# paddle_engine

**paddle_engine: supply network**

Pins as bars on the die edge. Tap cells in grey.
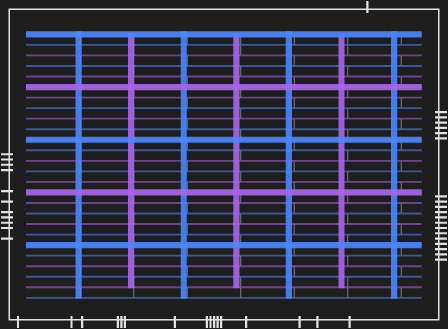

File: config.mk
export PLATFORM = sky130hd
export DESIGN_NAME = paddle_engine
export DESIGN_NICKNAME = d
export VERILOG_FILES = /design/src/rtl/paddle_engine.sv
export SDC_FILE = /design/constraint.sdc
export NUM_CORES = 1
export LEC_CHECK = 0
export ABC_CLOCK_PERIOD_IN_PS = 3320
export CORE_ASPECT_RATIO = 0.7
export CORE_MARGIN = 4
export CORE_UTILIZATION = 50
export DETAILED_ROUTE_END_ITERATION = 8
export GPL_TIMING_DRIVEN = 1
export PLACE_DENSITY = 0.73
export SYNTH_ARGS = -nofsm -noshare
export SYNTH_HDL_FRONTEND = slang
export SYNTH_SLANG_ARGS = --single-unit
export TNS_END_PERCENT = 5
File: constraint.sdc
create_clock -name clk_in -period 3.32 [get_ports clk_in]
set_input_delay 0.664 -clock clk_in [delete_from_list [all_inputs] [get_ports clk_in]]
set_output_delay 0.664 -clock clk_in [all_outputs]
set_load 0.02 [all_outputs]
File: src/rtl/paddle_engine.sv
// Paddle position engine: accepts move requests, waits a settle delay, then commits the new
// top row at the next frame start so the paddle never moves mid-frame; also renders its pixel.
module paddle_engine #(
  parameter int unsigned Y_INIT      = 195,
  parameter int unsigned X_BAR       = 10,
  parameter int unsigned BAR_W       = 10,
  parameter int unsigned BAR_H       = 90,
  parameter int unsigned Y_MIN       = 6,
  parameter int unsigned Y_MAX       = 472,
  parameter int unsigned HOLD_CYCLES = 1048575
) (
  input  logic       clk_in,
  input  logic       i_rst,
  input  logic       enable,
  input  logic       cmd_valid,
  input  logic       cmd_dir,
  input  logic [8:0] cmd_step,
  output logic       cmd_ready,
  input  logic       frame_start,
  input  logic       o_active,
  input  logic [9:0] o_x,
  input  logic [8:0] o_y,
  output logic [8:0] y_pos,
  output logic       busy,
  output logic       color
);

  localparam int unsigned CntW = (HOLD_CYCLES > 2) ? $clog2(HOLD_CYCLES) : 1;
  localparam logic [CntW-1:0] HoldLast = CntW'((HOLD_CYCLES == 0) ? 0 : HOLD_CYCLES - 1);
  localparam logic [10:0] YLow  = 11'(Y_MIN);
  localparam logic [10:0] YHigh = 11'(Y_MAX - BAR_H + 1);
  localparam logic [10:0] XLo   = 11'(X_BAR);
  localparam logic [10:0] XHi   = 11'(X_BAR + BAR_W - 1);
  localparam logic [10:0] BarH1 = 11'(BAR_H - 1);

  typedef enum logic [1:0] {StIdle, StHold, StArmed} state_e;

  state_e          state_q, state_d;
  logic [CntW-1:0] cnt_q, cnt_d;
  logic [8:0]      target_q, target_d;
  logic [8:0]      y_pos_q, y_pos_d;
  logic            color_q, color_d;

  logic [10:0] y_ext, step_ext, down_sum, target_calc;
  logic [10:0] ox_ext, oy_ext;
  logic        cmd_accept;

  assign cmd_ready  = enable && (state_q == StIdle) && !i_rst;
  assign cmd_accept = cmd_valid && cmd_ready;

  // 11-bit arithmetic so neither the sum nor the up-move bound can wrap.
  always_comb begin
    y_ext    = {2'b00, y_pos_q};
    step_ext = {2'b00, cmd_step};
    down_sum = y_ext + step_ext;
    if (cmd_dir) begin
      target_calc = (down_sum > YHigh) ? YHigh : down_sum;
    end else begin
      target_calc = ((step_ext + YLow) > y_ext) ? YLow : (y_ext - step_ext);
    end
  end

  always_comb begin
    state_d  = state_q;
    cnt_d    = cnt_q;
    target_d = target_q;
    y_pos_d  = y_pos_q;
    if (!enable) begin
      state_d = StIdle;
      cnt_d   = '0;
    end else begin
      unique case (state_q)
        StIdle: begin
          if (cmd_accept) begin
            target_d = target_calc[8:0];
            cnt_d    = '0;
            state_d  = StHold;
          end
        end
        StHold: begin
          cnt_d = cnt_q + CntW'(1);
          if ((HOLD_CYCLES == 0) || (cnt_q == HoldLast)) begin
            state_d = StArmed;
          end
        end
        StArmed: begin
          if (frame_start) begin
            y_pos_d = target_q;
            state_d = StIdle;
          end
        end
        default: state_d = StIdle;
      endcase
    end
  end

  always_comb begin
    ox_ext  = {1'b0, o_x};
    oy_ext  = {2'b00, o_y};
    color_d = enable && o_active &&
              (ox_ext >= XLo) && (ox_ext <= XHi) &&
              (oy_ext >= y_ext) && (oy_ext <= (y_ext + BarH1));
  end

  always_ff @(posedge clk_in) begin
    if (i_rst) begin
      state_q  <= StIdle;
      cnt_q    <= '0;
      target_q <= 9'(Y_INIT);
      y_pos_q  <= 9'(Y_INIT);
      color_q  <= 1'b0;
    end else begin
      state_q  <= state_d;
      cnt_q    <= cnt_d;
      target_q <= target_d;
      y_pos_q  <= y_pos_d;
      color_q  <= color_d;
    end
  end

  assign y_pos = y_pos_q;
  assign busy  = (state_q != StIdle);
  assign color = color_q;

endmodule

# fetch_branch_ctrl

`config.mk`:
```
export PLATFORM = sky130hd
export DESIGN_NAME = fetch_branch_ctrl
export DESIGN_NICKNAME = d
export VERILOG_FILES = /design/src/rtl/fetch_branch_ctrl.sv
export SDC_FILE = /design/constraint.sdc
export NUM_CORES = 1
export LEC_CHECK = 0
export ABC_CLOCK_PERIOD_IN_PS = 2000
export CAP_MARGIN = 0
export CORE_UTILIZATION = 34
export DETAILED_ROUTE_END_ITERATION = 7
export MAX_ROUTING_LAYER = met4
export PLACE_DENSITY = 0.88
export SETUP_SLACK_MARGIN = 0.3
export SLEW_MARGIN = 20
export SYNTH_ARGS = -nofsm -noshare
export SYNTH_HDL_FRONTEND = slang
export SYNTH_SLANG_ARGS = --single-unit
export TNS_END_PERCENT = 20
```
`constraint.sdc`:
```
create_clock -name Clk -period 2 [get_ports Clk]
set_input_delay 0.4 -clock Clk [delete_from_list [all_inputs] [get_ports Clk]]
set_output_delay 0.4 -clock Clk [all_outputs]
set_load 0.005 [all_outputs]
```
`src/rtl/fetch_branch_ctrl.sv`:
```
// fetch_branch_ctrl: instruction-fetch and next-PC controller.
// Fetches the word at PC over a req/ack handshake and holds it until the
// pipeline consumes it. In the consume cycle it decodes beq/bne/j/jal and
// drives PcSel/Address/PcStep back into the PC register unit.
// Optional feature macro: FETCH_TIMEOUT_EN. When it is defined, a REQ phase
// that waits TIMEOUT_CYCLES without ImemAck parks the controller in ERR and
// raises a sticky FetchErr.
module fetch_branch_ctrl #(
    parameter int          TIMEOUT_CYCLES = 64,
    parameter int          TMO_W          = 7,
    parameter logic [31:0] INSTR_RESET    = 32'h0000_0000
) (
    input  logic        Clk,
    input  logic        PcReSet,
    input  logic [31:0] PC,
    output logic        ImemReq,
    output logic [31:0] ImemAddr,
    input  logic        ImemAck,
    input  logic [31:0] ImemData,
    output logic [31:0] Instr,
    output logic        InstrValid,
    input  logic        Stall,
    input  logic        CmpEq,
    output logic [1:0]  PcSel,
    output logic [31:0] Address,
    output logic        PcStep,
    output logic        FetchErr
);

    typedef enum logic [1:0] {
        ST_REQ  = 2'd0,
        ST_HOLD = 2'd1,
        ST_ERR  = 2'd2
    } state_t;

    localparam logic [5:0] OP_J   = 6'b000010;
    localparam logic [5:0] OP_JAL = 6'b000011;
    localparam logic [5:0] OP_BEQ = 6'b000100;
    localparam logic [5:0] OP_BNE = 6'b000101;

    state_t      state_q, state_d;
    logic [31:0] instr_q, instr_d;
    logic        req_q, req_d;
    logic        consume_s;
    logic        ack_take_s;
    logic [5:0]  op_s;
    logic [3:0]  jmp_region_s;
    logic [27:0] unused_pc_low_s;
    logic [1:0]  pc_sel_s;
    logic [31:0] address_s;

`ifdef FETCH_TIMEOUT_EN
    logic [TMO_W-1:0] tmo_q, tmo_d;
    logic             err_q, err_d;
`else
    localparam int unused_tmo_cfg = TIMEOUT_CYCLES + TMO_W;
`endif

    // req_q is low in the first cycle after reset release, so an ack that
    // straddles the reset is never taken as the answer to a new request.
    assign consume_s  = (state_q == ST_HOLD) && !Stall;
    assign ack_take_s = (state_q == ST_REQ) && req_q && ImemAck;
    assign op_s       = instr_q[31:26];
    assign {jmp_region_s, unused_pc_low_s} = PC + 32'd4;

    // Next-state, held-instruction and timeout bookkeeping.
    always_comb begin
        state_d = state_q;
        instr_d = instr_q;
`ifdef FETCH_TIMEOUT_EN
        tmo_d   = tmo_q;
        err_d   = err_q;
`endif
        case (state_q)
            ST_REQ: begin
                if (ack_take_s) begin
                    instr_d = ImemData;
                    state_d = ST_HOLD;
                end
`ifdef FETCH_TIMEOUT_EN
                else if (req_q) begin
                    if (tmo_q == TMO_W'(TIMEOUT_CYCLES - 1)) begin
                        state_d = ST_ERR;
                        err_d   = 1'b1;
                    end else begin
                        tmo_d = tmo_q + {{(TMO_W-1){1'b0}}, 1'b1};
                    end
                end
`endif
                else begin
                    state_d = ST_REQ;
                end
            end
            ST_HOLD: begin
                if (!Stall) begin
                    // PC updates on this same edge, so the next request
                    // naturally carries the new PC.
                    state_d = ST_REQ;
`ifdef FETCH_TIMEOUT_EN
                    tmo_d   = {TMO_W{1'b0}};
`endif
                end else begin
                    state_d = ST_HOLD;
                end
            end
            ST_ERR: begin
                state_d = ST_ERR;
            end
            default: begin
                state_d = ST_REQ;
            end
        endcase
        req_d = (state_d == ST_REQ);
    end

    // State, held instruction and request flop; reset abandons any fetch.
    always_ff @(posedge Clk or posedge PcReSet) begin
        if (PcReSet) begin
            state_q <= ST_REQ;
            instr_q <= INSTR_RESET;
            req_q   <= 1'b0;
`ifdef FETCH_TIMEOUT_EN
            tmo_q   <= {TMO_W{1'b0}};
            err_q   <= 1'b0;
`endif
        end else begin
            state_q <= state_d;
            instr_q <= instr_d;
            req_q   <= req_d;
`ifdef FETCH_TIMEOUT_EN
            tmo_q   <= tmo_d;
            err_q   <= err_d;
`endif
        end
    end

    // Branch/jump decode; only meaningful in the consume cycle.
    always_comb begin
        pc_sel_s  = 2'b00;
        address_s = 32'h0000_0000;
        if (consume_s) begin
            case (op_s)
                OP_BEQ: begin
                    pc_sel_s  = CmpEq ? 2'b01 : 2'b00;
                    address_s = {{16{instr_q[15]}}, instr_q[15:0]};
                end
                OP_BNE: begin
                    pc_sel_s  = CmpEq ? 2'b00 : 2'b01;
                    address_s = {{16{instr_q[15]}}, instr_q[15:0]};
                end
                OP_J, OP_JAL: begin
                    pc_sel_s  = 2'b10;
                    address_s = {jmp_region_s, instr_q[25:0], 2'b00};
                end
                default: begin
                    pc_sel_s  = 2'b00;
                    address_s = 32'h0000_0000;
                end
            endcase
        end else begin
            pc_sel_s  = 2'b00;
            address_s = 32'h0000_0000;
        end
    end

    assign ImemReq    = req_q;
    assign ImemAddr   = PC;
    assign Instr      = instr_q;
    assign InstrValid = (state_q == ST_HOLD);
    assign PcSel      = pc_sel_s;
    assign Address    = address_s;
    assign PcStep     = consume_s;
`ifdef FETCH_TIMEOUT_EN
    assign FetchErr   = err_q;
`else
    assign FetchErr   = 1'b0;
`endif

endmodule
```
# csa_accumulator

## src/rtl/csa_accumulator.sv

```systemverilog
// Carry-save accumulator: folds a packet of 64-bit operands into sum/carry rows for a downstream KPG/prefix adder.
// Optional macro CSA_TERM_COUNT_EN adds a saturating out_terms beat counter.
module csa_accumulator #(
    parameter int CNT_W = 8
) (
    input  logic             clk,
    input  logic             rst_n,
    input  logic             in_valid,
    output logic             in_ready,
    input  logic [63:0]      in_data,
    input  logic             in_last,
    output logic             out_valid,
    input  logic             out_ready,
    output logic [63:0]      out_a,
    output logic [63:0]      out_b,
    output logic [7:0]       out_xin,
`ifdef CSA_TERM_COUNT_EN
    output logic [CNT_W-1:0] out_terms,
`endif
    output logic             busy
);

    typedef enum logic [1:0] {
        IDLE = 2'd0,
        ACC  = 2'd1,
        HOLD = 2'd2
    } state_t;

    localparam logic [7:0] KPG_KILL = 8'h6B;

    state_t      r_state;
    logic [63:0] r_sumRow;
    logic [63:0] r_carryRow;
    logic        r_outValid;
    logic        r_inReady;
    logic        r_busy;

    logic        w_accept;
    logic        w_release;
    logic [63:0] w_nextSum;
    logic [63:0] w_nextCarry;

    generate
        if (CNT_W < 1) begin : g_badCntW
            $error("CNT_W must be at least 1");
        end
    endgenerate

    assign w_accept    = in_valid && r_inReady;
    assign w_release   = r_outValid && out_ready;
    assign w_nextSum   = r_sumRow ^ r_carryRow ^ in_data;
    // Majority shifted left; bit 63's carry falls off, keeping the sum modulo 2^64.
    assign w_nextCarry = ((r_sumRow & r_carryRow) | (r_sumRow & in_data) | (r_carryRow & in_data)) << 1;

    always_ff @(posedge clk or negedge rst_n) begin
        if (!rst_n) begin
            r_state    <= IDLE;
            r_sumRow   <= '0;
            r_carryRow <= '0;
            r_outValid <= 1'b0;
            r_inReady  <= 1'b1;
            r_busy     <= 1'b0;
        end else begin
            case (r_state)
                IDLE, ACC: begin
                    if (w_accept) begin
                        r_sumRow   <= w_nextSum;
                        r_carryRow <= w_nextCarry;
                        r_busy     <= 1'b1;
                        if (in_last) begin
                            r_state    <= HOLD;
                            r_outValid <= 1'b1;
                            r_inReady  <= 1'b0;
                        end else begin
                            r_state <= ACC;
                        end
                    end
                end
                HOLD: begin
                    if (w_release) begin
                        r_state    <= IDLE;
                        r_sumRow   <= '0;
                        r_carryRow <= '0;
                        r_outValid <= 1'b0;
                        r_inReady  <= 1'b1;
                        r_busy     <= 1'b0;
                    end
                end
                default: begin
                    r_state    <= IDLE;
                    r_sumRow   <= '0;
                    r_carryRow <= '0;
                    r_outValid <= 1'b0;
                    r_inReady  <= 1'b1;
                    r_busy     <= 1'b0;
                end
            endcase
        end
    end

`ifdef CSA_TERM_COUNT_EN
    logic [CNT_W-1:0] r_terms;

    // The first beat of a packet restarts the count even if a stale value remains.
    always_ff @(posedge clk or negedge rst_n) begin
        if (!rst_n) begin
            r_terms <= '0;
        end else if (w_accept) begin
            if (r_state == IDLE) begin
                r_terms <= CNT_W'(1);
            end else if (r_terms != {CNT_W{1'b1}}) begin
                r_terms <= r_terms + CNT_W'(1);
            end
        end else if (w_release) begin
            r_terms <= '0;
        end
    end

    assign out_terms = r_terms;
`endif

    assign in_ready  = r_inReady;
    assign out_valid = r_outValid;
    assign out_a     = r_sumRow;
    assign out_b     = r_carryRow;
    assign busy      = r_busy;
    assign out_xin   = KPG_KILL;

endmodule

```

## config.mk

```make
export PLATFORM = sky130hd
export DESIGN_NAME = csa_accumulator
export DESIGN_NICKNAME = d
export VERILOG_FILES = /design/src/rtl/csa_accumulator.sv
export SDC_FILE = /design/constraint.sdc
export NUM_CORES = 1
export LEC_CHECK = 0
export CAP_MARGIN = 15
export CORE_MARGIN = 4
export CORE_UTILIZATION = 45
export DETAILED_ROUTE_END_ITERATION = 16
export MAX_ROUTING_LAYER = met4
export PLACE_DENSITY = 0.8
export SKIP_CTS_REPAIR_TIMING = 1
export SLEW_MARGIN = 10
export SYNTH_ARGS = -nofsm -noshare
export SYNTH_HDL_FRONTEND = slang
export SYNTH_SLANG_ARGS = --single-unit
```

## constraint.sdc

```tcl
create_clock -name clk -period 1.6 [get_ports clk]
set_input_delay 0.24 -clock clk [delete_from_list [all_inputs] [get_ports clk]]
set_output_delay 0.24 -clock clk [all_outputs]
set_load 0.01 [all_outputs]
```

**paddle_engine: cells coloured by class**

Scale bar: 20 um.
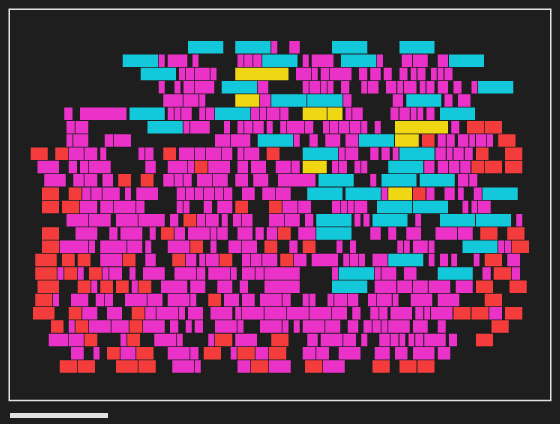
colour	class	cells	share of their area
yellow	clock drivers and dummy loads	8	3.0%
magenta	combinational and other logic	406	62%
cyan	sequential cells	41	18%
red	remaining buffers and delay cells	85	17%
design area: 4630 um^2
Layout Utilization: 66.7%
core area: 6940 um^2
num rows: 25
flop share of the area: 17.7%

**paddle_engine: clock wires, drivers and flops**

Scale bar: 20 um.
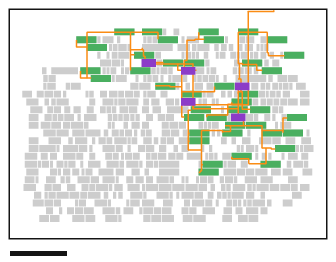
[green] flip-flops | count: 41
[purple] clock drivers | count: 5
[orange] clock wires | length: 486 um
routed clock nets	6

About 'supply network' of paddle_engine:
colour	net
purple	VDD
blue	VSS
signal pins	47
met1 rails	26

==> flow_summary.yaml, paddle_engine <==
# generated from flow reports
outcome:
  status: "completed"
synthesis:
  post-synth-top-count-cell: "ha_1"
  synth_adder_area_share_pct: 17.4
  synthArstFlopShare_pct: 0
  postSynthSeqShare_pct: 22.3
  ys_warn_count: 0
  synthTopCellsByArea: "dfxtp_1, ha_1, nand2_1, xnor2_1, a21oi_1"
run:
  warning_count: 39
timing:
  period_used_pct: 95.6
  fin_skew_ps: 9.49
  max_freq_ghz: 0.315
setup_path:
  cp-start-kind: "primary input"
  path_class: "in2reg"
  crit_path_end_kind: "flop"
power_and_ir_drop:
  seq_power_share_pct: 38.6
  internal-power_mw: 0.960
floorplan:
  ios: 47
global_routing:
  grt_max_degree: 20
cells_and_area:
  largest_reg_flops: 20
  clk_share_pct: 2.97
  diodes: 0
  sh_comb_area_pct: 57.4
detailed_routing:
  drtPass1Iterations: 5
  top_layer: "met4"
cts:
  cts_sinks: 41
  clockRootBuffer: "clkbuf_8"
  cts.repair.resized: 2
  hold_buffers: 0
min_path:
  worst_hold_path.endpoint: "y_pos[2]$_SDFFE_PP0P_"
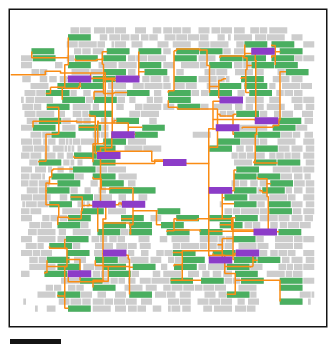
**Above:** csa_accumulator (clock wires, drivers and flops).
Scale bar: 20 um.
[purple] clock drivers | count: 17
[green] flip-flops | count: 132
[orange] clock wires | length: 1,530 um
routed clock nets	18
flops lie	widely spread
Latency at later pin: 400 ps
Clock Power: 3.64 mW
Final Skew: 4.50 ps
Clock power frac: 49.6%

==> flow_summary.yaml, csa_accumulator <==
# generated from flow reports
cells_and_area:
  fill_cells: 772
  final_cell_area_um2: 9250
  largest_reg_flops: 64
  logic_area_um2: 2510
power_and_ir_drop:
  power_switching_mw: 1.51
  peakVddDrop_mv: 0.634
  powerDensity_nw_per_um2: 793
  internal-power_mw: 5.83
  switching_share_pct: 20.6
setup_path:
  cpPeakStageDelay_ps: 540
  crit_start: "out_a[31]$_DFFE_PN0P_"
  crit_path_end_kind: "primary output"
outcome:
  status: "completed"
detailed_routing:
  wl_met2_mm: 7.74
  antenna_left: 0
timing:
  period_used_pct: 96.2
  finalSetupViolCount: 0
floorplan:
  core_area_um2: 12800
synthesis:
  ys_top_logic_family: "adder cells"
  postSynthSeqShare_pct: 55.0
cts:
  cts_sinks: 132
global_routing:
  grt_pass1_vias: 4420
**fetch_branch_ctrl: supply network**

Pins as bars on the die edge. Tap cells in grey.
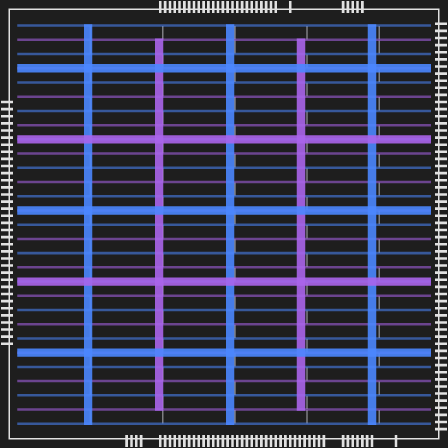
colour	net
blue	VSS
purple	VDD
tap cells	75
met5 straps	5
signal pins	171
met4 straps	5
rows	28
core area: 6030 um^2
Chip Height: 81.9 um

==> flow_summary.yaml, fetch_branch_ctrl <==
# generated from flow reports
synthesis:
  synth_cell_types: 34
  synthSimpleGateAreaFrac_pct: 17.4
  aoi_share_pct: 8.54
  ys_area_um2: 2170
  ys_top_logic_family: "simple AND/OR/NAND/NOR gates"
  post-synth-top-count-cell: "dfrtp_1"
  mux_share_pct: 16.6
global_routing:
  grt_pass1_vias: 2578
  grt_max_degree: 36
setup_path:
  cp.required_ps: 1600
  cp-start-kind: "primary input"
  rrSetupSlack_ps: 500
timing:
  fin_ws_ps: -548
  finalSetupViolCount: 34
outcome:
  status: "finished, violations left"
  violations: "setup timing"
power_and_ir_drop:
  power_switching_mw: 1.50
cells_and_area:
  area.sequential_um2: 878
  area_dominant_class: "buffers"
cts:
  post_cts_buffers: 20
detailed_routing:
  routed_via_density: 5.04

# updn_count_sched

**updn_count_sched: gate families picked out**

Scale bar: 10 um.
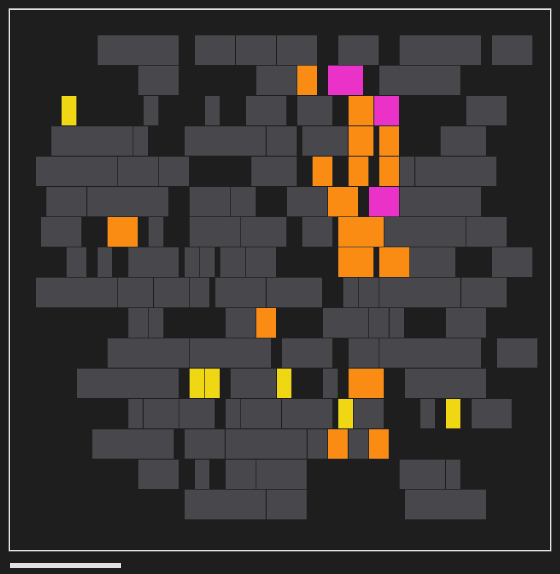

[src/rtl/updn_count_sched_pkg.sv]
// updn_count_sched_pkg: shared state encoding and count-direction constants
package updn_count_sched_pkg;
    typedef enum logic [1:0] {IDLE = 2'd0, RUN = 2'd1, DONE = 2'd2} state_t;
    localparam logic UP   = 1'b1;
    localparam logic DOWN = 1'b0;
endpackage

[src/rtl/updn_count_sched_counter_core.sv]
// updn_counter_core: WIDTH-bit up/down counter with enable and synchronous clear
// Ports: CLK clock, RESET sync active-high clear, EN step enable, UD 1=up 0=down, Q count
module updn_counter_core #(
    parameter int WIDTH = 4
) (
    input  logic             CLK,
    input  logic             RESET,
    input  logic             EN,
    input  logic             UD,
    output logic [WIDTH-1:0] Q
);
    always_ff @(posedge CLK) begin
        if (RESET) Q <= '0;
        else if (EN) Q <= UD ? Q + 1'b1 : Q - 1'b1;
    end
endmodule

[src/rtl/updn_count_sched.sv]
// updn_count_sched: round-robin scheduler driving a shared up/down counter to per-requester targets
// Ports: CLK clock, RESET sync active-high; REQn/TGTn request and target per requester;
//        GNTn ownership, DONEn one-cycle completion pulse, BUSY not idle, UD direction, Q count
module updn_count_sched
    import updn_count_sched_pkg::*;
#(
    parameter int WIDTH = 4
) (
    input  logic             CLK,
    input  logic             RESET,
    input  logic             REQ0,
    input  logic [WIDTH-1:0] TGT0,
    input  logic             REQ1,
    input  logic [WIDTH-1:0] TGT1,
    output logic             GNT0,
    output logic             GNT1,
    output logic             DONE0,
    output logic             DONE1,
    output logic             BUSY,
    output logic             UD,
    output logic [WIDTH-1:0] Q
);
    state_t           r_state, w_state_n;
    logic             r_owner, w_owner_n;
    logic             r_last, w_last_n;
    logic [WIDTH-1:0] r_tgt, w_tgt_n;
    logic             r_ud, w_ud_n;
    logic             r_gnt0, r_gnt1, r_done0, r_done1, r_busy;
    logic             w_pick, w_req_own, w_en;
    logic [WIDTH-1:0] w_sel_tgt, w_step;

    // on a tie the requester that did not win last time gets the counter
    assign w_pick    = (REQ0 && REQ1) ? ~r_last : REQ1;
    assign w_sel_tgt = w_pick ? TGT1 : TGT0;
    assign w_req_own = r_owner ? REQ1 : REQ0;
    assign w_step    = (r_ud == UP) ? Q + 1'b1 : Q - 1'b1;
    // the counter is frozen on the abort edge so Q keeps the value reached
    assign w_en      = (r_state == RUN) && w_req_own;

    always_comb begin
        w_state_n = r_state;
        w_owner_n = r_owner;
        w_last_n  = r_last;
        w_tgt_n   = r_tgt;
        w_ud_n    = r_ud;
        case (r_state)
            IDLE: if (REQ0 || REQ1) begin
                w_owner_n = w_pick;
                w_last_n  = w_pick;
                w_tgt_n   = w_sel_tgt;
                if (w_sel_tgt == Q) w_state_n = DONE;
                else begin
                    w_ud_n    = (w_sel_tgt > Q) ? UP : DOWN;
                    w_state_n = RUN;
                end
            end
            RUN:     w_state_n = !w_req_own ? IDLE : (w_step == r_tgt) ? DONE : RUN;
            default: w_state_n = IDLE;
        endcase
    end

    always_ff @(posedge CLK) begin
        if (RESET) begin
            r_state <= IDLE;
            r_owner <= 1'b0;
            r_last  <= 1'b1;
            r_tgt   <= '0;
            r_ud    <= DOWN;
            r_gnt0  <= 1'b0;
            r_gnt1  <= 1'b0;
            r_done0 <= 1'b0;
            r_done1 <= 1'b0;
            r_busy  <= 1'b0;
        end else begin
            r_state <= w_state_n;
            r_owner <= w_owner_n;
            r_last  <= w_last_n;
            r_tgt   <= w_tgt_n;
            r_ud    <= w_ud_n;
            r_gnt0  <= (w_state_n != IDLE) && !w_owner_n;
            r_gnt1  <= (w_state_n != IDLE) && w_owner_n;
            r_done0 <= (w_state_n == DONE) && !w_owner_n;
            r_done1 <= (w_state_n == DONE) && w_owner_n;
            r_busy  <= (w_state_n != IDLE);
        end
    end

    updn_counter_core #(.WIDTH(WIDTH)) u_core (
        .CLK  (CLK),
        .RESET(RESET),
        .EN   (w_en),
        .UD   (r_ud),
        .Q    (Q)
    );

    assign GNT0  = r_gnt0;
    assign GNT1  = r_gnt1;
    assign DONE0 = r_done0;
    assign DONE1 = r_done1;
    assign BUSY  = r_busy;
    assign UD    = r_ud;
endmodule

[config.mk]
export PLATFORM = sky130hd
export DESIGN_NAME = updn_count_sched
export DESIGN_NICKNAME = d
export VERILOG_FILES = /design/src/rtl/updn_count_sched_pkg.sv /design/src/rtl/updn_count_sched_counter_core.sv /design/src/rtl/updn_count_sched.sv
export SDC_FILE = /design/constraint.sdc
export NUM_CORES = 1
export LEC_CHECK = 0
export CORE_UTILIZATION = 45
export DETAILED_ROUTE_END_ITERATION = 8
export PLACE_DENSITY = 0.72
export SYNTH_ARGS = -nofsm -noshare
export SYNTH_HDL_FRONTEND = slang
export SYNTH_SLANG_ARGS = --single-unit
[constraint.sdc]
create_clock -name CLK -period 6.27 [get_ports CLK]
set_clock_uncertainty 0.2 [all_clocks]
set_input_delay 1.254 -clock CLK [delete_from_list [all_inputs] [get_ports CLK]]
set_output_delay 1.254 -clock CLK [all_outputs]
set_load 0.05 [all_outputs]
# octet_controller_gen

[src/rtl/octet_pkg.sv]
// Shared types and constants for the Octet operand-buffer sequencer.
package octet_pkg;

  typedef enum logic [2:0] {
    ST_IDLE       = 3'd0,
    ST_FETCH      = 3'd1,
    ST_COMPUTE    = 3'd2,
    ST_DRAIN      = 3'd3,
    ST_WRITE_BACK = 3'd4
  } state_e;

  localparam int ACC_LAT_MAX = 4;

  // Index width for a counter over n entries, never narrower than one bit.
  function automatic int idx_width(input int n);
    return (n <= 2) ? 1 : $clog2(n);
  endfunction

endpackage

[src/rtl/octet_acc_delay.sv]
// Fixed-latency shift line carrying {valid, address} from C read to C write-back.
module octet_acc_delay #(
  parameter int DEPTH = 1,
  parameter int W     = 4
) (
  input  logic         clk,
  input  logic         rst,
  input  logic         flush,
  input  logic [W-1:0] in_word,
  output logic [W-1:0] out_word,
  output logic         pending
);

  logic [W-1:0] line_q [DEPTH];
  logic [W-1:0] line_d [DEPTH];

  always_comb begin
    line_d[0] = flush ? '0 : in_word;
    for (int i = 1; i < DEPTH; i++) begin
      line_d[i] = flush ? '0 : line_q[i-1];
    end
  end

  // NOTE: this is a handful of flops, not a RAM, so every stage is reset;
  // a stale valid bit here would fire a spurious C write after reset.
  always_ff @(posedge clk or negedge rst) begin
    if (!rst) begin
      for (int i = 0; i < DEPTH; i++) line_q[i] <= '0;
    end else begin
      for (int i = 0; i < DEPTH; i++) line_q[i] <= line_d[i];
    end
  end

  assign out_word = line_q[DEPTH-1];

  // Work still in flight behind the output stage (input is idle while draining).
  always_comb begin
    pending = 1'b0;
    for (int i = 0; i < DEPTH - 1; i++) begin
      pending = pending | line_q[i][W-1];
    end
  end

endmodule

[src/rtl/octet_controller_gen.sv]
// Octet sequencer: fetch into A/B/C buffers, compute passes, accumulator drain, C write-back.
module octet_controller_gen
  import octet_pkg::*;
#(
  parameter int A_DEPTH  = 2,
  parameter int B_DEPTH  = 4,
  parameter int NUM_SETS = 4,
  parameter int ACC_LAT  = 1,
  localparam int C_DEPTH = A_DEPTH * B_DEPTH,
  localparam int AW      = idx_width(A_DEPTH),
  localparam int BW      = idx_width(B_DEPTH),
  localparam int CW      = idx_width(C_DEPTH),
  localparam int SETW    = idx_width(NUM_SETS)
) (
  input  logic          clk,
  input  logic          rst,
  input  logic          start,
  input  logic          abort,
  input  logic          fetch_valid,
  input  logic          buffer_ready,
  input  logic          wb_ready,
  output logic          idle,
  output logic          fetch,
  output logic          compute,
  output logic          write_back,
  output logic          done,
  output logic          wb_valid,
  output logic          a_wr_en,
  output logic          a_rd_en,
  output logic [AW-1:0] a_wr_addr,
  output logic [AW-1:0] a_rd_addr,
  output logic          b_wr_en,
  output logic          b_rd_en,
  output logic [BW-1:0] b_wr_addr,
  output logic [BW-1:0] b_rd_addr,
  output logic          c_wr_en,
  output logic          c_rd_en,
  output logic [CW-1:0] c_wr_addr,
  output logic [CW-1:0] c_rd_addr
);

  localparam int LAT = (ACC_LAT < 1) ? 1 : ((ACC_LAT > ACC_LAT_MAX) ? ACC_LAT_MAX : ACC_LAT);
  localparam logic [CW-1:0]   LAST_IDX = CW'(C_DEPTH - 1);
  localparam logic [SETW-1:0] LAST_SET = SETW'(NUM_SETS - 1);

  state_e          state_q, state_d;
  logic [CW-1:0]   fb_q, fb_d;
  logic [CW-1:0]   step_q, step_d;
  logic [SETW-1:0] set_q, set_d;
  logic [CW-1:0]   wb_q, wb_d;
  logic            done_q, done_d;
  logic            wb_valid_q, wb_valid_d;

  logic            flush;
  logic            fetch_beat;
  logic            issue;
  logic            wb_beat;
  logic [CW:0]     pipe_in;
  logic [CW:0]     pipe_out;
  logic            pipe_pending;

  // NOTE: every signal gets a default before the case so no path leaves it
  // unassigned; otherwise synthesis infers a latch to hold the old value.
  always_comb begin
    state_d    = state_q;
    fb_d       = fb_q;
    step_d     = step_q;
    set_d      = set_q;
    wb_d       = wb_q;
    done_d     = 1'b0;
    wb_valid_d = 1'b0;
    fetch_beat = 1'b0;
    issue      = 1'b0;
    wb_beat    = 1'b0;
    flush      = abort && (state_q != ST_IDLE);

    unique case (state_q)
      ST_IDLE: begin
        if (start && !abort) begin
          state_d = ST_FETCH;
          fb_d    = '0;
        end
      end
      ST_FETCH: begin
        fetch_beat = fetch_valid;
        if (fetch_valid) begin
          fb_d = fb_q + CW'(1);
          if (fb_q == LAST_IDX) begin
            state_d = ST_COMPUTE;
            step_d  = '0;
            set_d   = '0;
          end
        end
      end
      ST_COMPUTE: begin
        issue = buffer_ready;
        if (buffer_ready) begin
          step_d = step_q + CW'(1);
          if (step_q == LAST_IDX) begin
            set_d = set_q + SETW'(1);
            if (set_q == LAST_SET) state_d = ST_DRAIN;
          end
        end
      end
      ST_DRAIN: begin
        if (!pipe_pending) begin
          state_d = ST_WRITE_BACK;
          wb_d    = '0;
        end
      end
      ST_WRITE_BACK: begin
        wb_beat    = wb_ready;
        wb_valid_d = wb_ready;
        if (wb_ready) begin
          wb_d = wb_q + CW'(1);
          if (wb_q == LAST_IDX) begin
            state_d = ST_IDLE;
            done_d  = 1'b1;
          end
        end
      end
      default: state_d = ST_IDLE;
    endcase

    // Abort wins over everything: nothing new is issued or reported this cycle.
    if (flush) begin
      state_d    = ST_IDLE;
      done_d     = 1'b0;
      wb_valid_d = 1'b0;
      fetch_beat = 1'b0;
      issue      = 1'b0;
      wb_beat    = 1'b0;
    end
  end

  // NOTE: sequential state uses non-blocking assignments only, so every flop
  // samples pre-edge values regardless of statement order.
  always_ff @(posedge clk or negedge rst) begin
    if (!rst) begin
      state_q    <= ST_IDLE;
      fb_q       <= '0;
      step_q     <= '0;
      set_q      <= '0;
      wb_q       <= '0;
      done_q     <= 1'b0;
      wb_valid_q <= 1'b0;
    end else begin
      state_q    <= state_d;
      fb_q       <= fb_d;
      step_q     <= step_d;
      set_q      <= set_d;
      wb_q       <= wb_d;
      done_q     <= done_d;
      wb_valid_q <= wb_valid_d;
    end
  end

  assign pipe_in = {issue, step_q};

  octet_acc_delay #(
    .DEPTH (LAT),
    .W     (CW + 1)
  ) u_acc_delay (
    .clk      (clk),
    .rst      (rst),
    .flush    (flush),
    .in_word  (pipe_in),
    .out_word (pipe_out),
    .pending  (pipe_pending)
  );

  assign idle       = (state_q == ST_IDLE);
  assign fetch      = (state_q == ST_FETCH);
  assign compute    = (state_q == ST_COMPUTE) || (state_q == ST_DRAIN);
  assign write_back = (state_q == ST_WRITE_BACK);
  assign done       = done_q;
  assign wb_valid   = wb_valid_q;

  assign a_wr_en   = fetch_beat;
  assign b_wr_en   = fetch_beat;
  assign a_wr_addr = fb_q[AW-1:0];
  assign b_wr_addr = fb_q[BW-1:0];

  // A is indexed by the high bits of the step and B by the low bits, so B sweeps fastest.
  assign a_rd_en   = issue;
  assign b_rd_en   = issue;
  assign a_rd_addr = step_q[CW-1:BW];
  assign b_rd_addr = step_q[BW-1:0];

  assign c_wr_en   = fetch_beat | (pipe_out[CW] & ~flush);
  assign c_wr_addr = (state_q == ST_FETCH) ? fb_q : pipe_out[CW-1:0];
  assign c_rd_en   = issue | wb_beat;
  assign c_rd_addr = (state_q == ST_WRITE_BACK) ? wb_q : step_q;

endmodule

[config.mk]
export PLATFORM = sky130hd
export DESIGN_NAME = octet_controller_gen
export DESIGN_NICKNAME = d
export VERILOG_FILES = /design/src/rtl/octet_pkg.sv /design/src/rtl/octet_acc_delay.sv /design/src/rtl/octet_controller_gen.sv
export SDC_FILE = /design/constraint.sdc
export NUM_CORES = 1
export LEC_CHECK = 0
export ABC_AREA = 1
export CAP_MARGIN = 20
export CORE_MARGIN = 2
export CORE_UTILIZATION = 48
export CTS_CLUSTER_SIZE = 12
export DETAILED_ROUTE_END_ITERATION = 12
export GPL_TIMING_DRIVEN = 0
export PLACE_DENSITY = 0.82
export SLEW_MARGIN = 30
export SYNTH_ARGS = -nofsm -noshare
export SYNTH_HDL_FRONTEND = slang
export SYNTH_SLANG_ARGS = --single-unit
[constraint.sdc]
create_clock -name clk -period 1.63 [get_ports clk]
set_input_delay 0.2445 -clock clk [delete_from_list [all_inputs] [get_ports clk]]
set_output_delay 0.2445 -clock clk [all_outputs]
set_load 0.005 [all_outputs]
# load_store_unit

$ cat src/rtl/lsu_pkg.sv
`default_nettype none
// +----------------------------------------------------------------------+
// | lsu_pkg : shared types and width codes for the load/store unit       |
// | Revision: 1.0                                                        |
// +----------------------------------------------------------------------+
package lsu_pkg;

  typedef enum logic [1:0] {
    IDLE = 2'd0,
    ACC0 = 2'd1,
    ACC1 = 2'd2,
    RESP = 2'd3
  } state_t;

  localparam logic [2:0] F3_B  = 3'b000;
  localparam logic [2:0] F3_H  = 3'b001;
  localparam logic [2:0] F3_W  = 3'b010;
  localparam logic [2:0] F3_BU = 3'b100;
  localparam logic [2:0] F3_HU = 3'b101;

  // Access size in bytes; 0 marks an unsupported width code.
  function automatic logic [2:0] size_of(input logic [2:0] funct3);
    case (funct3)
      F3_B, F3_BU: size_of = 3'd1;
      F3_H, F3_HU: size_of = 3'd2;
      F3_W:        size_of = 3'd4;
      default:     size_of = 3'd0;
    endcase
  endfunction

endpackage
`default_nettype wire

$ cat src/rtl/lsu_lane_merge.sv
`default_nettype none
// +----------------------------------------------------------------------+
// | lsu_lane_merge : store byte-lane merge and load byte extract/extend  |
// | Revision: 1.0                                                        |
// +----------------------------------------------------------------------+
module lsu_lane_merge
  import lsu_pkg::*;
(
  input  logic [1:0]  offset,
  input  logic [2:0]  size,
  input  logic        word_idx,
  input  logic [2:0]  funct3,
  input  logic [31:0] old_word,
  input  logic [31:0] wdata,
  input  logic [31:0] w0,
  input  logic [23:0] w1,
  output logic [31:0] merged,
  output logic [31:0] rdata
);

  logic [7:0]  w_bmask;
  logic [63:0] w_sdata;
  logic [3:0]  w_lmask;
  logic [31:0] w_ldata;
  logic [31:0] w_raw;

  // Store bytes laid out across a two-word window starting at the offset.
  assign w_bmask = ((8'd1 << size) - 8'd1) << offset;
  assign w_sdata = {32'd0, wdata} << {offset, 3'b000};
  assign w_lmask = word_idx ? w_bmask[7:4] : w_bmask[3:0];
  assign w_ldata = word_idx ? w_sdata[63:32] : w_sdata[31:0];

  for (genvar l = 0; l < 4; l++) begin : g_lane
    assign merged[8*l +: 8] = w_lmask[l] ? w_ldata[8*l +: 8] : old_word[8*l +: 8];
  end

  // At most three bytes of the second word are ever needed by a load.
  always_comb begin
    case (offset)
      2'd0:    w_raw = w0;
      2'd1:    w_raw = {w1[7:0],  w0[31:8]};
      2'd2:    w_raw = {w1[15:0], w0[31:16]};
      default: w_raw = {w1[23:0], w0[31:24]};
    endcase
  end

  always_comb begin
    case (funct3)
      F3_B:    rdata = {{24{w_raw[7]}}, w_raw[7:0]};
      F3_H:    rdata = {{16{w_raw[15]}}, w_raw[15:0]};
      F3_BU:   rdata = {24'd0, w_raw[7:0]};
      F3_HU:   rdata = {16'd0, w_raw[15:0]};
      default: rdata = w_raw;
    endcase
  end

endmodule
`default_nettype wire

$ cat src/rtl/load_store_unit.sv
`default_nettype none
// +----------------------------------------------------------------------+
// | load_store_unit : byte-addressed load/store initiator, split spans   |
// | Revision: 1.0                                                        |
// +----------------------------------------------------------------------+
module load_store_unit
  import lsu_pkg::*;
#(
  parameter bit MISALIGNED_EN = 1'b1
) (
  input  logic        clk,
  input  logic        reset,
  input  logic        req_valid,
  output logic        req_ready,
  input  logic        req_we,
  input  logic [2:0]  req_funct3,
  input  logic [31:0] req_addr,
  input  logic [31:0] req_wdata,
  output logic        resp_valid,
  output logic [31:0] resp_rdata,
  output logic        resp_err,
  output logic [31:0] mem_addr,
  input  logic [31:0] mem_rdata,
  output logic        mem_we,
  output logic [31:0] mem_wdata
);

  state_t      r_state;
  logic        r_we;
  logic [2:0]  r_funct3;
  logic [31:0] r_addr;
  logic [31:0] r_wdata;
  logic [31:0] r_w0;

  logic [2:0]  w_req_size;
  logic        w_req_span;
  logic        w_req_illegal;
  logic [2:0]  w_size;
  logic        w_span;
  logic [31:0] w_word0;
  logic [31:0] w_ld_w0;
  logic [31:0] w_merged;
  logic [31:0] w_rdata;

  assign w_req_size    = size_of(req_funct3);
  assign w_req_span    = ({1'b0, req_addr[1:0]} + w_req_size) > 3'd4;
  assign w_req_illegal = (w_req_size == 3'd0) | (req_we & req_funct3[2]) |
                         (w_req_span & !MISALIGNED_EN);

  assign w_size  = size_of(r_funct3);
  assign w_span  = ({1'b0, r_addr[1:0]} + w_size) > 3'd4;
  assign w_word0 = {r_addr[31:2], 2'b00};
  // In ACC0 the first word is still on the bus; in ACC1 it comes from r_w0.
  assign w_ld_w0 = (r_state == ACC1) ? r_w0 : mem_rdata;

  lsu_lane_merge u_lane_merge (
    .offset   (r_addr[1:0]),
    .size     (w_size),
    .word_idx (r_state == ACC1),
    .funct3   (r_funct3),
    .old_word (mem_rdata),
    .wdata    (r_wdata),
    .w0       (w_ld_w0),
    .w1       (mem_rdata[23:0]),
    .merged   (w_merged),
    .rdata    (w_rdata)
  );

  assign req_ready  = (r_state == IDLE);
  assign resp_valid = (r_state == RESP);
  assign mem_wdata  = w_merged;

  always_comb begin
    mem_addr = 32'd0;
    mem_we   = 1'b0;
    case (r_state)
      ACC0: begin
        mem_addr = w_word0;
        mem_we   = r_we;
      end
      ACC1: begin
        mem_addr = w_word0 + 32'd4;
        mem_we   = r_we;
      end
      default: ;
    endcase
  end

  always_ff @(posedge clk or posedge reset) begin
    if (reset) begin
      r_state    <= IDLE;
      r_we       <= 1'b0;
      r_funct3   <= 3'd0;
      r_addr     <= 32'd0;
      r_wdata    <= 32'd0;
      r_w0       <= 32'd0;
      resp_rdata <= 32'd0;
      resp_err   <= 1'b0;
    end else begin
      case (r_state)
        IDLE: begin
          if (req_valid) begin
            r_we     <= req_we;
            r_funct3 <= req_funct3;
            r_addr   <= req_addr;
            r_wdata  <= req_wdata;
            if (w_req_illegal) begin
              r_state    <= RESP;
              resp_err   <= 1'b1;
              resp_rdata <= 32'd0;
            end else begin
              r_state <= ACC0;
            end
          end
        end
        ACC0: begin
          r_w0 <= mem_rdata;
          if (w_span) begin
            r_state <= ACC1;
          end else begin
            r_state    <= RESP;
            resp_err   <= 1'b0;
            resp_rdata <= r_we ? 32'd0 : w_rdata;
          end
        end
        ACC1: begin
          r_state    <= RESP;
          resp_err   <= 1'b0;
          resp_rdata <= r_we ? 32'd0 : w_rdata;
        end
        RESP:    r_state <= IDLE;
        default: r_state <= IDLE;
      endcase
    end
  end

endmodule
`default_nettype wire

$ cat config.mk
export PLATFORM = sky130hd
export DESIGN_NAME = load_store_unit
export DESIGN_NICKNAME = d
export VERILOG_FILES = /design/src/rtl/lsu_pkg.sv /design/src/rtl/lsu_lane_merge.sv /design/src/rtl/load_store_unit.sv
export SDC_FILE = /design/constraint.sdc
export NUM_CORES = 1
export LEC_CHECK = 0
export CAP_MARGIN = 20
export CORE_MARGIN = 10
export CORE_UTILIZATION = 25
export CTS_CLUSTER_DIAMETER = 80
export DETAILED_ROUTE_END_ITERATION = 8
export PLACE_DENSITY = 0.44
export SYNTH_ARGS = -nofsm -noshare
export SYNTH_HDL_FRONTEND = slang
export SYNTH_SLANG_ARGS = --single-unit
$ cat constraint.sdc
create_clock -name clk -period 4.6 [get_ports clk]
set_input_delay 0.46 -clock clk [delete_from_list [all_inputs] [get_ports clk]]
set_output_delay 0.46 -clock clk [all_outputs]
set_load 0.01 [all_outputs]
# spi_slave_to_axis_flat

<file path="src/rtl/spi_pkg.sv">
// Shared types and constants for the SPI slave to AXI4-Stream bridge.
package spi_pkg;

  typedef enum logic [1:0] {
    IDLE,
    LOAD,
    SHIFT
  } spi_slave_state_t;

  localparam int SPI_SYNC_STAGES    = 2;
  localparam int SPI_MIN_OVERSAMPLE = 8;

endpackage

</file>
<file path="src/rtl/axi4s_if.sv">
// AXI4-Stream bundle. A beat transfers on any clk edge where tvalid && tready;
// the master holds tdata/tuser/tlast/tkeep stable and tvalid high until that edge.
interface axi4s_if #(
  parameter int DATA_WIDTH = 8
) ();

  logic [DATA_WIDTH-1:0]   tdata;
  logic                    tvalid;
  logic                    tready;
  logic                    tlast;
  logic [DATA_WIDTH/8-1:0] tkeep;
  logic [0:0]              tuser;

  modport master (output tdata, tvalid, tlast, tkeep, tuser, input tready);
  modport slave  (input tdata, tvalid, tlast, tkeep, tuser, output tready);

endinterface

</file>
<file path="src/rtl/spi_sync_edge.sv">
// Multi-flop synchronizer for an asynchronous pin, with one extra register
// so rising/falling edges of the synchronized level can be detected.
module spi_sync_edge
  import spi_pkg::*;
#(
  parameter logic RESET_VAL = 1'b0
) (
  input  logic clk,
  input  logic rst,
  input  logic din,
  output logic sync,
  output logic rise,
  output logic fall
);

  logic [SPI_SYNC_STAGES-1:0] sync_q;
  logic                       prev_q;

  always_ff @(posedge clk) begin
    if (rst) begin
      sync_q <= {SPI_SYNC_STAGES{RESET_VAL}};
      prev_q <= RESET_VAL;
    end else begin
      sync_q <= {sync_q[SPI_SYNC_STAGES-2:0], din};
      prev_q <= sync_q[SPI_SYNC_STAGES-1];
    end
  end

  assign sync = sync_q[SPI_SYNC_STAGES-1];
  assign rise = sync & ~prev_q;
  assign fall = ~sync & prev_q;

endmodule

</file>
<file path="src/rtl/spi_slave_to_axis.sv">
// SPI mode-0 slave, oversampled in the clk domain, bridging to AXI4-Stream.
// Optional SPI_SLAVE_OVERRUN_CNT_EN adds a saturating overrun_cnt output.
module spi_slave_to_axis
  import spi_pkg::*;
#(
  parameter int                    DATA_WIDTH = 8,
  parameter logic [DATA_WIDTH-1:0] TX_FILL    = {DATA_WIDTH{1'b1}}
) (
  input  logic             clk,
  input  logic             rst,
  axi4s_if.master          m_axis,
  axi4s_if.slave           s_axis,
  input  logic             spi_sclk,
  input  logic             spi_mosi,
  input  logic             spi_ss,
  output logic             spi_miso,
  output logic             spi_miso_oe,
  output logic             overrun,
  output logic             underrun,
  output logic             frame_err,
`ifdef SPI_SLAVE_OVERRUN_CNT_EN
  output logic [15:0]      overrun_cnt,
`endif
  output spi_slave_state_t fsm_state
);

  localparam int CNT_W = $clog2(DATA_WIDTH + 1);
  localparam logic [CNT_W-1:0] LAST_BIT = CNT_W'(DATA_WIDTH - 1);

  logic sclk_sync, sclk_rise, sclk_fall;
  logic ss_sync, ss_rise, ss_fall;
  logic [SPI_SYNC_STAGES-1:0] mosi_q;
  logic mosi_sync;

  spi_sync_edge #(.RESET_VAL(1'b0)) u_sclk_sync (
    .clk (clk), .rst (rst), .din (spi_sclk),
    .sync(sclk_sync), .rise(sclk_rise), .fall(sclk_fall)
  );

  spi_sync_edge #(.RESET_VAL(1'b1)) u_ss_sync (
    .clk (clk), .rst (rst), .din (spi_ss),
    .sync(ss_sync), .rise(ss_rise), .fall(ss_fall)
  );

  always_ff @(posedge clk) begin
    if (rst) mosi_q <= '0;
    else     mosi_q <= {mosi_q[SPI_SYNC_STAGES-2:0], spi_mosi};
  end
  assign mosi_sync = mosi_q[SPI_SYNC_STAGES-1];

  spi_slave_state_t      state;
  logic [CNT_W-1:0]      bit_cnt;
  logic                  first;
  logic [DATA_WIDTH-1:0] rx_sr;
  logic [DATA_WIDTH-1:0] tx_sr;
  logic [DATA_WIDTH-1:0] m_tdata_q;
  logic                  m_tvalid_q;
  logic                  m_tuser_q;
  logic [1:0]            settle_cnt;
  logic                  armed;

  // After reset, a frame may only start once SS has been seen high with the
  // synchronizer flushed, so a select held low through reset is ignored.
  always_ff @(posedge clk) begin
    if (rst) begin
      state      <= IDLE;
      bit_cnt    <= '0;
      first      <= 1'b0;
      rx_sr      <= '0;
      tx_sr      <= '0;
      m_tdata_q  <= '0;
      m_tvalid_q <= 1'b0;
      m_tuser_q  <= 1'b0;
      overrun    <= 1'b0;
      underrun   <= 1'b0;
      frame_err  <= 1'b0;
      settle_cnt <= '0;
      armed      <= 1'b0;
    end else begin
      overrun   <= 1'b0;
      underrun  <= 1'b0;
      frame_err <= 1'b0;

      if (settle_cnt != 2'd3) settle_cnt <= settle_cnt + 2'd1;
      else if (ss_sync)       armed      <= 1'b1;

      if (m_tvalid_q && m_axis.tready) m_tvalid_q <= 1'b0;

      case (state)
        IDLE: begin
          bit_cnt <= '0;
          if (armed && ss_fall) begin
            state <= LOAD;
            first <= 1'b1;
          end
        end
        LOAD: begin
          if (s_axis.tvalid) begin
            tx_sr <= s_axis.tdata;
          end else begin
            tx_sr    <= TX_FILL;
            underrun <= 1'b1;
          end
          state <= SHIFT;
        end
        SHIFT: begin
          if (sclk_rise) begin
            rx_sr <= {rx_sr[DATA_WIDTH-2:0], mosi_sync};
            if (bit_cnt == LAST_BIT) begin
              bit_cnt <= '0;
              state   <= LOAD;
              if (!m_tvalid_q || m_axis.tready) begin
                m_tdata_q  <= {rx_sr[DATA_WIDTH-2:0], mosi_sync};
                m_tvalid_q <= 1'b1;
                m_tuser_q  <= first;
                first      <= 1'b0;
              end else begin
                overrun <= 1'b1;
              end
            end else begin
              bit_cnt <= bit_cnt + CNT_W'(1);
            end
          end else if (sclk_fall && bit_cnt != '0) begin
            // At bit_cnt 0 the freshly loaded MSB is already on MISO.
            tx_sr <= {tx_sr[DATA_WIDTH-2:0], 1'b0};
          end
        end
        default: state <= IDLE;
      endcase

      if (ss_rise) begin
        state   <= IDLE;
        bit_cnt <= '0;
        if (bit_cnt != '0) frame_err <= 1'b1;
      end
    end
  end

`ifdef SPI_SLAVE_OVERRUN_CNT_EN
  logic [15:0] overrun_cnt_q;

  always_ff @(posedge clk) begin
    if (rst)                                 overrun_cnt_q <= '0;
    else if (overrun && overrun_cnt_q != '1) overrun_cnt_q <= overrun_cnt_q + 16'd1;
  end
  assign overrun_cnt = overrun_cnt_q;
`endif

  assign m_axis.tdata  = m_tdata_q;
  assign m_axis.tvalid = m_tvalid_q;
  assign m_axis.tuser  = m_tuser_q;
  assign m_axis.tlast  = 1'b0;
  assign m_axis.tkeep  = '1;
  assign s_axis.tready = (state == LOAD);

  assign spi_miso_oe = ~ss_sync;
  assign spi_miso    = ~ss_sync & tx_sr[DATA_WIDTH-1];
  assign fsm_state   = state;

  logic unused_inputs;
  assign unused_inputs = ^{s_axis.tlast, s_axis.tkeep, s_axis.tuser, sclk_sync};

endmodule

</file>
<file path="src/flat_wrapper.sv">
// flat-port wrapper written by rule: the top's interface ports become plain ports
module spi_slave_to_axis_flat import spi_pkg::*;
#(
  parameter int                    DATA_WIDTH = 8,
  parameter logic [DATA_WIDTH-1:0] TX_FILL    = {DATA_WIDTH{1'b1}}
)
  (clk, rst, spi_sclk, spi_mosi, spi_ss, spi_miso, spi_miso_oe, overrun, underrun, frame_err, fsm_state, m_axis_tdata, m_axis_tvalid, m_axis_tlast, m_axis_tkeep, m_axis_tuser, m_axis_tready, s_axis_tdata, s_axis_tvalid, s_axis_tlast, s_axis_tkeep, s_axis_tuser, s_axis_tready);
  axi4s_if #(.DATA_WIDTH(DATA_WIDTH)) m_axis_i ();
  axi4s_if #(.DATA_WIDTH(DATA_WIDTH)) s_axis_i ();
  input  logic clk;
  input  logic rst;
  input  logic spi_sclk;
  input  logic spi_mosi;
  input  logic spi_ss;
  output logic spi_miso;
  output logic spi_miso_oe;
  output logic overrun;
  output logic underrun;
  output logic frame_err;
  output spi_slave_state_t fsm_state;
  output wire logic [$bits(m_axis_i.tdata)-1:0] m_axis_tdata;
  output wire logic [$bits(m_axis_i.tvalid)-1:0] m_axis_tvalid;
  output wire logic [$bits(m_axis_i.tlast)-1:0] m_axis_tlast;
  output wire logic [$bits(m_axis_i.tkeep)-1:0] m_axis_tkeep;
  output wire logic [$bits(m_axis_i.tuser)-1:0] m_axis_tuser;
  input wire logic [$bits(m_axis_i.tready)-1:0] m_axis_tready;
  input wire logic [$bits(s_axis_i.tdata)-1:0] s_axis_tdata;
  input wire logic [$bits(s_axis_i.tvalid)-1:0] s_axis_tvalid;
  input wire logic [$bits(s_axis_i.tlast)-1:0] s_axis_tlast;
  input wire logic [$bits(s_axis_i.tkeep)-1:0] s_axis_tkeep;
  input wire logic [$bits(s_axis_i.tuser)-1:0] s_axis_tuser;
  output wire logic [$bits(s_axis_i.tready)-1:0] s_axis_tready;
  assign m_axis_tdata = m_axis_i.tdata;
  assign m_axis_tvalid = m_axis_i.tvalid;
  assign m_axis_tlast = m_axis_i.tlast;
  assign m_axis_tkeep = m_axis_i.tkeep;
  assign m_axis_tuser = m_axis_i.tuser;
  assign m_axis_i.tready = m_axis_tready;
  assign s_axis_i.tdata = s_axis_tdata;
  assign s_axis_i.tvalid = s_axis_tvalid;
  assign s_axis_i.tlast = s_axis_tlast;
  assign s_axis_i.tkeep = s_axis_tkeep;
  assign s_axis_i.tuser = s_axis_tuser;
  assign s_axis_tready = s_axis_i.tready;
  spi_slave_to_axis #(.DATA_WIDTH(DATA_WIDTH), .TX_FILL(TX_FILL)) u_core (.clk(clk), .rst(rst), .m_axis(m_axis_i), .s_axis(s_axis_i), .spi_sclk(spi_sclk), .spi_mosi(spi_mosi), .spi_ss(spi_ss), .spi_miso(spi_miso), .spi_miso_oe(spi_miso_oe), .overrun(overrun), .underrun(underrun), .frame_err(frame_err), .fsm_state(fsm_state));
endmodule
</file>
<file path="config.mk">
export PLATFORM = sky130hd
export DESIGN_NAME = spi_slave_to_axis_flat
export DESIGN_NICKNAME = d
export VERILOG_FILES = /design/src/rtl/spi_pkg.sv /design/src/rtl/axi4s_if.sv /design/src/rtl/spi_sync_edge.sv /design/src/rtl/spi_slave_to_axis.sv /design/src/flat_wrapper.sv
export SDC_FILE = /design/constraint.sdc
export NUM_CORES = 1
export LEC_CHECK = 0
export ABC_AREA = 1
export ABC_CLOCK_PERIOD_IN_PS = 2800
export CAP_MARGIN = 20
export CORE_ASPECT_RATIO = 1.4
export CORE_MARGIN = 8
export CORE_UTILIZATION = 66
export DETAILED_ROUTE_END_ITERATION = 6
export DONT_BUFFER_PORTS = 1
export PLACE_DENSITY = 0.8
export SYNTH_ARGS = -nofsm -noshare
export SYNTH_HDL_FRONTEND = slang
export SYNTH_SLANG_ARGS = --single-unit
</file>
<file path="constraint.sdc">
create_clock -name clk -period 2.8 [get_ports clk]
set_clock_uncertainty 0.1 [all_clocks]
set_input_delay 0.84 -clock clk [delete_from_list [all_inputs] [get_ports clk]]
set_output_delay 0.84 -clock clk [all_outputs]
set_load 0.05 [all_outputs]
</file>

==> layout pictures side by side <==
Gate families picked out.
Plate I
Scale bar: 20 um.
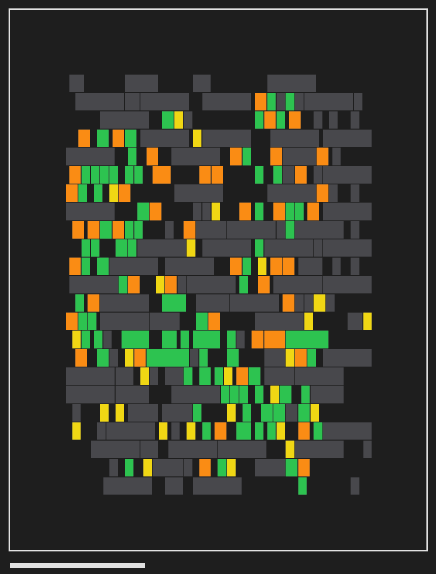
Plate II
Scale bar: 50 um.
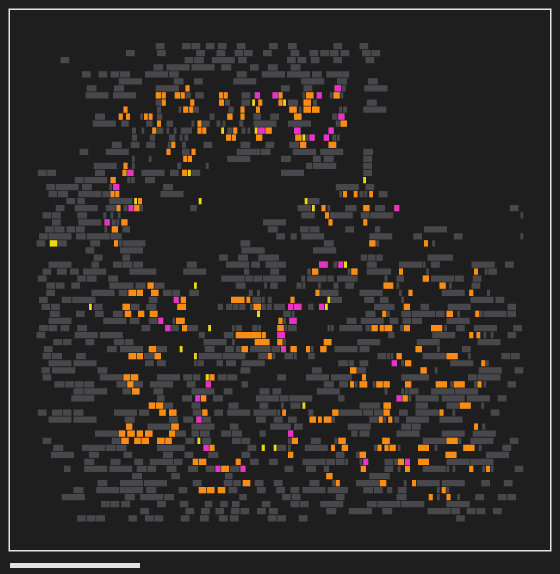
Plate III
Scale bar: 20 um.
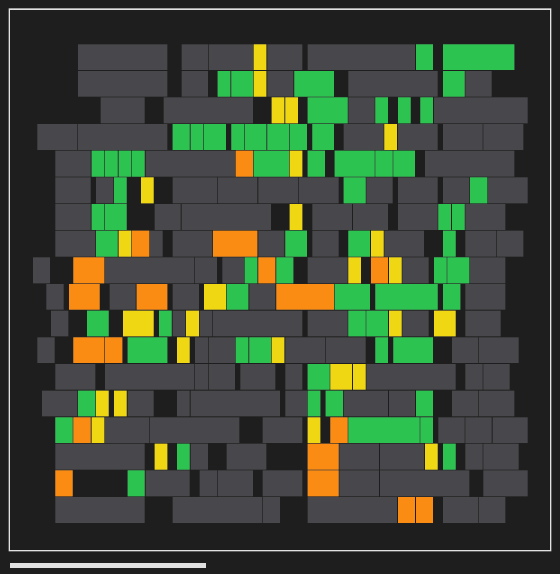
The one with the most cells is Plate II.
The one with the smallest die is Plate III.
Plate III -> octet_controller_gen
Plate II -> load_store_unit
Plate I -> spi_slave_to_axis_flat

Key to Plate III:
colour	family	cells
green	nand cells	66
orange	aoi and oai cells	18
yellow	inv cells	27

**spi_slave_to_axis_flat: cells coloured by class**

Scale bar: 20 um.
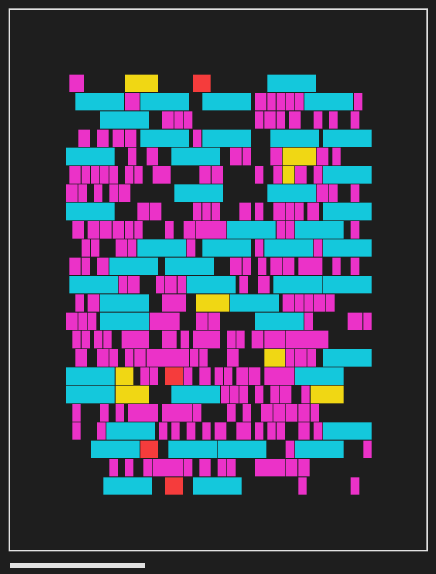
colour	class	cells	share of their area
cyan	sequential cells	46	46%
yellow	clock drivers and dummy loads	8	4.5%
magenta	combinational and other logic	199	48%
red	remaining buffers and delay cells	4	1.5%
Layout Utilization: 72.0%
core area: 2850 um^2
design area: 2050 um^2

**spi_slave_to_axis_flat: supply network**

Pins as bars on the die edge. Tap cells in grey.
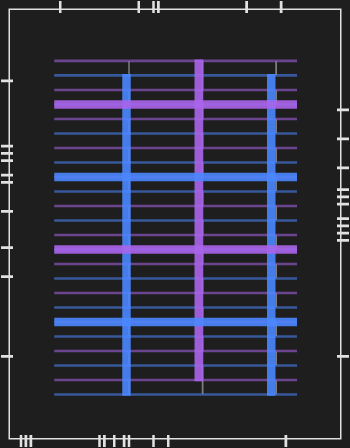
colour	net
purple	VDD
blue	VSS
tap cells	37
rows	23
signal pins	38
met4 straps	3
Chip Height: 80.3 um
Max VDD drop: 0.651 mV

==> flow_summary.yaml, spi_slave_to_axis_flat <==
# generated from flow reports
floorplan:
  die_w_um: 61.9
synthesis:
  ys_sh_xor_pct: 0
  numSynthFlops: 46
  synth-edff-count: 0
  synthArstFlopShare_pct: 0
global_routing:
  grt_pass1_vias: 1488
  gr-usage-met2_pct: 28.4
  grt_usage_pct: 16.8
power_and_ir_drop:
  p_comb_share_pct: 21.3
  power_leader: "sequential cells"
  power.total_mw: 1.44
setup_path:
  crit_end: "s_axis_tready"
  crit_path_end_kind: "primary output"
  regToRegEndpoint: "u_core.m_axis.tdata[0]$_SDFFE_PP0P_"
  crit_start: "u_core.fsm_state[1]$_SDFFE_PP0P_"
min_path:
  min_path_type: "reg2reg"
cts:
  clk_path_buf_depth: 2
  htree_levels: 2
cells_and_area:
  seq_share_pct: 44.9
  lay_top_count: "nand2_1"
  area_dominant_class: "registers"
placement:
  portBuffers: 0
  place_area_um2: 1960
outcome:
  status: "completed"
timing:
  finalHoldViolCount: 0
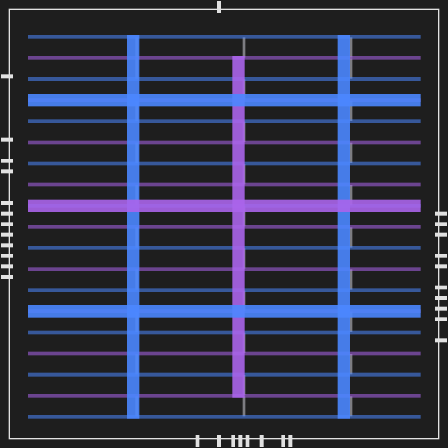
**Above:** octet_controller_gen (supply network).
Pins as bars on the die edge. Tap cells in grey.
colour	net
blue	VSS
purple	VDD
rows	18
tap cells	30
core area: 2480 um^2
die width: 55.1 um
Max VDD drop: 1.57 mV

**octet_controller_gen: clock routing**

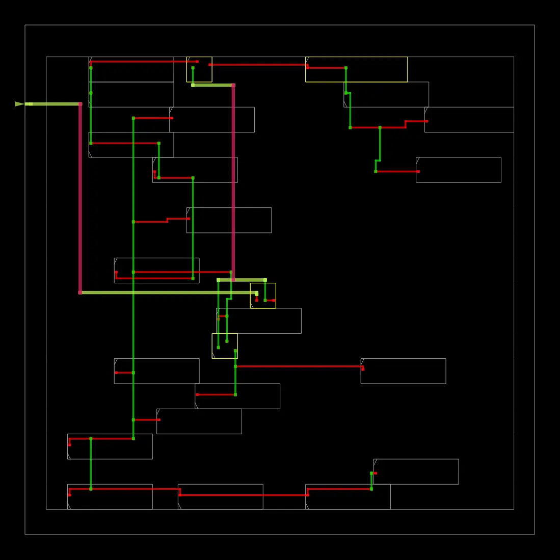
CTS sink count: 20
Latency at later pin: 330 ps

==> flow_summary.yaml, octet_controller_gen <==
# generated from flow reports
outcome:
  status: "finished, violations left"
  violations: "setup timing"
cells_and_area:
  num-nonclk-inverters: 27
setup_path:
  rrSetupSlack_ps: -150
  crit_fanout: 8
timing:
  finalSetupViolCount: 22
  fin_ws_ps: -231
detailed_routing:
  antenna_left: 0
  drt-met1-wl_mm: 1.68
  met3_length_um: 229
synthesis:
  synthArstFlopShare_pct: 100
global_routing:
  grt_overflow: 0
  antenna_found_initial: 0
cts:
  post_cts_buffers: 27
power_and_ir_drop:
  powerClk_mw: 0.436
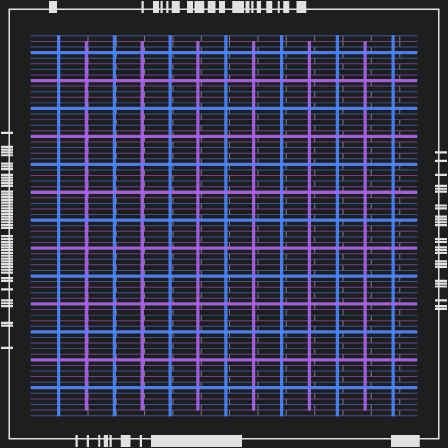
**Above:** load_store_unit (supply network).
Pins as bars on the die edge. Tap cells in grey.
colour	net
purple	VDD
blue	VSS
signal pins	203
rows	68
met1 rails	69
met5 straps	13
core area: 34,800 um^2
die width: 208 um
Chip Height: 208 um

**load_store_unit: cells coloured by class**

Scale bar: 50 um.
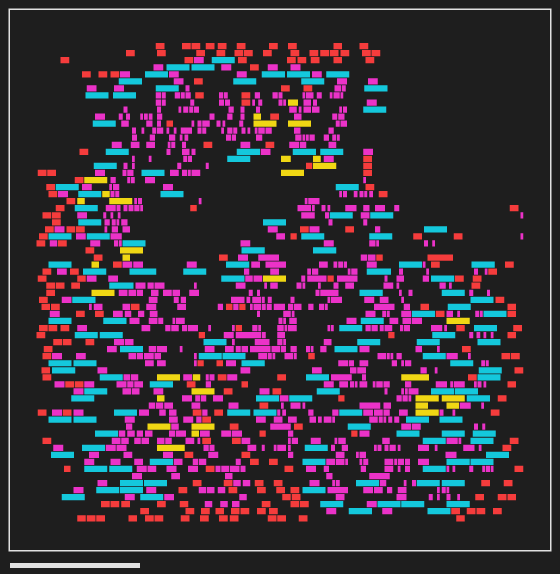
colour	class	cells	share of their area
cyan	sequential cells	135	30%
red	remaining buffers and delay cells	220	19%
yellow	clock drivers and dummy loads	32	5.4%
magenta	combinational and other logic	677	46%

==> flow_summary.yaml, load_store_unit <==
# generated from flow reports
outcome:
  status: "completed"
power_and_ir_drop:
  seq_power_share_pct: 24.6
  switching_share_pct: 44.2
  p_comb_share_pct: 60.5
  p_comb_mw: 5.90
cells_and_area:
  sh_comb_area_pct: 42.7
  final_cell_area_um2: 11900
  lay_top_count: "clkdlybuf4s50_1"
  final_cell_mix: "clkdlybuf4s50_1, dfrtp_1, mux2_2"
  num-nonclk-buffers: 220
  logic_area_um2: 5100
setup_path:
  crit_end: "mem_wdata[27]"
  r2r-start: "r_addr[0]$_DFFE_PP0P_"
  crit_path_end_kind: "primary output"
  crit_fanout: 13
synthesis:
  mux_share_pct: 24.8
  top_area_cell: "dfrtp_1"
  synthArstFlopShare_pct: 100
  synthSimpleGateAreaFrac_pct: 12.2
  post-synth-top-count-cell: "dfrtp_1"
  postSynthSeqShare_pct: 38.1
global_routing:
  use_met1_pct: 21.7
  grt_first_pass_wirelength_mm: 51.6
run:
  warning_count: 29
detailed_routing:
  drt-met1-wl_mm: 16.4
  wl_per_cell_um: 21.9
timing:
  post-route-min-period_ps: 4270
  finalHoldViolCount: 0
  grt_setup_unrepaired: "false"
  relSlewSlack_pct: 31.1
**updn_count_sched: clock wires, drivers and flops**

Scale bar: 10 um.
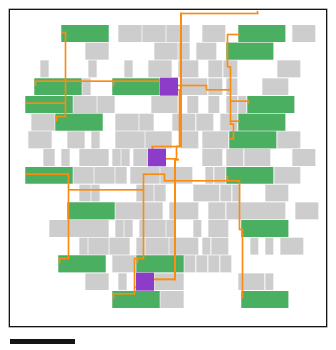
[purple] clock drivers | count: 3
[orange] clock wires | length: 248 um
[green] flip-flops | count: 18
flops lie	widely spread
routed clock nets	4
Clock power frac: 19.0%
Clock Power: 0.0731 mW
Latency at later pin: 300 ps

Notes on 'gate families picked out' of updn_count_sched above:
colour	family	cells
magenta	and/or cells	3
orange	aoi and oai cells	16
yellow	inv cells	6
Final Non-Filler Cells: 151
dominant logic cell type in the layout: clkdlybuf4s50_1
logic share of the area: 46.9%

==> flow_summary.yaml, updn_count_sched <==
# generated from flow reports
outcome:
  status: "completed"
cells_and_area:
  seq_share_pct: 28.9
  synthToLayoutAreaGrowth_pct: 28.4
cts:
  cts_tree: "built"
  post_cts_buffers: 0
  cts.repair.resized: 0
  clk_path_buf_depth: 2
synthesis:
  synthArstFlopShare_pct: 0
  synthSimpleGateAreaFrac_pct: 16.1
  synthTopCellsByArea: "dfxtp_1, ha_1, mux2_2, nor2_1, xor3_2"
timing:
  fin_hold_ws_ps: 306
  fin_ws_ps: 2700
  max_freq_ghz: 0.280
setup_path:
  path_depth: 7
  cp.arrival_ps: 3600
run:
  warning_count: 26
global_routing:
  grt_first_pass_wirelength_mm: 3.44
  grt_max_degree: 17
  gr-usage-met2_pct: 28.9
placement:
  place_area_um2: 1210
power_and_ir_drop:
  p_comb_mw: 0.169
  power.total_mw: 0.385
min_path:
  min_path_type: "reg2reg"
detailed_routing:
  met3_length_um: 89
  wirelength_mm: 1.97

# fetch_stage

**fetch_stage: clock routing**

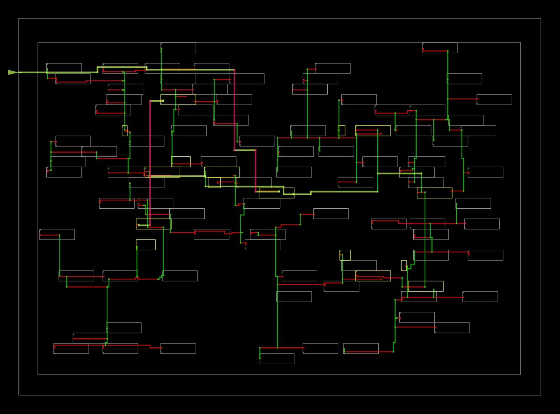

==> config.mk <==
export PLATFORM = sky130hd
export DESIGN_NAME = fetch_stage
export DESIGN_NICKNAME = d
export VERILOG_FILES = /design/src/rtl/fetch_stage.sv
export SDC_FILE = /design/constraint.sdc
export NUM_CORES = 1
export LEC_CHECK = 0
export ABC_AREA = 1
export CAP_MARGIN = 40
export CORE_ASPECT_RATIO = 0.7
export CORE_MARGIN = 5
export CORE_UTILIZATION = 43
export DETAILED_ROUTE_END_ITERATION = 8
export HOLD_SLACK_MARGIN = 0.08
export MAX_ROUTING_LAYER = met4
export PLACE_DENSITY = 0.71
export REMOVE_ABC_BUFFERS = 1
export SLEW_MARGIN = 20
export SYNTH_ARGS = -nofsm -noshare
export SYNTH_HDL_FRONTEND = slang
export SYNTH_SLANG_ARGS = --single-unit
==> constraint.sdc <==
create_clock -name clk -period 2.7 [get_ports clk]
set_input_delay 0.405 -clock clk [delete_from_list [all_inputs] [get_ports clk]]
set_output_delay 0.405 -clock clk [all_outputs]
set_load 0.01 [all_outputs]
==> src/rtl/fetch_stage.sv <==
`default_nettype none
// ============================================================================
// fetch_stage : dual-thread round-robin fetch with prefix folding and redirects
// Rev 1.0
// ============================================================================
module fetch_stage #(
  parameter logic [15:0] T0_START = 16'h0000,
  parameter logic [15:0] T1_START = 16'h0001,
  parameter logic [15:0] PC_STEP  = 16'h0002
) (
  input  logic        clk,
  input  logic        reset,
  output logic [15:0] imem_addr,
  input  logic [15:0] imem_rdata,
  input  logic        redir_valid,
  input  logic        redir_tid,
  input  logic [15:0] redir_pc,
  output logic        out_valid,
  input  logic        out_ready,
  output logic [15:0] out_instr,
  output logic [15:0] out_pc,
  output logic        out_tid,
  output logic [3:0]  out_pre,
  output logic        out_pre_vld,
  output logic        all_stopped
);

  localparam logic [3:0]  C_OP_PRE = 4'hF;
  localparam logic [15:0] C_OP_SYS = 16'h0009;

  logic [15:0] r_pc [2];
  logic [3:0]  r_pend [2];
  logic [1:0]  r_pend_vld;
  logic [1:0]  r_stop;
  logic        r_rr;

  logic        w_has_sel;
  logic        w_sel;
  logic        w_slot;
  logic        w_adv;
  logic        w_is_pre;
  logic        w_is_sys;
  logic        w_squash;
  logic        w_sel_pend_vld;
  logic [3:0]  w_sel_pend;

  // A fetch slot exists whenever a thread is runnable and the output register is free.
  // A redirect aimed at the selected thread burns the slot: the word is dropped.
  always_comb begin
    w_has_sel      = !r_stop[r_rr] || !r_stop[~r_rr];
    w_sel          = !r_stop[r_rr] ? r_rr : ~r_rr;
    imem_addr      = w_has_sel ? r_pc[w_sel] : r_pc[r_rr];
    w_slot         = w_has_sel && (!out_valid || out_ready);
    w_adv          = w_slot && !(redir_valid && (redir_tid == w_sel));
    w_is_pre       = (imem_rdata[15:12] == C_OP_PRE);
    w_is_sys       = (imem_rdata == C_OP_SYS);
    w_squash       = redir_valid && out_valid && (out_tid == redir_tid);
    w_sel_pend_vld = r_pend_vld[w_sel];
    w_sel_pend     = r_pend[w_sel];
  end

  assign all_stopped = r_stop[0] & r_stop[1];

  always_ff @(posedge clk or posedge reset) begin
    if (reset) begin
      r_pc[0]    <= T0_START;
      r_pc[1]    <= T1_START;
      r_pend[0]  <= 4'h0;
      r_pend[1]  <= 4'h0;
      r_pend_vld <= 2'b00;
      r_stop     <= 2'b00;
    end else begin
      for (int t = 0; t < 2; t++) begin
        if (redir_valid && (redir_tid == t[0])) begin
          r_pc[t]       <= redir_pc;
          r_pend[t]     <= 4'h0;
          r_pend_vld[t] <= 1'b0;
          r_stop[t]     <= 1'b0;
        end else if (w_adv && (w_sel == t[0])) begin
          r_pc[t] <= r_pc[t] + PC_STEP;
          if (w_is_pre) begin
            r_pend[t]     <= imem_rdata[3:0];
            r_pend_vld[t] <= 1'b1;
          end else begin
            r_pend[t]     <= 4'h0;
            r_pend_vld[t] <= 1'b0;
            if (w_is_sys) begin
              r_stop[t] <= 1'b1;
            end
          end
        end
      end
    end
  end

  always_ff @(posedge clk or posedge reset) begin
    if (reset) begin
      r_rr <= 1'b0;
    end else if (w_slot) begin
      r_rr <= ~w_sel;
    end
  end

  always_ff @(posedge clk or posedge reset) begin
    if (reset) begin
      out_valid   <= 1'b0;
      out_instr   <= 16'h0000;
      out_pc      <= 16'h0000;
      out_tid     <= 1'b0;
      out_pre     <= 4'h0;
      out_pre_vld <= 1'b0;
    end else if (w_adv) begin
      if (w_is_pre) begin
        out_valid <= 1'b0;
      end else begin
        out_valid   <= 1'b1;
        out_instr   <= imem_rdata;
        out_pc      <= r_pc[w_sel];
        out_tid     <= w_sel;
        out_pre     <= w_sel_pend_vld ? w_sel_pend : 4'h0;
        out_pre_vld <= w_sel_pend_vld;
      end
    end else if (out_valid && (out_ready || w_squash)) begin
      out_valid <= 1'b0;
    end
  end

endmodule
`default_nettype wire

# bus_dma_master_flat

==> src/rtl/bus_dma_master_if.sv <==
// Bus-master port of the DMA engine as seen by the two-master arbiter.
// The master drives request/strobe/address/data; grant and read data come back.
interface bus_dma_master_if #(
  parameter int ADDR_W = 8,
  parameter int DATA_W = 32
);
  logic              M_req;
  logic              M_grant;
  logic              M_wr;
  logic [ADDR_W-1:0] M_addr;
  logic [DATA_W-1:0] M_dout;
  logic [DATA_W-1:0] M_din;

  modport master (
    output M_req, M_wr, M_addr, M_dout,
    input  M_grant, M_din
  );

  modport slave (
    input  M_req, M_wr, M_addr, M_dout,
    output M_grant, M_din
  );
endinterface

==> src/rtl/bus_dma_master.sv <==
// Single-channel word copy engine: reads src, writes dst, one word per grant-qualified
// read/write pair, pulsing done when length words have moved.
module bus_dma_master #(
  parameter int ADDR_W = 8,
  parameter int DATA_W = 32,
  parameter int LEN_W  = 4
) (
  input  logic              clk,
  input  logic              reset_n,
  input  logic              start,
  input  logic [ADDR_W-1:0] src_addr,
  input  logic [ADDR_W-1:0] dst_addr,
  input  logic [LEN_W-1:0]  length,
  output logic              busy,
  output logic              done,
  bus_dma_master_if.master  m
);

  typedef enum logic [1:0] {IDLE, READ, WRITE, DONE} state_t;

  state_t            state_q, state_d;
  logic [ADDR_W-1:0] src_q, dst_q;
  logic [LEN_W-1:0]  cnt_q;
  logic [DATA_W-1:0] data_q;

  always_ff @(posedge clk or negedge reset_n) begin
    if (!reset_n) state_q <= IDLE;
    else          state_q <= state_d;
  end

  // Pointers only advance on a granted write, so a lost grant freezes the engine in place.
  always_ff @(posedge clk or negedge reset_n) begin
    if (!reset_n) begin
      src_q  <= '0;
      dst_q  <= '0;
      cnt_q  <= '0;
      data_q <= '0;
    end else begin
      case (state_q)
        IDLE: begin
          if (start && (length != '0)) begin
            src_q <= src_addr;
            dst_q <= dst_addr;
            cnt_q <= length;
          end
        end
        READ: begin
          if (m.M_grant) data_q <= m.M_din;
        end
        WRITE: begin
          if (m.M_grant) begin
            src_q <= src_q + 1'b1;
            dst_q <= dst_q + 1'b1;
            cnt_q <= cnt_q - 1'b1;
          end
        end
        default: ;
      endcase
    end
  end

  always_comb begin
    state_d  = state_q;
    busy     = (state_q != IDLE);
    done     = 1'b0;
    m.M_req  = 1'b0;
    m.M_wr   = 1'b0;
    m.M_addr = '0;
    m.M_dout = '0;
    case (state_q)
      IDLE: begin
        if (start) state_d = (length == '0) ? DONE : READ;
      end
      READ: begin
        m.M_req  = 1'b1;
        m.M_addr = src_q;
        if (m.M_grant) state_d = WRITE;
      end
      WRITE: begin
        // Strobe follows the grant combinationally so an ungranted cycle never writes.
        m.M_req  = 1'b1;
        m.M_addr = dst_q;
        m.M_dout = data_q;
        m.M_wr   = m.M_grant;
        if (m.M_grant) state_d = (cnt_q == LEN_W'(1)) ? DONE : READ;
      end
      DONE: begin
        done    = 1'b1;
        state_d = IDLE;
      end
      default: state_d = IDLE;
    endcase
  end

endmodule

==> src/flat_wrapper.sv <==
// flat-port wrapper written by rule: the top's interface ports become plain ports
module bus_dma_master_flat 
#(
  parameter int ADDR_W = 8,
  parameter int DATA_W = 32,
  parameter int LEN_W  = 4
)
  (clk, reset_n, start, src_addr, dst_addr, length, busy, done, m_M_req, m_M_wr, m_M_addr, m_M_dout, m_M_grant, m_M_din);
  bus_dma_master_if #(.ADDR_W(ADDR_W), .DATA_W(DATA_W)) m_i ();
  input  logic clk;
  input  logic reset_n;
  input  logic start;
  input  logic [ADDR_W-1:0] src_addr;
  input  logic [ADDR_W-1:0] dst_addr;
  input  logic [LEN_W-1:0] length;
  output logic busy;
  output logic done;
  output wire logic [$bits(m_i.M_req)-1:0] m_M_req;
  output wire logic [$bits(m_i.M_wr)-1:0] m_M_wr;
  output wire logic [$bits(m_i.M_addr)-1:0] m_M_addr;
  output wire logic [$bits(m_i.M_dout)-1:0] m_M_dout;
  input wire logic [$bits(m_i.M_grant)-1:0] m_M_grant;
  input wire logic [$bits(m_i.M_din)-1:0] m_M_din;
  assign m_M_req = m_i.M_req;
  assign m_M_wr = m_i.M_wr;
  assign m_M_addr = m_i.M_addr;
  assign m_M_dout = m_i.M_dout;
  assign m_i.M_grant = m_M_grant;
  assign m_i.M_din = m_M_din;
  bus_dma_master #(.ADDR_W(ADDR_W), .DATA_W(DATA_W), .LEN_W(LEN_W)) u_core (.clk(clk), .reset_n(reset_n), .start(start), .src_addr(src_addr), .dst_addr(dst_addr), .length(length), .busy(busy), .done(done), .m(m_i));
endmodule
==> config.mk <==
export PLATFORM = sky130hd
export DESIGN_NAME = bus_dma_master_flat
export DESIGN_NICKNAME = d
export VERILOG_FILES = /design/src/rtl/bus_dma_master_if.sv /design/src/rtl/bus_dma_master.sv /design/src/flat_wrapper.sv
export SDC_FILE = /design/constraint.sdc
export NUM_CORES = 1
export LEC_CHECK = 0
export CELL_PAD_IN_SITES_DETAIL_PLACEMENT = 0
export CELL_PAD_IN_SITES_GLOBAL_PLACEMENT = 1
export CORE_MARGIN = 3
export CORE_UTILIZATION = 35
export CTS_CLUSTER_DIAMETER = 40
export CTS_CLUSTER_SIZE = 40
export DETAILED_ROUTE_END_ITERATION = 10
export PLACE_DENSITY = 0.86
export SKIP_LAST_GASP = 1
export SYNTH_ARGS = -nofsm -noshare
export SYNTH_HDL_FRONTEND = slang
export SYNTH_SLANG_ARGS = --single-unit
==> constraint.sdc <==
create_clock -name clk -period 2.1 [get_ports clk]
set_input_delay 0.42 -clock clk [delete_from_list [all_inputs] [get_ports clk]]
set_output_delay 0.42 -clock clk [all_outputs]
set_load 0.1 [all_outputs]
**fetch_stage: supply network**

Pins as bars on the die edge. Tap cells in grey.
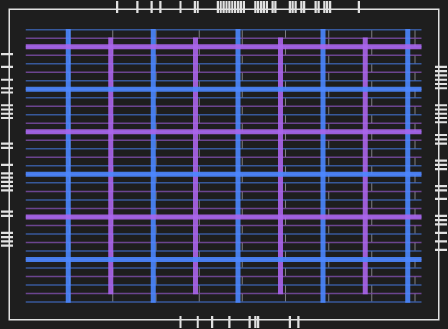
colour	net
purple	VDD
blue	VSS
met1 rails	33
met4 straps	9
signal pins	93
tap cells	153
rows	32
Chip Height: 98.8 um
die width: 137 um

About 'clock routing' of fetch_stage:
Latency at later pin: 340 ps
clock buf count: 13
Final Skew: 11.1 ps
CTS Buf Count: 9

==> flow_summary.yaml, fetch_stage <==
# generated from flow reports
outcome:
  status: "completed"
timing:
  post-route-min-period_ps: 2600
  period_used_pct: 96.2
  fin_hold_ws_ps: 450
  finalHoldViolCount: 0
  finalSetupViolCount: 0
synthesis:
  synth_cells: 718
  synth_cell_types: 27
setup_path:
  crit_end: "imem_addr[6]"
  crit_start: "r_rr$_DFFE_PP0P_"
floorplan:
  placement_rows: 32
  core_area_um2: 11000
cells_and_area:
  stdcell_count: 964
  drive_gt1_share_pct: 5.67
  seq_cells: 84
detailed_routing:
  drt-met1-wl_mm: 6.99
  drtPass1Iterations: 6
placement:
  portBuffers: 92
  place_hpwl_mm: 10.6
global_routing:
  grtUsageMet3_pct: 4.34
cts:
  cts.repair.resized: 1
**bus_dma_master_flat: clock wires, drivers and flops**

Scale bar: 20 um.
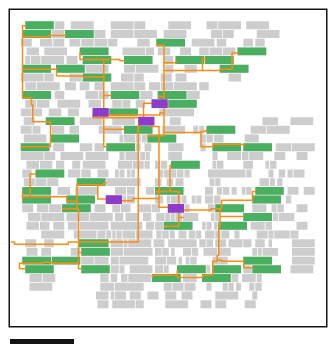
[purple] clock drivers | count: 5
[orange] clock wires | length: 680 um
[green] flip-flops | count: 54
routed clock nets	6
flops lie	widely spread

**bus_dma_master_flat: gate families picked out**

Scale bar: 20 um.
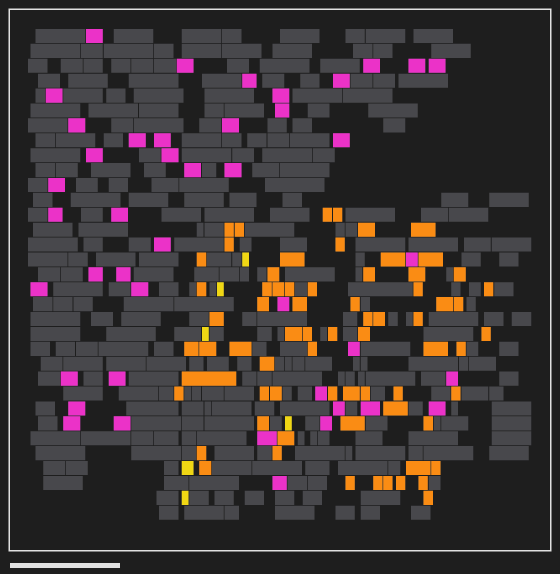
colour	family	cells	most used
yellow	inv cells	6	inv_1
orange	aoi and oai cells	69	a21oi_1
magenta	and/or cells	43	and2_4
logic share of the area: 34.0%
Final Non-Filler Cells: 520
dominant logic cell type in the layout: clkdlybuf4s50_1

==> flow_summary.yaml, bus_dma_master_flat <==
# generated from flow reports
cts:
  insertion_delay_ps: 310
  cts_tree: "built"
  cts_sinks: 54
  cts_made_buffers: 5
outcome:
  status: "completed"
timing:
  report.final.slew_viol_count: 0
  fin_hold_ws_ps: 97.6
  finalHoldViolCount: 0
  fin_ws_ps: 19.1
  finalSetupViolCount: 0
  period_used_pct: 99.1
detailed_routing:
  drc: 0
cells_and_area:
  seq_cells: 54
  top_regs: "u_core.data_q: 32 flops, u_core.dst_q: 8 flops, u_core.src_q: 8 flops"
  utilization_pct: 63.3
  fill_cells: 649
setup_path:
  crit_family: "flip-flops"
  r2r-start: "u_core.state_q[1]$_DFFE_PN0P_"
  crit_end: "m_M_addr[0]"
synthesis:
  ys_sh_xor_pct: 0
  synth_cells: 290
  synthTopCellsByArea: "dfrtp_1, mux2_2, and2_1, ha_1, a21oi_1"
  aoi_share_pct: 15.1
placement:
  pre_cts_ws_ps: 54.7
run:
  warning_count: 35

# pwm_dac_out_flat

**pwm_dac_out_flat: supply network**

Pins as bars on the die edge. Tap cells in grey.
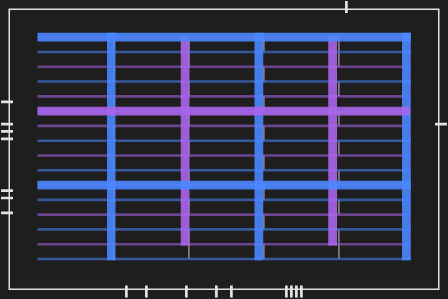

$ cat src/rtl/wave_pkg.sv
// Shared definitions for the sine sample path (lookup, mixer and PWM output stage).
package wave_pkg;
   localparam int SAMPLE_W = 10;
   localparam logic [SAMPLE_W-1:0] MIDSCALE = 10'h1FF;

   typedef enum logic {
      IDLE = 1'b0,
      RUN  = 1'b1
   } pwm_state_t;
endpackage

$ cat src/rtl/pwm_dac_out_if.sv
// Sample handshake between the wave generator (master) and the PWM output stage (slave).
interface pwm_dac_out_if
   import wave_pkg::*;
#(
   parameter int WIDTH = SAMPLE_W
) ();
   logic [WIDTH-1:0] sample_in;
   logic             sample_valid;
   logic             sample_ready;

   modport master (output sample_in, output sample_valid, input sample_ready);
   modport slave  (input sample_in, input sample_valid, output sample_ready);
endinterface

$ cat src/rtl/pwm_dac_out_tick_gen.sv
// PWM tick prescaler: one tick every PRESCALE clocks, held at zero phase while clear is high.
module pwm_tick_gen #(
   parameter int PRESCALE = 1
) (
   input  logic clk,
   input  logic rst,
   input  logic clear,
   output logic tick
);
   generate
      if (PRESCALE <= 1) begin : g_every
         logic unused_inputs;
         assign unused_inputs = clk ^ rst;
         assign tick = !clear;
      end else begin : g_div
         localparam int CW = $clog2(PRESCALE);
         localparam logic [CW-1:0] LAST = CW'(PRESCALE - 1);
         logic [CW-1:0] cnt_q, cnt_d;

         always_comb begin
            cnt_d = cnt_q + CW'(1);
            if (clear || cnt_q == LAST) begin
               cnt_d = '0;
            end
         end

         always_ff @(posedge clk) begin
            if (rst) begin
               cnt_q <= '0;
            end else begin
               cnt_q <= cnt_d;
            end
         end

         assign tick = !clear && (cnt_q == LAST);
      end
   endgenerate
endmodule

$ cat src/rtl/pwm_dac_out.sv
// PWM DAC output stage: one-entry sample buffer feeding a frame-synchronous duty register.
module pwm_dac_out
   import wave_pkg::*;
#(
   parameter int               WIDTH      = SAMPLE_W,
   parameter int               PRESCALE   = 1,
   parameter logic [WIDTH-1:0] RESET_DUTY = WIDTH'(MIDSCALE)
) (
   input  logic         clk,
   input  logic         rst,
   input  logic         enable,
   pwm_dac_out_if.slave smp,
   output logic         pwm_out,
   output logic         frame_start,
   output logic         underrun
);
   localparam logic [WIDTH-1:0] CNT_MAX = '1;

   pwm_state_t       state_q, state_d;
   logic [WIDTH-1:0] counter_q, counter_d;
   logic [WIDTH-1:0] duty_q, duty_d;
   logic [WIDTH-1:0] buf_q, buf_d;
   logic             buf_full_q, buf_full_d;
   logic             pwm_q, pwm_d;
   logic             frame_start_q, frame_start_d;
   logic             underrun_q, underrun_d;
   logic             tick, accept, frame_go;

   pwm_tick_gen #(.PRESCALE(PRESCALE)) u_tick (
      .clk   (clk),
      .rst   (rst),
      .clear (state_q == IDLE),
      .tick  (tick)
   );

   always_comb begin
      state_d    = state_q;
      counter_d  = counter_q;
      duty_d     = duty_q;
      buf_d      = buf_q;
      buf_full_d = buf_full_q;
      frame_go   = 1'b0;
      accept     = smp.sample_valid && !buf_full_q;

      case (state_q)
         IDLE: begin
            counter_d = '0;
            if (enable) begin
               state_d  = RUN;
               frame_go = 1'b1;
            end
         end
         RUN: begin
            if (!enable) begin
               state_d   = IDLE;
               counter_d = '0;
            end else if (tick) begin
               counter_d = counter_q + WIDTH'(1);
               frame_go  = (counter_q == CNT_MAX);
            end
         end
         default: state_d = IDLE;
      endcase

      // Accept and reload are mutually exclusive: accept needs an empty buffer, reload a full one.
      if (accept) begin
         buf_d      = smp.sample_in;
         buf_full_d = 1'b1;
      end
      if (frame_go && buf_full_q) begin
         duty_d     = buf_q;
         buf_full_d = 1'b0;
      end

      underrun_d    = frame_go && !buf_full_q;
      frame_start_d = frame_go;
      pwm_d         = (state_q == RUN) && enable && (counter_q < duty_q);
   end

   always_ff @(posedge clk) begin
      if (rst) begin
         state_q       <= IDLE;
         counter_q     <= '0;
         duty_q        <= RESET_DUTY;
         buf_q         <= '0;
         buf_full_q    <= 1'b0;
         pwm_q         <= 1'b0;
         frame_start_q <= 1'b0;
         underrun_q    <= 1'b0;
      end else begin
         state_q       <= state_d;
         counter_q     <= counter_d;
         duty_q        <= duty_d;
         buf_q         <= buf_d;
         buf_full_q    <= buf_full_d;
         pwm_q         <= pwm_d;
         frame_start_q <= frame_start_d;
         underrun_q    <= underrun_d;
      end
   end

   assign smp.sample_ready = !buf_full_q;
   assign pwm_out          = pwm_q;
   assign frame_start      = frame_start_q;
   assign underrun         = underrun_q;
endmodule
$ cat src/flat_wrapper.sv
// flat-port wrapper written by rule: the top's interface ports become plain ports
module pwm_dac_out_flat import wave_pkg::*;
#(
   parameter int               WIDTH      = SAMPLE_W,
   parameter int               PRESCALE   = 1,
   parameter logic [WIDTH-1:0] RESET_DUTY = WIDTH'(MIDSCALE)
)
  (clk, rst, enable, pwm_out, frame_start, underrun, smp_sample_in, smp_sample_valid, smp_sample_ready);
  pwm_dac_out_if #(.WIDTH(WIDTH)) smp_i ();
  input  logic clk;
  input  logic rst;
  input  logic enable;
  output logic pwm_out;
  output logic frame_start;
  output logic underrun;
  input wire logic [$bits(smp_i.sample_in)-1:0] smp_sample_in;
  input wire logic [$bits(smp_i.sample_valid)-1:0] smp_sample_valid;
  output wire logic [$bits(smp_i.sample_ready)-1:0] smp_sample_ready;
  assign smp_i.sample_in = smp_sample_in;
  assign smp_i.sample_valid = smp_sample_valid;
  assign smp_sample_ready = smp_i.sample_ready;
  pwm_dac_out #(.WIDTH(WIDTH), .PRESCALE(PRESCALE), .RESET_DUTY(RESET_DUTY)) u_core (.clk(clk), .rst(rst), .enable(enable), .smp(smp_i), .pwm_out(pwm_out), .frame_start(frame_start), .underrun(underrun));
endmodule
$ cat config.mk
export PLATFORM = sky130hd
export DESIGN_NAME = pwm_dac_out_flat
export DESIGN_NICKNAME = d
export VERILOG_FILES = /design/src/rtl/wave_pkg.sv /design/src/rtl/pwm_dac_out_if.sv /design/src/rtl/pwm_dac_out_tick_gen.sv /design/src/rtl/pwm_dac_out.sv /design/src/flat_wrapper.sv
export SDC_FILE = /design/constraint.sdc
export NUM_CORES = 1
export LEC_CHECK = 0
export CORE_ASPECT_RATIO = 0.6
export CORE_MARGIN = 5
export CORE_UTILIZATION = 53
export CTS_CLUSTER_DIAMETER = 40
export DETAILED_ROUTE_END_ITERATION = 6
export MAX_ROUTING_LAYER = met4
export PLACE_DENSITY_LB_ADDON = 0.2
export SETUP_SLACK_MARGIN = 0.3
export SLEW_MARGIN = 0
export SYNTH_ARGS = -nofsm -noshare
export SYNTH_HDL_FRONTEND = slang
export SYNTH_SLANG_ARGS = --single-unit
$ cat constraint.sdc
create_clock -name clk -period 1.8 [get_ports clk]
set_input_delay 0.36 -clock clk [delete_from_list [all_inputs] [get_ports clk]]
set_output_delay 0.36 -clock clk [all_outputs]
set_load 0.005 [all_outputs]
# bubctrlfe_mc

<file path="src/rtl/bubctrlfe_mc.sv">
// Bubble-memory control front end: internal rotation-phase counter plus per-channel
// shift-start, shift-enable, replicator, swap-gate and bootloop strobes (all active-low).
module bubctrlfe_mc #(
  parameter int CHANNELS   = 2,
  parameter int CH_W       = 1,
  parameter int ROT_LEN    = 20,
  parameter int BOOT_PH    = 0,
  parameter int BSEN_PH    = 1,
  parameter int REP_PH     = 2,
  parameter int SWAP_PH    = 3,
  parameter int REP_END_PH = 16,
  parameter int BSS_PH     = 17,
  parameter int REP_DIV    = 2
) (
  input  logic                i_MCLK,
  input  logic                i_RST,
  input  logic                i_CLK2M_PCEN_n,
  input  logic                i_ROT_SYNC,
  input  logic                i_SYS_RUN_FLAG_SET_n,
  input  logic [CH_W-1:0]     i_CH_SEL,
  input  logic                i_ABSPGCNTR_CNT_START,
  input  logic                i_ABSPGCNTR_CNT_STOP,
  input  logic                i_VALPG_ACC_FLAG,
  input  logic                i_BMODE_n,
  input  logic                i_REP_START,
  input  logic                i_SWAP_START,
  output logic [4:0]          o_ROT_PH,
  output logic [CHANNELS-1:0] o_BOOTEN_n,
  output logic [CHANNELS-1:0] o_BSS_n,
  output logic [CHANNELS-1:0] o_BSEN_n,
  output logic [CHANNELS-1:0] o_REPEN_n,
  output logic [CHANNELS-1:0] o_SWAPEN_n
);

  localparam logic [4:0] LAST_P    = 5'(ROT_LEN - 1);
  localparam logic [4:0] BOOT_P    = 5'(BOOT_PH);
  localparam logic [4:0] BSEN_P    = 5'(BSEN_PH);
  localparam logic [4:0] REP_P     = 5'(REP_PH);
  localparam logic [4:0] SWAP_P    = 5'(SWAP_PH);
  localparam logic [4:0] REP_END_P = 5'(REP_END_PH);
  localparam logic [4:0] BSS_P     = 5'(BSS_PH);
  localparam logic [3:0] REP_MAX   = 4'(REP_DIV - 1);

  logic [4:0]          phase;
  logic [CHANNELS-1:0] booten_n, bss_n, bsen_n, repen_n, swapen_n;
  logic [CHANNELS-1:0] sel, rep_fire;
  logic [3:0]          rep_cnt [CHANNELS];
  logic                tick;

  assign tick = !i_CLK2M_PCEN_n;

  // An out-of-range channel select matches no channel, so commands to it vanish.
  always_comb begin
    sel      = '0;
    rep_fire = '0;
    for (int ch = 0; ch < CHANNELS; ch++) begin
      sel[ch]      = (int'(i_CH_SEL) == ch);
      rep_fire[ch] = (!booten_n[ch] && !bsen_n[ch] && (rep_cnt[ch] == 4'd0))
                     || (sel[ch] && i_REP_START);
    end
  end

  always_ff @(posedge i_MCLK) begin
    if (i_RST) begin
      phase    <= '0;
      booten_n <= '0;
      bss_n    <= '1;
      bsen_n   <= '1;
      repen_n  <= '1;
      swapen_n <= '1;
      for (int ch = 0; ch < CHANNELS; ch++) rep_cnt[ch] <= REP_MAX;
    end else if (tick) begin
      if (i_ROT_SYNC || (phase == LAST_P)) phase <= '0;
      else                                 phase <= phase + 5'd1;

      if (i_BMODE_n && (phase == BOOT_P)) booten_n <= '1;

      for (int ch = 0; ch < CHANNELS; ch++) begin
        if (!i_SYS_RUN_FLAG_SET_n) bss_n[ch] <= 1'b1;
        else if (sel[ch] && i_ABSPGCNTR_CNT_START && (phase == BSS_P)) bss_n[ch] <= 1'b0;

        if (sel[ch] && i_ABSPGCNTR_CNT_STOP) bsen_n[ch] <= 1'b1;
        else if (sel[ch] && i_ABSPGCNTR_CNT_START && (phase == BSEN_P)) bsen_n[ch] <= 1'b0;

        // Counter parks at REP_DIV-1 so the first full rotation after enable replicates.
        if (booten_n[ch] || bsen_n[ch]) rep_cnt[ch] <= REP_MAX;
        else if (phase == BSEN_P) rep_cnt[ch] <= (rep_cnt[ch] == REP_MAX) ? 4'd0 : rep_cnt[ch] + 4'd1;

        if (phase == REP_END_P) repen_n[ch] <= 1'b1;
        else if ((phase == REP_P) && rep_fire[ch]) repen_n[ch] <= 1'b0;

        if (phase == BSS_P) swapen_n[ch] <= 1'b1;
        else if ((phase == SWAP_P) && sel[ch] && i_SWAP_START && i_VALPG_ACC_FLAG)
          swapen_n[ch] <= 1'b0;
      end
    end
  end

  assign o_ROT_PH   = phase;
  assign o_BOOTEN_n = booten_n;
  assign o_BSS_n    = bss_n;
  assign o_BSEN_n   = bsen_n;
  assign o_REPEN_n  = repen_n;
  assign o_SWAPEN_n = swapen_n;

endmodule

</file>
<file path="config.mk">
export PLATFORM = sky130hd
export DESIGN_NAME = bubctrlfe_mc
export DESIGN_NICKNAME = d
export VERILOG_FILES = /design/src/rtl/bubctrlfe_mc.sv
export SDC_FILE = /design/constraint.sdc
export NUM_CORES = 1
export LEC_CHECK = 0
export ABC_AREA = 0
export CORE_MARGIN = 8
export CORE_UTILIZATION = 50
export CTS_CLUSTER_DIAMETER = 120
export CTS_CLUSTER_SIZE = 30
export DETAILED_ROUTE_END_ITERATION = 10
export PLACE_DENSITY = 0.79
export SLEW_MARGIN = 20
export SYNTH_ARGS = -nofsm -noshare
export SYNTH_HDL_FRONTEND = slang
export SYNTH_SLANG_ARGS = --single-unit
</file>
<file path="constraint.sdc">
create_clock -name i_MCLK -period 2.1 [get_ports i_MCLK]
set_input_delay 0.525 -clock i_MCLK [delete_from_list [all_inputs] [get_ports i_MCLK]]
set_output_delay 0.525 -clock i_MCLK [all_outputs]
set_load 0.005 [all_outputs]
</file>
# pipe_hazard_ctrl

File: src/rtl/mips_pipe_pkg.sv
// ============================================================================
//  Module      : mips_pipe_pkg
//  Description : Shared types and constants for the MIPS pipeline control.
//  Revision    : 1.0 - initial release
// ============================================================================
`default_nettype none

package mips_pipe_pkg;

    localparam logic [1:0] FWD_RF   = 2'b00;
    localparam logic [1:0] FWD_W    = 2'b01;
    localparam logic [1:0] FWD_M    = 2'b10;
    localparam logic [4:0] REG_ZERO = 5'd0;

    typedef enum logic [0:0] {
        MD_IDLE = 1'b0,
        MD_BUSY = 1'b1
    } md_state_t;

    // A producer only matters when it writes a real (non-$0) register.
    function automatic logic reg_hit(input logic       we,
                                     input logic [4:0] wr,
                                     input logic [4:0] src);
        return we && (wr != REG_ZERO) && (wr == src);
    endfunction

endpackage

`default_nettype wire

File: src/rtl/md_seq.sv
// ============================================================================
//  Module      : md_seq
//  Description : Mult/div latency sequencer; busy for LAT cycles, done pulse
//                on the last busy cycle.
//  Revision    : 1.0 - initial release
// ============================================================================
`default_nettype none

module md_seq
    import mips_pipe_pkg::*;
#(
    parameter int MUL_LAT = 4,
    parameter int DIV_LAT = 32,
    parameter int CNT_W   = 6
) (
    input  logic clk,
    input  logic rst,
    input  logic start,
    input  logic is_div,
    output logic busy,
    output logic done
);

    localparam logic [CNT_W-1:0] C_MUL_LOAD = CNT_W'(MUL_LAT - 1);
    localparam logic [CNT_W-1:0] C_DIV_LOAD = CNT_W'(DIV_LAT - 1);
    localparam logic [CNT_W-1:0] C_CNT_ONE  = CNT_W'(1);

    md_state_t        r_state, w_state_nxt;
    logic [CNT_W-1:0] r_cnt,   w_cnt_nxt;
    logic             r_busy,  w_busy_nxt;
    logic             r_done,  w_done_nxt;

    always_ff @(posedge clk or negedge rst) begin
        if (!rst) begin
            r_state <= MD_IDLE;
            r_cnt   <= '0;
            r_busy  <= 1'b0;
            r_done  <= 1'b0;
        end else begin
            r_state <= w_state_nxt;
            r_cnt   <= w_cnt_nxt;
            r_busy  <= w_busy_nxt;
            r_done  <= w_done_nxt;
        end
    end

    // FSM leaves BUSY one cycle early; the done cycle is the final busy cycle,
    // which also lets a new start be accepted back-to-back.
    always_comb begin
        w_state_nxt = r_state;
        w_cnt_nxt   = r_cnt;
        w_done_nxt  = 1'b0;
        case (r_state)
            MD_IDLE: begin
                if (start) begin
                    w_cnt_nxt   = is_div ? C_DIV_LOAD : C_MUL_LOAD;
                    w_state_nxt = MD_BUSY;
                end
            end
            MD_BUSY: begin
                w_cnt_nxt = r_cnt - C_CNT_ONE;
                if (r_cnt == C_CNT_ONE) begin
                    w_state_nxt = MD_IDLE;
                    w_done_nxt  = 1'b1;
                end
            end
            default: begin
                w_state_nxt = MD_IDLE;
                w_cnt_nxt   = '0;
            end
        endcase
        w_busy_nxt = (w_state_nxt == MD_BUSY) || w_done_nxt;
    end

    assign busy = r_busy;
    assign done = r_done;

endmodule

`default_nettype wire

File: src/rtl/pipe_hazard_ctrl.sv
// ============================================================================
//  Module      : pipe_hazard_ctrl
//  Description : 5-stage MIPS hazard/forwarding control with mult/div stall.
//                Optional stall/flush counters under HAZ_PERF_CNT_EN.
//  Revision    : 1.0 - initial release
// ============================================================================
`default_nettype none

module pipe_hazard_ctrl
    import mips_pipe_pkg::*;
#(
    parameter int MUL_LAT = 4,
    parameter int DIV_LAT = 32,
    parameter int CNT_W   = 6
) (
    input  logic        clk,
    input  logic        rst,
    input  logic [4:0]  RsD,
    input  logic [4:0]  RtD,
    input  logic [4:0]  RsE,
    input  logic [4:0]  RtE,
    input  logic [4:0]  WriteRegE,
    input  logic [4:0]  WriteRegM,
    input  logic [4:0]  WriteRegW,
    input  logic        RegWriteE,
    input  logic        RegWriteM,
    input  logic        RegWriteW,
    input  logic        MemToRegE,
    input  logic        MemToRegM,
    input  logic        BranchD,
    input  logic        PCSrcD,
    input  logic        MdOpD,
    input  logic        MdStartE,
    input  logic        MdIsDivE,
    output logic        StallF,
    output logic        StallD,
    output logic        FlushD,
    output logic        FlushE,
    output logic [1:0]  ForwardAE,
    output logic [1:0]  ForwardBE,
    output logic        ForwardAD,
    output logic        ForwardBD,
`ifdef HAZ_PERF_CNT_EN
    output logic [31:0] LwStallCnt,
    output logic [31:0] BrStallCnt,
    output logic [31:0] MdStallCnt,
    output logic [31:0] FlushCnt,
`endif
    output logic        MdBusy,
    output logic        MdDone
);

    logic w_lwstall, w_brstall, w_mdstall, w_stall;

    md_seq #(
        .MUL_LAT (MUL_LAT),
        .DIV_LAT (DIV_LAT),
        .CNT_W   (CNT_W)
    ) u_md_seq (
        .clk    (clk),
        .rst    (rst),
        .start  (MdStartE),
        .is_div (MdIsDivE),
        .busy   (MdBusy),
        .done   (MdDone)
    );

    always_comb begin
        ForwardAE = FWD_RF;
        if      (reg_hit(RegWriteM, WriteRegM, RsE)) ForwardAE = FWD_M;
        else if (reg_hit(RegWriteW, WriteRegW, RsE)) ForwardAE = FWD_W;
        ForwardBE = FWD_RF;
        if      (reg_hit(RegWriteM, WriteRegM, RtE)) ForwardBE = FWD_M;
        else if (reg_hit(RegWriteW, WriteRegW, RtE)) ForwardBE = FWD_W;
    end

    assign ForwardAD = reg_hit(RegWriteM, WriteRegM, RsD);
    assign ForwardBD = reg_hit(RegWriteM, WriteRegM, RtD);

    assign w_lwstall = reg_hit(MemToRegE, WriteRegE, RsD) || reg_hit(MemToRegE, WriteRegE, RtD);
    assign w_brstall = BranchD &&
                       (reg_hit(RegWriteE, WriteRegE, RsD) || reg_hit(RegWriteE, WriteRegE, RtD) ||
                        reg_hit(MemToRegM, WriteRegM, RsD) || reg_hit(MemToRegM, WriteRegM, RtD));
    assign w_mdstall = MdOpD && (MdBusy || MdStartE);
    assign w_stall   = w_lwstall || w_brstall || w_mdstall;

    assign StallF = w_stall;
    assign StallD = w_stall;
    assign FlushE = w_stall;
    // A held decode register cannot also be cleared, so stall masks flush.
    assign FlushD = PCSrcD && !w_stall;

`ifdef HAZ_PERF_CNT_EN
    localparam logic [31:0] C_CNT_MAX = 32'hFFFF_FFFF;

    always_ff @(posedge clk or negedge rst) begin
        if (!rst) begin
            LwStallCnt <= '0;
            BrStallCnt <= '0;
            MdStallCnt <= '0;
            FlushCnt   <= '0;
        end else begin
            if (w_lwstall) begin
                if (LwStallCnt != C_CNT_MAX) LwStallCnt <= LwStallCnt + 32'd1;
            end else if (w_brstall) begin
                if (BrStallCnt != C_CNT_MAX) BrStallCnt <= BrStallCnt + 32'd1;
            end else if (w_mdstall) begin
                if (MdStallCnt != C_CNT_MAX) MdStallCnt <= MdStallCnt + 32'd1;
            end
            if (FlushD && (FlushCnt != C_CNT_MAX)) FlushCnt <= FlushCnt + 32'd1;
        end
    end
`endif

endmodule

`default_nettype wire

File: config.mk
export PLATFORM = sky130hd
export DESIGN_NAME = pipe_hazard_ctrl
export DESIGN_NICKNAME = d
export VERILOG_FILES = /design/src/rtl/mips_pipe_pkg.sv /design/src/rtl/md_seq.sv /design/src/rtl/pipe_hazard_ctrl.sv
export SDC_FILE = /design/constraint.sdc
export NUM_CORES = 1
export LEC_CHECK = 0
export CORE_MARGIN = 2
export CORE_UTILIZATION = 42
export CTS_BUF_LIST = sky130_fd_sc_hd__clkbuf_8
export CTS_CLUSTER_DIAMETER = 30
export DETAILED_ROUTE_END_ITERATION = 6
export GPL_TIMING_DRIVEN = 1
export PLACE_DENSITY_LB_ADDON = 0.2
export SYNTH_ARGS = -nofsm -noshare
export SYNTH_HDL_FRONTEND = slang
export SYNTH_SLANG_ARGS = --single-unit
File: constraint.sdc
create_clock -name clk -period 3.2 [get_ports clk]
set_clock_uncertainty 0.1 [all_clocks]
set_input_delay 0.48 -clock clk [delete_from_list [all_inputs] [get_ports clk]]
set_output_delay 0.48 -clock clk [all_outputs]
set_load 0.05 [all_outputs]
# riscv_v_rf_wb_arbiter

===== src/rtl/riscv_v_pkg.sv =====
// Shared vector-unit constants and the RF write request record used by the
// writeback arbiter's output stage.
package riscv_v_pkg;

    localparam int RISCV_V_RF_ADDR_WIDTH  = 5;
    localparam int RISCV_V_DATA_WIDTH     = 128;
    localparam int RISCV_V_NUM_BYTES_DATA = RISCV_V_DATA_WIDTH / 8;

    // One RF write: destination register, data and byte mask.
    typedef struct packed {
        logic [RISCV_V_RF_ADDR_WIDTH-1:0]  addr;
        logic [RISCV_V_DATA_WIDTH-1:0]     data;
        logic [RISCV_V_NUM_BYTES_DATA-1:0] be;
    } rf_wr_req_t;

endpackage


===== src/rtl/riscv_v_rr_arbiter.sv =====
// Combinational round-robin pick: the first asserted request found when
// scanning from rr_ptr upward (wrapping) wins. Returns a one-hot grant and
// the winner's index. rr_ptr must be below NUM_REQ.
module riscv_v_rr_arbiter #(
    parameter int NUM_REQ = 3,
    localparam int PTR_WIDTH = $clog2(NUM_REQ)
) (
    input  logic [NUM_REQ-1:0]   req,
    input  logic [PTR_WIDTH-1:0] rr_ptr,
    output logic [NUM_REQ-1:0]   grant,
    output logic [PTR_WIDTH-1:0] grant_idx,
    output logic                 grant_valid
);

    // Scan requesters in priority order starting at rr_ptr; first hit wins.
    always_comb begin
        int cand;
        cand        = 0;
        grant       = '0;
        grant_idx   = '0;
        grant_valid = 1'b0;
        for (int k = 0; k < NUM_REQ; k++) begin
            cand = int'(rr_ptr) + k;
            if (cand >= NUM_REQ) begin
                cand = cand - NUM_REQ;
            end
            if (!grant_valid && req[cand]) begin
                grant_valid  = 1'b1;
                grant[cand]  = 1'b1;
                grant_idx    = PTR_WIDTH'(cand);
            end
        end
    end

endmodule


===== src/rtl/riscv_v_rf_wb_arbiter.sv =====
// Vector RF writeback arbiter: round-robin shares the single RF write port
// between NUM_REQ writeback sources through one registered output stage,
// and exposes the in-flight write for RAW hazard detection.
// Optional build macro RISCV_V_WB_ARB_PERF_EN adds saturating conflict and
// stall performance counters.
module riscv_v_rf_wb_arbiter
    import riscv_v_pkg::*;
#(
    parameter int NUM_REQ    = 3,
    parameter int ADDR_WIDTH = RISCV_V_RF_ADDR_WIDTH,
    parameter int DATA_WIDTH = RISCV_V_DATA_WIDTH,
    parameter int NUM_BYTES  = RISCV_V_NUM_BYTES_DATA
) (
    input  logic                          clk,
    input  logic                          rst,
    input  logic                          wb_stall,
    input  logic [NUM_REQ-1:0]            req_valid,
    output logic [NUM_REQ-1:0]            req_ready,
    input  logic [NUM_REQ*ADDR_WIDTH-1:0] req_addr,
    input  logic [NUM_REQ*DATA_WIDTH-1:0] req_data,
    input  logic [NUM_REQ*NUM_BYTES-1:0]  req_be,
    output logic [ADDR_WIDTH-1:0]         rf_wr_addr,
    output logic [DATA_WIDTH-1:0]         rf_data_in,
    output logic [NUM_BYTES-1:0]          rf_wr_en,
    output logic                          pend_valid,
    output logic [ADDR_WIDTH-1:0]         pend_addr
`ifdef RISCV_V_WB_ARB_PERF_EN
    ,
    output logic [31:0]                   perf_conflict_cnt,
    output logic [31:0]                   perf_stall_cnt
`endif
);

    localparam int PTR_WIDTH = $clog2(NUM_REQ);

    logic [PTR_WIDTH-1:0] rr_ptr;
    logic [PTR_WIDTH-1:0] next_ptr;
    logic [PTR_WIDTH-1:0] grant_idx;
    logic                 grant_valid;
    logic [NUM_REQ-1:0]   arb_req;
    logic [NUM_REQ-1:0]   grant;
    rf_wr_req_t           stage_q;
    logic                 stage_valid;

    // Reset and stall both suppress new grants; the output stage still drains.
    assign arb_req = (rst || wb_stall) ? '0 : req_valid;

    riscv_v_rr_arbiter #(
        .NUM_REQ (NUM_REQ)
    ) u_rr_arbiter (
        .req         (arb_req),
        .rr_ptr      (rr_ptr),
        .grant       (grant),
        .grant_idx   (grant_idx),
        .grant_valid (grant_valid)
    );

    assign req_ready = grant;

    // Pointer moves to the slot just after the winner, wrapping at NUM_REQ.
    always_comb begin
        next_ptr = grant_idx + 1'b1;
        if (grant_idx == PTR_WIDTH'(NUM_REQ - 1)) begin
            next_ptr = '0;
        end
    end

    // Output stage captures the winner's write; addr/data hold when idle.
    always_ff @(posedge clk) begin
        if (rst) begin
            stage_q     <= '0;
            stage_valid <= 1'b0;
            rr_ptr      <= '0;
        end else begin
            stage_valid <= grant_valid;
            if (grant_valid) begin
                stage_q.addr <= req_addr[grant_idx*ADDR_WIDTH +: ADDR_WIDTH];
                stage_q.data <= req_data[grant_idx*DATA_WIDTH +: DATA_WIDTH];
                stage_q.be   <= req_be[grant_idx*NUM_BYTES +: NUM_BYTES];
                rr_ptr       <= next_ptr;
            end
        end
    end

    assign rf_wr_addr = stage_q.addr;
    assign rf_data_in = stage_q.data;
    assign rf_wr_en   = stage_valid ? stage_q.be : '0;
    assign pend_valid = stage_valid;
    assign pend_addr  = stage_q.addr;

`ifdef RISCV_V_WB_ARB_PERF_EN
    logic [2:0] num_valid;

    // Count how many requesters are contending this cycle.
    always_comb begin
        num_valid = '0;
        for (int i = 0; i < NUM_REQ; i++) begin
            num_valid = num_valid + {2'b00, req_valid[i]};
        end
    end

    // Saturating event counters for contention and stall pressure.
    always_ff @(posedge clk) begin
        if (rst) begin
            perf_conflict_cnt <= '0;
            perf_stall_cnt    <= '0;
        end else begin
            if (num_valid >= 3'd2 && !wb_stall && perf_conflict_cnt != 32'hFFFF_FFFF) begin
                perf_conflict_cnt <= perf_conflict_cnt + 32'd1;
            end
            if (wb_stall && |req_valid && perf_stall_cnt != 32'hFFFF_FFFF) begin
                perf_stall_cnt <= perf_stall_cnt + 32'd1;
            end
        end
    end
`endif

endmodule

===== config.mk =====
export PLATFORM = sky130hd
export DESIGN_NAME = riscv_v_rf_wb_arbiter
export DESIGN_NICKNAME = d
export VERILOG_FILES = /design/src/rtl/riscv_v_pkg.sv /design/src/rtl/riscv_v_rr_arbiter.sv /design/src/rtl/riscv_v_rf_wb_arbiter.sv
export SDC_FILE = /design/constraint.sdc
export NUM_CORES = 1
export LEC_CHECK = 0
export CAP_MARGIN = 5
export CORE_AREA = 2 2 235 237
export CTS_BUF_LIST = sky130_fd_sc_hd__clkbuf_8
export DETAILED_ROUTE_END_ITERATION = 12
export DIE_AREA = 0 0 237 239
export PLACE_DENSITY = 0.49
export SLEW_MARGIN = 0
export SYNTH_ARGS = -nofsm -noshare
export SYNTH_HDL_FRONTEND = slang
export SYNTH_SLANG_ARGS = --single-unit

===== constraint.sdc =====
create_clock -name clk -period 2.5 [get_ports clk]
set_input_delay 0.375 -clock clk [delete_from_list [all_inputs] [get_ports clk]]
set_output_delay 0.375 -clock clk [all_outputs]
set_load 0.02 [all_outputs]

**bubctrlfe_mc: gate families picked out**

Scale bar: 20 um.
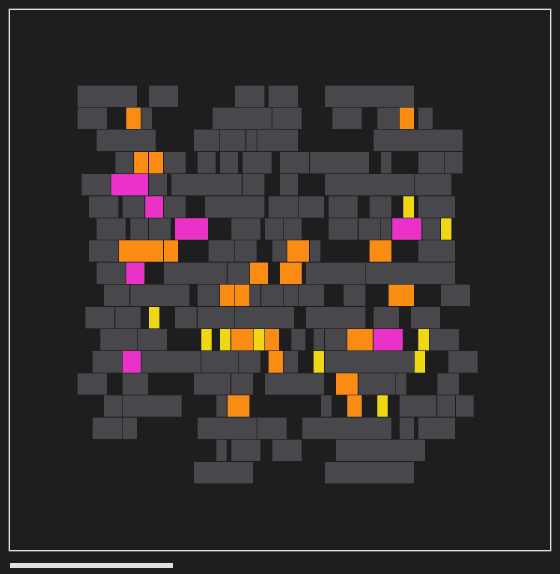
colour	family	cells
yellow	inv cells	10
magenta	and/or cells	7
orange	aoi and oai cells	20

==> flow_summary.yaml, bubctrlfe_mc <==
# generated from flow reports
timing:
  fin_ws_ps: 82.4
  period_used_pct: 96.1
  post-route-min-period_ps: 2020
setup_path:
  crit_family: "flip-flops"
  cp-start-kind: "flop"
cts:
  htree_levels: 1
  clk_path_buf_depth: 2
  cts_sinks: 22
synthesis:
  numSynthFlops: 22
  synth_cell_types: 37
  aoi_share_pct: 14.1
power_and_ir_drop:
  clockPowerShare_pct: 28.5
  power_switching_mw: 0.199
  power.total_mw: 0.823
cells_and_area:
  drive_gt1_share_pct: 11.9
  diodes: 0
outcome:
  status: "completed"
min_path:
  worst_hold_path.endpoint: "o_SWAPEN_n[1]$_SDFFE_PP1P_"
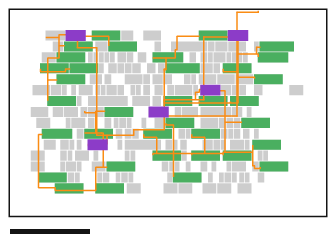
**Above:** pwm_dac_out_flat (clock wires, drivers and flops).
Scale bar: 20 um.
[purple] clock drivers | count: 5
[orange] clock wires | length: 436 um
[green] flip-flops | count: 35
routed clock nets	6
flops lie	widely spread
Latency at later pin: 290 ps
Clock Power: 0.568 mW
Clock power frac: 37.0%
Final Skew: 8.85 ps

About 'supply network' of pwm_dac_out_flat:
colour	net
purple	VDD
blue	VSS
signal pins	18
met1 rails	16

==> flow_summary.yaml, pwm_dac_out_flat <==
# generated from flow reports
placement:
  gp_congestion: 0.842
setup_path:
  crit_end: "u_core.duty_q[3]$_SDFFE_PP1P_"
  path_cells: "ha_4, nand4_4, o32ai_4, buf_6, nor3_2, a21oi_1"
  crit_start: "u_core.counter_q[0]$_SDFF_PP0_"
floorplan:
  die_w_um: 78.7
  fp_util_pct: 53.7
  die_area_um2: 4040
outcome:
  status: "completed"
timing:
  fin_hold_ws_ps: 395
cells_and_area:
  n_clock_buffer: 6
  logic_gates: 127
  seq_share_pct: 37.0
  area.sequential_um2: 712
synthesis:
  synthSimpleGateAreaFrac_pct: 22.9
  postSynthAreaPerCell_um2: 8.30
min_path:
  min_path_type: "in2reg"
global_routing:
  busiest_layer: "met2"
  grt_overflow: 0
power_and_ir_drop:
  p_leak_nw: 0.828
detailed_routing:
  antenna_left: 0
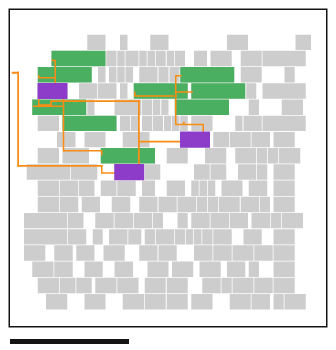
**Above:** pipe_hazard_ctrl (clock wires, drivers and flops).
Scale bar: 20 um.
[green] flip-flops | count: 9
[purple] clock drivers | count: 3
[orange] clock wires | length: 133 um
routed clock nets	4
Clock Power: 0.126 mW
Latency at later pin: 230 ps

==> flow_summary.yaml, pipe_hazard_ctrl <==
# generated from flow reports
synthesis:
  top_area_share_pct: 22.6
  aoi_share_pct: 8.18
  common_cells: "xor2_1, xnor2_1, nor2_1"
  postSynthAreaPerCell_um2: 8.08
cells_and_area:
  utilization_pct: 75.3
  n_clock_buffer: 3
  nonClkBufAreaFrac_pct: 38.4
setup_path:
  slowest_stage: "or4_1"
  cp-start-kind: "primary input"
  crit_fanout: 3
  crit_path_end_kind: "primary output"
  cpPeakStageDelay_ps: 570
  cp.required_ps: 2620
  cp_common_cell: "or4_1"
power_and_ir_drop:
  powerDensity_nw_per_um2: 398
cts:
  post_cts_buffers: 0
  htree_levels: 1
  path_clk_slew_ps: 40
  cts_made_buffers: 3
placement:
  dp_cells: 205
floorplan:
  core_area_um2: 2230
timing:
  worst_pin_slew_ps: 507
  tns_ps: 0
  finalSetupViolCount: 0
detailed_routing:
  antenna_left: 0
  wl_per_cell_um: 14.3
  routed_via_density: 5.16
outcome:
  status: "completed"
**riscv_v_rf_wb_arbiter: supply network**

Pins as bars on the die edge. Tap cells in grey.
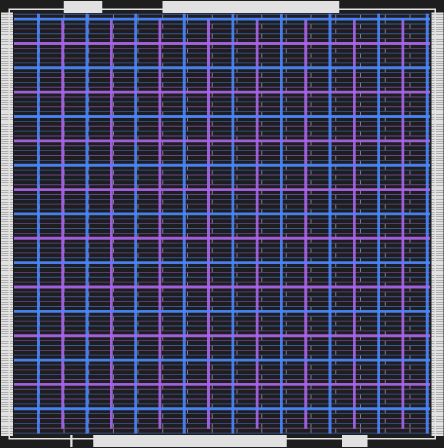
colour	net
purple	VDD
blue	VSS
met1 rails	87
rows	86
core area: 54,300 um^2
Max VDD drop: 0.298 mV
die width: 237 um
Chip Height: 239 um

==> flow_summary.yaml, riscv_v_rf_wb_arbiter <==
# generated from flow reports
power_and_ir_drop:
  p_leak_nw: 6.37
  internal-power_mw: 8.42
  powerDensity_nw_per_um2: 765
synthesis:
  synth_cell_types: 37
  mux_share_pct: 18.5
  synth-edff-count: 0
  synthSimpleGateAreaFrac_pct: 5.32
  post-synth-top-count-cell: "dfxtp_1"
  postSynthAreaPerCell_um2: 9.12
global_routing:
  busiest_layer: "met2"
timing:
  relSlewSlack_pct: 43.6
  fin_hold_ws_ps: 392
  fin_ws_ps: -257
  finalSetupViolCount: 152
setup_path:
  rrSetupSlack_ps: -260
  regToRegEndpoint: "rf_data_in[105]$_SDFFE_PP0P_"
  path_depth: 12
outcome:
  violations: "setup timing"
  status: "finished, violations left"
cells_and_area:
  nonClkBufAreaFrac_pct: 44.1
cts:
  path_clk_slew_ps: 90
  insertion_delay_ps: 540
run:
  warning_count: 31
placement:
  place_hpwl_mm: 33.2

==> gallery <==
Clock routing.
(a)
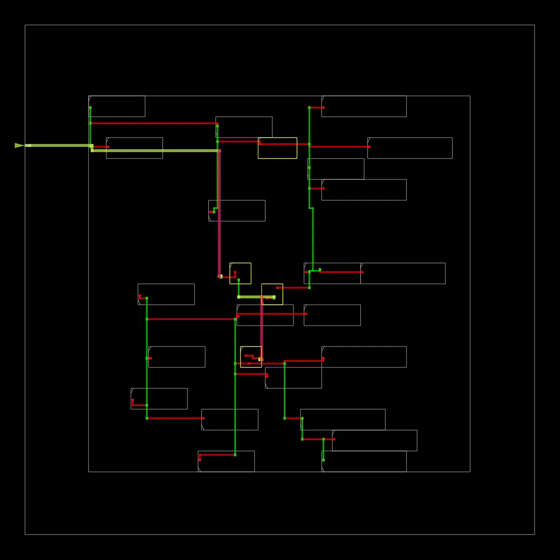
(b)
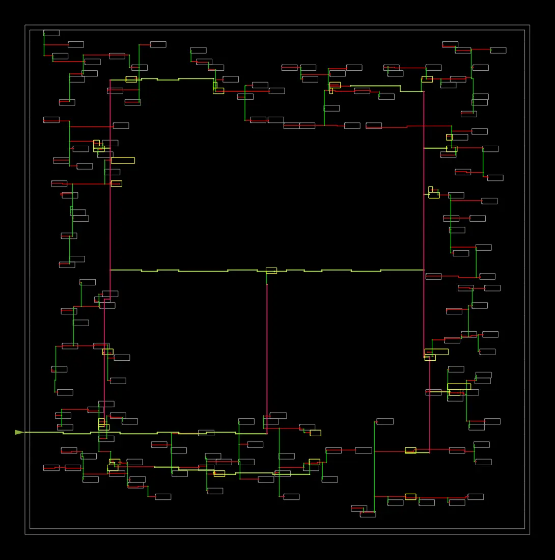
(c)
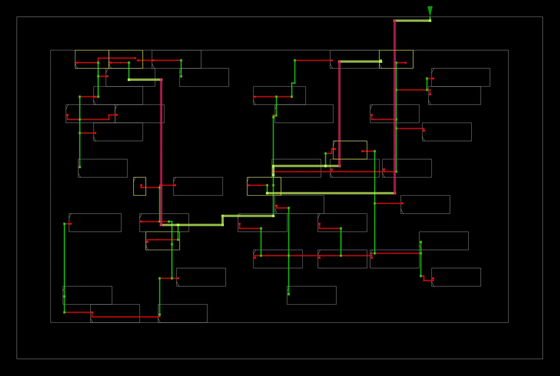
(d)
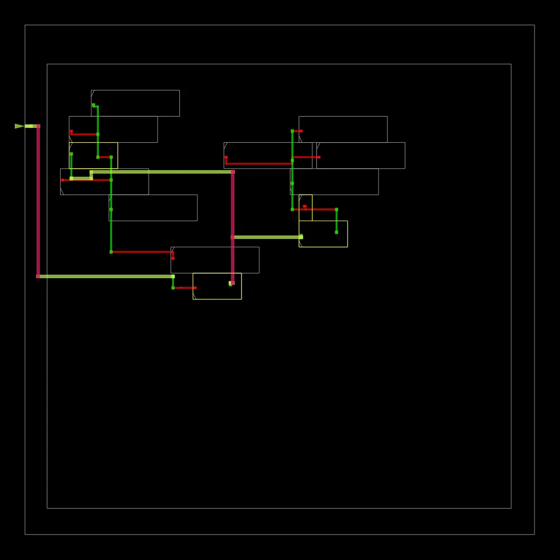
riscv_v_rf_wb_arbiter -> (b)
bubctrlfe_mc -> (a)
pwm_dac_out_flat -> (c)
pipe_hazard_ctrl -> (d)
The one with the fewest sequential cells is (d).
The one with the most sequential cells is (b).


# lcd_hd44780_responder

**config.mk**
```make
export PLATFORM = sky130hd
export DESIGN_NAME = lcd_hd44780_responder
export DESIGN_NICKNAME = d
export VERILOG_FILES = /design/src/rtl/lcd_hd44780_responder.sv
export SDC_FILE = /design/constraint.sdc
export NUM_CORES = 1
export LEC_CHECK = 0
export ABC_CLOCK_PERIOD_IN_PS = 7450
export CAP_MARGIN = 25
export CORE_MARGIN = 5
export CORE_UTILIZATION = 50
export DETAILED_ROUTE_END_ITERATION = 8
export GPL_TIMING_DRIVEN = 0
export HOLD_SLACK_MARGIN = 0.1
export PLACE_DENSITY = 0.74
export SLEW_MARGIN = 40
export SYNTH_ARGS = -nofsm -noshare
export SYNTH_HDL_FRONTEND = slang
export SYNTH_SLANG_ARGS = --single-unit
```
**constraint.sdc**
```tcl
create_clock -name clock -period 7.45 [get_ports clock]
set_clock_uncertainty 0.05 [all_clocks]
set_input_delay 1.49 -clock clock [delete_from_list [all_inputs] [get_ports clock]]
set_output_delay 1.49 -clock clock [all_outputs]
set_load 0.02 [all_outputs]
```
**src/rtl/lcd_hd44780_responder.sv**
```systemverilog
// Responder-side model of a 16x2 HD44780-style character LCD.
// Decodes the controller's E/RS/RW/DATA strobes, executes the command subset
// the controller issues, tracks the busy time and keeps a 2x16 character
// buffer that can be read back on a side port.
module lcd_hd44780_responder #(
  parameter int unsigned BUSY_CYCLES  = 2000,
  parameter int unsigned CLEAR_CYCLES = 82000,
  parameter int unsigned CNT_W        = 17
) (
  input  logic       clock,
  input  logic       rst,
  input  logic       lcd_en,
  input  logic       lcd_rs,
  input  logic       lcd_rw,
  input  logic [7:0] lcd_data_in,
  output logic [7:0] lcd_data_out,
  output logic       lcd_data_oe,
  input  logic [4:0] rd_idx,
  output logic [7:0] rd_char,
  output logic       wr_strobe,
  output logic [4:0] wr_idx,
  output logic [7:0] wr_char,
  output logic       busy,
  output logic       display_on,
  output logic       err_busy
);

  typedef enum logic [3:0] {
    CMD_NONE,
    CMD_CLEAR,
    CMD_HOME,
    CMD_ENTRY,
    CMD_DISPLAY,
    CMD_SHIFT,
    CMD_FUNC,
    CMD_CGRAM,
    CMD_DDRAM
  } cmd_e;

  localparam logic [7:0] BLANK = 8'h20;

  // DDRAM address stepping: the two 40-byte lines form one 80-entry ring.
  function automatic logic [6:0] ac_step(input logic [6:0] a, input logic up);
    logic [6:0] r;
    if (up) begin
      if (a == 7'h27)      r = 7'h40;
      else if (a == 7'h67) r = 7'h00;
      else                 r = a + 7'd1;
    end else begin
      if (a == 7'h00)      r = 7'h67;
      else if (a == 7'h40) r = 7'h27;
      else                 r = a - 7'd1;
    end
    return r;
  endfunction

  // strobe capture
  logic             en_q;
  logic             rs_q;
  logic             rw_q;
  logic [7:0]       data_q;

  // architectural state
  logic [6:0]       ac;
  logic             inc_mode;
  logic             cgram_mode;
  logic [CNT_W-1:0] cnt;
  logic [7:0]       cells [32];

  // decode results
  logic             fall;
  cmd_e             cmd;
  logic [6:0]       ac_nxt;
  logic             inc_nxt;
  logic             disp_nxt;
  logic             cgram_nxt;
  logic             clear_all;
  logic             buf_we;
  logic             cnt_load;
  logic [CNT_W-1:0] cnt_val;
  logic             ac_visible;
  logic [4:0]       ac_idx;
  logic [7:0]       ac_cell;

  // Register RS/RW/DATA while E is high so the falling edge sees the last E=1 values
  always_ff @(posedge clock) begin
    if (rst) begin
      en_q   <= 1'b0;
      rs_q   <= 1'b0;
      rw_q   <= 1'b0;
      data_q <= '0;
    end else begin
      en_q <= lcd_en;
      if (lcd_en) begin
        rs_q   <= lcd_rs;
        rw_q   <= lcd_rw;
        data_q <= lcd_data_in;
      end
    end
  end

  // Decode the captured transfer and compute next state for the falling-edge cycle
  always_comb begin
    fall       = en_q & ~lcd_en;
    ac_visible = (ac[5:4] == 2'b00);
    ac_idx     = {ac[6], ac[3:0]};
    ac_cell    = cells[ac_idx];

    cmd = CMD_NONE;
    casez (data_q)
      8'b1???????: cmd = CMD_DDRAM;
      8'b01??????: cmd = CMD_CGRAM;
      8'b001?????: cmd = CMD_FUNC;
      8'b0001????: cmd = CMD_SHIFT;
      8'b00001???: cmd = CMD_DISPLAY;
      8'b000001??: cmd = CMD_ENTRY;
      8'b0000001?: cmd = CMD_HOME;
      8'b00000001: cmd = CMD_CLEAR;
      default:     cmd = CMD_NONE;
    endcase

    ac_nxt    = ac;
    inc_nxt   = inc_mode;
    disp_nxt  = display_on;
    cgram_nxt = cgram_mode;
    clear_all = 1'b0;
    buf_we    = 1'b0;
    cnt_load  = 1'b0;
    cnt_val   = CNT_W'(BUSY_CYCLES);

    if (fall) begin
      if (!rw_q) begin
        cnt_load = 1'b1;
        if (rs_q) begin
          buf_we = ac_visible & ~cgram_mode;
          ac_nxt = ac_step(ac, inc_mode);
        end else begin
          unique case (cmd)
            CMD_CLEAR: begin
              clear_all = 1'b1;
              ac_nxt    = '0;
              inc_nxt   = 1'b1;
              cgram_nxt = 1'b0;
              cnt_val   = CNT_W'(CLEAR_CYCLES);
            end
            CMD_HOME:    ac_nxt   = '0;
            CMD_ENTRY:   inc_nxt  = data_q[1];
            CMD_DISPLAY: disp_nxt = data_q[2];
            CMD_SHIFT: begin
              if (!data_q[3]) ac_nxt = ac_step(ac, data_q[2]);
            end
            CMD_CGRAM: cgram_nxt = 1'b1;
            CMD_DDRAM: begin
              ac_nxt    = data_q[6:0];
              cgram_nxt = 1'b0;
            end
            default: ;
          endcase
        end
      end else if (rs_q) begin
        ac_nxt = ac_step(ac, inc_mode);
      end
    end
  end

  // Control state, busy counter, sticky error and write-notification outputs
  always_ff @(posedge clock) begin
    if (rst) begin
      ac         <= '0;
      inc_mode   <= 1'b1;
      display_on <= 1'b0;
      cgram_mode <= 1'b0;
      cnt        <= '0;
      err_busy   <= 1'b0;
      wr_strobe  <= 1'b0;
      wr_idx     <= '0;
      wr_char    <= '0;
    end else begin
      ac         <= ac_nxt;
      inc_mode   <= inc_nxt;
      display_on <= disp_nxt;
      cgram_mode <= cgram_nxt;
      wr_strobe  <= buf_we;
      if (buf_we) begin
        wr_idx  <= ac_idx;
        wr_char <= data_q;
      end
      if (cnt_load)  cnt <= cnt_val;
      else if (busy) cnt <= cnt - CNT_W'(1);
      if (fall && busy) err_busy <= 1'b1;
    end
  end

  // Character buffer: blank on reset or clear, otherwise one cell per data write
  always_ff @(posedge clock) begin
    if (rst || clear_all) begin
      for (int unsigned i = 0; i < 32; i++) cells[i] <= BLANK;
    end else if (buf_we) begin
      cells[ac_idx] <= data_q;
    end
  end

  // Side-port read; sampling before the buffer update returns the old value on a collision
  always_ff @(posedge clock) begin
    if (rst) rd_char <= '0;
    else     rd_char <= cells[rd_idx];
  end

  // Busy flag and bus read-back, driven only while the controller reads
  always_comb begin
    busy         = (cnt != '0);
    lcd_data_oe  = lcd_en & lcd_rw;
    lcd_data_out = '0;
    if (lcd_data_oe) begin
      if (lcd_rs) lcd_data_out = ac_visible ? ac_cell : BLANK;
      else        lcd_data_out = {busy, ac};
    end
  end

endmodule

```
# mac_tx_frame_fifo_flat

**config.mk**
```make
export PLATFORM = sky130hd
export DESIGN_NAME = mac_tx_frame_fifo_flat
export DESIGN_NICKNAME = d
export VERILOG_FILES = /design/src/rtl/mac_tx_frame_fifo_pkg.sv /design/src/rtl/mac_tx_frame_fifo_if.sv /design/src/rtl/mac_tx_fifo_mem.sv /design/src/rtl/mac_tx_frame_fifo.sv /design/src/flat_wrapper.sv
export SDC_FILE = /design/constraint.sdc
export NUM_CORES = 1
export LEC_CHECK = 0
export CAP_MARGIN = 20
export CORE_MARGIN = 1
export CORE_UTILIZATION = 60
export DETAILED_ROUTE_END_ITERATION = 16
export GPL_ROUTABILITY_DRIVEN = 0
export PLACE_DENSITY = 0.8
export SETUP_SLACK_MARGIN = 0.2
export SYNTH_ARGS = -nofsm -noshare
export SYNTH_HDL_FRONTEND = slang
export SYNTH_SLANG_ARGS = --single-unit
```
**constraint.sdc**
```tcl
create_clock -name i_clk -period 6.7 [get_ports i_clk]
set_input_delay 1.34 -clock i_clk [delete_from_list [all_inputs] [get_ports i_clk]]
set_output_delay 1.34 -clock i_clk [all_outputs]
set_load 0.01 [all_outputs]
```
**src/rtl/mac_tx_frame_fifo_pkg.sv**
```systemverilog
// Shared MAC TX parameters and the FIFO word layout.
// Lane 0 sits in the LSBs of data; last is the MSB of the word.
package mac_params;
  localparam int N_CHANNELS         = 4;
  localparam int W_BYTE             = 8;
  localparam int MAC_TX_FIFO_DEPTH  = 16;
  localparam int W_MAC_TX_FIFO_WORD = N_CHANNELS*W_BYTE + N_CHANNELS + 1;

  typedef struct packed {
    logic                                 last;
    logic [N_CHANNELS-1:0]                ctrl;
    logic [N_CHANNELS-1:0][W_BYTE-1:0]    data;
  } mac_tx_word_t;
endpackage

```
**src/rtl/mac_tx_frame_fifo_if.sv**
```systemverilog
// Framer-side write bus and encoder-side read bus of the TX frame FIFO.
// master drives writes/reads, slave is the FIFO.
interface mac_tx_frame_fifo_if #(parameter int DEPTH = 16);
  import mac_params::*;
  localparam int PW = $clog2(DEPTH) + 1;

  logic                         i_wen;
  logic [N_CHANNELS-1:0]        i_wctrl;
  logic [N_CHANNELS*W_BYTE-1:0] i_wdata;
  logic                         i_wlast;
  logic                         i_wabort;
  logic                         i_ren;
  logic [N_CHANNELS-1:0]        o_rctrl;
  logic [N_CHANNELS*W_BYTE-1:0] o_rdata;
  logic                         o_rlast;
  logic                         o_empty;
  logic                         o_full;
  logic                         o_afull;
  logic [PW-1:0]                o_rcount;
  logic                         o_ovf;
  logic                         o_udf;

  modport master (
    output i_wen, i_wctrl, i_wdata, i_wlast, i_wabort, i_ren,
    input  o_rctrl, o_rdata, o_rlast, o_empty, o_full, o_afull, o_rcount, o_ovf, o_udf
  );
  modport slave (
    input  i_wen, i_wctrl, i_wdata, i_wlast, i_wabort, i_ren,
    output o_rctrl, o_rdata, o_rlast, o_empty, o_full, o_afull, o_rcount, o_ovf, o_udf
  );
endinterface

```
**src/rtl/mac_tx_fifo_mem.sv**
```systemverilog
// FIFO storage: one clock-enabled synchronous write port, one combinational read port.
// No reset; the top masks the read data while the FIFO is empty.
module mac_tx_fifo_mem
  import mac_params::*;
#(
  parameter int DEPTH = 16,
  parameter int AW    = $clog2(DEPTH)
) (
  input  logic         i_clk,
  input  logic         i_clk_en,
  input  logic         i_we,
  input  logic [AW-1:0] i_waddr,
  input  mac_tx_word_t i_wword,
  input  logic [AW-1:0] i_raddr,
  output mac_tx_word_t o_rword
);
  mac_tx_word_t mem [DEPTH];

  always_ff @(posedge i_clk) begin
    if (i_clk_en && i_we) mem[i_waddr] <= i_wword;
  end

  assign o_rword = mem[i_raddr];
endmodule

```
**src/rtl/mac_tx_frame_fifo.sv**
```systemverilog
// Store-and-forward TX frame FIFO: words are written speculatively at wptr and
// become visible to the reader only when the frame's last word moves cptr.
module mac_tx_frame_fifo
  import mac_params::*;
#(
  parameter int DEPTH        = MAC_TX_FIFO_DEPTH,
  parameter int AFULL_THRESH = 12
) (
  input  logic                 i_clk,
  input  logic                 i_reset,
  input  logic                 i_clk_en,
  input  logic                 i_clr,
  mac_tx_frame_fifo_if.slave   bus
);
  localparam int AW = $clog2(DEPTH);
  localparam int PW = AW + 1;

  logic [PW-1:0] wptr, cptr, rptr;
  logic          q_bad, ovf, udf;
  logic [PW-1:0] occ;
  logic          empty, full, mem_we;
  mac_tx_word_t  wword, rword;

  assign occ   = wptr - rptr;
  assign empty = (cptr == rptr);
  assign full  = (occ == PW'(DEPTH));

  assign wword  = {bus.i_wlast, bus.i_wctrl, bus.i_wdata};
  // Same gating as the wptr advance below, so memory and pointer never diverge.
  assign mem_we = !i_reset && !i_clr && !bus.i_wabort && bus.i_wen && !full;

  mac_tx_fifo_mem #(.DEPTH(DEPTH)) u_mem (
    .i_clk    (i_clk),
    .i_clk_en (i_clk_en),
    .i_we     (mem_we),
    .i_waddr  (wptr[AW-1:0]),
    .i_wword  (wword),
    .i_raddr  (rptr[AW-1:0]),
    .o_rword  (rword)
  );

  always_ff @(posedge i_clk) begin
    if (i_reset) begin
      wptr <= '0; cptr <= '0; rptr <= '0;
      q_bad <= 1'b0; ovf <= 1'b0; udf <= 1'b0;
    end else if (i_clk_en) begin
      if (i_clr) begin
        wptr <= '0; cptr <= '0; rptr <= '0;
        q_bad <= 1'b0; ovf <= 1'b0; udf <= 1'b0;
      end else begin
        if (bus.i_ren) begin
          if (!empty) rptr <= rptr + 1'b1;
          else        udf  <= 1'b1;
        end
        if (bus.i_wabort) begin
          wptr  <= cptr;
          q_bad <= 1'b0;
        end else if (bus.i_wen) begin
          if (full) begin
            ovf <= 1'b1;
            // A dropped last word means the frame can never be whole: discard it.
            if (bus.i_wlast) begin
              wptr  <= cptr;
              q_bad <= 1'b0;
            end else begin
              q_bad <= 1'b1;
            end
          end else if (bus.i_wlast) begin
            if (q_bad) begin
              wptr  <= cptr;
              q_bad <= 1'b0;
            end else begin
              wptr <= wptr + 1'b1;
              cptr <= wptr + 1'b1;
            end
          end else begin
            wptr <= wptr + 1'b1;
          end
        end
      end
    end
  end

  assign bus.o_empty  = empty;
  assign bus.o_full   = full;
  assign bus.o_afull  = (occ >= PW'(AFULL_THRESH));
  assign bus.o_rcount = cptr - rptr;
  assign bus.o_ovf    = ovf;
  assign bus.o_udf    = udf;
  assign bus.o_rdata  = empty ? '0 : rword.data;
  assign bus.o_rctrl  = empty ? '0 : rword.ctrl;
  assign bus.o_rlast  = empty ? 1'b0 : rword.last;
endmodule

```
**src/flat_wrapper.sv**
```systemverilog
// flat-port wrapper written by rule: the top's interface ports become plain ports
module mac_tx_frame_fifo_flat import mac_params::*;
#(
  parameter int DEPTH        = MAC_TX_FIFO_DEPTH,
  parameter int AFULL_THRESH = 12
)
  (i_clk, i_reset, i_clk_en, i_clr, bus_i_wen, bus_i_wctrl, bus_i_wdata, bus_i_wlast, bus_i_wabort, bus_i_ren, bus_o_rctrl, bus_o_rdata, bus_o_rlast, bus_o_empty, bus_o_full, bus_o_afull, bus_o_rcount, bus_o_ovf, bus_o_udf);
  mac_tx_frame_fifo_if #(.DEPTH(DEPTH)) bus_i ();
  input  logic i_clk;
  input  logic i_reset;
  input  logic i_clk_en;
  input  logic i_clr;
  input wire logic [$bits(bus_i.i_wen)-1:0] bus_i_wen;
  input wire logic [$bits(bus_i.i_wctrl)-1:0] bus_i_wctrl;
  input wire logic [$bits(bus_i.i_wdata)-1:0] bus_i_wdata;
  input wire logic [$bits(bus_i.i_wlast)-1:0] bus_i_wlast;
  input wire logic [$bits(bus_i.i_wabort)-1:0] bus_i_wabort;
  input wire logic [$bits(bus_i.i_ren)-1:0] bus_i_ren;
  output wire logic [$bits(bus_i.o_rctrl)-1:0] bus_o_rctrl;
  output wire logic [$bits(bus_i.o_rdata)-1:0] bus_o_rdata;
  output wire logic [$bits(bus_i.o_rlast)-1:0] bus_o_rlast;
  output wire logic [$bits(bus_i.o_empty)-1:0] bus_o_empty;
  output wire logic [$bits(bus_i.o_full)-1:0] bus_o_full;
  output wire logic [$bits(bus_i.o_afull)-1:0] bus_o_afull;
  output wire logic [$bits(bus_i.o_rcount)-1:0] bus_o_rcount;
  output wire logic [$bits(bus_i.o_ovf)-1:0] bus_o_ovf;
  output wire logic [$bits(bus_i.o_udf)-1:0] bus_o_udf;
  assign bus_i.i_wen = bus_i_wen;
  assign bus_i.i_wctrl = bus_i_wctrl;
  assign bus_i.i_wdata = bus_i_wdata;
  assign bus_i.i_wlast = bus_i_wlast;
  assign bus_i.i_wabort = bus_i_wabort;
  assign bus_i.i_ren = bus_i_ren;
  assign bus_o_rctrl = bus_i.o_rctrl;
  assign bus_o_rdata = bus_i.o_rdata;
  assign bus_o_rlast = bus_i.o_rlast;
  assign bus_o_empty = bus_i.o_empty;
  assign bus_o_full = bus_i.o_full;
  assign bus_o_afull = bus_i.o_afull;
  assign bus_o_rcount = bus_i.o_rcount;
  assign bus_o_ovf = bus_i.o_ovf;
  assign bus_o_udf = bus_i.o_udf;
  mac_tx_frame_fifo #(.DEPTH(DEPTH), .AFULL_THRESH(AFULL_THRESH)) u_core (.i_clk(i_clk), .i_reset(i_reset), .i_clk_en(i_clk_en), .i_clr(i_clr), .bus(bus_i));
endmodule
```

## Gallery

Clock wires, drivers and flops.
Scale bar: 50 um.
shot_01.png
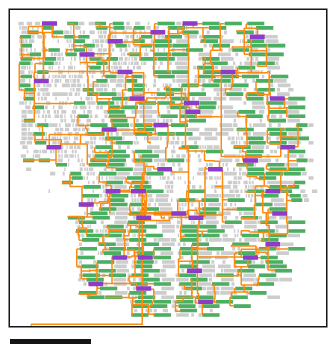
shot_02.png
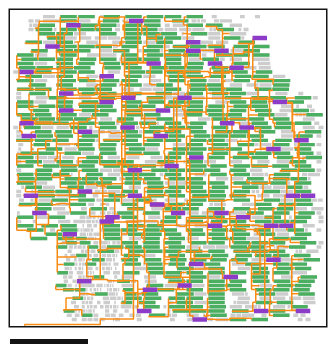
mac_tx_frame_fifo_flat: shot_02.png
lcd_hd44780_responder: shot_01.png

Key to shot_01.png:
[orange] clock wires | length: 4,210 um
[green] flip-flops | count: 322
[purple] clock drivers | count: 36
routed clock nets	37
flops lie	widely spread

**mac_tx_frame_fifo_flat: gate families picked out**

Scale bar: 50 um.
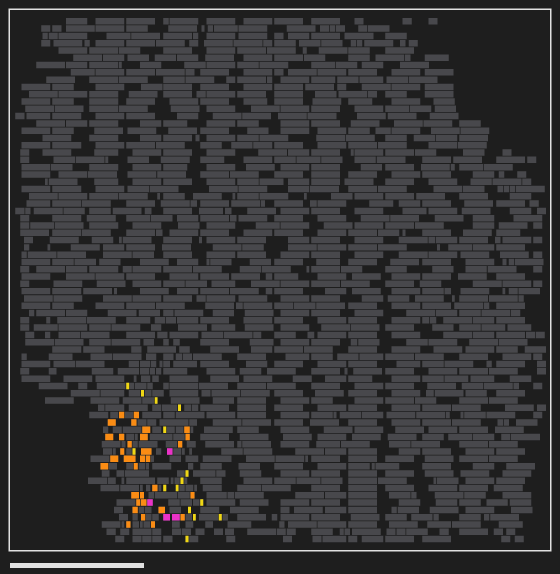
colour	family	cells
orange	aoi and oai cells	32
magenta	and/or cells	4
yellow	inv cells	15
logic share of the area: 20.0%
Final Non-Filler Cells: 1,724
dominant logic cell type in the layout: edfxtp_1

==> flow_summary.yaml, mac_tx_frame_fifo_flat <==
# generated from flow reports
cts:
  hold_buffers: 0
  htree_levels: 2
  insertion_delay_ps: 620
run:
  drv_cap: 0
cells_and_area:
  clk_share_pct: 6.87
  logic_area_um2: 5470
  num-nonclk-buffers: 112
  nonClkBufAreaFrac_pct: 4.03
min_path:
  min_path_type: "reg2reg"
setup_path:
  cpPeakStageDelay_ps: 880
detailed_routing:
  top_layer: "met5"
outcome:
  status: "completed"
synthesis:
  postSynthSeqShare_pct: 76.3
  synth_cells: 1036
global_routing:
  gr-usage-met2_pct: 45.0
timing:
  grt_setup_unrepaired: "false"
**lcd_hd44780_responder: gate families picked out**

Scale bar: 50 um.
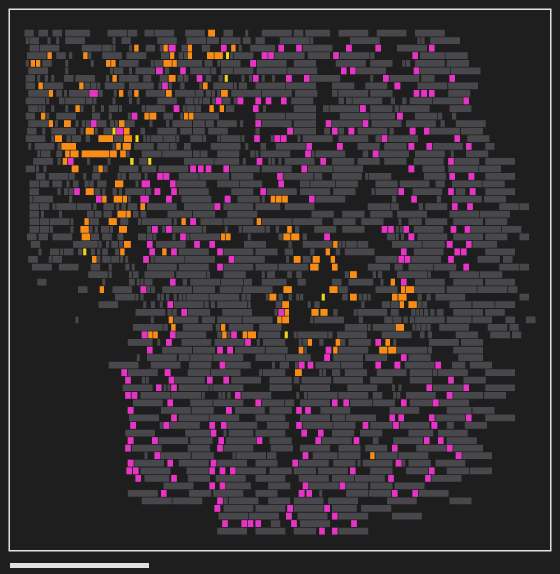
colour	family	cells	most used
yellow	inv cells	9	inv_1
orange	aoi and oai cells	125	a21oi_1
magenta	and/or cells	244	and2_1
logic share of the area: 39.3%
Final Non-Filler Cells: 1,841
dominant logic cell type in the layout: edfxtp_1

==> flow_summary.yaml, lcd_hd44780_responder <==
# generated from flow reports
detailed_routing:
  met3_length_mm: 7.00
  top_layer: "met5"
  wl_met2_mm: 24.7
timing:
  max_freq_ghz: 0.169
  fin_ws_ps: 1530
outcome:
  status: "completed"
setup_path:
  crit_fanout: 10
  path_class: "reg2out"
  r2r-start: "rw_q$_SDFFE_PP0P_"
  slowest_stage: "mux4_2"
cts:
  insertion_delay_ps: 540
synthesis:
  synthTopCellsByArea: "edfxtp_1, mux4_2, dfxtp_1, and2_1, clkbuf_1"
  aoi_share_pct: 5.97
  top_area_cell: "edfxtp_1"
global_routing:
  grt_max_degree: 14
power_and_ir_drop:
  p_seq_mw: 2.10
  internal-power_mw: 3.33
floorplan:
  tap_cells: 448
placement:
  pre_cts_ws_ps: 1830
cells_and_area:
  num-nonclk-inverters: 9

# sel_pipe_mux

**sel_pipe_mux: clock wires, drivers and flops**

Scale bar: 20 um.
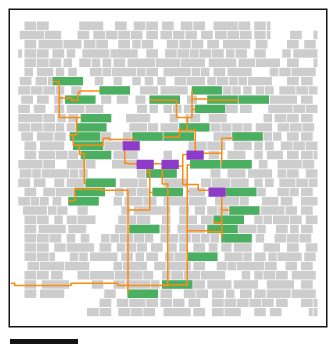

===== config.mk =====
export PLATFORM = sky130hd
export DESIGN_NAME = sel_pipe_mux
export DESIGN_NICKNAME = d
export VERILOG_FILES = /design/src/rtl/sel_pipe_mux.sv
export SDC_FILE = /design/constraint.sdc
export NUM_CORES = 1
export LEC_CHECK = 0
export CORE_MARGIN = 2
export CORE_UTILIZATION = 35
export DETAILED_ROUTE_END_ITERATION = 10
export GPL_ROUTABILITY_DRIVEN = 0
export PLACE_DENSITY = 0.86
export SYNTH_ARGS = -nofsm -noshare
export SYNTH_HDL_FRONTEND = slang
export SYNTH_SLANG_ARGS = --single-unit

===== constraint.sdc =====
create_clock -name clk -period 1.4 [get_ports clk]
set_input_delay 0.14 -clock clk [delete_from_list [all_inputs] [get_ports clk]]
set_output_delay 0.14 -clock clk [all_outputs]
set_load 0.05 [all_outputs]

===== src/rtl/sel_pipe_mux.sv =====
// sel_pipe_mux: N-way WIDTH-bit selector feeding a DEPTH-stage registered pipeline with valid tracking.
// Ports: clk/rst_n (async active-low), in_valid/sel/opts in, en (advance), flush (clear), err_clr;
//        comb_result (combinational select), out_data/out_valid (last stage), err/err_cnt (illegal select).
// Latency DEPTH enabled edges; en=0 stalls every stage, flush clears every stage and beats en.
// Optional macro SEL_PIPE_MUX_ERR_EN builds the sticky err flag and saturating 8-bit err_cnt;
// without it err/err_cnt are tied to 0 and err_clr is ignored.
module sel_pipe_mux #(
  parameter int WIDTH = 32,
  parameter int N     = 4,
  parameter int SEL_W = 2,
  parameter int DEPTH = 1
) (
  input  logic               clk,
  input  logic               rst_n,
  input  logic               in_valid,
  input  logic [SEL_W-1:0]   sel,
  input  logic [N*WIDTH-1:0] opts,
  input  logic               en,
  input  logic               flush,
  input  logic               err_clr,
  output logic [WIDTH-1:0]   comb_result,
  output logic [WIDTH-1:0]   out_data,
  output logic               out_valid,
  output logic               err,
  output logic [7:0]         err_cnt
);

  logic [DEPTH-1:0][WIDTH-1:0] stg_dat;
  logic [DEPTH-1:0]            stg_vld;

  // Out-of-range selects fall through every comparison and leave the zero default.
  always_comb begin
    comb_result = '0;
    for (int k = 0; k < N; k++) begin
      if (sel == SEL_W'(k)) begin
        comb_result = opts[k*WIDTH +: WIDTH];
      end
    end
  end

  // Data of invalid entries is still captured; only flush/reset force it to zero.
  always_ff @(posedge clk or negedge rst_n) begin
    if (!rst_n) begin
      stg_dat <= '0;
      stg_vld <= '0;
    end else if (flush) begin
      stg_dat <= '0;
      stg_vld <= '0;
    end else if (en) begin
      stg_dat[0] <= comb_result;
      stg_vld[0] <= in_valid;
      for (int i = 1; i < DEPTH; i++) begin
        stg_dat[i] <= stg_dat[i-1];
        stg_vld[i] <= stg_vld[i-1];
      end
    end
  end

  assign out_data  = stg_dat[DEPTH-1];
  assign out_valid = stg_vld[DEPTH-1];

`ifdef SEL_PIPE_MUX_ERR_EN
  logic illegal_sel;
  logic err_evt;

  assign illegal_sel = (32'(sel) >= 32'(N));
  assign err_evt     = in_valid & en & ~flush & illegal_sel;

  // An event on the same edge as err_clr wins: the count restarts at 1.
  always_ff @(posedge clk or negedge rst_n) begin
    if (!rst_n) begin
      err     <= 1'b0;
      err_cnt <= 8'd0;
    end else if (err_evt) begin
      err <= 1'b1;
      if (err_clr) begin
        err_cnt <= 8'd1;
      end else if (err_cnt != 8'hFF) begin
        err_cnt <= err_cnt + 8'd1;
      end
    end else if (err_clr) begin
      err     <= 1'b0;
      err_cnt <= 8'd0;
    end
  end
`else
  logic err_clr_unused;

  assign err_clr_unused = err_clr;
  assign err            = 1'b0;
  assign err_cnt        = 8'd0;
`endif

endmodule


# apb_uart_rx_if

==> src/rtl/uart_apb_pkg.sv <==
`timescale 1ns/1ps
`default_nettype none
// ============================================================================
// Module   : uart_apb_pkg
// Brief    : Register map, bit indices and FSM encoding shared by UART APB front ends.
// Revision : 1.0
// ============================================================================
package uart_apb_pkg;

  // Register offsets as seen on paddr[3:2]
  localparam logic [1:0] c_addr_rxdata = 2'd0;
  localparam logic [1:0] c_addr_status = 2'd1;
  localparam logic [1:0] c_addr_irq_en = 2'd2;
  localparam logic [1:0] c_addr_rsvd   = 2'd3;

  localparam int unsigned c_stat_empty = 0;
  localparam int unsigned c_stat_full  = 1;
  localparam int unsigned c_stat_fe    = 2;
  localparam int unsigned c_stat_ovr   = 3;

  localparam int unsigned c_irqen_ne   = 0;
  localparam int unsigned c_irqen_err  = 1;

  // rx_stat = {full, empty, overrun pulse, frame-error pulse}
  localparam int unsigned c_rx_fe      = 0;
  localparam int unsigned c_rx_ovr     = 1;
  localparam int unsigned c_rx_empty   = 2;
  localparam int unsigned c_rx_full    = 3;

  typedef enum logic [1:0] {
    ST_IDLE = 2'd0,
    ST_POP  = 2'd1,
    ST_CAPT = 2'd2,
    ST_RESP = 2'd3
  } rx_state_e;

endpackage
`default_nettype wire

==> src/rtl/uart_stat_sticky.sv <==
`timescale 1ns/1ps
`default_nettype none
// ============================================================================
// Module   : uart_stat_sticky
// Brief    : Sticky frame/overrun flags (set beats W1C) and registered irq combine.
// Revision : 1.0
// ============================================================================
module uart_stat_sticky
  import uart_apb_pkg::*;
(
  input  logic       clk,
  input  logic       rst,
  input  logic       i_fe_set,
  input  logic       i_ovr_set,
  input  logic       i_fe_clr,
  input  logic       i_ovr_clr,
  input  logic       i_empty,
  input  logic [1:0] i_irq_en,
  output logic       o_fe,
  output logic       o_ovr,
  output logic       o_irq
);

  logic r_fe;
  logic r_ovr;
  logic r_irq;

  always_ff @(posedge clk or posedge rst) begin
    if (rst) begin
      r_fe  <= 1'b0;
      r_ovr <= 1'b0;
      r_irq <= 1'b0;
    end else begin
      if (i_fe_set)       r_fe <= 1'b1;
      else if (i_fe_clr)  r_fe <= 1'b0;

      if (i_ovr_set)      r_ovr <= 1'b1;
      else if (i_ovr_clr) r_ovr <= 1'b0;

      r_irq <= (i_irq_en[c_irqen_ne]  & ~i_empty) |
               (i_irq_en[c_irqen_err] & (r_fe | r_ovr));
    end
  end

  assign o_fe  = r_fe;
  assign o_ovr = r_ovr;
  assign o_irq = r_irq;

endmodule
`default_nettype wire

==> src/rtl/apb_uart_rx_if.sv <==
`timescale 1ns/1ps
`default_nettype none
// ============================================================================
// Module   : apb_uart_rx_if
// Brief    : APB3 slave for the UART RX FIFO: data pops, live/sticky status, irq.
// Revision : 1.0
// ============================================================================
module apb_uart_rx_if
  import uart_apb_pkg::*;
#(
  parameter int APB_DW = 32,
  parameter int RX_DW  = 8
) (
  input  logic              clk_i,
  input  logic              rst_i,
  input  logic              psel_i,
  input  logic              penable_i,
  input  logic              pwrite_i,
  input  logic [3:0]        paddr_i,
  input  logic [APB_DW-1:0] pwdata_i,
  output logic [APB_DW-1:0] prdata_o,
  output logic              pready_o,
  output logic              pslverr_o,
  output logic              rden_o,
  input  logic [RX_DW-1:0]  rd_data_i,
  input  logic [3:0]        rx_stat_i,
  output logic              irq_o
);

  rx_state_e         r_state;
  logic [RX_DW-1:0]  r_rx_byte;
  logic [1:0]        r_irq_en;

  logic [1:0]        w_addr;
  logic              w_empty;
  logic              w_full;
  logic              w_setup;
  logic              w_idle_acc;
  logic              w_wr;
  logic              w_rd;
  logic              w_pop_req;
  logic              w_err;
  logic              w_fe;
  logic              w_ovr;
  logic [APB_DW-1:0] w_reg_rdata;
  logic              w_unused;

  assign w_addr     = paddr_i[3:2];
  assign w_empty    = rx_stat_i[c_rx_empty];
  assign w_full     = rx_stat_i[c_rx_full];
  assign w_setup    = psel_i & ~penable_i;
  assign w_idle_acc = (r_state == ST_IDLE) & psel_i & penable_i;
  assign w_wr       = w_idle_acc & pwrite_i;
  assign w_rd       = w_idle_acc & ~pwrite_i;

  // Empty is judged in the setup cycle; a pop is committed only from there.
  assign w_pop_req  = (r_state == ST_IDLE) & w_setup & ~pwrite_i &
                      (w_addr == c_addr_rxdata) & ~w_empty;
  // Any RXDATA access still in IDLE at its access phase is a write or an empty read.
  assign w_err      = w_idle_acc & ((w_addr == c_addr_rxdata) | (w_addr == c_addr_rsvd));

  always_ff @(posedge clk_i or posedge rst_i) begin
    if (rst_i) begin
      r_state   <= ST_IDLE;
      r_rx_byte <= '0;
    end else begin
      case (r_state)
        ST_IDLE: if (w_pop_req) r_state <= ST_POP;
        ST_POP:  r_state <= psel_i ? ST_CAPT : ST_IDLE;
        ST_CAPT: begin
          if (psel_i) begin
            r_rx_byte <= rd_data_i;
            r_state   <= ST_RESP;
          end else begin
            r_state   <= ST_IDLE;
          end
        end
        ST_RESP: r_state <= ST_IDLE;
        default: r_state <= ST_IDLE;
      endcase
    end
  end

  always_ff @(posedge clk_i or posedge rst_i) begin
    if (rst_i) begin
      r_irq_en <= '0;
    end else if (w_wr && (w_addr == c_addr_irq_en)) begin
      r_irq_en <= pwdata_i[1:0];
    end
  end

  uart_stat_sticky u_sticky (
    .clk       (clk_i),
    .rst       (rst_i),
    .i_fe_set  (rx_stat_i[c_rx_fe]),
    .i_ovr_set (rx_stat_i[c_rx_ovr]),
    .i_fe_clr  (w_wr & (w_addr == c_addr_status) & pwdata_i[c_stat_fe]),
    .i_ovr_clr (w_wr & (w_addr == c_addr_status) & pwdata_i[c_stat_ovr]),
    .i_empty   (w_empty),
    .i_irq_en  (r_irq_en),
    .o_fe      (w_fe),
    .o_ovr     (w_ovr),
    .o_irq     (irq_o)
  );

  always_comb begin
    w_reg_rdata = '0;
    case (w_addr)
      c_addr_status: begin
        w_reg_rdata[c_stat_empty] = w_empty;
        w_reg_rdata[c_stat_full]  = w_full;
        w_reg_rdata[c_stat_fe]    = w_fe;
        w_reg_rdata[c_stat_ovr]   = w_ovr;
      end
      c_addr_irq_en: w_reg_rdata[1:0] = r_irq_en;
      default:       w_reg_rdata = '0;
    endcase
  end

  // The captured byte is held on the bus between zero-wait register reads.
  assign prdata_o  = w_rd ? w_reg_rdata : {{(APB_DW-RX_DW){1'b0}}, r_rx_byte};
  assign pready_o  = w_idle_acc | (r_state == ST_RESP);
  assign pslverr_o = w_err;
  assign rden_o    = (r_state == ST_POP);

  assign w_unused  = ^{paddr_i[1:0], pwdata_i[APB_DW-1:4]};

endmodule
`default_nettype wire
==> config.mk <==
export PLATFORM = sky130hd
export DESIGN_NAME = apb_uart_rx_if
export DESIGN_NICKNAME = d
export VERILOG_FILES = /design/src/rtl/uart_apb_pkg.sv /design/src/rtl/uart_stat_sticky.sv /design/src/rtl/apb_uart_rx_if.sv
export SDC_FILE = /design/constraint.sdc
export NUM_CORES = 1
export LEC_CHECK = 0
export CORE_UTILIZATION = 30
export CTS_BUF_LIST = sky130_fd_sc_hd__clkbuf_4 sky130_fd_sc_hd__clkbuf_8
export CTS_CLUSTER_DIAMETER = 30
export DETAILED_ROUTE_END_ITERATION = 12
export DONT_BUFFER_PORTS = 1
export SYNTH_ARGS = -nofsm -noshare
export SYNTH_HDL_FRONTEND = slang
export SYNTH_SLANG_ARGS = --single-unit
==> constraint.sdc <==
create_clock -name clk_i -period 3.7 [get_ports clk_i]
set_input_delay 0.925 -clock clk_i [delete_from_list [all_inputs] [get_ports clk_i]]
set_output_delay 0.925 -clock clk_i [all_outputs]
set_load 0.1 [all_outputs]
# pipe_mem

## src/rtl/pipe_mem.sv

```systemverilog
// pipe_mem: EX/MEM pipeline register plus word-addressed local data memory.
// Ports: clk; clrn (sync, active-low reset);
//   EXwreg/EXm2reg/EXwmem/EXwn/EXaluResult/EXdi from execute;
//   MEMwreg/MEMm2reg/MEMwn/MEMaluResult to MEM/WB;
//   MEMmo load data; MEMmisalign access-alignment flag.
// Macro PIPE_MEM_MISALIGN_EN enables misalignment detection:
//   flagged stores are dropped and flagged loads return 0.
module pipe_mem #(
  parameter int ADDR_W = 5
) (
  input  logic        clk,
  input  logic        clrn,
  input  logic        EXwreg,
  input  logic        EXm2reg,
  input  logic        EXwmem,
  input  logic [4:0]  EXwn,
  input  logic [31:0] EXaluResult,
  input  logic [31:0] EXdi,
  output logic        MEMwreg,
  output logic        MEMm2reg,
  output logic [4:0]  MEMwn,
  output logic [31:0] MEMaluResult,
  output logic [31:0] MEMmo,
  output logic        MEMmisalign
);
  logic              wreg_q, m2reg_q, wmem_q;
  logic [4:0]        wn_q;
  logic [31:0]       alu_q, di_q;
  logic [31:0]       mem_q [0:(1<<ADDR_W)-1];
  logic [ADDR_W-1:0] idx;
  logic              mis;
  logic              we_d;
  always_ff @(posedge clk) begin
    if (!clrn) begin
      wreg_q  <= 1'b0;
      m2reg_q <= 1'b0;
      wmem_q  <= 1'b0;
      wn_q    <= '0;
      alu_q   <= '0;
      di_q    <= '0;
    end else begin
      wreg_q  <= EXwreg;
      m2reg_q <= EXm2reg;
      wmem_q  <= EXwmem;
      wn_q    <= EXwn;
      alu_q   <= EXaluResult;
      di_q    <= EXdi;
    end
  end
  assign idx = alu_q[ADDR_W+1:2];
`ifdef PIPE_MEM_MISALIGN_EN
  assign mis   = (wmem_q | m2reg_q) & (alu_q[1:0] != 2'b00);
  assign MEMmo = mis ? 32'h0 : mem_q[idx];
`else
  assign mis   = 1'b0;
  assign MEMmo = mem_q[idx];
`endif
  // reset at the ending edge discards the store held in the register
  assign we_d = clrn & wmem_q & ~mis;
  always_ff @(posedge clk) begin
    if (we_d) mem_q[idx] <= di_q;
  end
  assign MEMwreg      = wreg_q;
  assign MEMm2reg     = m2reg_q;
  assign MEMwn        = wn_q;
  assign MEMaluResult = alu_q;
  assign MEMmisalign  = mis;
endmodule

```

## config.mk

```make
export PLATFORM = sky130hd
export DESIGN_NAME = pipe_mem
export DESIGN_NICKNAME = d
export VERILOG_FILES = /design/src/rtl/pipe_mem.sv
export SDC_FILE = /design/constraint.sdc
export NUM_CORES = 1
export LEC_CHECK = 0
export ABC_AREA = 1
export CAP_MARGIN = 20
export CORE_ASPECT_RATIO = 1.75
export CORE_MARGIN = 1
export CORE_UTILIZATION = 55
export DETAILED_ROUTE_END_ITERATION = 8
export PLACE_DENSITY = 0.76
export SLEW_MARGIN = 30
export SYNTH_ARGS = -nofsm -noshare
export SYNTH_HDL_FRONTEND = slang
export SYNTH_SLANG_ARGS = --single-unit
```

## constraint.sdc

```tcl
create_clock -name clk -period 8.8 [get_ports clk]
set_clock_uncertainty 0.05 [all_clocks]
set_input_delay 0.88 -clock clk [delete_from_list [all_inputs] [get_ports clk]]
set_output_delay 0.88 -clock clk [all_outputs]
set_load 0.005 [all_outputs]
```

# dmem_stream_reader

<file path="config.mk">
export PLATFORM = sky130hd
export DESIGN_NAME = dmem_stream_reader
export DESIGN_NICKNAME = d
export VERILOG_FILES = /design/src/rtl/dmem_pkg.sv /design/src/rtl/dmem_stream_reader.sv
export SDC_FILE = /design/constraint.sdc
export NUM_CORES = 1
export LEC_CHECK = 0
export CAP_MARGIN = 20
export CORE_ASPECT_RATIO = 0.7
export CORE_MARGIN = 2
export CORE_UTILIZATION = 42
export DETAILED_ROUTE_END_ITERATION = 8
export PLACE_DENSITY = 0.9
export SLEW_MARGIN = 20
export SYNTH_ARGS = -nofsm -noshare
export SYNTH_HDL_FRONTEND = slang
export SYNTH_SLANG_ARGS = --single-unit
</file>
<file path="constraint.sdc">
create_clock -name clk -period 2.4 [get_ports clk]
set_input_delay 0.36 -clock clk [delete_from_list [all_inputs] [get_ports clk]]
set_output_delay 0.36 -clock clk [all_outputs]
set_load 0.01 [all_outputs]
</file>
<file path="src/rtl/dmem_pkg.sv">
// Shared types and default geometry for the data memory and its stream reader.
package dmem_pkg;

    localparam int unsigned DmemWidth = 32;
    localparam int unsigned DmemDepth = 256;

    typedef enum logic [1:0] {
        StIdle,
        StRead,
        StDrain
    } dmem_state_t;

endpackage

</file>
<file path="src/rtl/dmem_stream_reader.sv">
// Walks a word range of data_mem and streams it out over valid/ready.
// Optional running checksum output enabled by DMEM_STREAM_CHECKSUM_EN.
module dmem_stream_reader
    import dmem_pkg::*;
#(
    parameter int unsigned WIDTH = DmemWidth,
    parameter int unsigned DEPTH = DmemDepth,
    parameter int unsigned CNT_W = 16
) (
    input  logic             clk,
    input  logic             rst,
    input  logic             start,
    input  logic [WIDTH-1:0] base,
    input  logic [CNT_W-1:0] count,
    input  logic             abort,
    output logic             busy,
    output logic             done,
    output logic [WIDTH-1:0] mem_a,
    input  logic [WIDTH-1:0] mem_rd,
    output logic [WIDTH-1:0] out_data,
    output logic             out_valid,
    input  logic             out_ready,
    output logic             out_last
`ifdef DMEM_STREAM_CHECKSUM_EN
    ,
    output logic [WIDTH-1:0] checksum
`endif
);

    localparam int unsigned AW = $clog2(DEPTH);

    dmem_state_t      state_q, state_d;
    logic [AW-1:0]    addr_q, addr_d;
    logic [CNT_W-1:0] remaining_q, remaining_d;
    logic [WIDTH-1:0] data_q, data_d;
    logic             valid_q, valid_d;
    logic             last_q, last_d;
    logic             done_q, done_d;
    logic             capture, handshake;
    logic             sum_clr, sum_add;

    // Upper base bits are ignored: the index wraps within DEPTH.
    logic unused_base_hi;
    assign unused_base_hi = ^base[WIDTH-1:AW];

    always_ff @(posedge clk) begin
        if (rst) begin
            state_q <= StIdle;
        end else begin
            state_q <= state_d;
        end
    end

    always_ff @(posedge clk) begin
        if (rst) begin
            addr_q      <= '0;
            remaining_q <= '0;
            data_q      <= '0;
            valid_q     <= 1'b0;
            last_q      <= 1'b0;
            done_q      <= 1'b0;
        end else begin
            addr_q      <= addr_d;
            remaining_q <= remaining_d;
            data_q      <= data_d;
            valid_q     <= valid_d;
            last_q      <= last_d;
            done_q      <= done_d;
        end
    end

    always_comb begin
        state_d     = state_q;
        addr_d      = addr_q;
        remaining_d = remaining_q;
        data_d      = data_q;
        valid_d     = valid_q;
        last_d      = last_q;
        done_d      = 1'b0;
        sum_clr     = 1'b0;
        sum_add     = 1'b0;
        unique case (state_q)
            StIdle: begin
                if (start && !abort) begin
                    sum_clr = 1'b1;
                    if (count != '0) begin
                        state_d     = StRead;
                        addr_d      = base[AW-1:0];
                        remaining_d = count;
                    end else begin
                        done_d = 1'b1;
                    end
                end
            end
            StRead: begin
                if (abort) begin
                    state_d = StIdle;
                    valid_d = 1'b0;
                    last_d  = 1'b0;
                end else if (capture) begin
                    sum_add     = handshake;
                    data_d      = mem_rd;
                    valid_d     = 1'b1;
                    addr_d      = addr_q + AW'(1);
                    remaining_d = remaining_q - CNT_W'(1);
                    if (remaining_q == CNT_W'(1)) begin
                        last_d  = 1'b1;
                        state_d = StDrain;
                    end
                end
            end
            StDrain: begin
                if (abort) begin
                    state_d = StIdle;
                    valid_d = 1'b0;
                    last_d  = 1'b0;
                end else if (handshake) begin
                    sum_add = 1'b1;
                    valid_d = 1'b0;
                    last_d  = 1'b0;
                    done_d  = 1'b1;
                    state_d = StIdle;
                end
            end
            default: state_d = StIdle;
        endcase
    end

    always_comb begin
        handshake = valid_q && out_ready;
        capture   = !valid_q || out_ready;
        busy      = (state_q != StIdle);
        mem_a     = WIDTH'(addr_q);
        out_data  = data_q;
        out_valid = valid_q;
        out_last  = last_q;
        done      = done_q;
    end

`ifdef DMEM_STREAM_CHECKSUM_EN
    logic [WIDTH-1:0] sum_q;

    always_ff @(posedge clk) begin
        if (rst) begin
            sum_q <= '0;
        end else if (sum_clr) begin
            sum_q <= '0;
        end else if (sum_add) begin
            sum_q <= sum_q + data_q;
        end
    end

    assign checksum = sum_q;
`else
    logic unused_sum;
    assign unused_sum = sum_clr ^ sum_add;
`endif

endmodule

</file>
# bcd_scan_display

==> src/rtl/calc_display_pkg.sv <==
`default_nettype none
// ============================================================================
// Module      : calc_display_pkg
// Description : Shared types and constants for the calculator display
//               back-end: converter FSM states, widths and the active-low
//               7-segment encoding {g,f,e,d,c,b,a}.
// Revision    : 1.0 - initial release
// ============================================================================
package calc_display_pkg;

  // Converter control states
  typedef enum logic [1:0] {
    ST_IDLE   = 2'd0,
    ST_SHIFT  = 2'd1,
    ST_COMMIT = 2'd2
  } state_t;

  localparam int c_BIN_W      = 14;
  localparam int c_BCD_W      = 16;
  localparam int c_ITERATIONS = 14;

  // Largest value that fits in four decimal digits
  localparam logic [c_BIN_W-1:0] c_MAX_SHOWN = 14'd9999;

  // Active-low segment patterns, bit0 = segment a
  localparam logic [6:0] SEG_BLANK = 7'b1111111;
  localparam logic [6:0] SEG_DASH  = 7'b0111111;

  // Decimal digit to active-low segment pattern; non-decimal codes go dark
  function automatic logic [6:0] seg_decode(input logic [3:0] nibble);
    logic [6:0] seg;
    case (nibble)
      4'd0:    seg = 7'b1000000;
      4'd1:    seg = 7'b1111001;
      4'd2:    seg = 7'b0100100;
      4'd3:    seg = 7'b0110000;
      4'd4:    seg = 7'b0011001;
      4'd5:    seg = 7'b0010010;
      4'd6:    seg = 7'b0000010;
      4'd7:    seg = 7'b1111000;
      4'd8:    seg = 7'b0000000;
      4'd9:    seg = 7'b0010000;
      default: seg = SEG_BLANK;
    endcase
    return seg;
  endfunction

endpackage
`default_nettype wire

==> src/rtl/bcd_scan_display_bin2bcd_iter.sv <==
`default_nettype none
// ============================================================================
// Module      : bin2bcd_iter
// Description : Sequential double-dabble converter. A start pulse loads the
//               binary value and clears the BCD accumulators; each shift_en
//               cycle then performs one add-3/shift iteration. done marks the
//               cycle whose edge completes the final iteration.
// Revision    : 1.0 - initial release
// ============================================================================
module bin2bcd_iter
  import calc_display_pkg::*;
(
  input  logic                 clk,
  input  logic                 reset_n,
  input  logic                 start,
  input  logic                 shift_en,
  input  logic [c_BIN_W-1:0]   bin,
  output logic [c_BCD_W-1:0]   bcd,
  output logic                 done
);

  logic [c_BIN_W-1:0] r_bin;
  logic [c_BCD_W-1:0] r_bcd;
  logic [3:0]         r_cnt;
  logic [c_BCD_W-1:0] w_adj;

  // Add 3 to every nibble that would exceed 9 after doubling
  generate
    for (genvar g = 0; g < 4; g++) begin : g_nibble
      assign w_adj[4*g +: 4] = (r_bcd[4*g +: 4] >= 4'd5) ? (r_bcd[4*g +: 4] + 4'd3)
                                                          : r_bcd[4*g +: 4];
    end
  endgenerate

  // Load on start, otherwise shift the adjusted accumulator with the binary value
  always_ff @(posedge clk or negedge reset_n) begin
    if (!reset_n) begin
      r_bin <= '0;
      r_bcd <= '0;
      r_cnt <= '0;
    end else if (start) begin
      r_bin <= bin;
      r_bcd <= '0;
      r_cnt <= '0;
    end else if (shift_en) begin
      {r_bcd, r_bin} <= {w_adj[c_BCD_W-2:0], r_bin, 1'b0};
      r_cnt          <= r_cnt + 4'd1;
    end
  end

  assign done = shift_en && (r_cnt == 4'(c_ITERATIONS - 1));
  assign bcd  = r_bcd;

endmodule
`default_nettype wire

==> src/rtl/bcd_scan_display.sv <==
`default_nettype none
// ============================================================================
// Module      : bcd_scan_display
// Description : 4-digit multiplexed common-anode 7-segment driver. Converts a
//               14-bit value to BCD in the background, commits it atomically,
//               and scans the digits with leading-zero blanking and an
//               all-dash pattern for values above 9999.
// Revision    : 1.0 - initial release
// ============================================================================
module bcd_scan_display
  import calc_display_pkg::*;
#(
  parameter int REFRESH_OVERFLOW = 2**19 - 1,
  parameter int BLANK_LEADING    = 1
)
(
  input  logic               clk,
  input  logic               reset_n,
  input  logic [c_BIN_W-1:0] to_display_nr,
  output logic [3:0]         digit_select,
  output logic [6:0]         led_select,
  output logic               busy
);

  localparam int c_CNT_W = (REFRESH_OVERFLOW > 0) ? $clog2(REFRESH_OVERFLOW + 1) : 1;
  localparam logic [c_CNT_W-1:0] c_CNT_TC = c_CNT_W'(REFRESH_OVERFLOW);

  state_t             r_state;
  state_t             w_state_next;
  logic               w_start;
  logic               w_shift_en;
  logic               w_conv_done;
  logic [c_BCD_W-1:0] w_conv_bcd;

  logic [c_BIN_W-1:0] r_last_value;
  logic [c_BCD_W-1:0] r_disp_bcd;
  logic               r_disp_ovf;

  logic [c_CNT_W-1:0] r_refresh;
  logic [1:0]         r_digit_idx;
  logic [1:0]         w_idx_next;
  logic               w_wrap;

  logic [3:0]         w_nibble;
  logic               w_upper_zero;
  logic               w_blank;
  logic [6:0]         w_seg_next;
  logic [3:0]         w_sel_next;

  logic [3:0]         r_digit_select;
  logic [6:0]         r_led_select;

  bin2bcd_iter u_bin2bcd (
    .clk      (clk),
    .reset_n  (reset_n),
    .start    (w_start),
    .shift_en (w_shift_en),
    .bin      (to_display_nr),
    .bcd      (w_conv_bcd),
    .done     (w_conv_done)
  );

  // Converter state register
  always_ff @(posedge clk or negedge reset_n) begin
    if (!reset_n) r_state <= ST_IDLE;
    else          r_state <= w_state_next;
  end

  // Next state and converter controls; input changes are only seen in IDLE
  always_comb begin
    w_state_next = r_state;
    w_start      = 1'b0;
    w_shift_en   = 1'b0;
    case (r_state)
      ST_IDLE: begin
        if (to_display_nr != r_last_value) begin
          w_start      = 1'b1;
          w_state_next = ST_SHIFT;
        end
      end
      ST_SHIFT: begin
        w_shift_en = 1'b1;
        if (w_conv_done) w_state_next = ST_COMMIT;
      end
      ST_COMMIT: w_state_next = ST_IDLE;
      default:   w_state_next = ST_IDLE;
    endcase
  end

  // Remember the value being converted; publish the finished result in one step
  always_ff @(posedge clk or negedge reset_n) begin
    if (!reset_n) begin
      r_last_value <= '0;
      r_disp_bcd   <= '0;
      r_disp_ovf   <= 1'b0;
    end else begin
      if (w_start) r_last_value <= to_display_nr;
      if (r_state == ST_COMMIT) begin
        r_disp_bcd <= w_conv_bcd;
        r_disp_ovf <= (r_last_value > c_MAX_SHOWN);
      end
    end
  end

  assign w_wrap     = (r_refresh == c_CNT_TC);
  assign w_idx_next = w_wrap ? (r_digit_idx + 2'd1) : r_digit_idx;

  // Refresh prescaler and digit index
  always_ff @(posedge clk or negedge reset_n) begin
    if (!reset_n) begin
      r_refresh   <= '0;
      r_digit_idx <= 2'd0;
    end else begin
      r_refresh   <= w_wrap ? '0 : (r_refresh + c_CNT_W'(1));
      r_digit_idx <= w_idx_next;
    end
  end

  // Segment pattern for the digit that becomes active at the next edge
  always_comb begin
    w_nibble     = r_disp_bcd[{w_idx_next, 2'b00} +: 4];
    w_upper_zero = ((r_disp_bcd >> {w_idx_next, 2'b00}) == '0);
    w_blank      = (BLANK_LEADING != 0) && (w_idx_next != 2'd0) && w_upper_zero;
    w_sel_next   = ~(4'b0001 << w_idx_next);
    if (r_disp_ovf)   w_seg_next = SEG_DASH;
    else if (w_blank) w_seg_next = SEG_BLANK;
    else              w_seg_next = seg_decode(w_nibble);
  end

  // Anode and segments registered together so they always switch on the same edge
  always_ff @(posedge clk or negedge reset_n) begin
    if (!reset_n) begin
      r_digit_select <= 4'b1110;
      r_led_select   <= seg_decode(4'd0);
    end else begin
      r_digit_select <= w_sel_next;
      r_led_select   <= w_seg_next;
    end
  end

  assign digit_select = r_digit_select;
  assign led_select   = r_led_select;
  assign busy         = (r_state != ST_IDLE);

endmodule
`default_nettype wire

==> config.mk <==
export PLATFORM = sky130hd
export DESIGN_NAME = bcd_scan_display
export DESIGN_NICKNAME = d
export VERILOG_FILES = /design/src/rtl/calc_display_pkg.sv /design/src/rtl/bcd_scan_display_bin2bcd_iter.sv /design/src/rtl/bcd_scan_display.sv
export SDC_FILE = /design/constraint.sdc
export NUM_CORES = 1
export LEC_CHECK = 0
export CAP_MARGIN = 20
export CORE_ASPECT_RATIO = 1.1
export CORE_MARGIN = 2
export CORE_UTILIZATION = 50
export DETAILED_ROUTE_END_ITERATION = 16
export PLACE_DENSITY = 0.69
export SYNTH_ARGS = -nofsm -noshare
export SYNTH_HDL_FRONTEND = slang
export SYNTH_SLANG_ARGS = --single-unit
export TNS_END_PERCENT = 5
==> constraint.sdc <==
create_clock -name clk -period 6.8 [get_ports clk]
set_clock_uncertainty 0.1 [all_clocks]
set_input_delay 1.02 -clock clk [delete_from_list [all_inputs] [get_ports clk]]
set_output_delay 1.02 -clock clk [all_outputs]
set_load 0.005 [all_outputs]

## Gallery

Cells coloured by class.
panel A
Scale bar: 20 um.
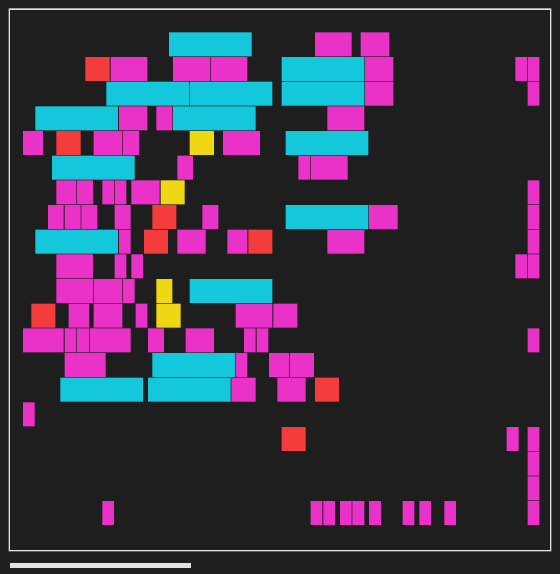
panel B
Scale bar: 20 um.
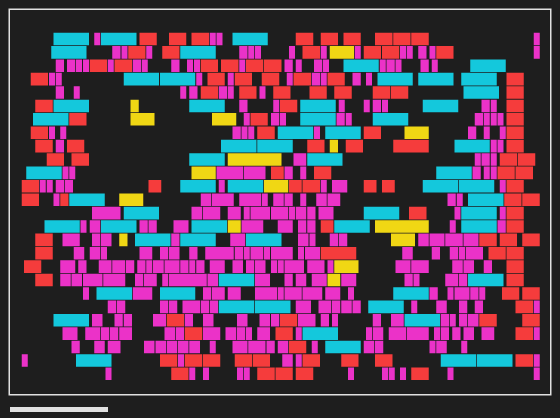
panel C
Scale bar: 50 um.
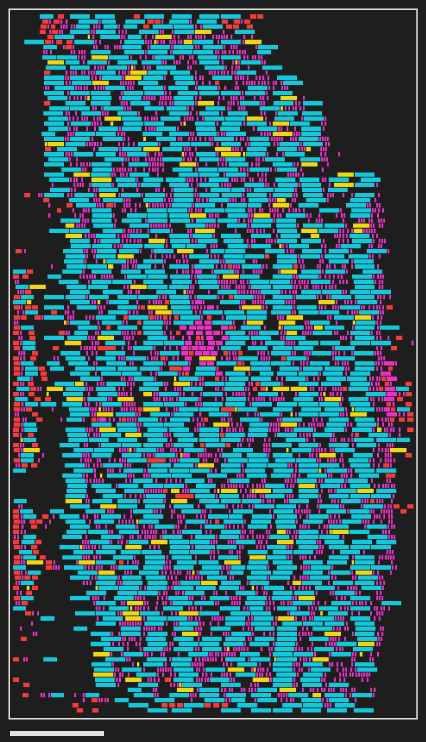
panel D
Scale bar: 20 um.
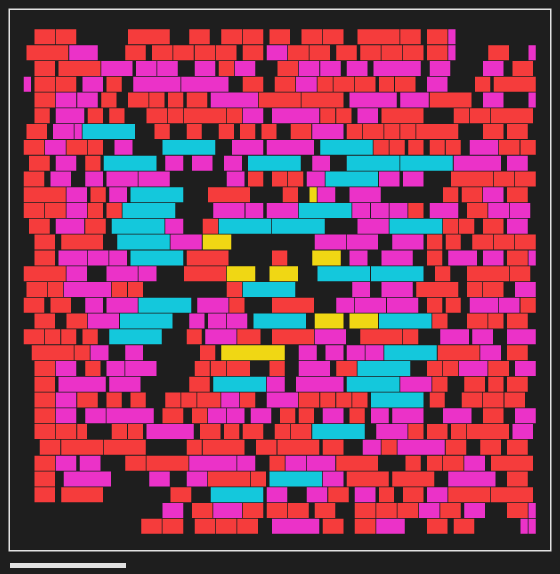
panel E
Scale bar: 20 um.
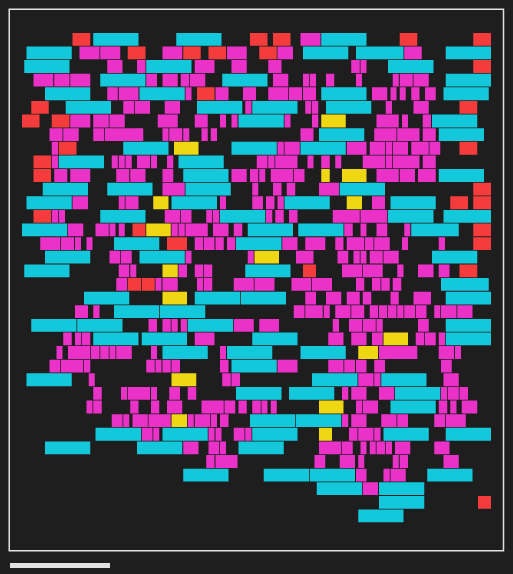
Panel B comes from dmem_stream_reader.
Panel C comes from pipe_mem.
Panel D comes from sel_pipe_mux.
Panel E comes from bcd_scan_display.
Panel A comes from apb_uart_rx_if.

Key to panel D:
colour	class	cells	share of their area
magenta	combinational and other logic	173	35%
cyan	sequential cells	33	14%
yellow	clock drivers and dummy loads	8	2.0%
red	remaining buffers and delay cells	277	49%

**apb_uart_rx_if: supply network**

Pins as bars on the die edge. Tap cells in grey.
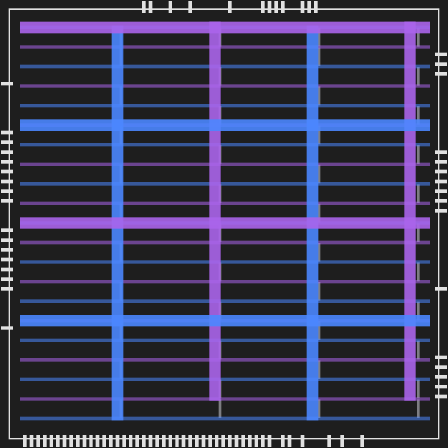
colour	net
blue	VSS
purple	VDD
tap cells	44
rows	20
signal pins	89
Chip Height: 59.5 um
die width: 59.5 um
Max VDD drop: 0.258 mV
core area: 3100 um^2

==> flow_summary.yaml, apb_uart_rx_if <==
# generated from flow reports
cts:
  clk_path_buf_depth: 2
  path_clk_slew_ps: 90
  cts_made_buffers: 3
  post_cts_buffers: 0
  cts_sinks: 15
global_routing:
  grt_pass1_vias: 551
  grt_first_pass_wirelength_mm: 2.50
  busiest_layer: "met2"
setup_path:
  cp.arrival_ps: 1890
  crit_start: "penable_i"
cells_and_area:
  n_clock_buffer: 3
  final_cell_mix: "conb_1, dfrtp_1, mux2_2"
  area_dominant_class: "multi-input combinational cells"
  final_nets: 165
timing:
  post-route-min-period_ps: 2820
  grt_setup_unrepaired: "false"
  fin_ws_ps: 881
synthesis:
  synthArstFlopShare_pct: 100
  ys_top_logic_family: "buffers and inverters"
outcome:
  status: "completed"
run:
  warning_count: 58
detailed_routing:
  drt-met1-wl_um: 627
  drc: 0
floorplan:
  tap_cells: 44
placement:
  pre_cts_ws_ps: 874
power_and_ir_drop:
  internal-power_mw: 0.303
min_path:
  min-delay-start: "r_rx_byte[4]$_DFFE_PP0P_"
**pipe_mem: clock routing**

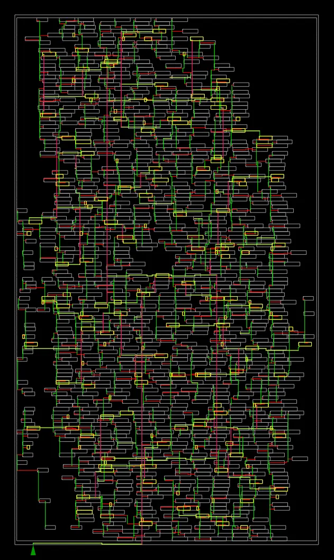
Clock Power: 4.15 mW
Seq cells: 1,096
CTS sink count: 1,096
CTS Buf Count: 93

==> flow_summary.yaml, pipe_mem <==
# generated from flow reports
outcome:
  status: "completed"
power_and_ir_drop:
  power_switching_mw: 2.20
cells_and_area:
  largest_reg_flops: 1024
placement:
  portBuffers: 144
setup_path:
  path_class: "reg2out"
  cp-start-kind: "flop"
  cp.required_ps: 7870
  cp.arrival_ps: 4790
  crit_family: "buffers and inverters"
timing:
  relSlewSlack_pct: 33.7
  finalHoldViolCount: 0
cts:
  htree_levels: 3
floorplan:
  ios: 146
  die_height_um: 377
min_path:
  min_path_type: "in2reg"
**dmem_stream_reader: gate families picked out**

Scale bar: 20 um.
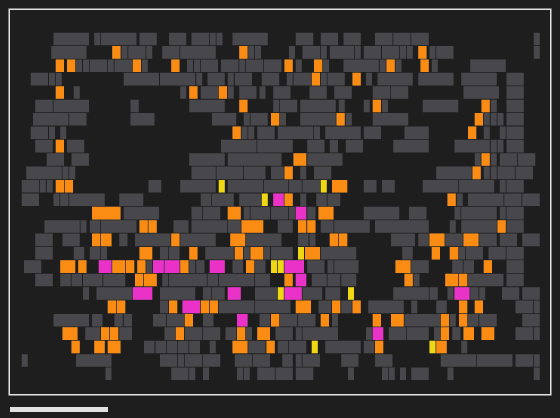
colour	family	cells	most used
magenta	and/or cells	15	or3_1
orange	aoi and oai cells	106	a21oi_1
yellow	inv cells	10	inv_1
Final Non-Filler Cells: 613
logic share of the area: 40.1%

**dmem_stream_reader: clock wires, drivers and flops**

Scale bar: 20 um.
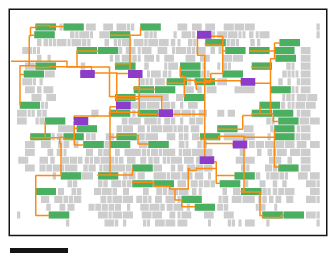
[green] flip-flops | count: 61
[purple] clock drivers | count: 9
[orange] clock wires | length: 817 um
routed clock nets	10

==> flow_summary.yaml, dmem_stream_reader <==
# generated from flow reports
timing:
  report.final.slew_viol_count: 0
  fin_hold_ws_ps: 432
  grt_setup_unrepaired: "false"
  tns_ps: 0
floorplan:
  die_w_um: 110
  die_height_um: 78.0
  tap_cells: 98
  placement_rows: 26
  fp_util_pct: 44.1
synthesis:
  synth_cell_types: 56
  ys_area_um2: 3280
  postSynthAreaPerCell_um2: 7.93
  netlist_area_um2: 3280
  synth-edff-count: 0
cells_and_area:
  fill_cells: 651
  area_dominant_class: "multi-input combinational cells"
placement:
  portBuffers: 104
  dp_cells: 597
power_and_ir_drop:
  switching_share_pct: 36.1
  seq_power_share_pct: 33.5
  p_comb_share_pct: 41.5
global_routing:
  busiest_layer: "met2"
  grt_max_degree: 57
  grt_first_pass_wirelength_mm: 13.0
setup_path:
  rrSetupSlack_ps: 260
  path_cells: "inv_1, ha_1, mux2i_1, a311oi_1, o21ai_2, buf_12, or3_1, a21oi_1"
cts:
  cts_tree: "built"
  cts_sinks: 61
outcome:
  status: "completed"
min_path:
  min_path_type: "in2reg"
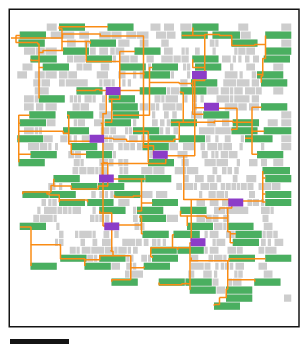
**Above:** bcd_scan_display (clock wires, drivers and flops).
Scale bar: 20 um.
[orange] clock wires | length: 1,190 um
[green] flip-flops | count: 99
[purple] clock drivers | count: 9
flops lie	widely spread
routed clock nets	10
Latency at later pin: 370 ps
Clock power frac: 16.3%
Clock Power: 0.360 mW

**bcd_scan_display: supply network**

Pins as bars on the die edge. Tap cells in grey.
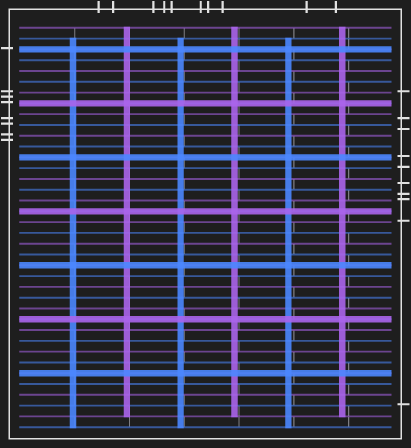
colour	net
purple	VDD
blue	VSS
signal pins	28
met5 straps	7
met4 straps	6
met1 rails	38
tap cells	117

==> flow_summary.yaml, bcd_scan_display <==
# generated from flow reports
outcome:
  status: "completed"
power_and_ir_drop:
  peakVddDrop_mv: 0.222
  p_comb_share_pct: 39.9
  powerDensity_nw_per_um2: 404
  power.total_mw: 2.21
timing:
  finalHoldViolCount: 0
  report.final.slew_viol_count: 0
cells_and_area:
  logic_gates: 332
  n_clock_buffer: 9
  seq_cells: 99
  final_cell_area_um2: 5460
  stdcell_count: 612
  clk_share_pct: 3.35
  fill_cells: 816
  final_nets: 522
  lay_top_count: "dfrtp_1"
setup_path:
  r2r-start: "r_refresh[0]$_DFF_PN0_"
  crit_start: "r_refresh[0]$_DFF_PN0_"
  cp.required_ps: 6920
  cp.arrival_ps: 3600
floorplan:
  fp_util_pct: 51.9
synthesis:
  synth_adder_area_share_pct: 4.08
  ys_cells: 468
  numSynthFlops: 99
  synthTopCellsByArea: "dfrtp_1, mux2_2, nand2_1, xor2_1, ha_1"
detailed_routing:
  drtPass1Iterations: 4
  routed_via_density: 5.69
placement:
  place_hpwl_mm: 6.56
  portBuffers: 27
global_routing:
  use_met1_pct: 25.5
**sel_pipe_mux: gate families picked out**

Scale bar: 20 um.
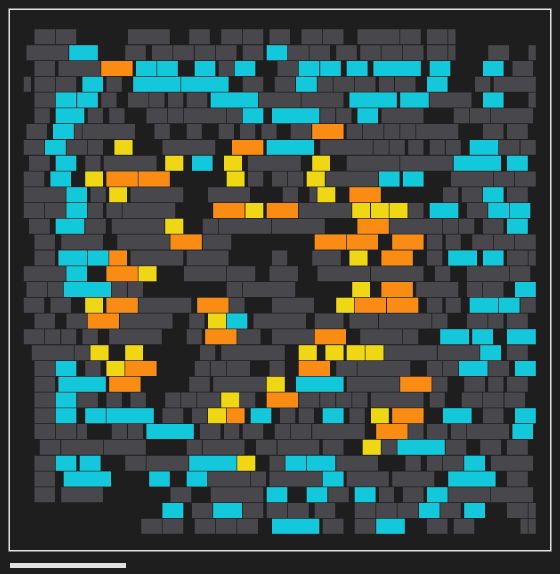
colour	family	cells	most used
cyan	mux cells	97	mux2i_1
orange	aoi and oai cells	32	o221ai_2
yellow	and/or cells	33	or3b_2

Notes on 'clock wires, drivers and flops' of sel_pipe_mux above:
[purple] clock drivers | count: 5
[green] flip-flops | count: 33
[orange] clock wires | length: 439 um
routed clock nets	6
Clock power frac: 20.0%
Latency at later pin: 270 ps

==> flow_summary.yaml, sel_pipe_mux <==
# generated from flow reports
synthesis:
  synth_cell_types: 13
  synth_cells: 231
  ys_cells: 231
  synthFlopType: "dfrtp_1"
power_and_ir_drop:
  switching_share_pct: 36.5
  power.total_mw: 4.58
  power_leader: "combinational cells"
global_routing:
  grt_overflow: 0
  grt_max_degree: 35
  grt_usage_pct: 24.5
  grt_first_pass_wirelength_mm: 16.7
  grt_pass1_vias: 3380
floorplan:
  fp_util_pct: 36.1
  die_height_um: 93.0
  ios: 210
cts:
  path_clk_slew_ps: 70
  cts_sinks: 33
  hold_buffers: 1
cells_and_area:
  area_dominant_class: "buffers"
  lay_top_count: "clkdlybuf4s50_1"
  num-nonclk-buffers: 277
  clk_share_pct: 1.92
  logic_area_um2: 2060
setup_path:
  cp.required_ps: 1260
  crit_path_end_kind: "primary output"
outcome:
  status: "completed"
placement:
  place_hpwl_mm: 8.80
timing:
  fin_hold_ws_ps: 329
detailed_routing:
  drt-met1-wl_mm: 3.81

# iir_ff_serial_flat

## config.mk

```make
export PLATFORM = sky130hd
export DESIGN_NAME = iir_ff_serial_flat
export DESIGN_NICKNAME = d
export VERILOG_FILES = /design/src/rtl/iir_ff_serial_if.sv /design/src/rtl/iir_ff_serial.sv /design/src/flat_wrapper.sv
export SDC_FILE = /design/constraint.sdc
export NUM_CORES = 1
export LEC_CHECK = 0
export CORE_UTILIZATION = 55
export DETAILED_ROUTE_END_ITERATION = 8
export DONT_BUFFER_PORTS = 1
export MAX_ROUTING_LAYER = met4
export PLACE_DENSITY = 0.7
export SLEW_MARGIN = 20
export SYNTH_ARGS = -nofsm -noshare
export SYNTH_HDL_FRONTEND = slang
export SYNTH_SLANG_ARGS = --single-unit
```

## constraint.sdc

```tcl
create_clock -name clk -period 12.3 [get_ports clk]
set_input_delay 2.46 -clock clk [delete_from_list [all_inputs] [get_ports clk]]
set_output_delay 2.46 -clock clk [all_outputs]
set_load 0.05 [all_outputs]
```

## src/rtl/iir_ff_serial_if.sv

```systemverilog
// Sample handshake bundle for the IIR feed-forward stage: input sample valid/ready
// plus the rounded output sample and its one-cycle valid strobe.
interface iir_ff_serial_if #(
    parameter int PRECISION = 24
);
    logic                        x_valid;
    logic                        x_ready;
    logic signed [PRECISION-1:0] x;
    logic                        y_valid;
    logic signed [PRECISION-1:0] y;

    modport master (
        output x_valid,
        output x,
        input  x_ready,
        input  y_valid,
        input  y
    );

    modport slave (
        input  x_valid,
        input  x,
        output x_ready,
        output y_valid,
        output y
    );
endinterface

```

## src/rtl/iir_ff_serial.sv

```systemverilog
// Feed-forward (b-coefficient) IIR stage: y[n] = sum b[k]*x[n-k] with one shared multiplier.
// Define IIR_FF_SAT_EN to clamp the rounded result instead of wrapping it.
module iir_ff_serial #(
    parameter int N           = 2,
    parameter int PRECISION   = 24,
    parameter int COEFF_WIDTH = 16,
    parameter int COEFF_FRAC  = 14
) (
    input  logic                         clk,
    input  logic                         rst_n,
    iir_ff_serial_if.slave               s_if,
    input  logic [COEFF_WIDTH*(N+1)-1:0] packed_b_coeffs,
    output logic                         busy
);
    localparam int KW = $clog2(N + 1);
    localparam int PW = PRECISION + COEFF_WIDTH;
    localparam int AW = PW + $clog2(N + 1);
    localparam int SW = AW - COEFF_FRAC;

    localparam logic [AW-1:0]        RND_BIAS = AW'(1) << (COEFF_FRAC - 1);
    localparam logic [KW-1:0]        K_LAST   = KW'(N);

    typedef enum logic [1:0] {IDLE, MAC, OUT} state_t;

    state_t                        state_q, state_d;
    logic signed [PRECISION-1:0]   dly_q [N+1];
    logic signed [PRECISION-1:0]   dly_d [N+1];
    logic signed [COEFF_WIDTH-1:0] b_q   [N+1];
    logic signed [COEFF_WIDTH-1:0] b_d   [N+1];
    logic signed [COEFF_WIDTH-1:0] b_in  [N+1];
    logic signed [AW-1:0]          acc_q, acc_d;
    logic [KW-1:0]                 k_q, k_d;
    logic signed [PRECISION-1:0]   y_q, y_d;
    logic                          y_valid_q, y_valid_d;
    logic                          x_ready_q, x_ready_d;
    logic                          busy_q, busy_d;

    logic                          accept;
    logic signed [PW-1:0]          prod;
    logic signed [AW-1:0]          acc_sum;
    logic signed [AW-1:0]          acc_rnd;
    logic signed [SW-1:0]          acc_shr;
    logic signed [PRECISION-1:0]   y_res;
    logic                          unused_bits;

    generate
        for (genvar gi = 0; gi <= N; gi++) begin : g_coeff
            assign b_in[gi] = packed_b_coeffs[COEFF_WIDTH*gi +: COEFF_WIDTH];
        end
    endgenerate

    // Shared MAC datapath; the final tap's sum is rounded in the same cycle so y
    // can be registered on the edge that enters OUT.
    assign prod    = PW'(dly_q[k_q]) * PW'(b_q[k_q]);
    assign acc_sum = acc_q + AW'(prod);
    assign acc_rnd = acc_sum + $signed(RND_BIAS);
    assign acc_shr = acc_rnd[AW-1:COEFF_FRAC];

`ifdef IIR_FF_SAT_EN
    localparam logic signed [SW-1:0] SAT_MAX = {{(SW-PRECISION+1){1'b0}}, {(PRECISION-1){1'b1}}};
    localparam logic signed [SW-1:0] SAT_MIN = {{(SW-PRECISION+1){1'b1}}, {(PRECISION-1){1'b0}}};

    always_comb begin
        if (acc_shr > SAT_MAX) begin
            y_res = SAT_MAX[PRECISION-1:0];
        end else if (acc_shr < SAT_MIN) begin
            y_res = SAT_MIN[PRECISION-1:0];
        end else begin
            y_res = acc_shr[PRECISION-1:0];
        end
    end

    assign unused_bits = ^acc_rnd[COEFF_FRAC-1:0];
`else
    assign y_res       = acc_shr[PRECISION-1:0];
    assign unused_bits = ^{acc_rnd[COEFF_FRAC-1:0], acc_shr[SW-1:PRECISION]};
`endif

    assign accept = s_if.x_valid && x_ready_q;

    always_comb begin
        state_d   = state_q;
        dly_d     = dly_q;
        b_d       = b_q;
        acc_d     = acc_q;
        k_d       = k_q;
        y_d       = y_q;
        y_valid_d = 1'b0;
        x_ready_d = x_ready_q;
        busy_d    = busy_q;

        case (state_q)
            IDLE, OUT: begin
                if (accept) begin
                    dly_d[0] = s_if.x;
                    for (int i = 1; i <= N; i++) begin
                        dly_d[i] = dly_q[i-1];
                    end
                    b_d       = b_in;
                    acc_d     = '0;
                    k_d       = '0;
                    x_ready_d = 1'b0;
                    busy_d    = 1'b1;
                    state_d   = MAC;
                end else begin
                    x_ready_d = 1'b1;
                    busy_d    = 1'b0;
                    state_d   = IDLE;
                end
            end
            MAC: begin
                acc_d = acc_sum;
                k_d   = k_q + KW'(1);
                if (k_q == K_LAST) begin
                    k_d       = '0;
                    y_d       = y_res;
                    y_valid_d = 1'b1;
                    x_ready_d = 1'b1;
                    busy_d    = 1'b1;
                    state_d   = OUT;
                end
            end
            default: begin
                x_ready_d = 1'b1;
                busy_d    = 1'b0;
                state_d   = IDLE;
            end
        endcase
    end

    always_ff @(posedge clk or negedge rst_n) begin
        if (!rst_n) begin
            state_q   <= IDLE;
            for (int i = 0; i <= N; i++) begin
                dly_q[i] <= '0;
                b_q[i]   <= '0;
            end
            acc_q     <= '0;
            k_q       <= '0;
            y_q       <= '0;
            y_valid_q <= 1'b0;
            x_ready_q <= 1'b1;
            busy_q    <= 1'b0;
        end else begin
            state_q   <= state_d;
            dly_q     <= dly_d;
            b_q       <= b_d;
            acc_q     <= acc_d;
            k_q       <= k_d;
            y_q       <= y_d;
            y_valid_q <= y_valid_d;
            x_ready_q <= x_ready_d;
            busy_q    <= busy_d;
        end
    end

    assign s_if.x_ready = x_ready_q;
    assign s_if.y_valid = y_valid_q;
    assign s_if.y       = y_q;
    assign busy         = busy_q;

endmodule

```

## src/flat_wrapper.sv

```systemverilog
// flat-port wrapper written by rule: the top's interface ports become plain ports
module iir_ff_serial_flat 
#(
    parameter int N           = 2,
    parameter int PRECISION   = 24,
    parameter int COEFF_WIDTH = 16,
    parameter int COEFF_FRAC  = 14
)
  (clk, rst_n, packed_b_coeffs, busy, s_if_x_valid, s_if_x, s_if_x_ready, s_if_y_valid, s_if_y);
  iir_ff_serial_if #(.PRECISION(PRECISION)) s_if_i ();
  input  logic clk;
  input  logic rst_n;
  input  logic [COEFF_WIDTH*(N+1)-1:0] packed_b_coeffs;
  output logic busy;
  input wire logic [$bits(s_if_i.x_valid)-1:0] s_if_x_valid;
  input wire logic [$bits(s_if_i.x)-1:0] s_if_x;
  output wire logic [$bits(s_if_i.x_ready)-1:0] s_if_x_ready;
  output wire logic [$bits(s_if_i.y_valid)-1:0] s_if_y_valid;
  output wire logic [$bits(s_if_i.y)-1:0] s_if_y;
  assign s_if_i.x_valid = s_if_x_valid;
  assign s_if_i.x = s_if_x;
  assign s_if_x_ready = s_if_i.x_ready;
  assign s_if_y_valid = s_if_i.y_valid;
  assign s_if_y = s_if_i.y;
  iir_ff_serial #(.N(N), .PRECISION(PRECISION), .COEFF_WIDTH(COEFF_WIDTH), .COEFF_FRAC(COEFF_FRAC)) u_core (.clk(clk), .rst_n(rst_n), .s_if(s_if_i), .packed_b_coeffs(packed_b_coeffs), .busy(busy));
endmodule
```

# alu_frame_ctrl

File: config.mk
export PLATFORM = sky130hd
export DESIGN_NAME = alu_frame_ctrl
export DESIGN_NICKNAME = d
export VERILOG_FILES = /design/src/rtl/alu_frame_ctrl.sv
export SDC_FILE = /design/constraint.sdc
export NUM_CORES = 1
export LEC_CHECK = 0
export ABC_AREA = 1
export CORE_MARGIN = 10
export CORE_UTILIZATION = 25
export CTS_BUF_LIST = sky130_fd_sc_hd__clkbuf_4 sky130_fd_sc_hd__clkbuf_8 sky130_fd_sc_hd__clkbuf_16
export DETAILED_ROUTE_END_ITERATION = 16
export PLACE_DENSITY_LB_ADDON = 0.1
export SLEW_MARGIN = 20
export SYNTH_ARGS = -nofsm -noshare
export SYNTH_HDL_FRONTEND = slang
export SYNTH_SLANG_ARGS = --single-unit
File: constraint.sdc
create_clock -name i_clk -period 1.65 [get_ports i_clk]
set_input_delay 0.495 -clock i_clk [delete_from_list [all_inputs] [get_ports i_clk]]
set_output_delay 0.495 -clock i_clk [all_outputs]
set_load 0.01 [all_outputs]
File: src/rtl/alu_frame_ctrl.sv
// Frame sequencer between a byte-stream RX/TX pair and a combinational ALU:
// collects A, B and opcode words, then hands the ALU result to the transmitter.
module alu_frame_ctrl #(
    parameter int unsigned NB_DATA = 8,
    parameter int unsigned NB_OP   = 6
) (
    input  logic               i_clk,
    input  logic               i_rst_n,
    input  logic [NB_DATA-1:0] i_rx_data,
    input  logic               i_rx_valid,
    output logic [NB_DATA-1:0] o_data_a,
    output logic [NB_DATA-1:0] o_data_b,
    output logic [NB_OP-1:0]   o_op,
    input  logic [NB_DATA-1:0] i_alu_result,
    output logic [NB_DATA-1:0] o_tx_data,
    output logic               o_tx_start,
    input  logic               i_tx_busy,
    output logic               o_overrun
);

    typedef enum logic [1:0] {
        StGetA,
        StGetB,
        StGetOp,
        StSend
    } state_e;

    state_e             state_q, state_d;
    logic [NB_DATA-1:0] data_a_q, data_a_d;
    logic [NB_DATA-1:0] data_b_q, data_b_d;
    logic [NB_OP-1:0]   op_q, op_d;
    logic [NB_DATA-1:0] tx_data_q, tx_data_d;
    logic               tx_start_q, tx_start_d;
    logic               overrun_q, overrun_d;

    always_ff @(posedge i_clk or negedge i_rst_n) begin
        if (!i_rst_n) begin
            state_q    <= StGetA;
            data_a_q   <= '0;
            data_b_q   <= '0;
            op_q       <= '0;
            tx_data_q  <= '0;
            tx_start_q <= 1'b0;
            overrun_q  <= 1'b0;
        end else begin
            state_q    <= state_d;
            data_a_q   <= data_a_d;
            data_b_q   <= data_b_d;
            op_q       <= op_d;
            tx_data_q  <= tx_data_d;
            tx_start_q <= tx_start_d;
            overrun_q  <= overrun_d;
        end
    end

    always_comb begin
        state_d    = state_q;
        data_a_d   = data_a_q;
        data_b_d   = data_b_q;
        op_d       = op_q;
        tx_data_d  = tx_data_q;
        tx_start_d = 1'b0;
        overrun_d  = 1'b0;

        case (state_q)
            StGetA: begin
                if (i_rx_valid) begin
                    data_a_d = i_rx_data;
                    state_d  = StGetB;
                end
            end
            StGetB: begin
                if (i_rx_valid) begin
                    data_b_d = i_rx_data;
                    state_d  = StGetOp;
                end
            end
            StGetOp: begin
                if (i_rx_valid) begin
                    op_d    = i_rx_data[NB_OP-1:0];
                    state_d = StSend;
                end
            end
            StSend: begin
                // Operands were registered a cycle ago, so the ALU output has settled here.
                overrun_d = i_rx_valid;
                if (!i_tx_busy) begin
                    tx_data_d  = i_alu_result;
                    tx_start_d = 1'b1;
                    state_d    = StGetA;
                end
            end
            default: state_d = StGetA;
        endcase
    end

    assign o_data_a   = data_a_q;
    assign o_data_b   = data_b_q;
    assign o_op       = op_q;
    assign o_tx_data  = tx_data_q;
    assign o_tx_start = tx_start_q;
    assign o_overrun  = overrun_q;

endmodule

# fifo_read

`src/rtl/fifo_read.sv`:
```
// fifo_read: FIFO drain controller with settle delay, burst counter and FIFO_READ_CHECK_EN-guarded incrementing-pattern checker
module fifo_read #(
  parameter int DATA_W = 8,
  parameter int DELAY  = 10,
  parameter int RD_LAT = 1
) (
  input  logic              sys_clk,
  input  logic              sys_rst,
  input  logic              almost_full,
  input  logic              almost_empty,
  input  logic              fifo_empty,
  input  logic [DATA_W-1:0] fifo_rdata,
  output logic              fifo_rd_en,
  output logic [DATA_W-1:0] rd_data,
  output logic              rd_valid,
  output logic              busy,
  output logic [7:0]        burst_cnt,
  output logic [15:0]       err_cnt,
  output logic              ae_seen
);
  localparam int CW = $clog2(DELAY + 2);
  localparam logic [CW-1:0] DLY_END = CW'(DELAY);
  localparam logic [CW-1:0] DRN_END = CW'(RD_LAT - 1);
  localparam logic [1:0] S_IDLE = 2'd0, S_DELAY = 2'd1, S_READ = 2'd2, S_DRAIN = 2'd3;
  logic [1:0] state, nxt;
  logic [CW-1:0] delay_cnt;
  logic af_d0, af_d1, af_rise;
  logic [RD_LAT-1:0] vld_pipe;
  logic [RD_LAT:0] vld_sh;
  logic cap, start, done;
  assign fifo_rd_en = (state == S_READ) & ~fifo_empty & ~sys_rst;
  assign vld_sh = {vld_pipe, fifo_rd_en};
  assign cap = vld_sh[RD_LAT];
  assign start = (state == S_IDLE) & af_rise;
  assign done = (state == S_DRAIN) & (delay_cnt == DRN_END);
  always_comb
    nxt = state == S_IDLE  ? (af_rise ? S_DELAY : S_IDLE) :
          state == S_DELAY ? (delay_cnt == DLY_END ? S_READ : S_DELAY) :
          state == S_READ  ? (fifo_empty ? S_DRAIN : S_READ) :
          (done ? S_IDLE : S_DRAIN);
  always_ff @(posedge sys_clk)
    if (sys_rst) begin
      state     <= S_IDLE;
      delay_cnt <= '0;
      af_d0     <= 1'b0;
      af_d1     <= 1'b0;
      af_rise   <= 1'b0;
      vld_pipe  <= '0;
      rd_data   <= '0;
      rd_valid  <= 1'b0;
      busy      <= 1'b0;
      burst_cnt <= '0;
      ae_seen   <= 1'b0;
    end else begin
      state     <= nxt;
      busy      <= nxt != S_IDLE;
      delay_cnt <= ((state == S_DELAY) | (state == S_DRAIN)) & (nxt == state) ? delay_cnt + 1'b1 : '0;
      af_d0     <= almost_full;
      af_d1     <= af_d0;
      af_rise   <= af_d0 & ~af_d1;
      vld_pipe  <= vld_sh[RD_LAT-1:0];
      rd_valid  <= cap;
      if (cap) rd_data <= fifo_rdata;
      if (done) burst_cnt <= burst_cnt + 1'b1;
      ae_seen   <= start ? 1'b0 : ae_seen | ((state == S_READ) & almost_empty);
    end
`ifdef FIFO_READ_CHECK_EN
  logic [DATA_W-1:0] exp;
  always_ff @(posedge sys_clk)
    if (sys_rst) begin
      exp     <= '0;
      err_cnt <= '0;
    end else if (cap) begin
      exp <= fifo_rdata + 1'b1;
      if (fifo_rdata != exp && err_cnt != 16'hFFFF) err_cnt <= err_cnt + 1'b1;
    end else if (start) begin
      exp <= '0;
    end
`else
  assign err_cnt = '0;
`endif
endmodule

```
`config.mk`:
```
export PLATFORM = sky130hd
export DESIGN_NAME = fifo_read
export DESIGN_NICKNAME = d
export VERILOG_FILES = /design/src/rtl/fifo_read.sv
export SDC_FILE = /design/constraint.sdc
export NUM_CORES = 1
export LEC_CHECK = 0
export ABC_AREA = 1
export CORE_MARGIN = 2
export CORE_UTILIZATION = 43
export DETAILED_ROUTE_END_ITERATION = 6
export GPL_TIMING_DRIVEN = 0
export MAX_ROUTING_LAYER = met4
export PLACE_DENSITY = 0.78
export RECOVER_POWER = 50
export SYNTH_ARGS = -nofsm -noshare
export SYNTH_HDL_FRONTEND = slang
export SYNTH_SLANG_ARGS = --single-unit
```
`constraint.sdc`:
```
create_clock -name sys_clk -period 1.5 [get_ports sys_clk]
set_clock_uncertainty 0.15 [all_clocks]
set_input_delay 0.15 -clock sys_clk [delete_from_list [all_inputs] [get_ports sys_clk]]
set_output_delay 0.15 -clock sys_clk [all_outputs]
set_load 0.03 [all_outputs]
```
# grf_wb_scoreboard

$ cat src/rtl/grf_wb_scoreboard_pkg.sv
// Shared constants and helpers for the general register file and its write-back scoreboard.
package grf_wb_scoreboard_pkg;

  localparam int unsigned DW   = 32;
  localparam int unsigned NREG = 32;
  localparam int unsigned AW   = $clog2(NREG);

  localparam logic [AW-1:0] REG_ZERO = 5'd0;
  localparam logic [AW-1:0] REG_RA   = 5'd31;

  // True when an enabled port targets address b; $0 never matches.
  function automatic logic addr_hit(input logic en, input logic [AW-1:0] a,
                                    input logic [AW-1:0] b);
    return en && (a == b) && (a != REG_ZERO);
  endfunction

endpackage

$ cat src/rtl/grf_core.sv
// Register storage with one write port, two combinational read ports, $0 rule and
// same-cycle write-through bypass.
module grf_core
  import grf_wb_scoreboard_pkg::*;
(
  input  logic          clk,
  input  logic          reset,
  input  logic          wb_en,
  input  logic [AW-1:0] wb_addr,
  input  logic [DW-1:0] wb_data,
  input  logic [AW-1:0] rs_addr,
  input  logic [AW-1:0] rt_addr,
  output logic [DW-1:0] rs_data,
  output logic [DW-1:0] rt_data
);

  logic [DW-1:0] regs_q [NREG];

  always_ff @(posedge clk) begin
    if (reset) begin
      for (int i = 0; i < NREG; i++) begin
        regs_q[i] <= '0;
      end
    end else if (wb_en && (wb_addr != REG_ZERO)) begin
      regs_q[wb_addr] <= wb_data;
    end
  end

  always_comb begin
    rs_data = regs_q[rs_addr];
    if (addr_hit(wb_en, wb_addr, rs_addr)) begin
      rs_data = wb_data;
    end
    if (rs_addr == REG_ZERO) begin
      rs_data = '0;
    end

    rt_data = regs_q[rt_addr];
    if (addr_hit(wb_en, wb_addr, rt_addr)) begin
      rt_data = wb_data;
    end
    if (rt_addr == REG_ZERO) begin
      rt_data = '0;
    end
  end

endmodule

$ cat src/rtl/grf_wb_scoreboard.sv
// General register file with a per-register pending-write scoreboard: issue sets a busy bit,
// write-back clears it, and a retiring register is reported not busy because it is bypassed.
module grf_wb_scoreboard
  import grf_wb_scoreboard_pkg::*;
(
  input  logic          clk,
  input  logic          reset,
  input  logic          wb_en,
  input  logic [AW-1:0] wb_addr,
  input  logic [DW-1:0] wb_data,
  input  logic          iss_en,
  input  logic [AW-1:0] iss_addr,
  input  logic [AW-1:0] rs_addr,
  input  logic [AW-1:0] rt_addr,
  output logic [DW-1:0] rs_data,
  output logic [DW-1:0] rt_data,
  output logic          rs_busy,
  output logic          rt_busy
);

  logic [NREG-1:0] busy_q;
  logic [NREG-1:0] busy_d;

  grf_core u_core (
    .clk     (clk),
    .reset   (reset),
    .wb_en   (wb_en),
    .wb_addr (wb_addr),
    .wb_data (wb_data),
    .rs_addr (rs_addr),
    .rt_addr (rt_addr),
    .rs_data (rs_data),
    .rt_data (rt_data)
  );

  // Issue is applied after retire so the newer producer wins on a same-address collision.
  always_comb begin
    busy_d = busy_q;
    if (wb_en && (wb_addr != REG_ZERO)) begin
      busy_d[wb_addr] = 1'b0;
    end
    if (iss_en && (iss_addr != REG_ZERO)) begin
      busy_d[iss_addr] = 1'b1;
    end
    busy_d[REG_ZERO] = 1'b0;
  end

  always_ff @(posedge clk) begin
    if (reset) begin
      busy_q <= '0;
    end else begin
      busy_q <= busy_d;
    end
  end

  assign rs_busy = (rs_addr != REG_ZERO) && busy_q[rs_addr] && !addr_hit(wb_en, wb_addr, rs_addr);
  assign rt_busy = (rt_addr != REG_ZERO) && busy_q[rt_addr] && !addr_hit(wb_en, wb_addr, rt_addr);

endmodule
$ cat config.mk
export PLATFORM = sky130hd
export DESIGN_NAME = grf_wb_scoreboard
export DESIGN_NICKNAME = d
export VERILOG_FILES = /design/src/rtl/grf_wb_scoreboard_pkg.sv /design/src/rtl/grf_core.sv /design/src/rtl/grf_wb_scoreboard.sv
export SDC_FILE = /design/constraint.sdc
export NUM_CORES = 2
export LEC_CHECK = 0
export CAP_MARGIN = 20
export CORE_MARGIN = 5
export CORE_UTILIZATION = 50
export DETAILED_ROUTE_END_ITERATION = 7
export PLACE_DENSITY = 0.67
export SYNTH_ARGS = -nofsm -noshare
export SYNTH_HDL_FRONTEND = slang
export SYNTH_HIERARCHICAL = 1
export SYNTH_SLANG_ARGS = --single-unit
$ cat constraint.sdc
create_clock -name clk -period 3.02 [get_ports clk]
set_clock_uncertainty 0.2 [all_clocks]
set_input_delay 0.604 -clock clk [delete_from_list [all_inputs] [get_ports clk]]
set_output_delay 0.604 -clock clk [all_outputs]
set_load 0.1 [all_outputs]
**iir_ff_serial_flat: clock routing**

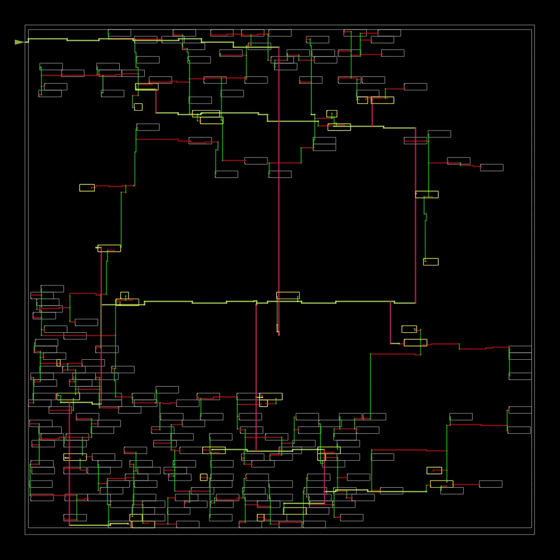
CTS sink count: 189
CTS Buf Count: 17
clock buf count: 19
Latency at later pin: 510 ps

**iir_ff_serial_flat: cells coloured by class**

Scale bar: 50 um.
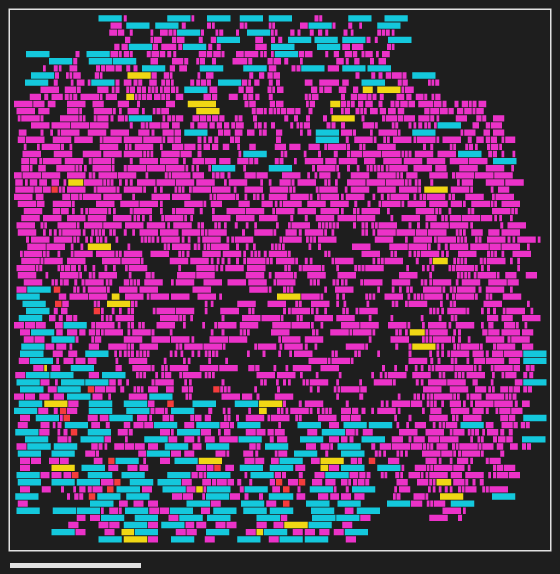
colour	class	cells	share of their area
cyan	sequential cells	189	20%
yellow	clock drivers and dummy loads	32	2.6%
magenta	combinational and other logic	2,095	76%
red	remaining buffers and delay cells	21	0.68%

==> flow_summary.yaml, iir_ff_serial_flat <==
# generated from flow reports
cells_and_area:
  seq_share_pct: 19.8
  seq_cells: 189
  final_cell_area_um2: 23900
  lay_top_count: "inv_1"
  area_dominant_class: "multi-input combinational cells"
  stdcell_count: 2874
placement:
  gp_congestion: 0.944
outcome:
  status: "completed"
setup_path:
  cp.arrival_ps: 9460
  crit_start: "u_core.k_q[0]$_DFFE_PN0P_"
  slowest_stage: "a21oi_1"
  cp_common_cell: "fa_1"
cts:
  clk_path_buf_depth: 2
global_routing:
  grt_first_pass_wirelength_mm: 95.9
synthesis:
  postSynthAreaPerCell_um2: 9.57
timing:
  finalHoldViolCount: 0
  report.final.slew_viol_count: 0
  max_freq_ghz: 0.110
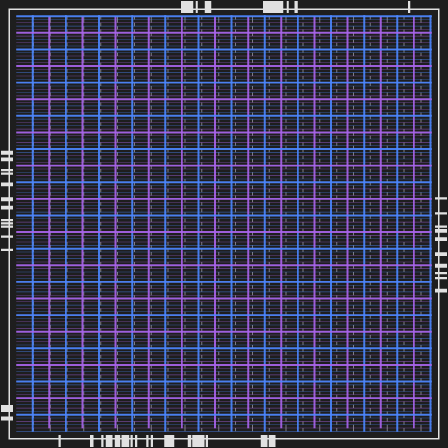
**Above:** grf_wb_scoreboard (supply network).
Pins as bars on the die edge. Tap cells in grey.
colour	net
purple	VDD
blue	VSS
signal pins	122
met4 straps	25

==> flow_summary.yaml, grf_wb_scoreboard <==
# generated from flow reports
outcome:
  status: "finished, violations left"
  violations: "setup timing"
cells_and_area:
  fill_cells: 7480
  final_nets: 5313
  drive_gt1_share_pct: 39.9
  stdcell_count: 6878
detailed_routing:
  routed_via_density: 6.74
  met3_length_mm: 32.0
  via_count: 46348
synthesis:
  postSynthSeqShare_pct: 54.1
  synthFlopType: "edfxtp_1"
  synth_cell_types: 57
cts:
  post_cts_buffers: 160
floorplan:
  die_height_um: 351
global_routing:
  grt_pass1_vias: 45019
setup_path:
  crit_path_end_kind: "primary output"
  rrSetupSlack_ps: 2080
timing:
  finalSetupViolCount: 66
  fin_ws_ps: -524
**alu_frame_ctrl: clock wires, drivers and flops**

Scale bar: 20 um.
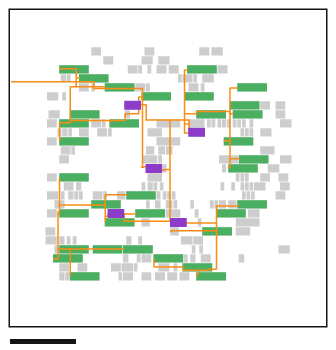
[purple] clock drivers | count: 5
[orange] clock wires | length: 461 um
[green] flip-flops | count: 34
routed clock nets	6

**alu_frame_ctrl: gate families picked out**

Scale bar: 20 um.
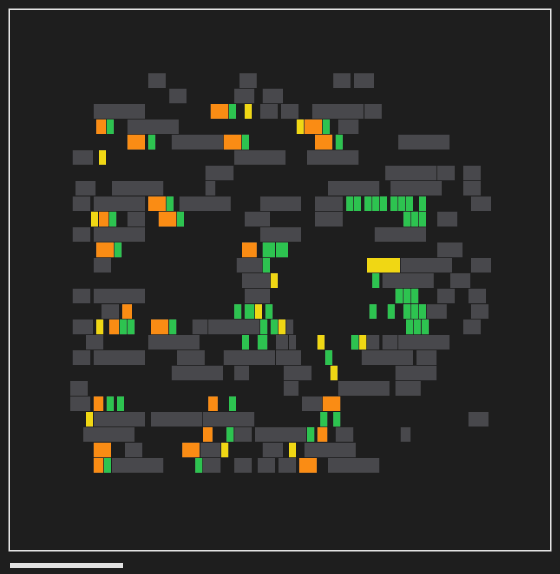
colour	family	cells	most used
yellow	inv cells	15	inv_1
orange	aoi and oai cells	23	o21ai_2
green	nand cells	58	nand2_1

==> flow_summary.yaml, alu_frame_ctrl <==
# generated from flow reports
timing:
  grt_setup_unrepaired: "false"
global_routing:
  antenna_found_initial: 0
  grt_max_degree: 20
synthesis:
  common_cells: "nand2_1, dfrtp_1, inv_1"
  synthTopCellsByArea: "dfrtp_1, nand2_1, o21ai_2, inv_1, ha_1"
  postSynthAreaPerCell_um2: 10.0
  ys_area_um2: 1420
placement:
  place_hpwl_mm: 2.87
  portBuffers: 51
run:
  warning_count: 29
  drv_cap: 0
outcome:
  status: "completed"
min_path:
  min_path_type: "in2async"
cells_and_area:
  clk_share_pct: 4.48
  area.sequential_um2: 851
cts:
  hold_buffers: 0
detailed_routing:
  via_count: 1114
  drc: 0
setup_path:
  crit_start: "i_tx_busy"
  crit_end: "o_tx_data[2]$_DFFE_PN0P_"
floorplan:
  fp_util_pct: 25.8
**fifo_read: clock routing**

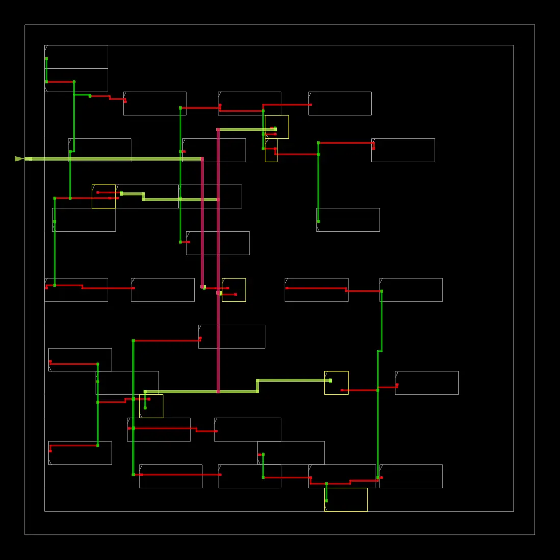
CTS Buf Count: 5
Latency at later pin: 320 ps
clock buf count: 7

==> flow_summary.yaml, fifo_read <==
# generated from flow reports
cts:
  cts_sinks: 29
  clk_path_buf_depth: 2
detailed_routing:
  drt-met1-wl_mm: 1.15
  wl_met2_mm: 1.15
synthesis:
  synth_cells: 175
  ys_warn_count: 0
  top_area_cell: "dfxtp_1"
setup_path:
  cp-start-kind: "flop"
global_routing:
  grt_pass1_vias: 1034
floorplan:
  die_w_um: 59.5
  tap_cells: 33
timing:
  tns_ps: 0
  grt_setup_unrepaired: "true"
placement:
  gp_congestion: 0.771
cells_and_area:
  fill_cells: 265
outcome:
  status: "completed"

# fetch_ctrl

File: src/rtl/fetch_ctrl_pkg.sv
// Shared types and constants for the instruction fetch controller.
package fetch_ctrl_pkg;

  typedef logic        u1;
  typedef logic [31:0] u32;

  localparam u32 RESET_PC = 32'hBFC0_0000;

  typedef enum logic [1:0] {
    REQ     = 2'd0,
    WAIT    = 2'd1,
    DISCARD = 2'd2,
    HOLD    = 2'd3
  } fetch_state_t;

endpackage

File: src/rtl/fetch_ctrl.sv
// Fetch stage controller: issues one I-side request at a time, delivers the
// returned word to F2, buffers it across stalls and discards stale responses.
module fetch_ctrl
  import fetch_ctrl_pkg::*;
(
  input  u1  clk,
  input  u1  reset,
  input  u1  stallF,
  input  u1  redirect_valid,
  input  u32 redirect_pc,
  output u1  ireq_valid,
  output u32 ireq_addr,
  input  u1  ireq_addr_ok,
  input  u1  iresp_data_ok,
  input  u32 iresp_data,
  output u1  i_wait,
  output u1  out_valid,
  output u32 out_pc,
  output u32 out_instr,
  output u1  out_adel
);

  fetch_state_t state_q, state_d;
  u32           pc_q, pc_d;
  u32           buf_instr_q, buf_instr_d;
  u1            buf_adel_q, buf_adel_d;

  u1  aligned;
  u1  deliver;
  u32 del_instr;
  u1  del_adel;

  assign aligned = (pc_q[1:0] == 2'b00);

  always_comb begin
    state_d     = state_q;
    pc_d        = pc_q;
    buf_instr_d = buf_instr_q;
    buf_adel_d  = buf_adel_q;
    ireq_valid  = 1'b0;
    ireq_addr   = pc_q;
    deliver     = 1'b0;
    del_instr   = '0;
    del_adel    = 1'b0;

    unique case (state_q)
      REQ: begin
        ireq_valid = aligned;
        if (redirect_valid) begin
          pc_d    = redirect_pc;
          state_d = (aligned && ireq_addr_ok) ? DISCARD : REQ;
        end else if (aligned) begin
          if (ireq_addr_ok) state_d = WAIT;
        end else begin
          deliver  = 1'b1;
          del_adel = 1'b1;
        end
      end
      WAIT: begin
        if (redirect_valid) begin
          pc_d    = redirect_pc;
          state_d = iresp_data_ok ? REQ : DISCARD;
        end else if (iresp_data_ok) begin
          deliver   = 1'b1;
          del_instr = iresp_data;
        end
      end
      DISCARD: begin
        if (redirect_valid) pc_d = redirect_pc;
        if (iresp_data_ok) state_d = REQ;
      end
      HOLD: begin
        if (redirect_valid) begin
          pc_d    = redirect_pc;
          state_d = REQ;
        end else begin
          deliver   = 1'b1;
          del_instr = buf_instr_q;
          del_adel  = buf_adel_q;
        end
      end
      default: state_d = REQ;
    endcase

    // A delivery from REQ, WAIT or HOLD shares one advance/hold decision.
    if (deliver) begin
      if (stallF) begin
        buf_instr_d = del_instr;
        buf_adel_d  = del_adel;
        state_d     = HOLD;
      end else begin
        pc_d    = pc_q + 32'd4;
        state_d = REQ;
      end
    end

    out_valid = deliver;
    out_pc    = pc_q;
    out_instr = del_instr;
    out_adel  = del_adel;

    if (reset) begin
      ireq_valid = 1'b0;
      out_valid  = 1'b0;
      out_instr  = '0;
      out_adel   = 1'b0;
    end

    i_wait = (state_q == HOLD) ? 1'b0 : ~out_valid;
  end

  always_ff @(posedge clk) begin
    if (reset) begin
      state_q     <= REQ;
      pc_q        <= RESET_PC;
      buf_instr_q <= '0;
      buf_adel_q  <= 1'b0;
    end else begin
      state_q     <= state_d;
      pc_q        <= pc_d;
      buf_instr_q <= buf_instr_d;
      buf_adel_q  <= buf_adel_d;
    end
  end

endmodule

File: config.mk
export PLATFORM = sky130hd
export DESIGN_NAME = fetch_ctrl
export DESIGN_NICKNAME = d
export VERILOG_FILES = /design/src/rtl/fetch_ctrl_pkg.sv /design/src/rtl/fetch_ctrl.sv
export SDC_FILE = /design/constraint.sdc
export NUM_CORES = 1
export LEC_CHECK = 0
export CAP_MARGIN = 0
export CORE_MARGIN = 4
export CORE_UTILIZATION = 39
export DETAILED_ROUTE_END_ITERATION = 10
export HOLD_SLACK_MARGIN = 0.15
export PLACE_DENSITY = 0.88
export SETUP_SLACK_MARGIN = 0.05
export SLEW_MARGIN = 40
export SYNTH_ARGS = -nofsm -noshare
export SYNTH_HDL_FRONTEND = slang
export SYNTH_SLANG_ARGS = --single-unit
File: constraint.sdc
create_clock -name clk -period 2 [get_ports clk]
set_input_delay 0.3 -clock clk [delete_from_list [all_inputs] [get_ports clk]]
set_output_delay 0.3 -clock clk [all_outputs]
set_load 0.01 [all_outputs]
# jtframe_objdma

### config.mk
export PLATFORM = sky130hd
export DESIGN_NAME = jtframe_objdma
export DESIGN_NICKNAME = d
export VERILOG_FILES = /design/src/rtl/jtframe_objdma.sv
export SDC_FILE = /design/constraint.sdc
export NUM_CORES = 1
export LEC_CHECK = 0
export CORE_ASPECT_RATIO = 2
export CORE_MARGIN = 3
export CORE_UTILIZATION = 30
export DETAILED_ROUTE_END_ITERATION = 16
export HOLD_SLACK_MARGIN = 0.12
export SETUP_SLACK_MARGIN = 0.5
export SLEW_MARGIN = 20
export SYNTH_ARGS = -nofsm -noshare
export SYNTH_HDL_FRONTEND = slang
export SYNTH_SLANG_ARGS = --single-unit
### constraint.sdc
create_clock -name clk -period 3.45 [get_ports clk]
set_input_delay 0.5175 -clock clk [delete_from_list [all_inputs] [get_ports clk]]
set_output_delay 0.5175 -clock clk [all_outputs]
set_load 0.02 [all_outputs]
### src/rtl/jtframe_objdma.sv
// jtframe_objdma
// Copies LEN words of object RAM into a destination (sprite) buffer while
// holding the CPU off the bus. A rising edge on dma_go requests the bus;
// once granted, one word moves per cen until the transfer ends and the bus
// is handed back.
//
// Parameters
//   AW        source/destination word address width
//   DW        data width
//   LEN       words per transfer (1..2^AW)
//   SRC_BASE  first source address
//   DST_BASE  first destination address
//
// Ports
//   clk, rst       system clock, synchronous active-high reset
//   cen            clock enable; state only advances when it is high
//   dma_go         transfer request (rising-edge sensitive)
//   busrq/busak_n  CPU bus request (high) / bus grant (low)
//   src_addr/data  source RAM read port; data arrives one cen after address
//   dst_addr/data  destination buffer write port, dst_we write strobe
//   busy           high whenever the engine is not idle
//   dst_bank       destination buffer bank select
//
// Optional feature
//   JTFRAME_OBJDMA_DBLBUF_EN  when defined, dst_bank flips at the end of
//   each completed transfer; otherwise dst_bank is tied to 0.

module jtframe_objdma #(
    parameter int AW       = 12,
    parameter int DW       = 8,
    parameter int LEN      = 512,
    parameter int SRC_BASE = 0,
    parameter int DST_BASE = 0
) (
    input  logic          clk,
    input  logic          rst,
    input  logic          cen,
    input  logic          dma_go,
    output logic          busrq,
    input  logic          busak_n,
    output logic [AW-1:0] src_addr,
    input  logic [DW-1:0] src_data,
    output logic [AW-1:0] dst_addr,
    output logic [DW-1:0] dst_data,
    output logic          dst_we,
    output logic          busy,
    output logic          dst_bank
);

    localparam int            CW    = $clog2(LEN + 1);
    localparam logic [CW-1:0] LAST  = CW'(LEN - 1);
    localparam logic [AW-1:0] SRC_B = AW'(SRC_BASE);
    localparam logic [AW-1:0] DST_B = AW'(DST_BASE);

    typedef enum logic [2:0] {IDLE, REQ, COPY, FLUSH, REL} state_t;

    state_t        state_q, state_d;
    logic [CW-1:0] cnt_q, cnt_d;
    logic          go_hist_q, go_hist_d;
    logic          pending_q, pending_d;
    logic          busrq_q, busrq_d;
    logic [AW-1:0] dst_addr_q, dst_addr_d;
    logic          rd_valid_q, rd_valid_d;
    logic [DW-1:0] hold_q, hold_d;
    logic          use_hold_q, use_hold_d;

    logic go;
    logic granted;
    logic wr_now;

    assign go      = dma_go & ~go_hist_q;
    assign granted = ~busak_n;

    // A write happens when a word read on the previous cen is waiting and
    // the bus is still ours. Reset blocks it so an aborted transfer never
    // commits a word in the reset cycle.
    assign wr_now = cen & ~rst & granted & rd_valid_q &
                    ((state_q == COPY) || (state_q == FLUSH));

    // cnt counts words issued to the source RAM; rd_valid marks a read in
    // flight. If the bus is taken away while a word is in flight, that word
    // is parked in hold_q because the RAM output will move on to the next
    // address during the stall.
    always_comb begin
        state_d    = state_q;
        cnt_d      = cnt_q;
        go_hist_d  = go_hist_q;
        pending_d  = pending_q;
        busrq_d    = busrq_q;
        dst_addr_d = dst_addr_q;
        rd_valid_d = rd_valid_q;
        hold_d     = hold_q;
        use_hold_d = use_hold_q;
        if (cen) begin
            go_hist_d = dma_go;
            case (state_q)
                IDLE: begin
                    if (go || pending_q) begin
                        state_d    = REQ;
                        busrq_d    = 1'b1;
                        pending_d  = 1'b0;
                        cnt_d      = '0;
                        rd_valid_d = 1'b0;
                        use_hold_d = 1'b0;
                    end
                end
                REQ: begin
                    if (granted) state_d = COPY;
                end
                COPY, FLUSH: begin
                    if (granted) begin
                        use_hold_d = 1'b0;
                        if (state_q == COPY) begin
                            cnt_d      = cnt_q + CW'(1);
                            dst_addr_d = DST_B + AW'(cnt_q);
                            rd_valid_d = 1'b1;
                            if (cnt_q == LAST) state_d = FLUSH;
                        end else begin
                            rd_valid_d = 1'b0;
                            busrq_d    = 1'b0;
                            state_d    = REL;
                        end
                    end else if (rd_valid_q && !use_hold_q) begin
                        hold_d     = src_data;
                        use_hold_d = 1'b1;
                    end
                end
                REL: begin
                    if (!granted) state_d = IDLE;
                end
                default: state_d = IDLE;
            endcase
            // Requests while busy collapse into a single queued transfer.
            if (go && (state_q != IDLE)) pending_d = 1'b1;
        end
    end

    always_ff @(posedge clk) begin
        if (rst) begin
            state_q    <= IDLE;
            cnt_q      <= '0;
            go_hist_q  <= 1'b0;
            pending_q  <= 1'b0;
            busrq_q    <= 1'b0;
            dst_addr_q <= DST_B;
            rd_valid_q <= 1'b0;
            hold_q     <= '0;
            use_hold_q <= 1'b0;
        end else begin
            state_q    <= state_d;
            cnt_q      <= cnt_d;
            go_hist_q  <= go_hist_d;
            pending_q  <= pending_d;
            busrq_q    <= busrq_d;
            dst_addr_q <= dst_addr_d;
            rd_valid_q <= rd_valid_d;
            hold_q     <= hold_d;
            use_hold_q <= use_hold_d;
        end
    end

    assign busrq    = busrq_q;
    assign busy     = (state_q != IDLE);
    assign src_addr = SRC_B + AW'(cnt_q);
    assign dst_addr = dst_addr_q;
    assign dst_we   = wr_now;
    assign dst_data = wr_now ? (use_hold_q ? hold_q : src_data) : '0;

`ifdef JTFRAME_OBJDMA_DBLBUF_EN
    logic bank_q, bank_d;

    // Flip banks as the last word lands so the video side sees the
    // freshly completed buffer.
    always_comb begin
        bank_d = bank_q;
        if (cen && (state_q == FLUSH) && granted) bank_d = ~bank_q;
    end

    always_ff @(posedge clk) begin
        if (rst) bank_q <= 1'b0;
        else     bank_q <= bank_d;
    end

    assign dst_bank = bank_q;
`else
    assign dst_bank = 1'b0;
`endif

endmodule

**jtframe_objdma: clock routing**

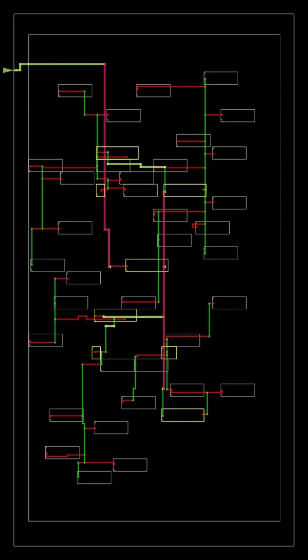
Clock Power: 0.447 mW
CTS sink count: 36
clock buf count: 5
Final Skew: 6.85 ps
Latency at later pin: 280 ps

==> flow_summary.yaml, jtframe_objdma <==
# generated from flow reports
detailed_routing:
  routed_via_density: 5.25
  antenna_left: 0
cts:
  cts_tree: "built"
min_path:
  min_path_type: "reg2reg"
run:
  drv_cap: 0
  warning_count: 26
floorplan:
  fp_util_pct: 31.3
  placement_rows: 39
  die_w_um: 61.0
synthesis:
  ys_cells: 197
  netlist_area_um2: 1820
  synthTopCellsByArea: "dfxtp_1, mux2i_1, nor2_1, buf_4, o31ai_1"
power_and_ir_drop:
  power.total_mw: 0.974
  p_comb_mw: 0.0947
cells_and_area:
  fill_cells: 577
  lay_top_count: "clkdlybuf4s50_1"
setup_path:
  cp.arrival_ps: 2290
outcome:
  status: "completed"
**fetch_ctrl: clock wires, drivers and flops**

Scale bar: 20 um.
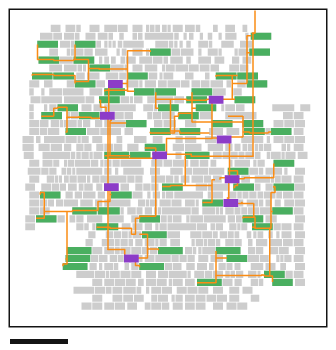
[purple] clock drivers | count: 9
[green] flip-flops | count: 67
[orange] clock wires | length: 924 um
routed clock nets	10
Clock power frac: 27.1%
Latency at later pin: 350 ps
Clock Power: 1.38 mW
Final Skew: 11.7 ps

==> flow_summary.yaml, fetch_ctrl <==
# generated from flow reports
outcome:
  status: "finished, violations left"
  violations: "setup timing"
cts:
  cts_made_buffers: 9
  cts_sinks: 67
floorplan:
  ios: 170
  die_height_um: 108
timing:
  tns_ps: -7590
  fin_ws_ps: -263
  finalSetupViolCount: 94
cells_and_area:
  final_cell_area_um2: 7000
  final_nets: 758
synthesis:
  synth_cells: 469
  common_cells: "dfxtp_1, nor2_1, a22oi_1"
  synthSimpleGateAreaFrac_pct: 21.0
  ys_cells: 469
  top_area_cell: "dfxtp_1"
  netlist_area_um2: 3920
  synth_adder_area_share_pct: 2.23
detailed_routing:
  drt_iter0_markers: 489
  via_count: 4907
setup_path:
  cp.arrival_ps: 1960
  path_cells: "ha_4, nor2b_4, buf_12, buf_16, a21oi_1, nor3_1, clkdlybuf4s15_2"
run:
  warning_count: 34
global_routing:
  grt_usage_pct: 27.0
  grt_max_degree: 38
power_and_ir_drop:
  p_comb_mw: 2.17

==> layout pictures side by side <==
Gate families picked out.
Scale bar: 20 um.
picture 1
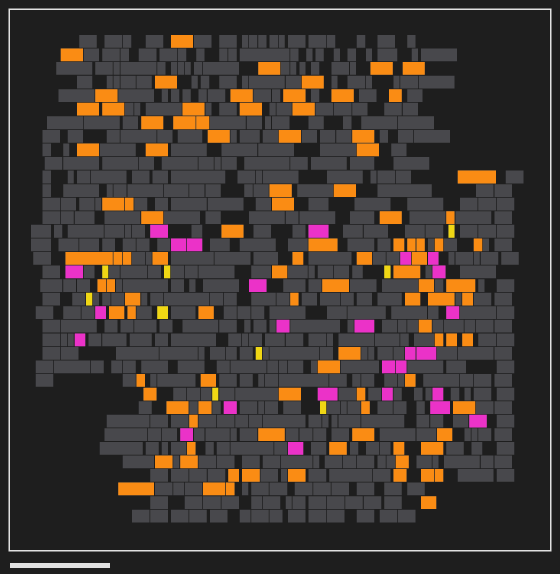
picture 2
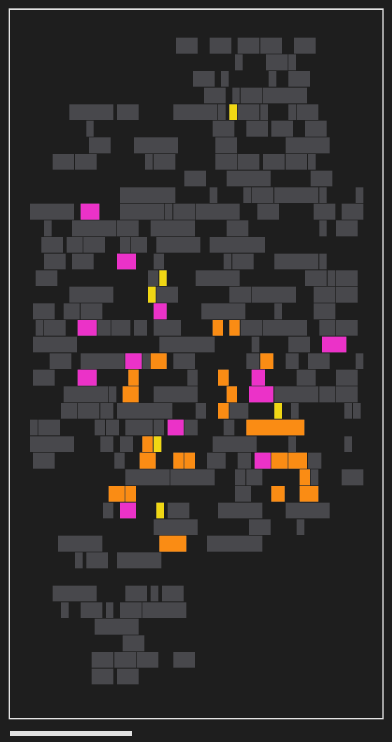
| picture | from |
|---|---|
| picture 2 | jtframe_objdma |
| picture 1 | fetch_ctrl |
- largest die: picture 1


# ifu_pc_gen_flat

**ifu_pc_gen_flat: supply network**

Pins as bars on the die edge. Tap cells in grey.
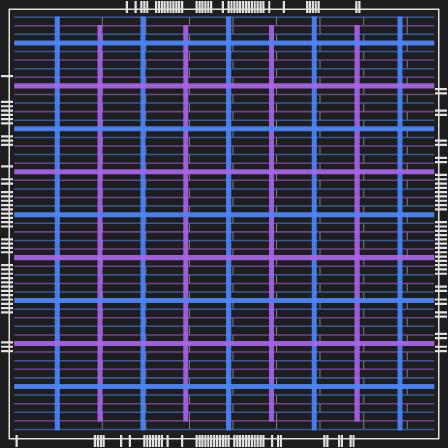

`config.mk`:
```
export PLATFORM = sky130hd
export DESIGN_NAME = ifu_pc_gen_flat
export DESIGN_NICKNAME = d
export VERILOG_FILES = /design/src/rtl/ifu_pc_gen_pkg.sv /design/src/rtl/ifu_pc_gen_if.sv /design/src/rtl/ifu_nxtpc_add.sv /design/src/rtl/ifu_pc_gen.sv /design/src/flat_wrapper.sv
export SDC_FILE = /design/constraint.sdc
export NUM_CORES = 1
export LEC_CHECK = 0
export CAP_MARGIN = 0
export CORE_UTILIZATION = 28
export CTS_CLUSTER_SIZE = 16
export DETAILED_ROUTE_END_ITERATION = 12
export PLACE_DENSITY_LB_ADDON = 0.2
export SETUP_SLACK_MARGIN = 0.15
export SLEW_MARGIN = 40
export SYNTH_ARGS = -nofsm -noshare
export SYNTH_HDL_FRONTEND = slang
export SYNTH_HIERARCHICAL = 1
export SYNTH_SLANG_ARGS = --single-unit
```
`constraint.sdc`:
```
create_clock -name clk -period 7.2 [get_ports clk]
set_input_delay 1.44 -clock clk [delete_from_list [all_inputs] [get_ports clk]]
set_output_delay 1.44 -clock clk [all_outputs]
set_load 0.02 [all_outputs]
```
`src/rtl/ifu_pc_gen_pkg.sv`:
```
// rtl/ifu_pc_gen_pkg.sv - shared widths, reset PC and FSM state encoding for the fetch PC generator
package ifu_pc_gen_pkg;

  localparam int          E203_PC_SIZE  = 32;
  localparam logic [31:0] E203_RESET_PC = 32'h8000_0000;

  typedef enum logic [1:0] {
    PCG_REQ  = 2'd0,
    PCG_WAIT = 2'd1,
    PCG_DEC  = 2'd2
  } pcg_state_e;

endpackage

```
`src/rtl/ifu_pc_gen_if.sv`:
```
// rtl/ifu_pc_gen_if.sv - instruction fetch request/response handshake bundle
interface ifu_pc_gen_if
  import ifu_pc_gen_pkg::*;
#(
  parameter int PC_SIZE = E203_PC_SIZE
);

  logic               ifu_req_valid;
  logic               ifu_req_ready;
  logic [PC_SIZE-1:0] ifu_req_pc;
  logic               ifu_rsp_valid;
  logic               ifu_rsp_ready;

  // Fetch controller side
  modport master (
    output ifu_req_valid,
    input  ifu_req_ready,
    output ifu_req_pc,
    input  ifu_rsp_valid,
    output ifu_rsp_ready
  );

  // Instruction memory side
  modport slave (
    input  ifu_req_valid,
    output ifu_req_ready,
    input  ifu_req_pc,
    output ifu_rsp_valid,
    input  ifu_rsp_ready
  );

endinterface

```
`src/rtl/ifu_nxtpc_add.sv`:
```
// rtl/ifu_nxtpc_add.sv - next fetch PC: predicted target or sequential +2/+4
module ifu_nxtpc_add
  import ifu_pc_gen_pkg::*;
#(
  parameter int PC_SIZE = E203_PC_SIZE
) (
  input  logic [PC_SIZE-1:0] pc,
  input  logic               is_16bit,
  input  logic               taken,
  input  logic [PC_SIZE-1:0] op1,
  input  logic [PC_SIZE-1:0] op2,
  output logic [PC_SIZE-1:0] nxt_pc
);

  logic [PC_SIZE-1:0] tgt_sum;
  logic [PC_SIZE-1:0] seq_inc;

  // Both additions simply wrap at PC_SIZE bits; the target always lands on a halfword.
  assign tgt_sum = op1 + op2;
  assign seq_inc = is_16bit ? PC_SIZE'(2) : PC_SIZE'(4);
  assign nxt_pc  = taken ? {tgt_sum[PC_SIZE-1:1], 1'b0} : (pc + seq_inc);

endmodule

```
`src/rtl/ifu_pc_gen.sv`:
```
// rtl/ifu_pc_gen.sv - fetch PC holder and single-outstanding fetch request controller
module ifu_pc_gen
  import ifu_pc_gen_pkg::*;
#(
  parameter int               PC_SIZE  = E203_PC_SIZE,
  parameter logic [PC_SIZE-1:0] RESET_PC = E203_RESET_PC[PC_SIZE-1:0]
) (
  input  logic               clk,
  input  logic               rst,
  output logic [PC_SIZE-1:0] pc,
  ifu_pc_gen_if.master       ifu,
  output logic               dec_i_valid,
  input  logic               dec_is_16bit,
  input  logic               prdt_taken,
  input  logic [PC_SIZE-1:0] prdt_pc_add_op1,
  input  logic [PC_SIZE-1:0] prdt_pc_add_op2,
  input  logic               bpu_wait,
  input  logic               ir_ready,
  input  logic               pipe_flush_req,
  input  logic [PC_SIZE-1:0] pipe_flush_pc,
  output logic               pipe_flush_ack
);

  pcg_state_e         state;
  pcg_state_e         state_nxt;
  logic [PC_SIZE-1:0] pc_nxt;
  logic [PC_SIZE-1:0] nxt_pc;
  logic [PC_SIZE-1:0] flush_tgt;
  logic               flush_pend;
  logic               flush_pend_nxt;
  logic               hs;

  ifu_nxtpc_add #(.PC_SIZE(PC_SIZE)) u_nxtpc_add (
    .pc       (pc),
    .is_16bit (dec_is_16bit),
    .taken    (prdt_taken),
    .op1      (prdt_pc_add_op1),
    .op2      (prdt_pc_add_op2),
    .nxt_pc   (nxt_pc)
  );

  assign flush_tgt      = {pipe_flush_pc[PC_SIZE-1:1], 1'b0};
  assign hs             = ir_ready & ~bpu_wait;
  assign ifu.ifu_req_pc = pc;

  // State, fetch PC and pending-discard flag registers
  always_ff @(posedge clk) begin
    if (rst) begin
      state      <= PCG_REQ;
      pc         <= RESET_PC;
      flush_pend <= 1'b0;
    end else begin
      state      <= state_nxt;
      pc         <= pc_nxt;
      flush_pend <= flush_pend_nxt;
    end
  end

  // Next state: a flush outranks every other event; an in-flight request is marked for discard
  always_comb begin
    state_nxt      = state;
    pc_nxt         = pc;
    flush_pend_nxt = flush_pend;
    case (state)
      PCG_REQ: begin
        if (pipe_flush_req) begin
          pc_nxt = flush_tgt;
          if (ifu.ifu_req_ready) begin
            state_nxt      = PCG_WAIT;
            flush_pend_nxt = 1'b1;
          end
        end else if (ifu.ifu_req_ready) begin
          state_nxt = PCG_WAIT;
        end
      end
      PCG_WAIT: begin
        if (ifu.ifu_rsp_valid && flush_pend) begin
          state_nxt      = PCG_REQ;
          flush_pend_nxt = 1'b0;
          if (pipe_flush_req) begin
            pc_nxt = flush_tgt;
          end
        end else if (pipe_flush_req) begin
          pc_nxt         = flush_tgt;
          flush_pend_nxt = 1'b1;
        end else if (ifu.ifu_rsp_valid) begin
          state_nxt = PCG_DEC;
        end
      end
      PCG_DEC: begin
        if (pipe_flush_req) begin
          pc_nxt    = flush_tgt;
          state_nxt = PCG_REQ;
        end else if (hs) begin
          pc_nxt    = nxt_pc;
          state_nxt = PCG_REQ;
        end
      end
      default: begin
        state_nxt = PCG_REQ;
      end
    endcase
  end

  // Handshake outputs; everything is held low while reset is asserted
  always_comb begin
    ifu.ifu_req_valid = 1'b0;
    ifu.ifu_rsp_ready = 1'b0;
    dec_i_valid       = 1'b0;
    pipe_flush_ack    = 1'b0;
    if (!rst) begin
      pipe_flush_ack = pipe_flush_req;
      case (state)
        PCG_REQ:  ifu.ifu_req_valid = 1'b1;
        PCG_WAIT: ifu.ifu_rsp_ready = ifu.ifu_rsp_valid & flush_pend;
        PCG_DEC: begin
          dec_i_valid       = 1'b1;
          ifu.ifu_rsp_ready = hs | pipe_flush_req;
        end
        default: ;
      endcase
    end
  end

endmodule
```
`src/flat_wrapper.sv`:
```
// flat-port wrapper written by rule: the top's interface ports become plain ports
module ifu_pc_gen_flat import ifu_pc_gen_pkg::*;
#(
  parameter int               PC_SIZE  = E203_PC_SIZE,
  parameter logic [PC_SIZE-1:0] RESET_PC = E203_RESET_PC[PC_SIZE-1:0]
)
  (clk, rst, pc, dec_i_valid, dec_is_16bit, prdt_taken, prdt_pc_add_op1, prdt_pc_add_op2, bpu_wait, ir_ready, pipe_flush_req, pipe_flush_pc, pipe_flush_ack, ifu_ifu_req_valid, ifu_ifu_req_ready, ifu_ifu_req_pc, ifu_ifu_rsp_valid, ifu_ifu_rsp_ready);
  ifu_pc_gen_if #(.PC_SIZE(PC_SIZE)) ifu_i ();
  input  logic clk;
  input  logic rst;
  output logic [PC_SIZE-1:0] pc;
  output logic dec_i_valid;
  input  logic dec_is_16bit;
  input  logic prdt_taken;
  input  logic [PC_SIZE-1:0] prdt_pc_add_op1;
  input  logic [PC_SIZE-1:0] prdt_pc_add_op2;
  input  logic bpu_wait;
  input  logic ir_ready;
  input  logic pipe_flush_req;
  input  logic [PC_SIZE-1:0] pipe_flush_pc;
  output logic pipe_flush_ack;
  output wire logic [$bits(ifu_i.ifu_req_valid)-1:0] ifu_ifu_req_valid;
  input wire logic [$bits(ifu_i.ifu_req_ready)-1:0] ifu_ifu_req_ready;
  output wire logic [$bits(ifu_i.ifu_req_pc)-1:0] ifu_ifu_req_pc;
  input wire logic [$bits(ifu_i.ifu_rsp_valid)-1:0] ifu_ifu_rsp_valid;
  output wire logic [$bits(ifu_i.ifu_rsp_ready)-1:0] ifu_ifu_rsp_ready;
  assign ifu_ifu_req_valid = ifu_i.ifu_req_valid;
  assign ifu_i.ifu_req_ready = ifu_ifu_req_ready;
  assign ifu_ifu_req_pc = ifu_i.ifu_req_pc;
  assign ifu_i.ifu_rsp_valid = ifu_ifu_rsp_valid;
  assign ifu_ifu_rsp_ready = ifu_i.ifu_rsp_ready;
  ifu_pc_gen #(.PC_SIZE(PC_SIZE), .RESET_PC(RESET_PC)) u_core (.clk(clk), .rst(rst), .pc(pc), .ifu(ifu_i), .dec_i_valid(dec_i_valid), .dec_is_16bit(dec_is_16bit), .prdt_taken(prdt_taken), .prdt_pc_add_op1(prdt_pc_add_op1), .prdt_pc_add_op2(prdt_pc_add_op2), .bpu_wait(bpu_wait), .ir_ready(ir_ready), .pipe_flush_req(pipe_flush_req), .pipe_flush_pc(pipe_flush_pc), .pipe_flush_ack(pipe_flush_ack));
endmodule
```
# light_sequence_monitor

===== config.mk =====
export PLATFORM = sky130hd
export DESIGN_NAME = light_sequence_monitor
export DESIGN_NICKNAME = d
export VERILOG_FILES = /design/src/rtl/traffic_pkg.sv /design/src/rtl/light_sequence_monitor_sat_counter.sv /design/src/rtl/light_sequence_monitor.sv
export SDC_FILE = /design/constraint.sdc
export NUM_CORES = 1
export LEC_CHECK = 0
export ABC_CLOCK_PERIOD_IN_PS = 2500
export CAP_MARGIN = 25
export CORE_MARGIN = 4
export CORE_UTILIZATION = 30
export CTS_CLUSTER_DIAMETER = 80
export DETAILED_ROUTE_END_ITERATION = 10
export SLEW_MARGIN = 20
export SYNTH_ARGS = -nofsm -noshare
export SYNTH_HDL_FRONTEND = slang
export SYNTH_HIERARCHICAL = 1
export SYNTH_SLANG_ARGS = --single-unit

===== constraint.sdc =====
create_clock -name clk -period 2.5 [get_ports clk]
set_input_delay 0.25 -clock clk [delete_from_list [all_inputs] [get_ports clk]]
set_output_delay 0.25 -clock clk [all_outputs]
set_load 0.01 [all_outputs]

===== src/rtl/traffic_pkg.sv =====
// Light codes and phase encoding shared by the traffic controller and its
// consumer-side sequence monitor.
package traffic_pkg;

  localparam logic [2:0] RED    = 3'b001;
  localparam logic [2:0] YELLOW = 3'b010;
  localparam logic [2:0] GREEN  = 3'b100;

  typedef enum logic [1:0] {
    UNKNOWN  = 2'd0,
    GREEN_S  = 2'd1,
    YELLOW_S = 2'd2,
    RED_S    = 2'd3
  } phase_e;

  // Any code that is not exactly one of the three lamps maps to UNKNOWN.
  function automatic phase_e code_to_phase(input logic [2:0] code);
    phase_e p;
    case (code)
      GREEN:   p = GREEN_S;
      YELLOW:  p = YELLOW_S;
      RED:     p = RED_S;
      default: p = UNKNOWN;
    endcase
    return p;
  endfunction

  function automatic phase_e legal_next(input phase_e p);
    phase_e n;
    case (p)
      GREEN_S:  n = YELLOW_S;
      YELLOW_S: n = RED_S;
      RED_S:    n = GREEN_S;
      default:  n = UNKNOWN;
    endcase
    return n;
  endfunction

endpackage


===== src/rtl/light_sequence_monitor_sat_counter.sv =====
// Saturating up-counter with synchronous clear and load-1; used to measure
// how many cycles the current light phase has been held.
module sat_counter #(
  parameter int CNT_W = 8
) (
  input  logic             clk,
  input  logic             reset_n,
  input  logic             clr_i,
  input  logic             load_i,
  input  logic             inc_i,
  output logic [CNT_W-1:0] count_o
);

  localparam logic [CNT_W-1:0] ONE = {{(CNT_W-1){1'b0}}, 1'b1};

  logic [CNT_W-1:0] count_q, count_d;

  always_comb begin
    count_d = count_q;
    if (clr_i)                          count_d = '0;
    else if (load_i)                    count_d = ONE;
    else if (inc_i && (count_q != '1))  count_d = count_q + ONE;
  end

  always_ff @(posedge clk) begin
    if (!reset_n) count_q <= '0;
    else          count_q <= count_d;
  end

  assign count_o = count_q;

endmodule


===== src/rtl/light_sequence_monitor.sv =====
// Passive monitor of the one-hot lights bus: tracks the phase, flags illegal
// codes, orders and short dwells, and grants pedestrian walk during RED.
module light_sequence_monitor
  import traffic_pkg::*;
#(
  parameter int MIN_GREEN  = 4,
  parameter int MIN_YELLOW = 2,
  parameter int MIN_RED    = 2,
  parameter int CNT_W      = 8
) (
  input  logic             clk,
  input  logic             reset_n,
  input  logic [2:0]       lights,
  input  logic             pedestrian_button,
  input  logic             err_clear,
  output logic             walk,
  output logic             ped_pending,
  output logic             err_code,
  output logic             err_sequence,
  output logic             err_dwell,
  output logic [CNT_W-1:0] cycle_count,
  output phase_e           phase_dbg,
  output logic [CNT_W-1:0] dwell_dbg
);

  localparam logic [CNT_W-1:0] ONE = {{(CNT_W-1){1'b0}}, 1'b1};

  // No handshake: lights is sampled every cycle and nothing is ever stalled.
  phase_e           phase_q, phase_d, code_phase;
  logic [CNT_W-1:0] dwell, min_dwell;
  logic             code_valid, phase_change, grant;
  logic             ev_code, ev_seq, ev_dwell, red_to_green;
  logic             walk_q, walk_d, ped_q, ped_d;
  logic             err_code_q, err_code_d, err_seq_q, err_seq_d;
  logic             err_dwell_q, err_dwell_d;
  logic [CNT_W-1:0] cycle_q, cycle_d;

  sat_counter #(.CNT_W(CNT_W)) u_dwell (
    .clk     (clk),
    .reset_n (reset_n),
    .clr_i   (!code_valid),
    .load_i  (code_valid && (code_phase != phase_q)),
    .inc_i   (code_valid && (code_phase == phase_q)),
    .count_o (dwell)
  );

  always_comb begin
    code_phase   = code_to_phase(lights);
    code_valid   = (code_phase != UNKNOWN);
    phase_d      = code_phase;
    min_dwell    = '0;
    case (phase_q)
      GREEN_S:  min_dwell = CNT_W'(MIN_GREEN);
      YELLOW_S: min_dwell = CNT_W'(MIN_YELLOW);
      RED_S:    min_dwell = CNT_W'(MIN_RED);
      default:  min_dwell = '0;
    endcase
    // Entry from UNKNOWN is never a "change": neither order nor dwell is checked.
    phase_change = (phase_q != UNKNOWN) && (code_phase != phase_q);
    ev_code      = !code_valid;
    ev_seq       = phase_change && code_valid && (code_phase != legal_next(phase_q));
    ev_dwell     = phase_change && (dwell < min_dwell);
    red_to_green = (phase_q == RED_S) && (code_phase == GREEN_S);
    grant        = ped_q && (phase_q == RED_S) && (code_phase == RED_S);

    walk_d       = (walk_q || grant) && (code_phase == RED_S);
    ped_d        = grant ? 1'b0 : (ped_q || (pedestrian_button && !walk_q));
    err_code_d   = (err_code_q  && !err_clear) || ev_code;
    err_seq_d    = (err_seq_q   && !err_clear) || ev_seq;
    err_dwell_d  = (err_dwell_q && !err_clear) || ev_dwell;
    cycle_d      = red_to_green ? cycle_q + ONE : cycle_q;
  end

  always_ff @(posedge clk) begin
    if (!reset_n) begin
      phase_q     <= UNKNOWN;
      walk_q      <= 1'b0;
      ped_q       <= 1'b0;
      err_code_q  <= 1'b0;
      err_seq_q   <= 1'b0;
      err_dwell_q <= 1'b0;
      cycle_q     <= '0;
    end else begin
      phase_q     <= phase_d;
      walk_q      <= walk_d;
      ped_q       <= ped_d;
      err_code_q  <= err_code_d;
      err_seq_q   <= err_seq_d;
      err_dwell_q <= err_dwell_d;
      cycle_q     <= cycle_d;
    end
  end

  assign walk         = walk_q;
  assign ped_pending  = ped_q;
  assign err_code     = err_code_q;
  assign err_sequence = err_seq_q;
  assign err_dwell    = err_dwell_q;
  assign cycle_count  = cycle_q;
  assign phase_dbg    = phase_q;
  assign dwell_dbg    = dwell;

endmodule


**ifu_pc_gen_flat: cells coloured by class**

Scale bar: 50 um.
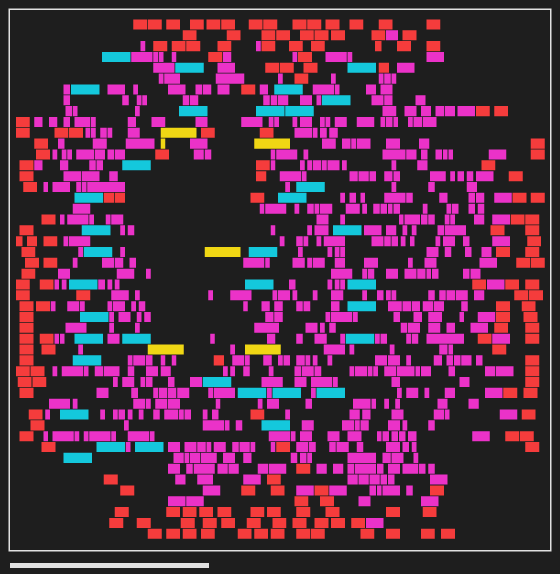
colour	class	cells	share of their area
red	remaining buffers and delay cells	177	27%
cyan	sequential cells	35	11%
yellow	clock drivers and dummy loads	6	2.0%
magenta	combinational and other logic	564	60%

## Picture notes: 'supply network' of ifu_pc_gen_flat
colour	net
purple	VDD
blue	VSS
tap cells	225
met5 straps	9

==> flow_summary.yaml, ifu_pc_gen_flat <==
# generated from flow reports
timing:
  fin_ws_ps: 2670
  finalHoldViolCount: 0
synthesis:
  fp_nets: 809
  ys_top_logic_family: "AND-OR/OR-AND gates"
detailed_routing:
  top_layer: "met4"
  via_count: 5007
  routed_via_density: 4.97
cells_and_area:
  diodes: 0
outcome:
  status: "completed"
power_and_ir_drop:
  peakVddDrop_mv: 0.106
  power_leader: "combinational cells"
global_routing:
  busiest_layer: "met2"
  grt_max_degree: 61
floorplan:
  placement_rows: 48
cts:
  post_cts_buffers: 0
**light_sequence_monitor: supply network**

Pins as bars on the die edge. Tap cells in grey.
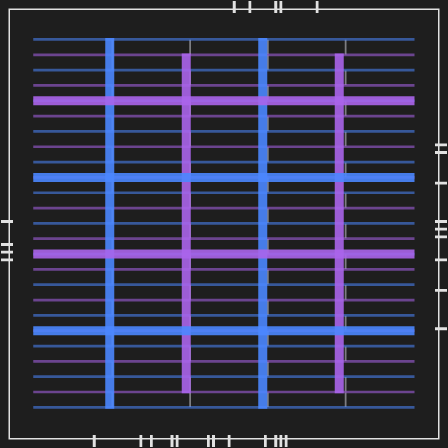
colour	net
purple	VDD
blue	VSS
met5 straps	4
signal pins	30
rows	24
tap cells	52
die width: 75.9 um
core area: 4410 um^2
Chip Height: 75.9 um
Max VDD drop: 0.202 mV

**light_sequence_monitor: clock wires, drivers and flops**

Scale bar: 20 um.
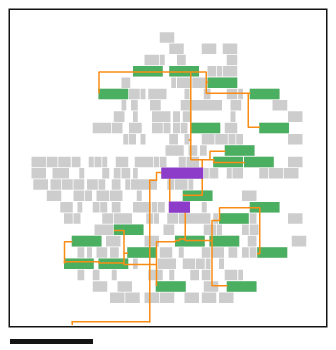
[orange] clock wires | length: 301 um
[green] flip-flops | count: 23
[purple] clock drivers | count: 3
routed clock nets	4

==> flow_summary.yaml, light_sequence_monitor <==
# generated from flow reports
outcome:
  status: "completed"
floorplan:
  ios: 30
  fp_util_pct: 31.4
  placement_rows: 24
power_and_ir_drop:
  power_leader: "sequential cells"
  power_switching_mw: 0.171
cts:
  hold_buffers: 0
  cts_made_buffers: 3
cells_and_area:
  final_nets: 211
  n_clock_buffer: 4
  final_cell_mix: "clkdlybuf4s50_1, dfxtp_1, a21oi_1, nand2_1"
run:
  warning_count: 29
synthesis:
  ys_sh_xor_pct: 3.79
  post-synth-top-count-cell: "dfxtp_1"
  postSynthAreaPerCell_um2: 8.55
  top_area_cell: "dfxtp_1"
  top_area_share_pct: 33.2
  synthFlopType: "dfxtp_1"
  aoi_share_pct: 19.4
timing:
  post-route-min-period_ps: 2130
setup_path:
  slowest_stage: "or4bb_1"
  cp_num_buf_inv: 1
  r2r-start: "phase_dbg[0]$_SDFF_PN0_"
global_routing:
  use_met1_pct: 15.1

==> notes/layouts.md <==
Pictures saved along the way, in no particular order.

Gate families picked out.
image #1
Scale bar: 50 um.
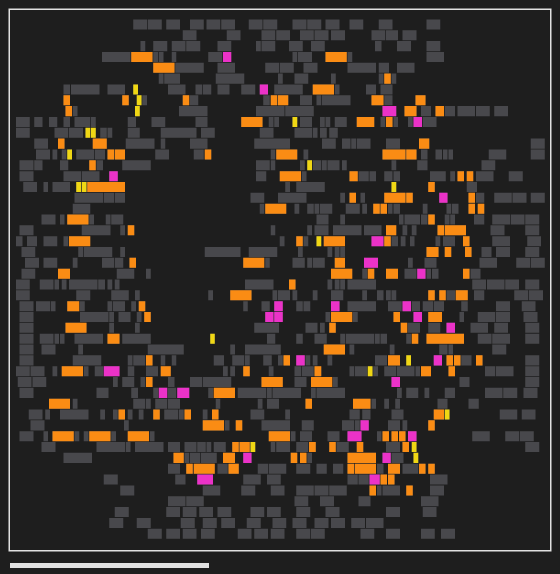
image #2
Scale bar: 20 um.
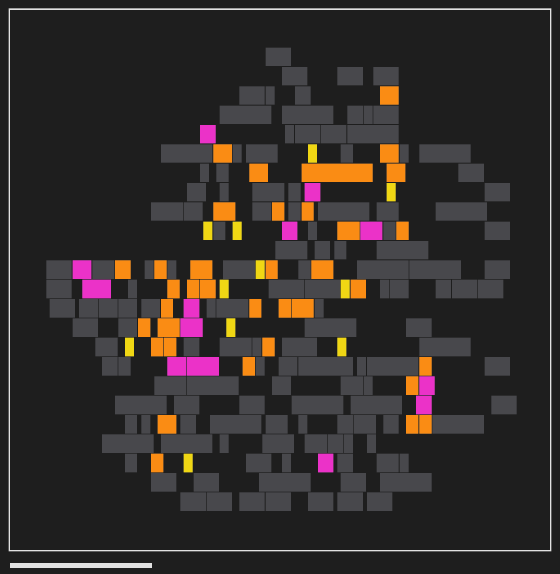
| from | picture |
|---|---|
| ifu_pc_gen_flat | image #1 |
| light_sequence_monitor | image #2 |
Of these, most cells: image #1
Of these, largest die: image #1



==> screenshots <==
Supply network.
Pins as bars on the die edge. Tap cells in grey.
picture 1
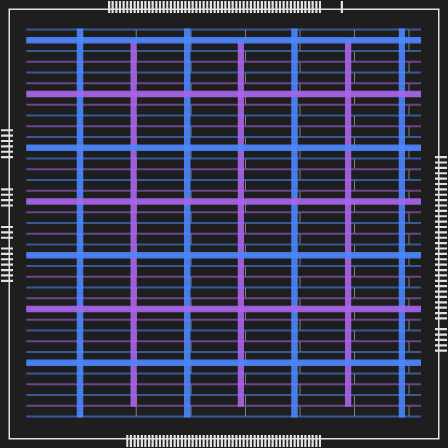
picture 2
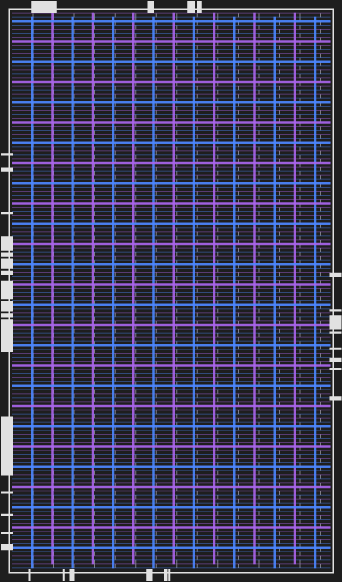
picture 3
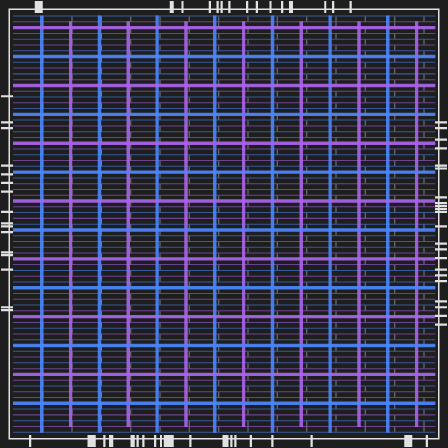
picture 4
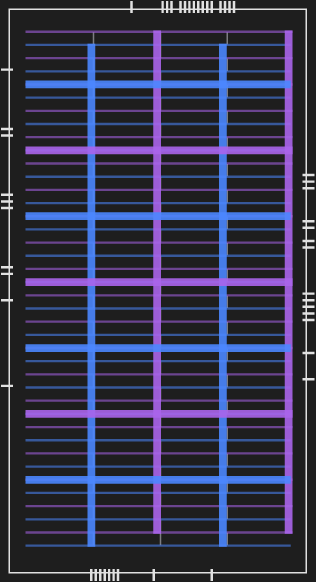
picture 5
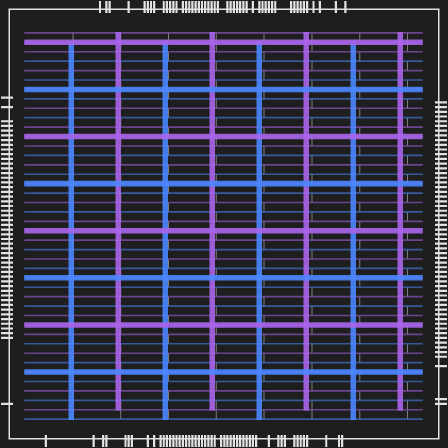
picture 6
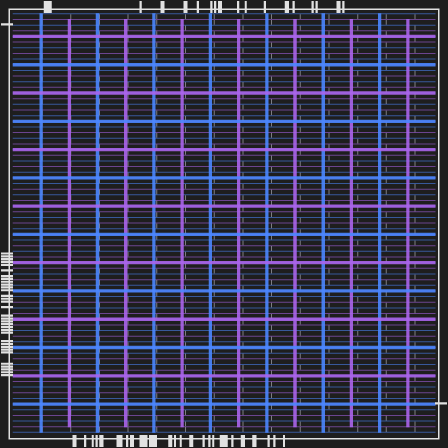
| picture | from |
|---|---|
| picture 3 | mac_tx_frame_fifo_flat |
| picture 4 | jtframe_objdma |
| picture 6 | iir_ff_serial_flat |
| picture 2 | pipe_mem |
| picture 1 | fetch_ctrl |
| picture 5 | csa_accumulator |


==> gallery <==
Clock routing.
panel A
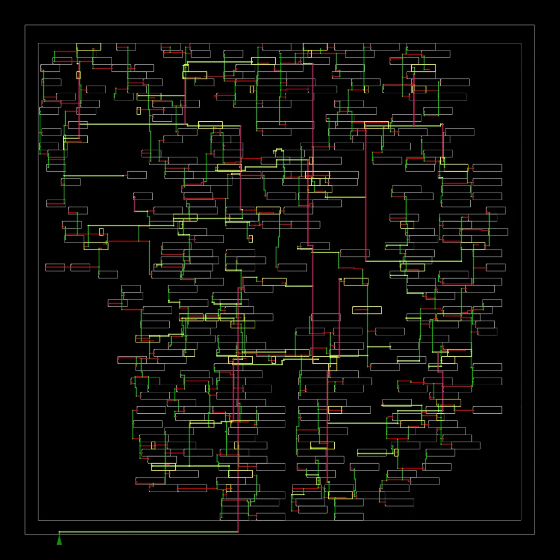
panel B
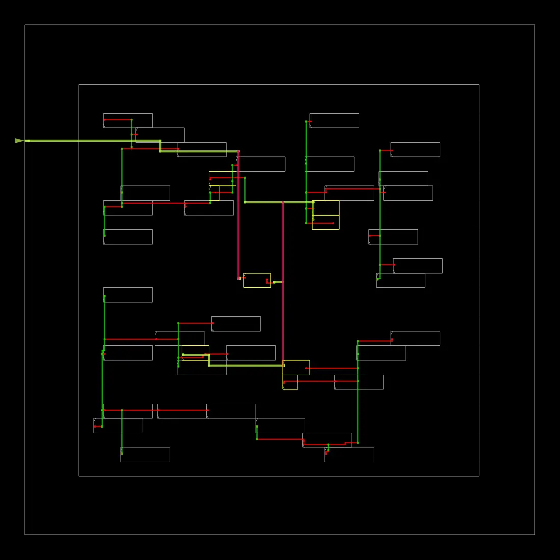
panel C
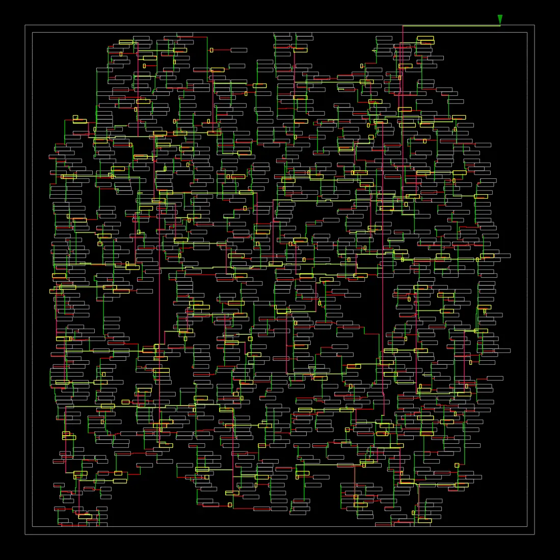
panel D
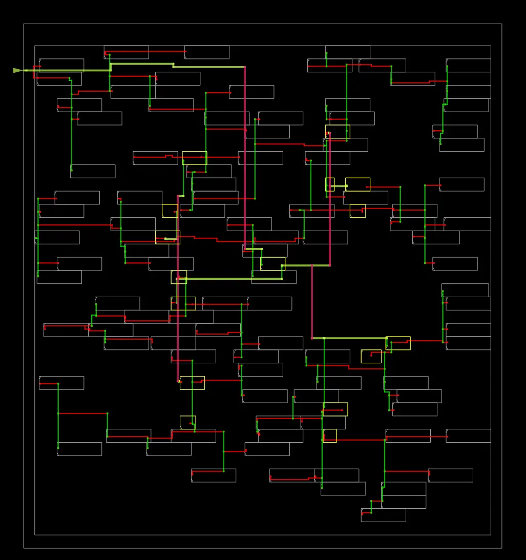
panel E
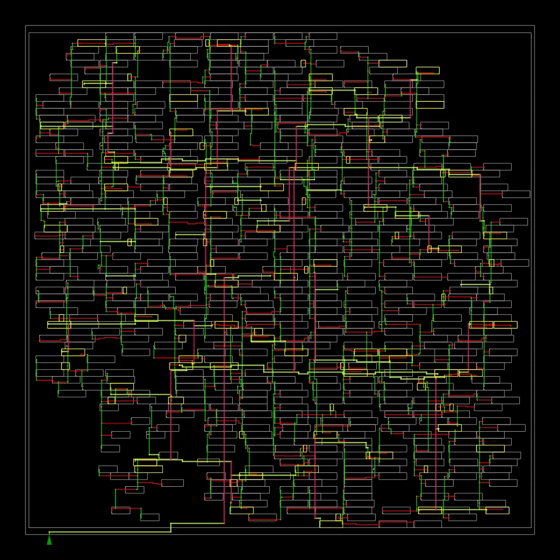
panel F
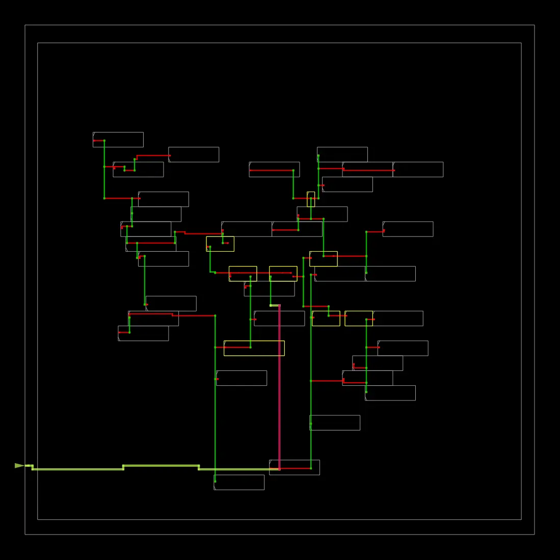
panel C: grf_wb_scoreboard
panel B: alu_frame_ctrl
panel E: mac_tx_frame_fifo_flat
panel F: sel_pipe_mux
panel D: bcd_scan_display
panel A: lcd_hd44780_responder
Of these, most clock buffers: panel C
Of these, most sequential cells: panel C

Power and IR drop assume default switching activity.
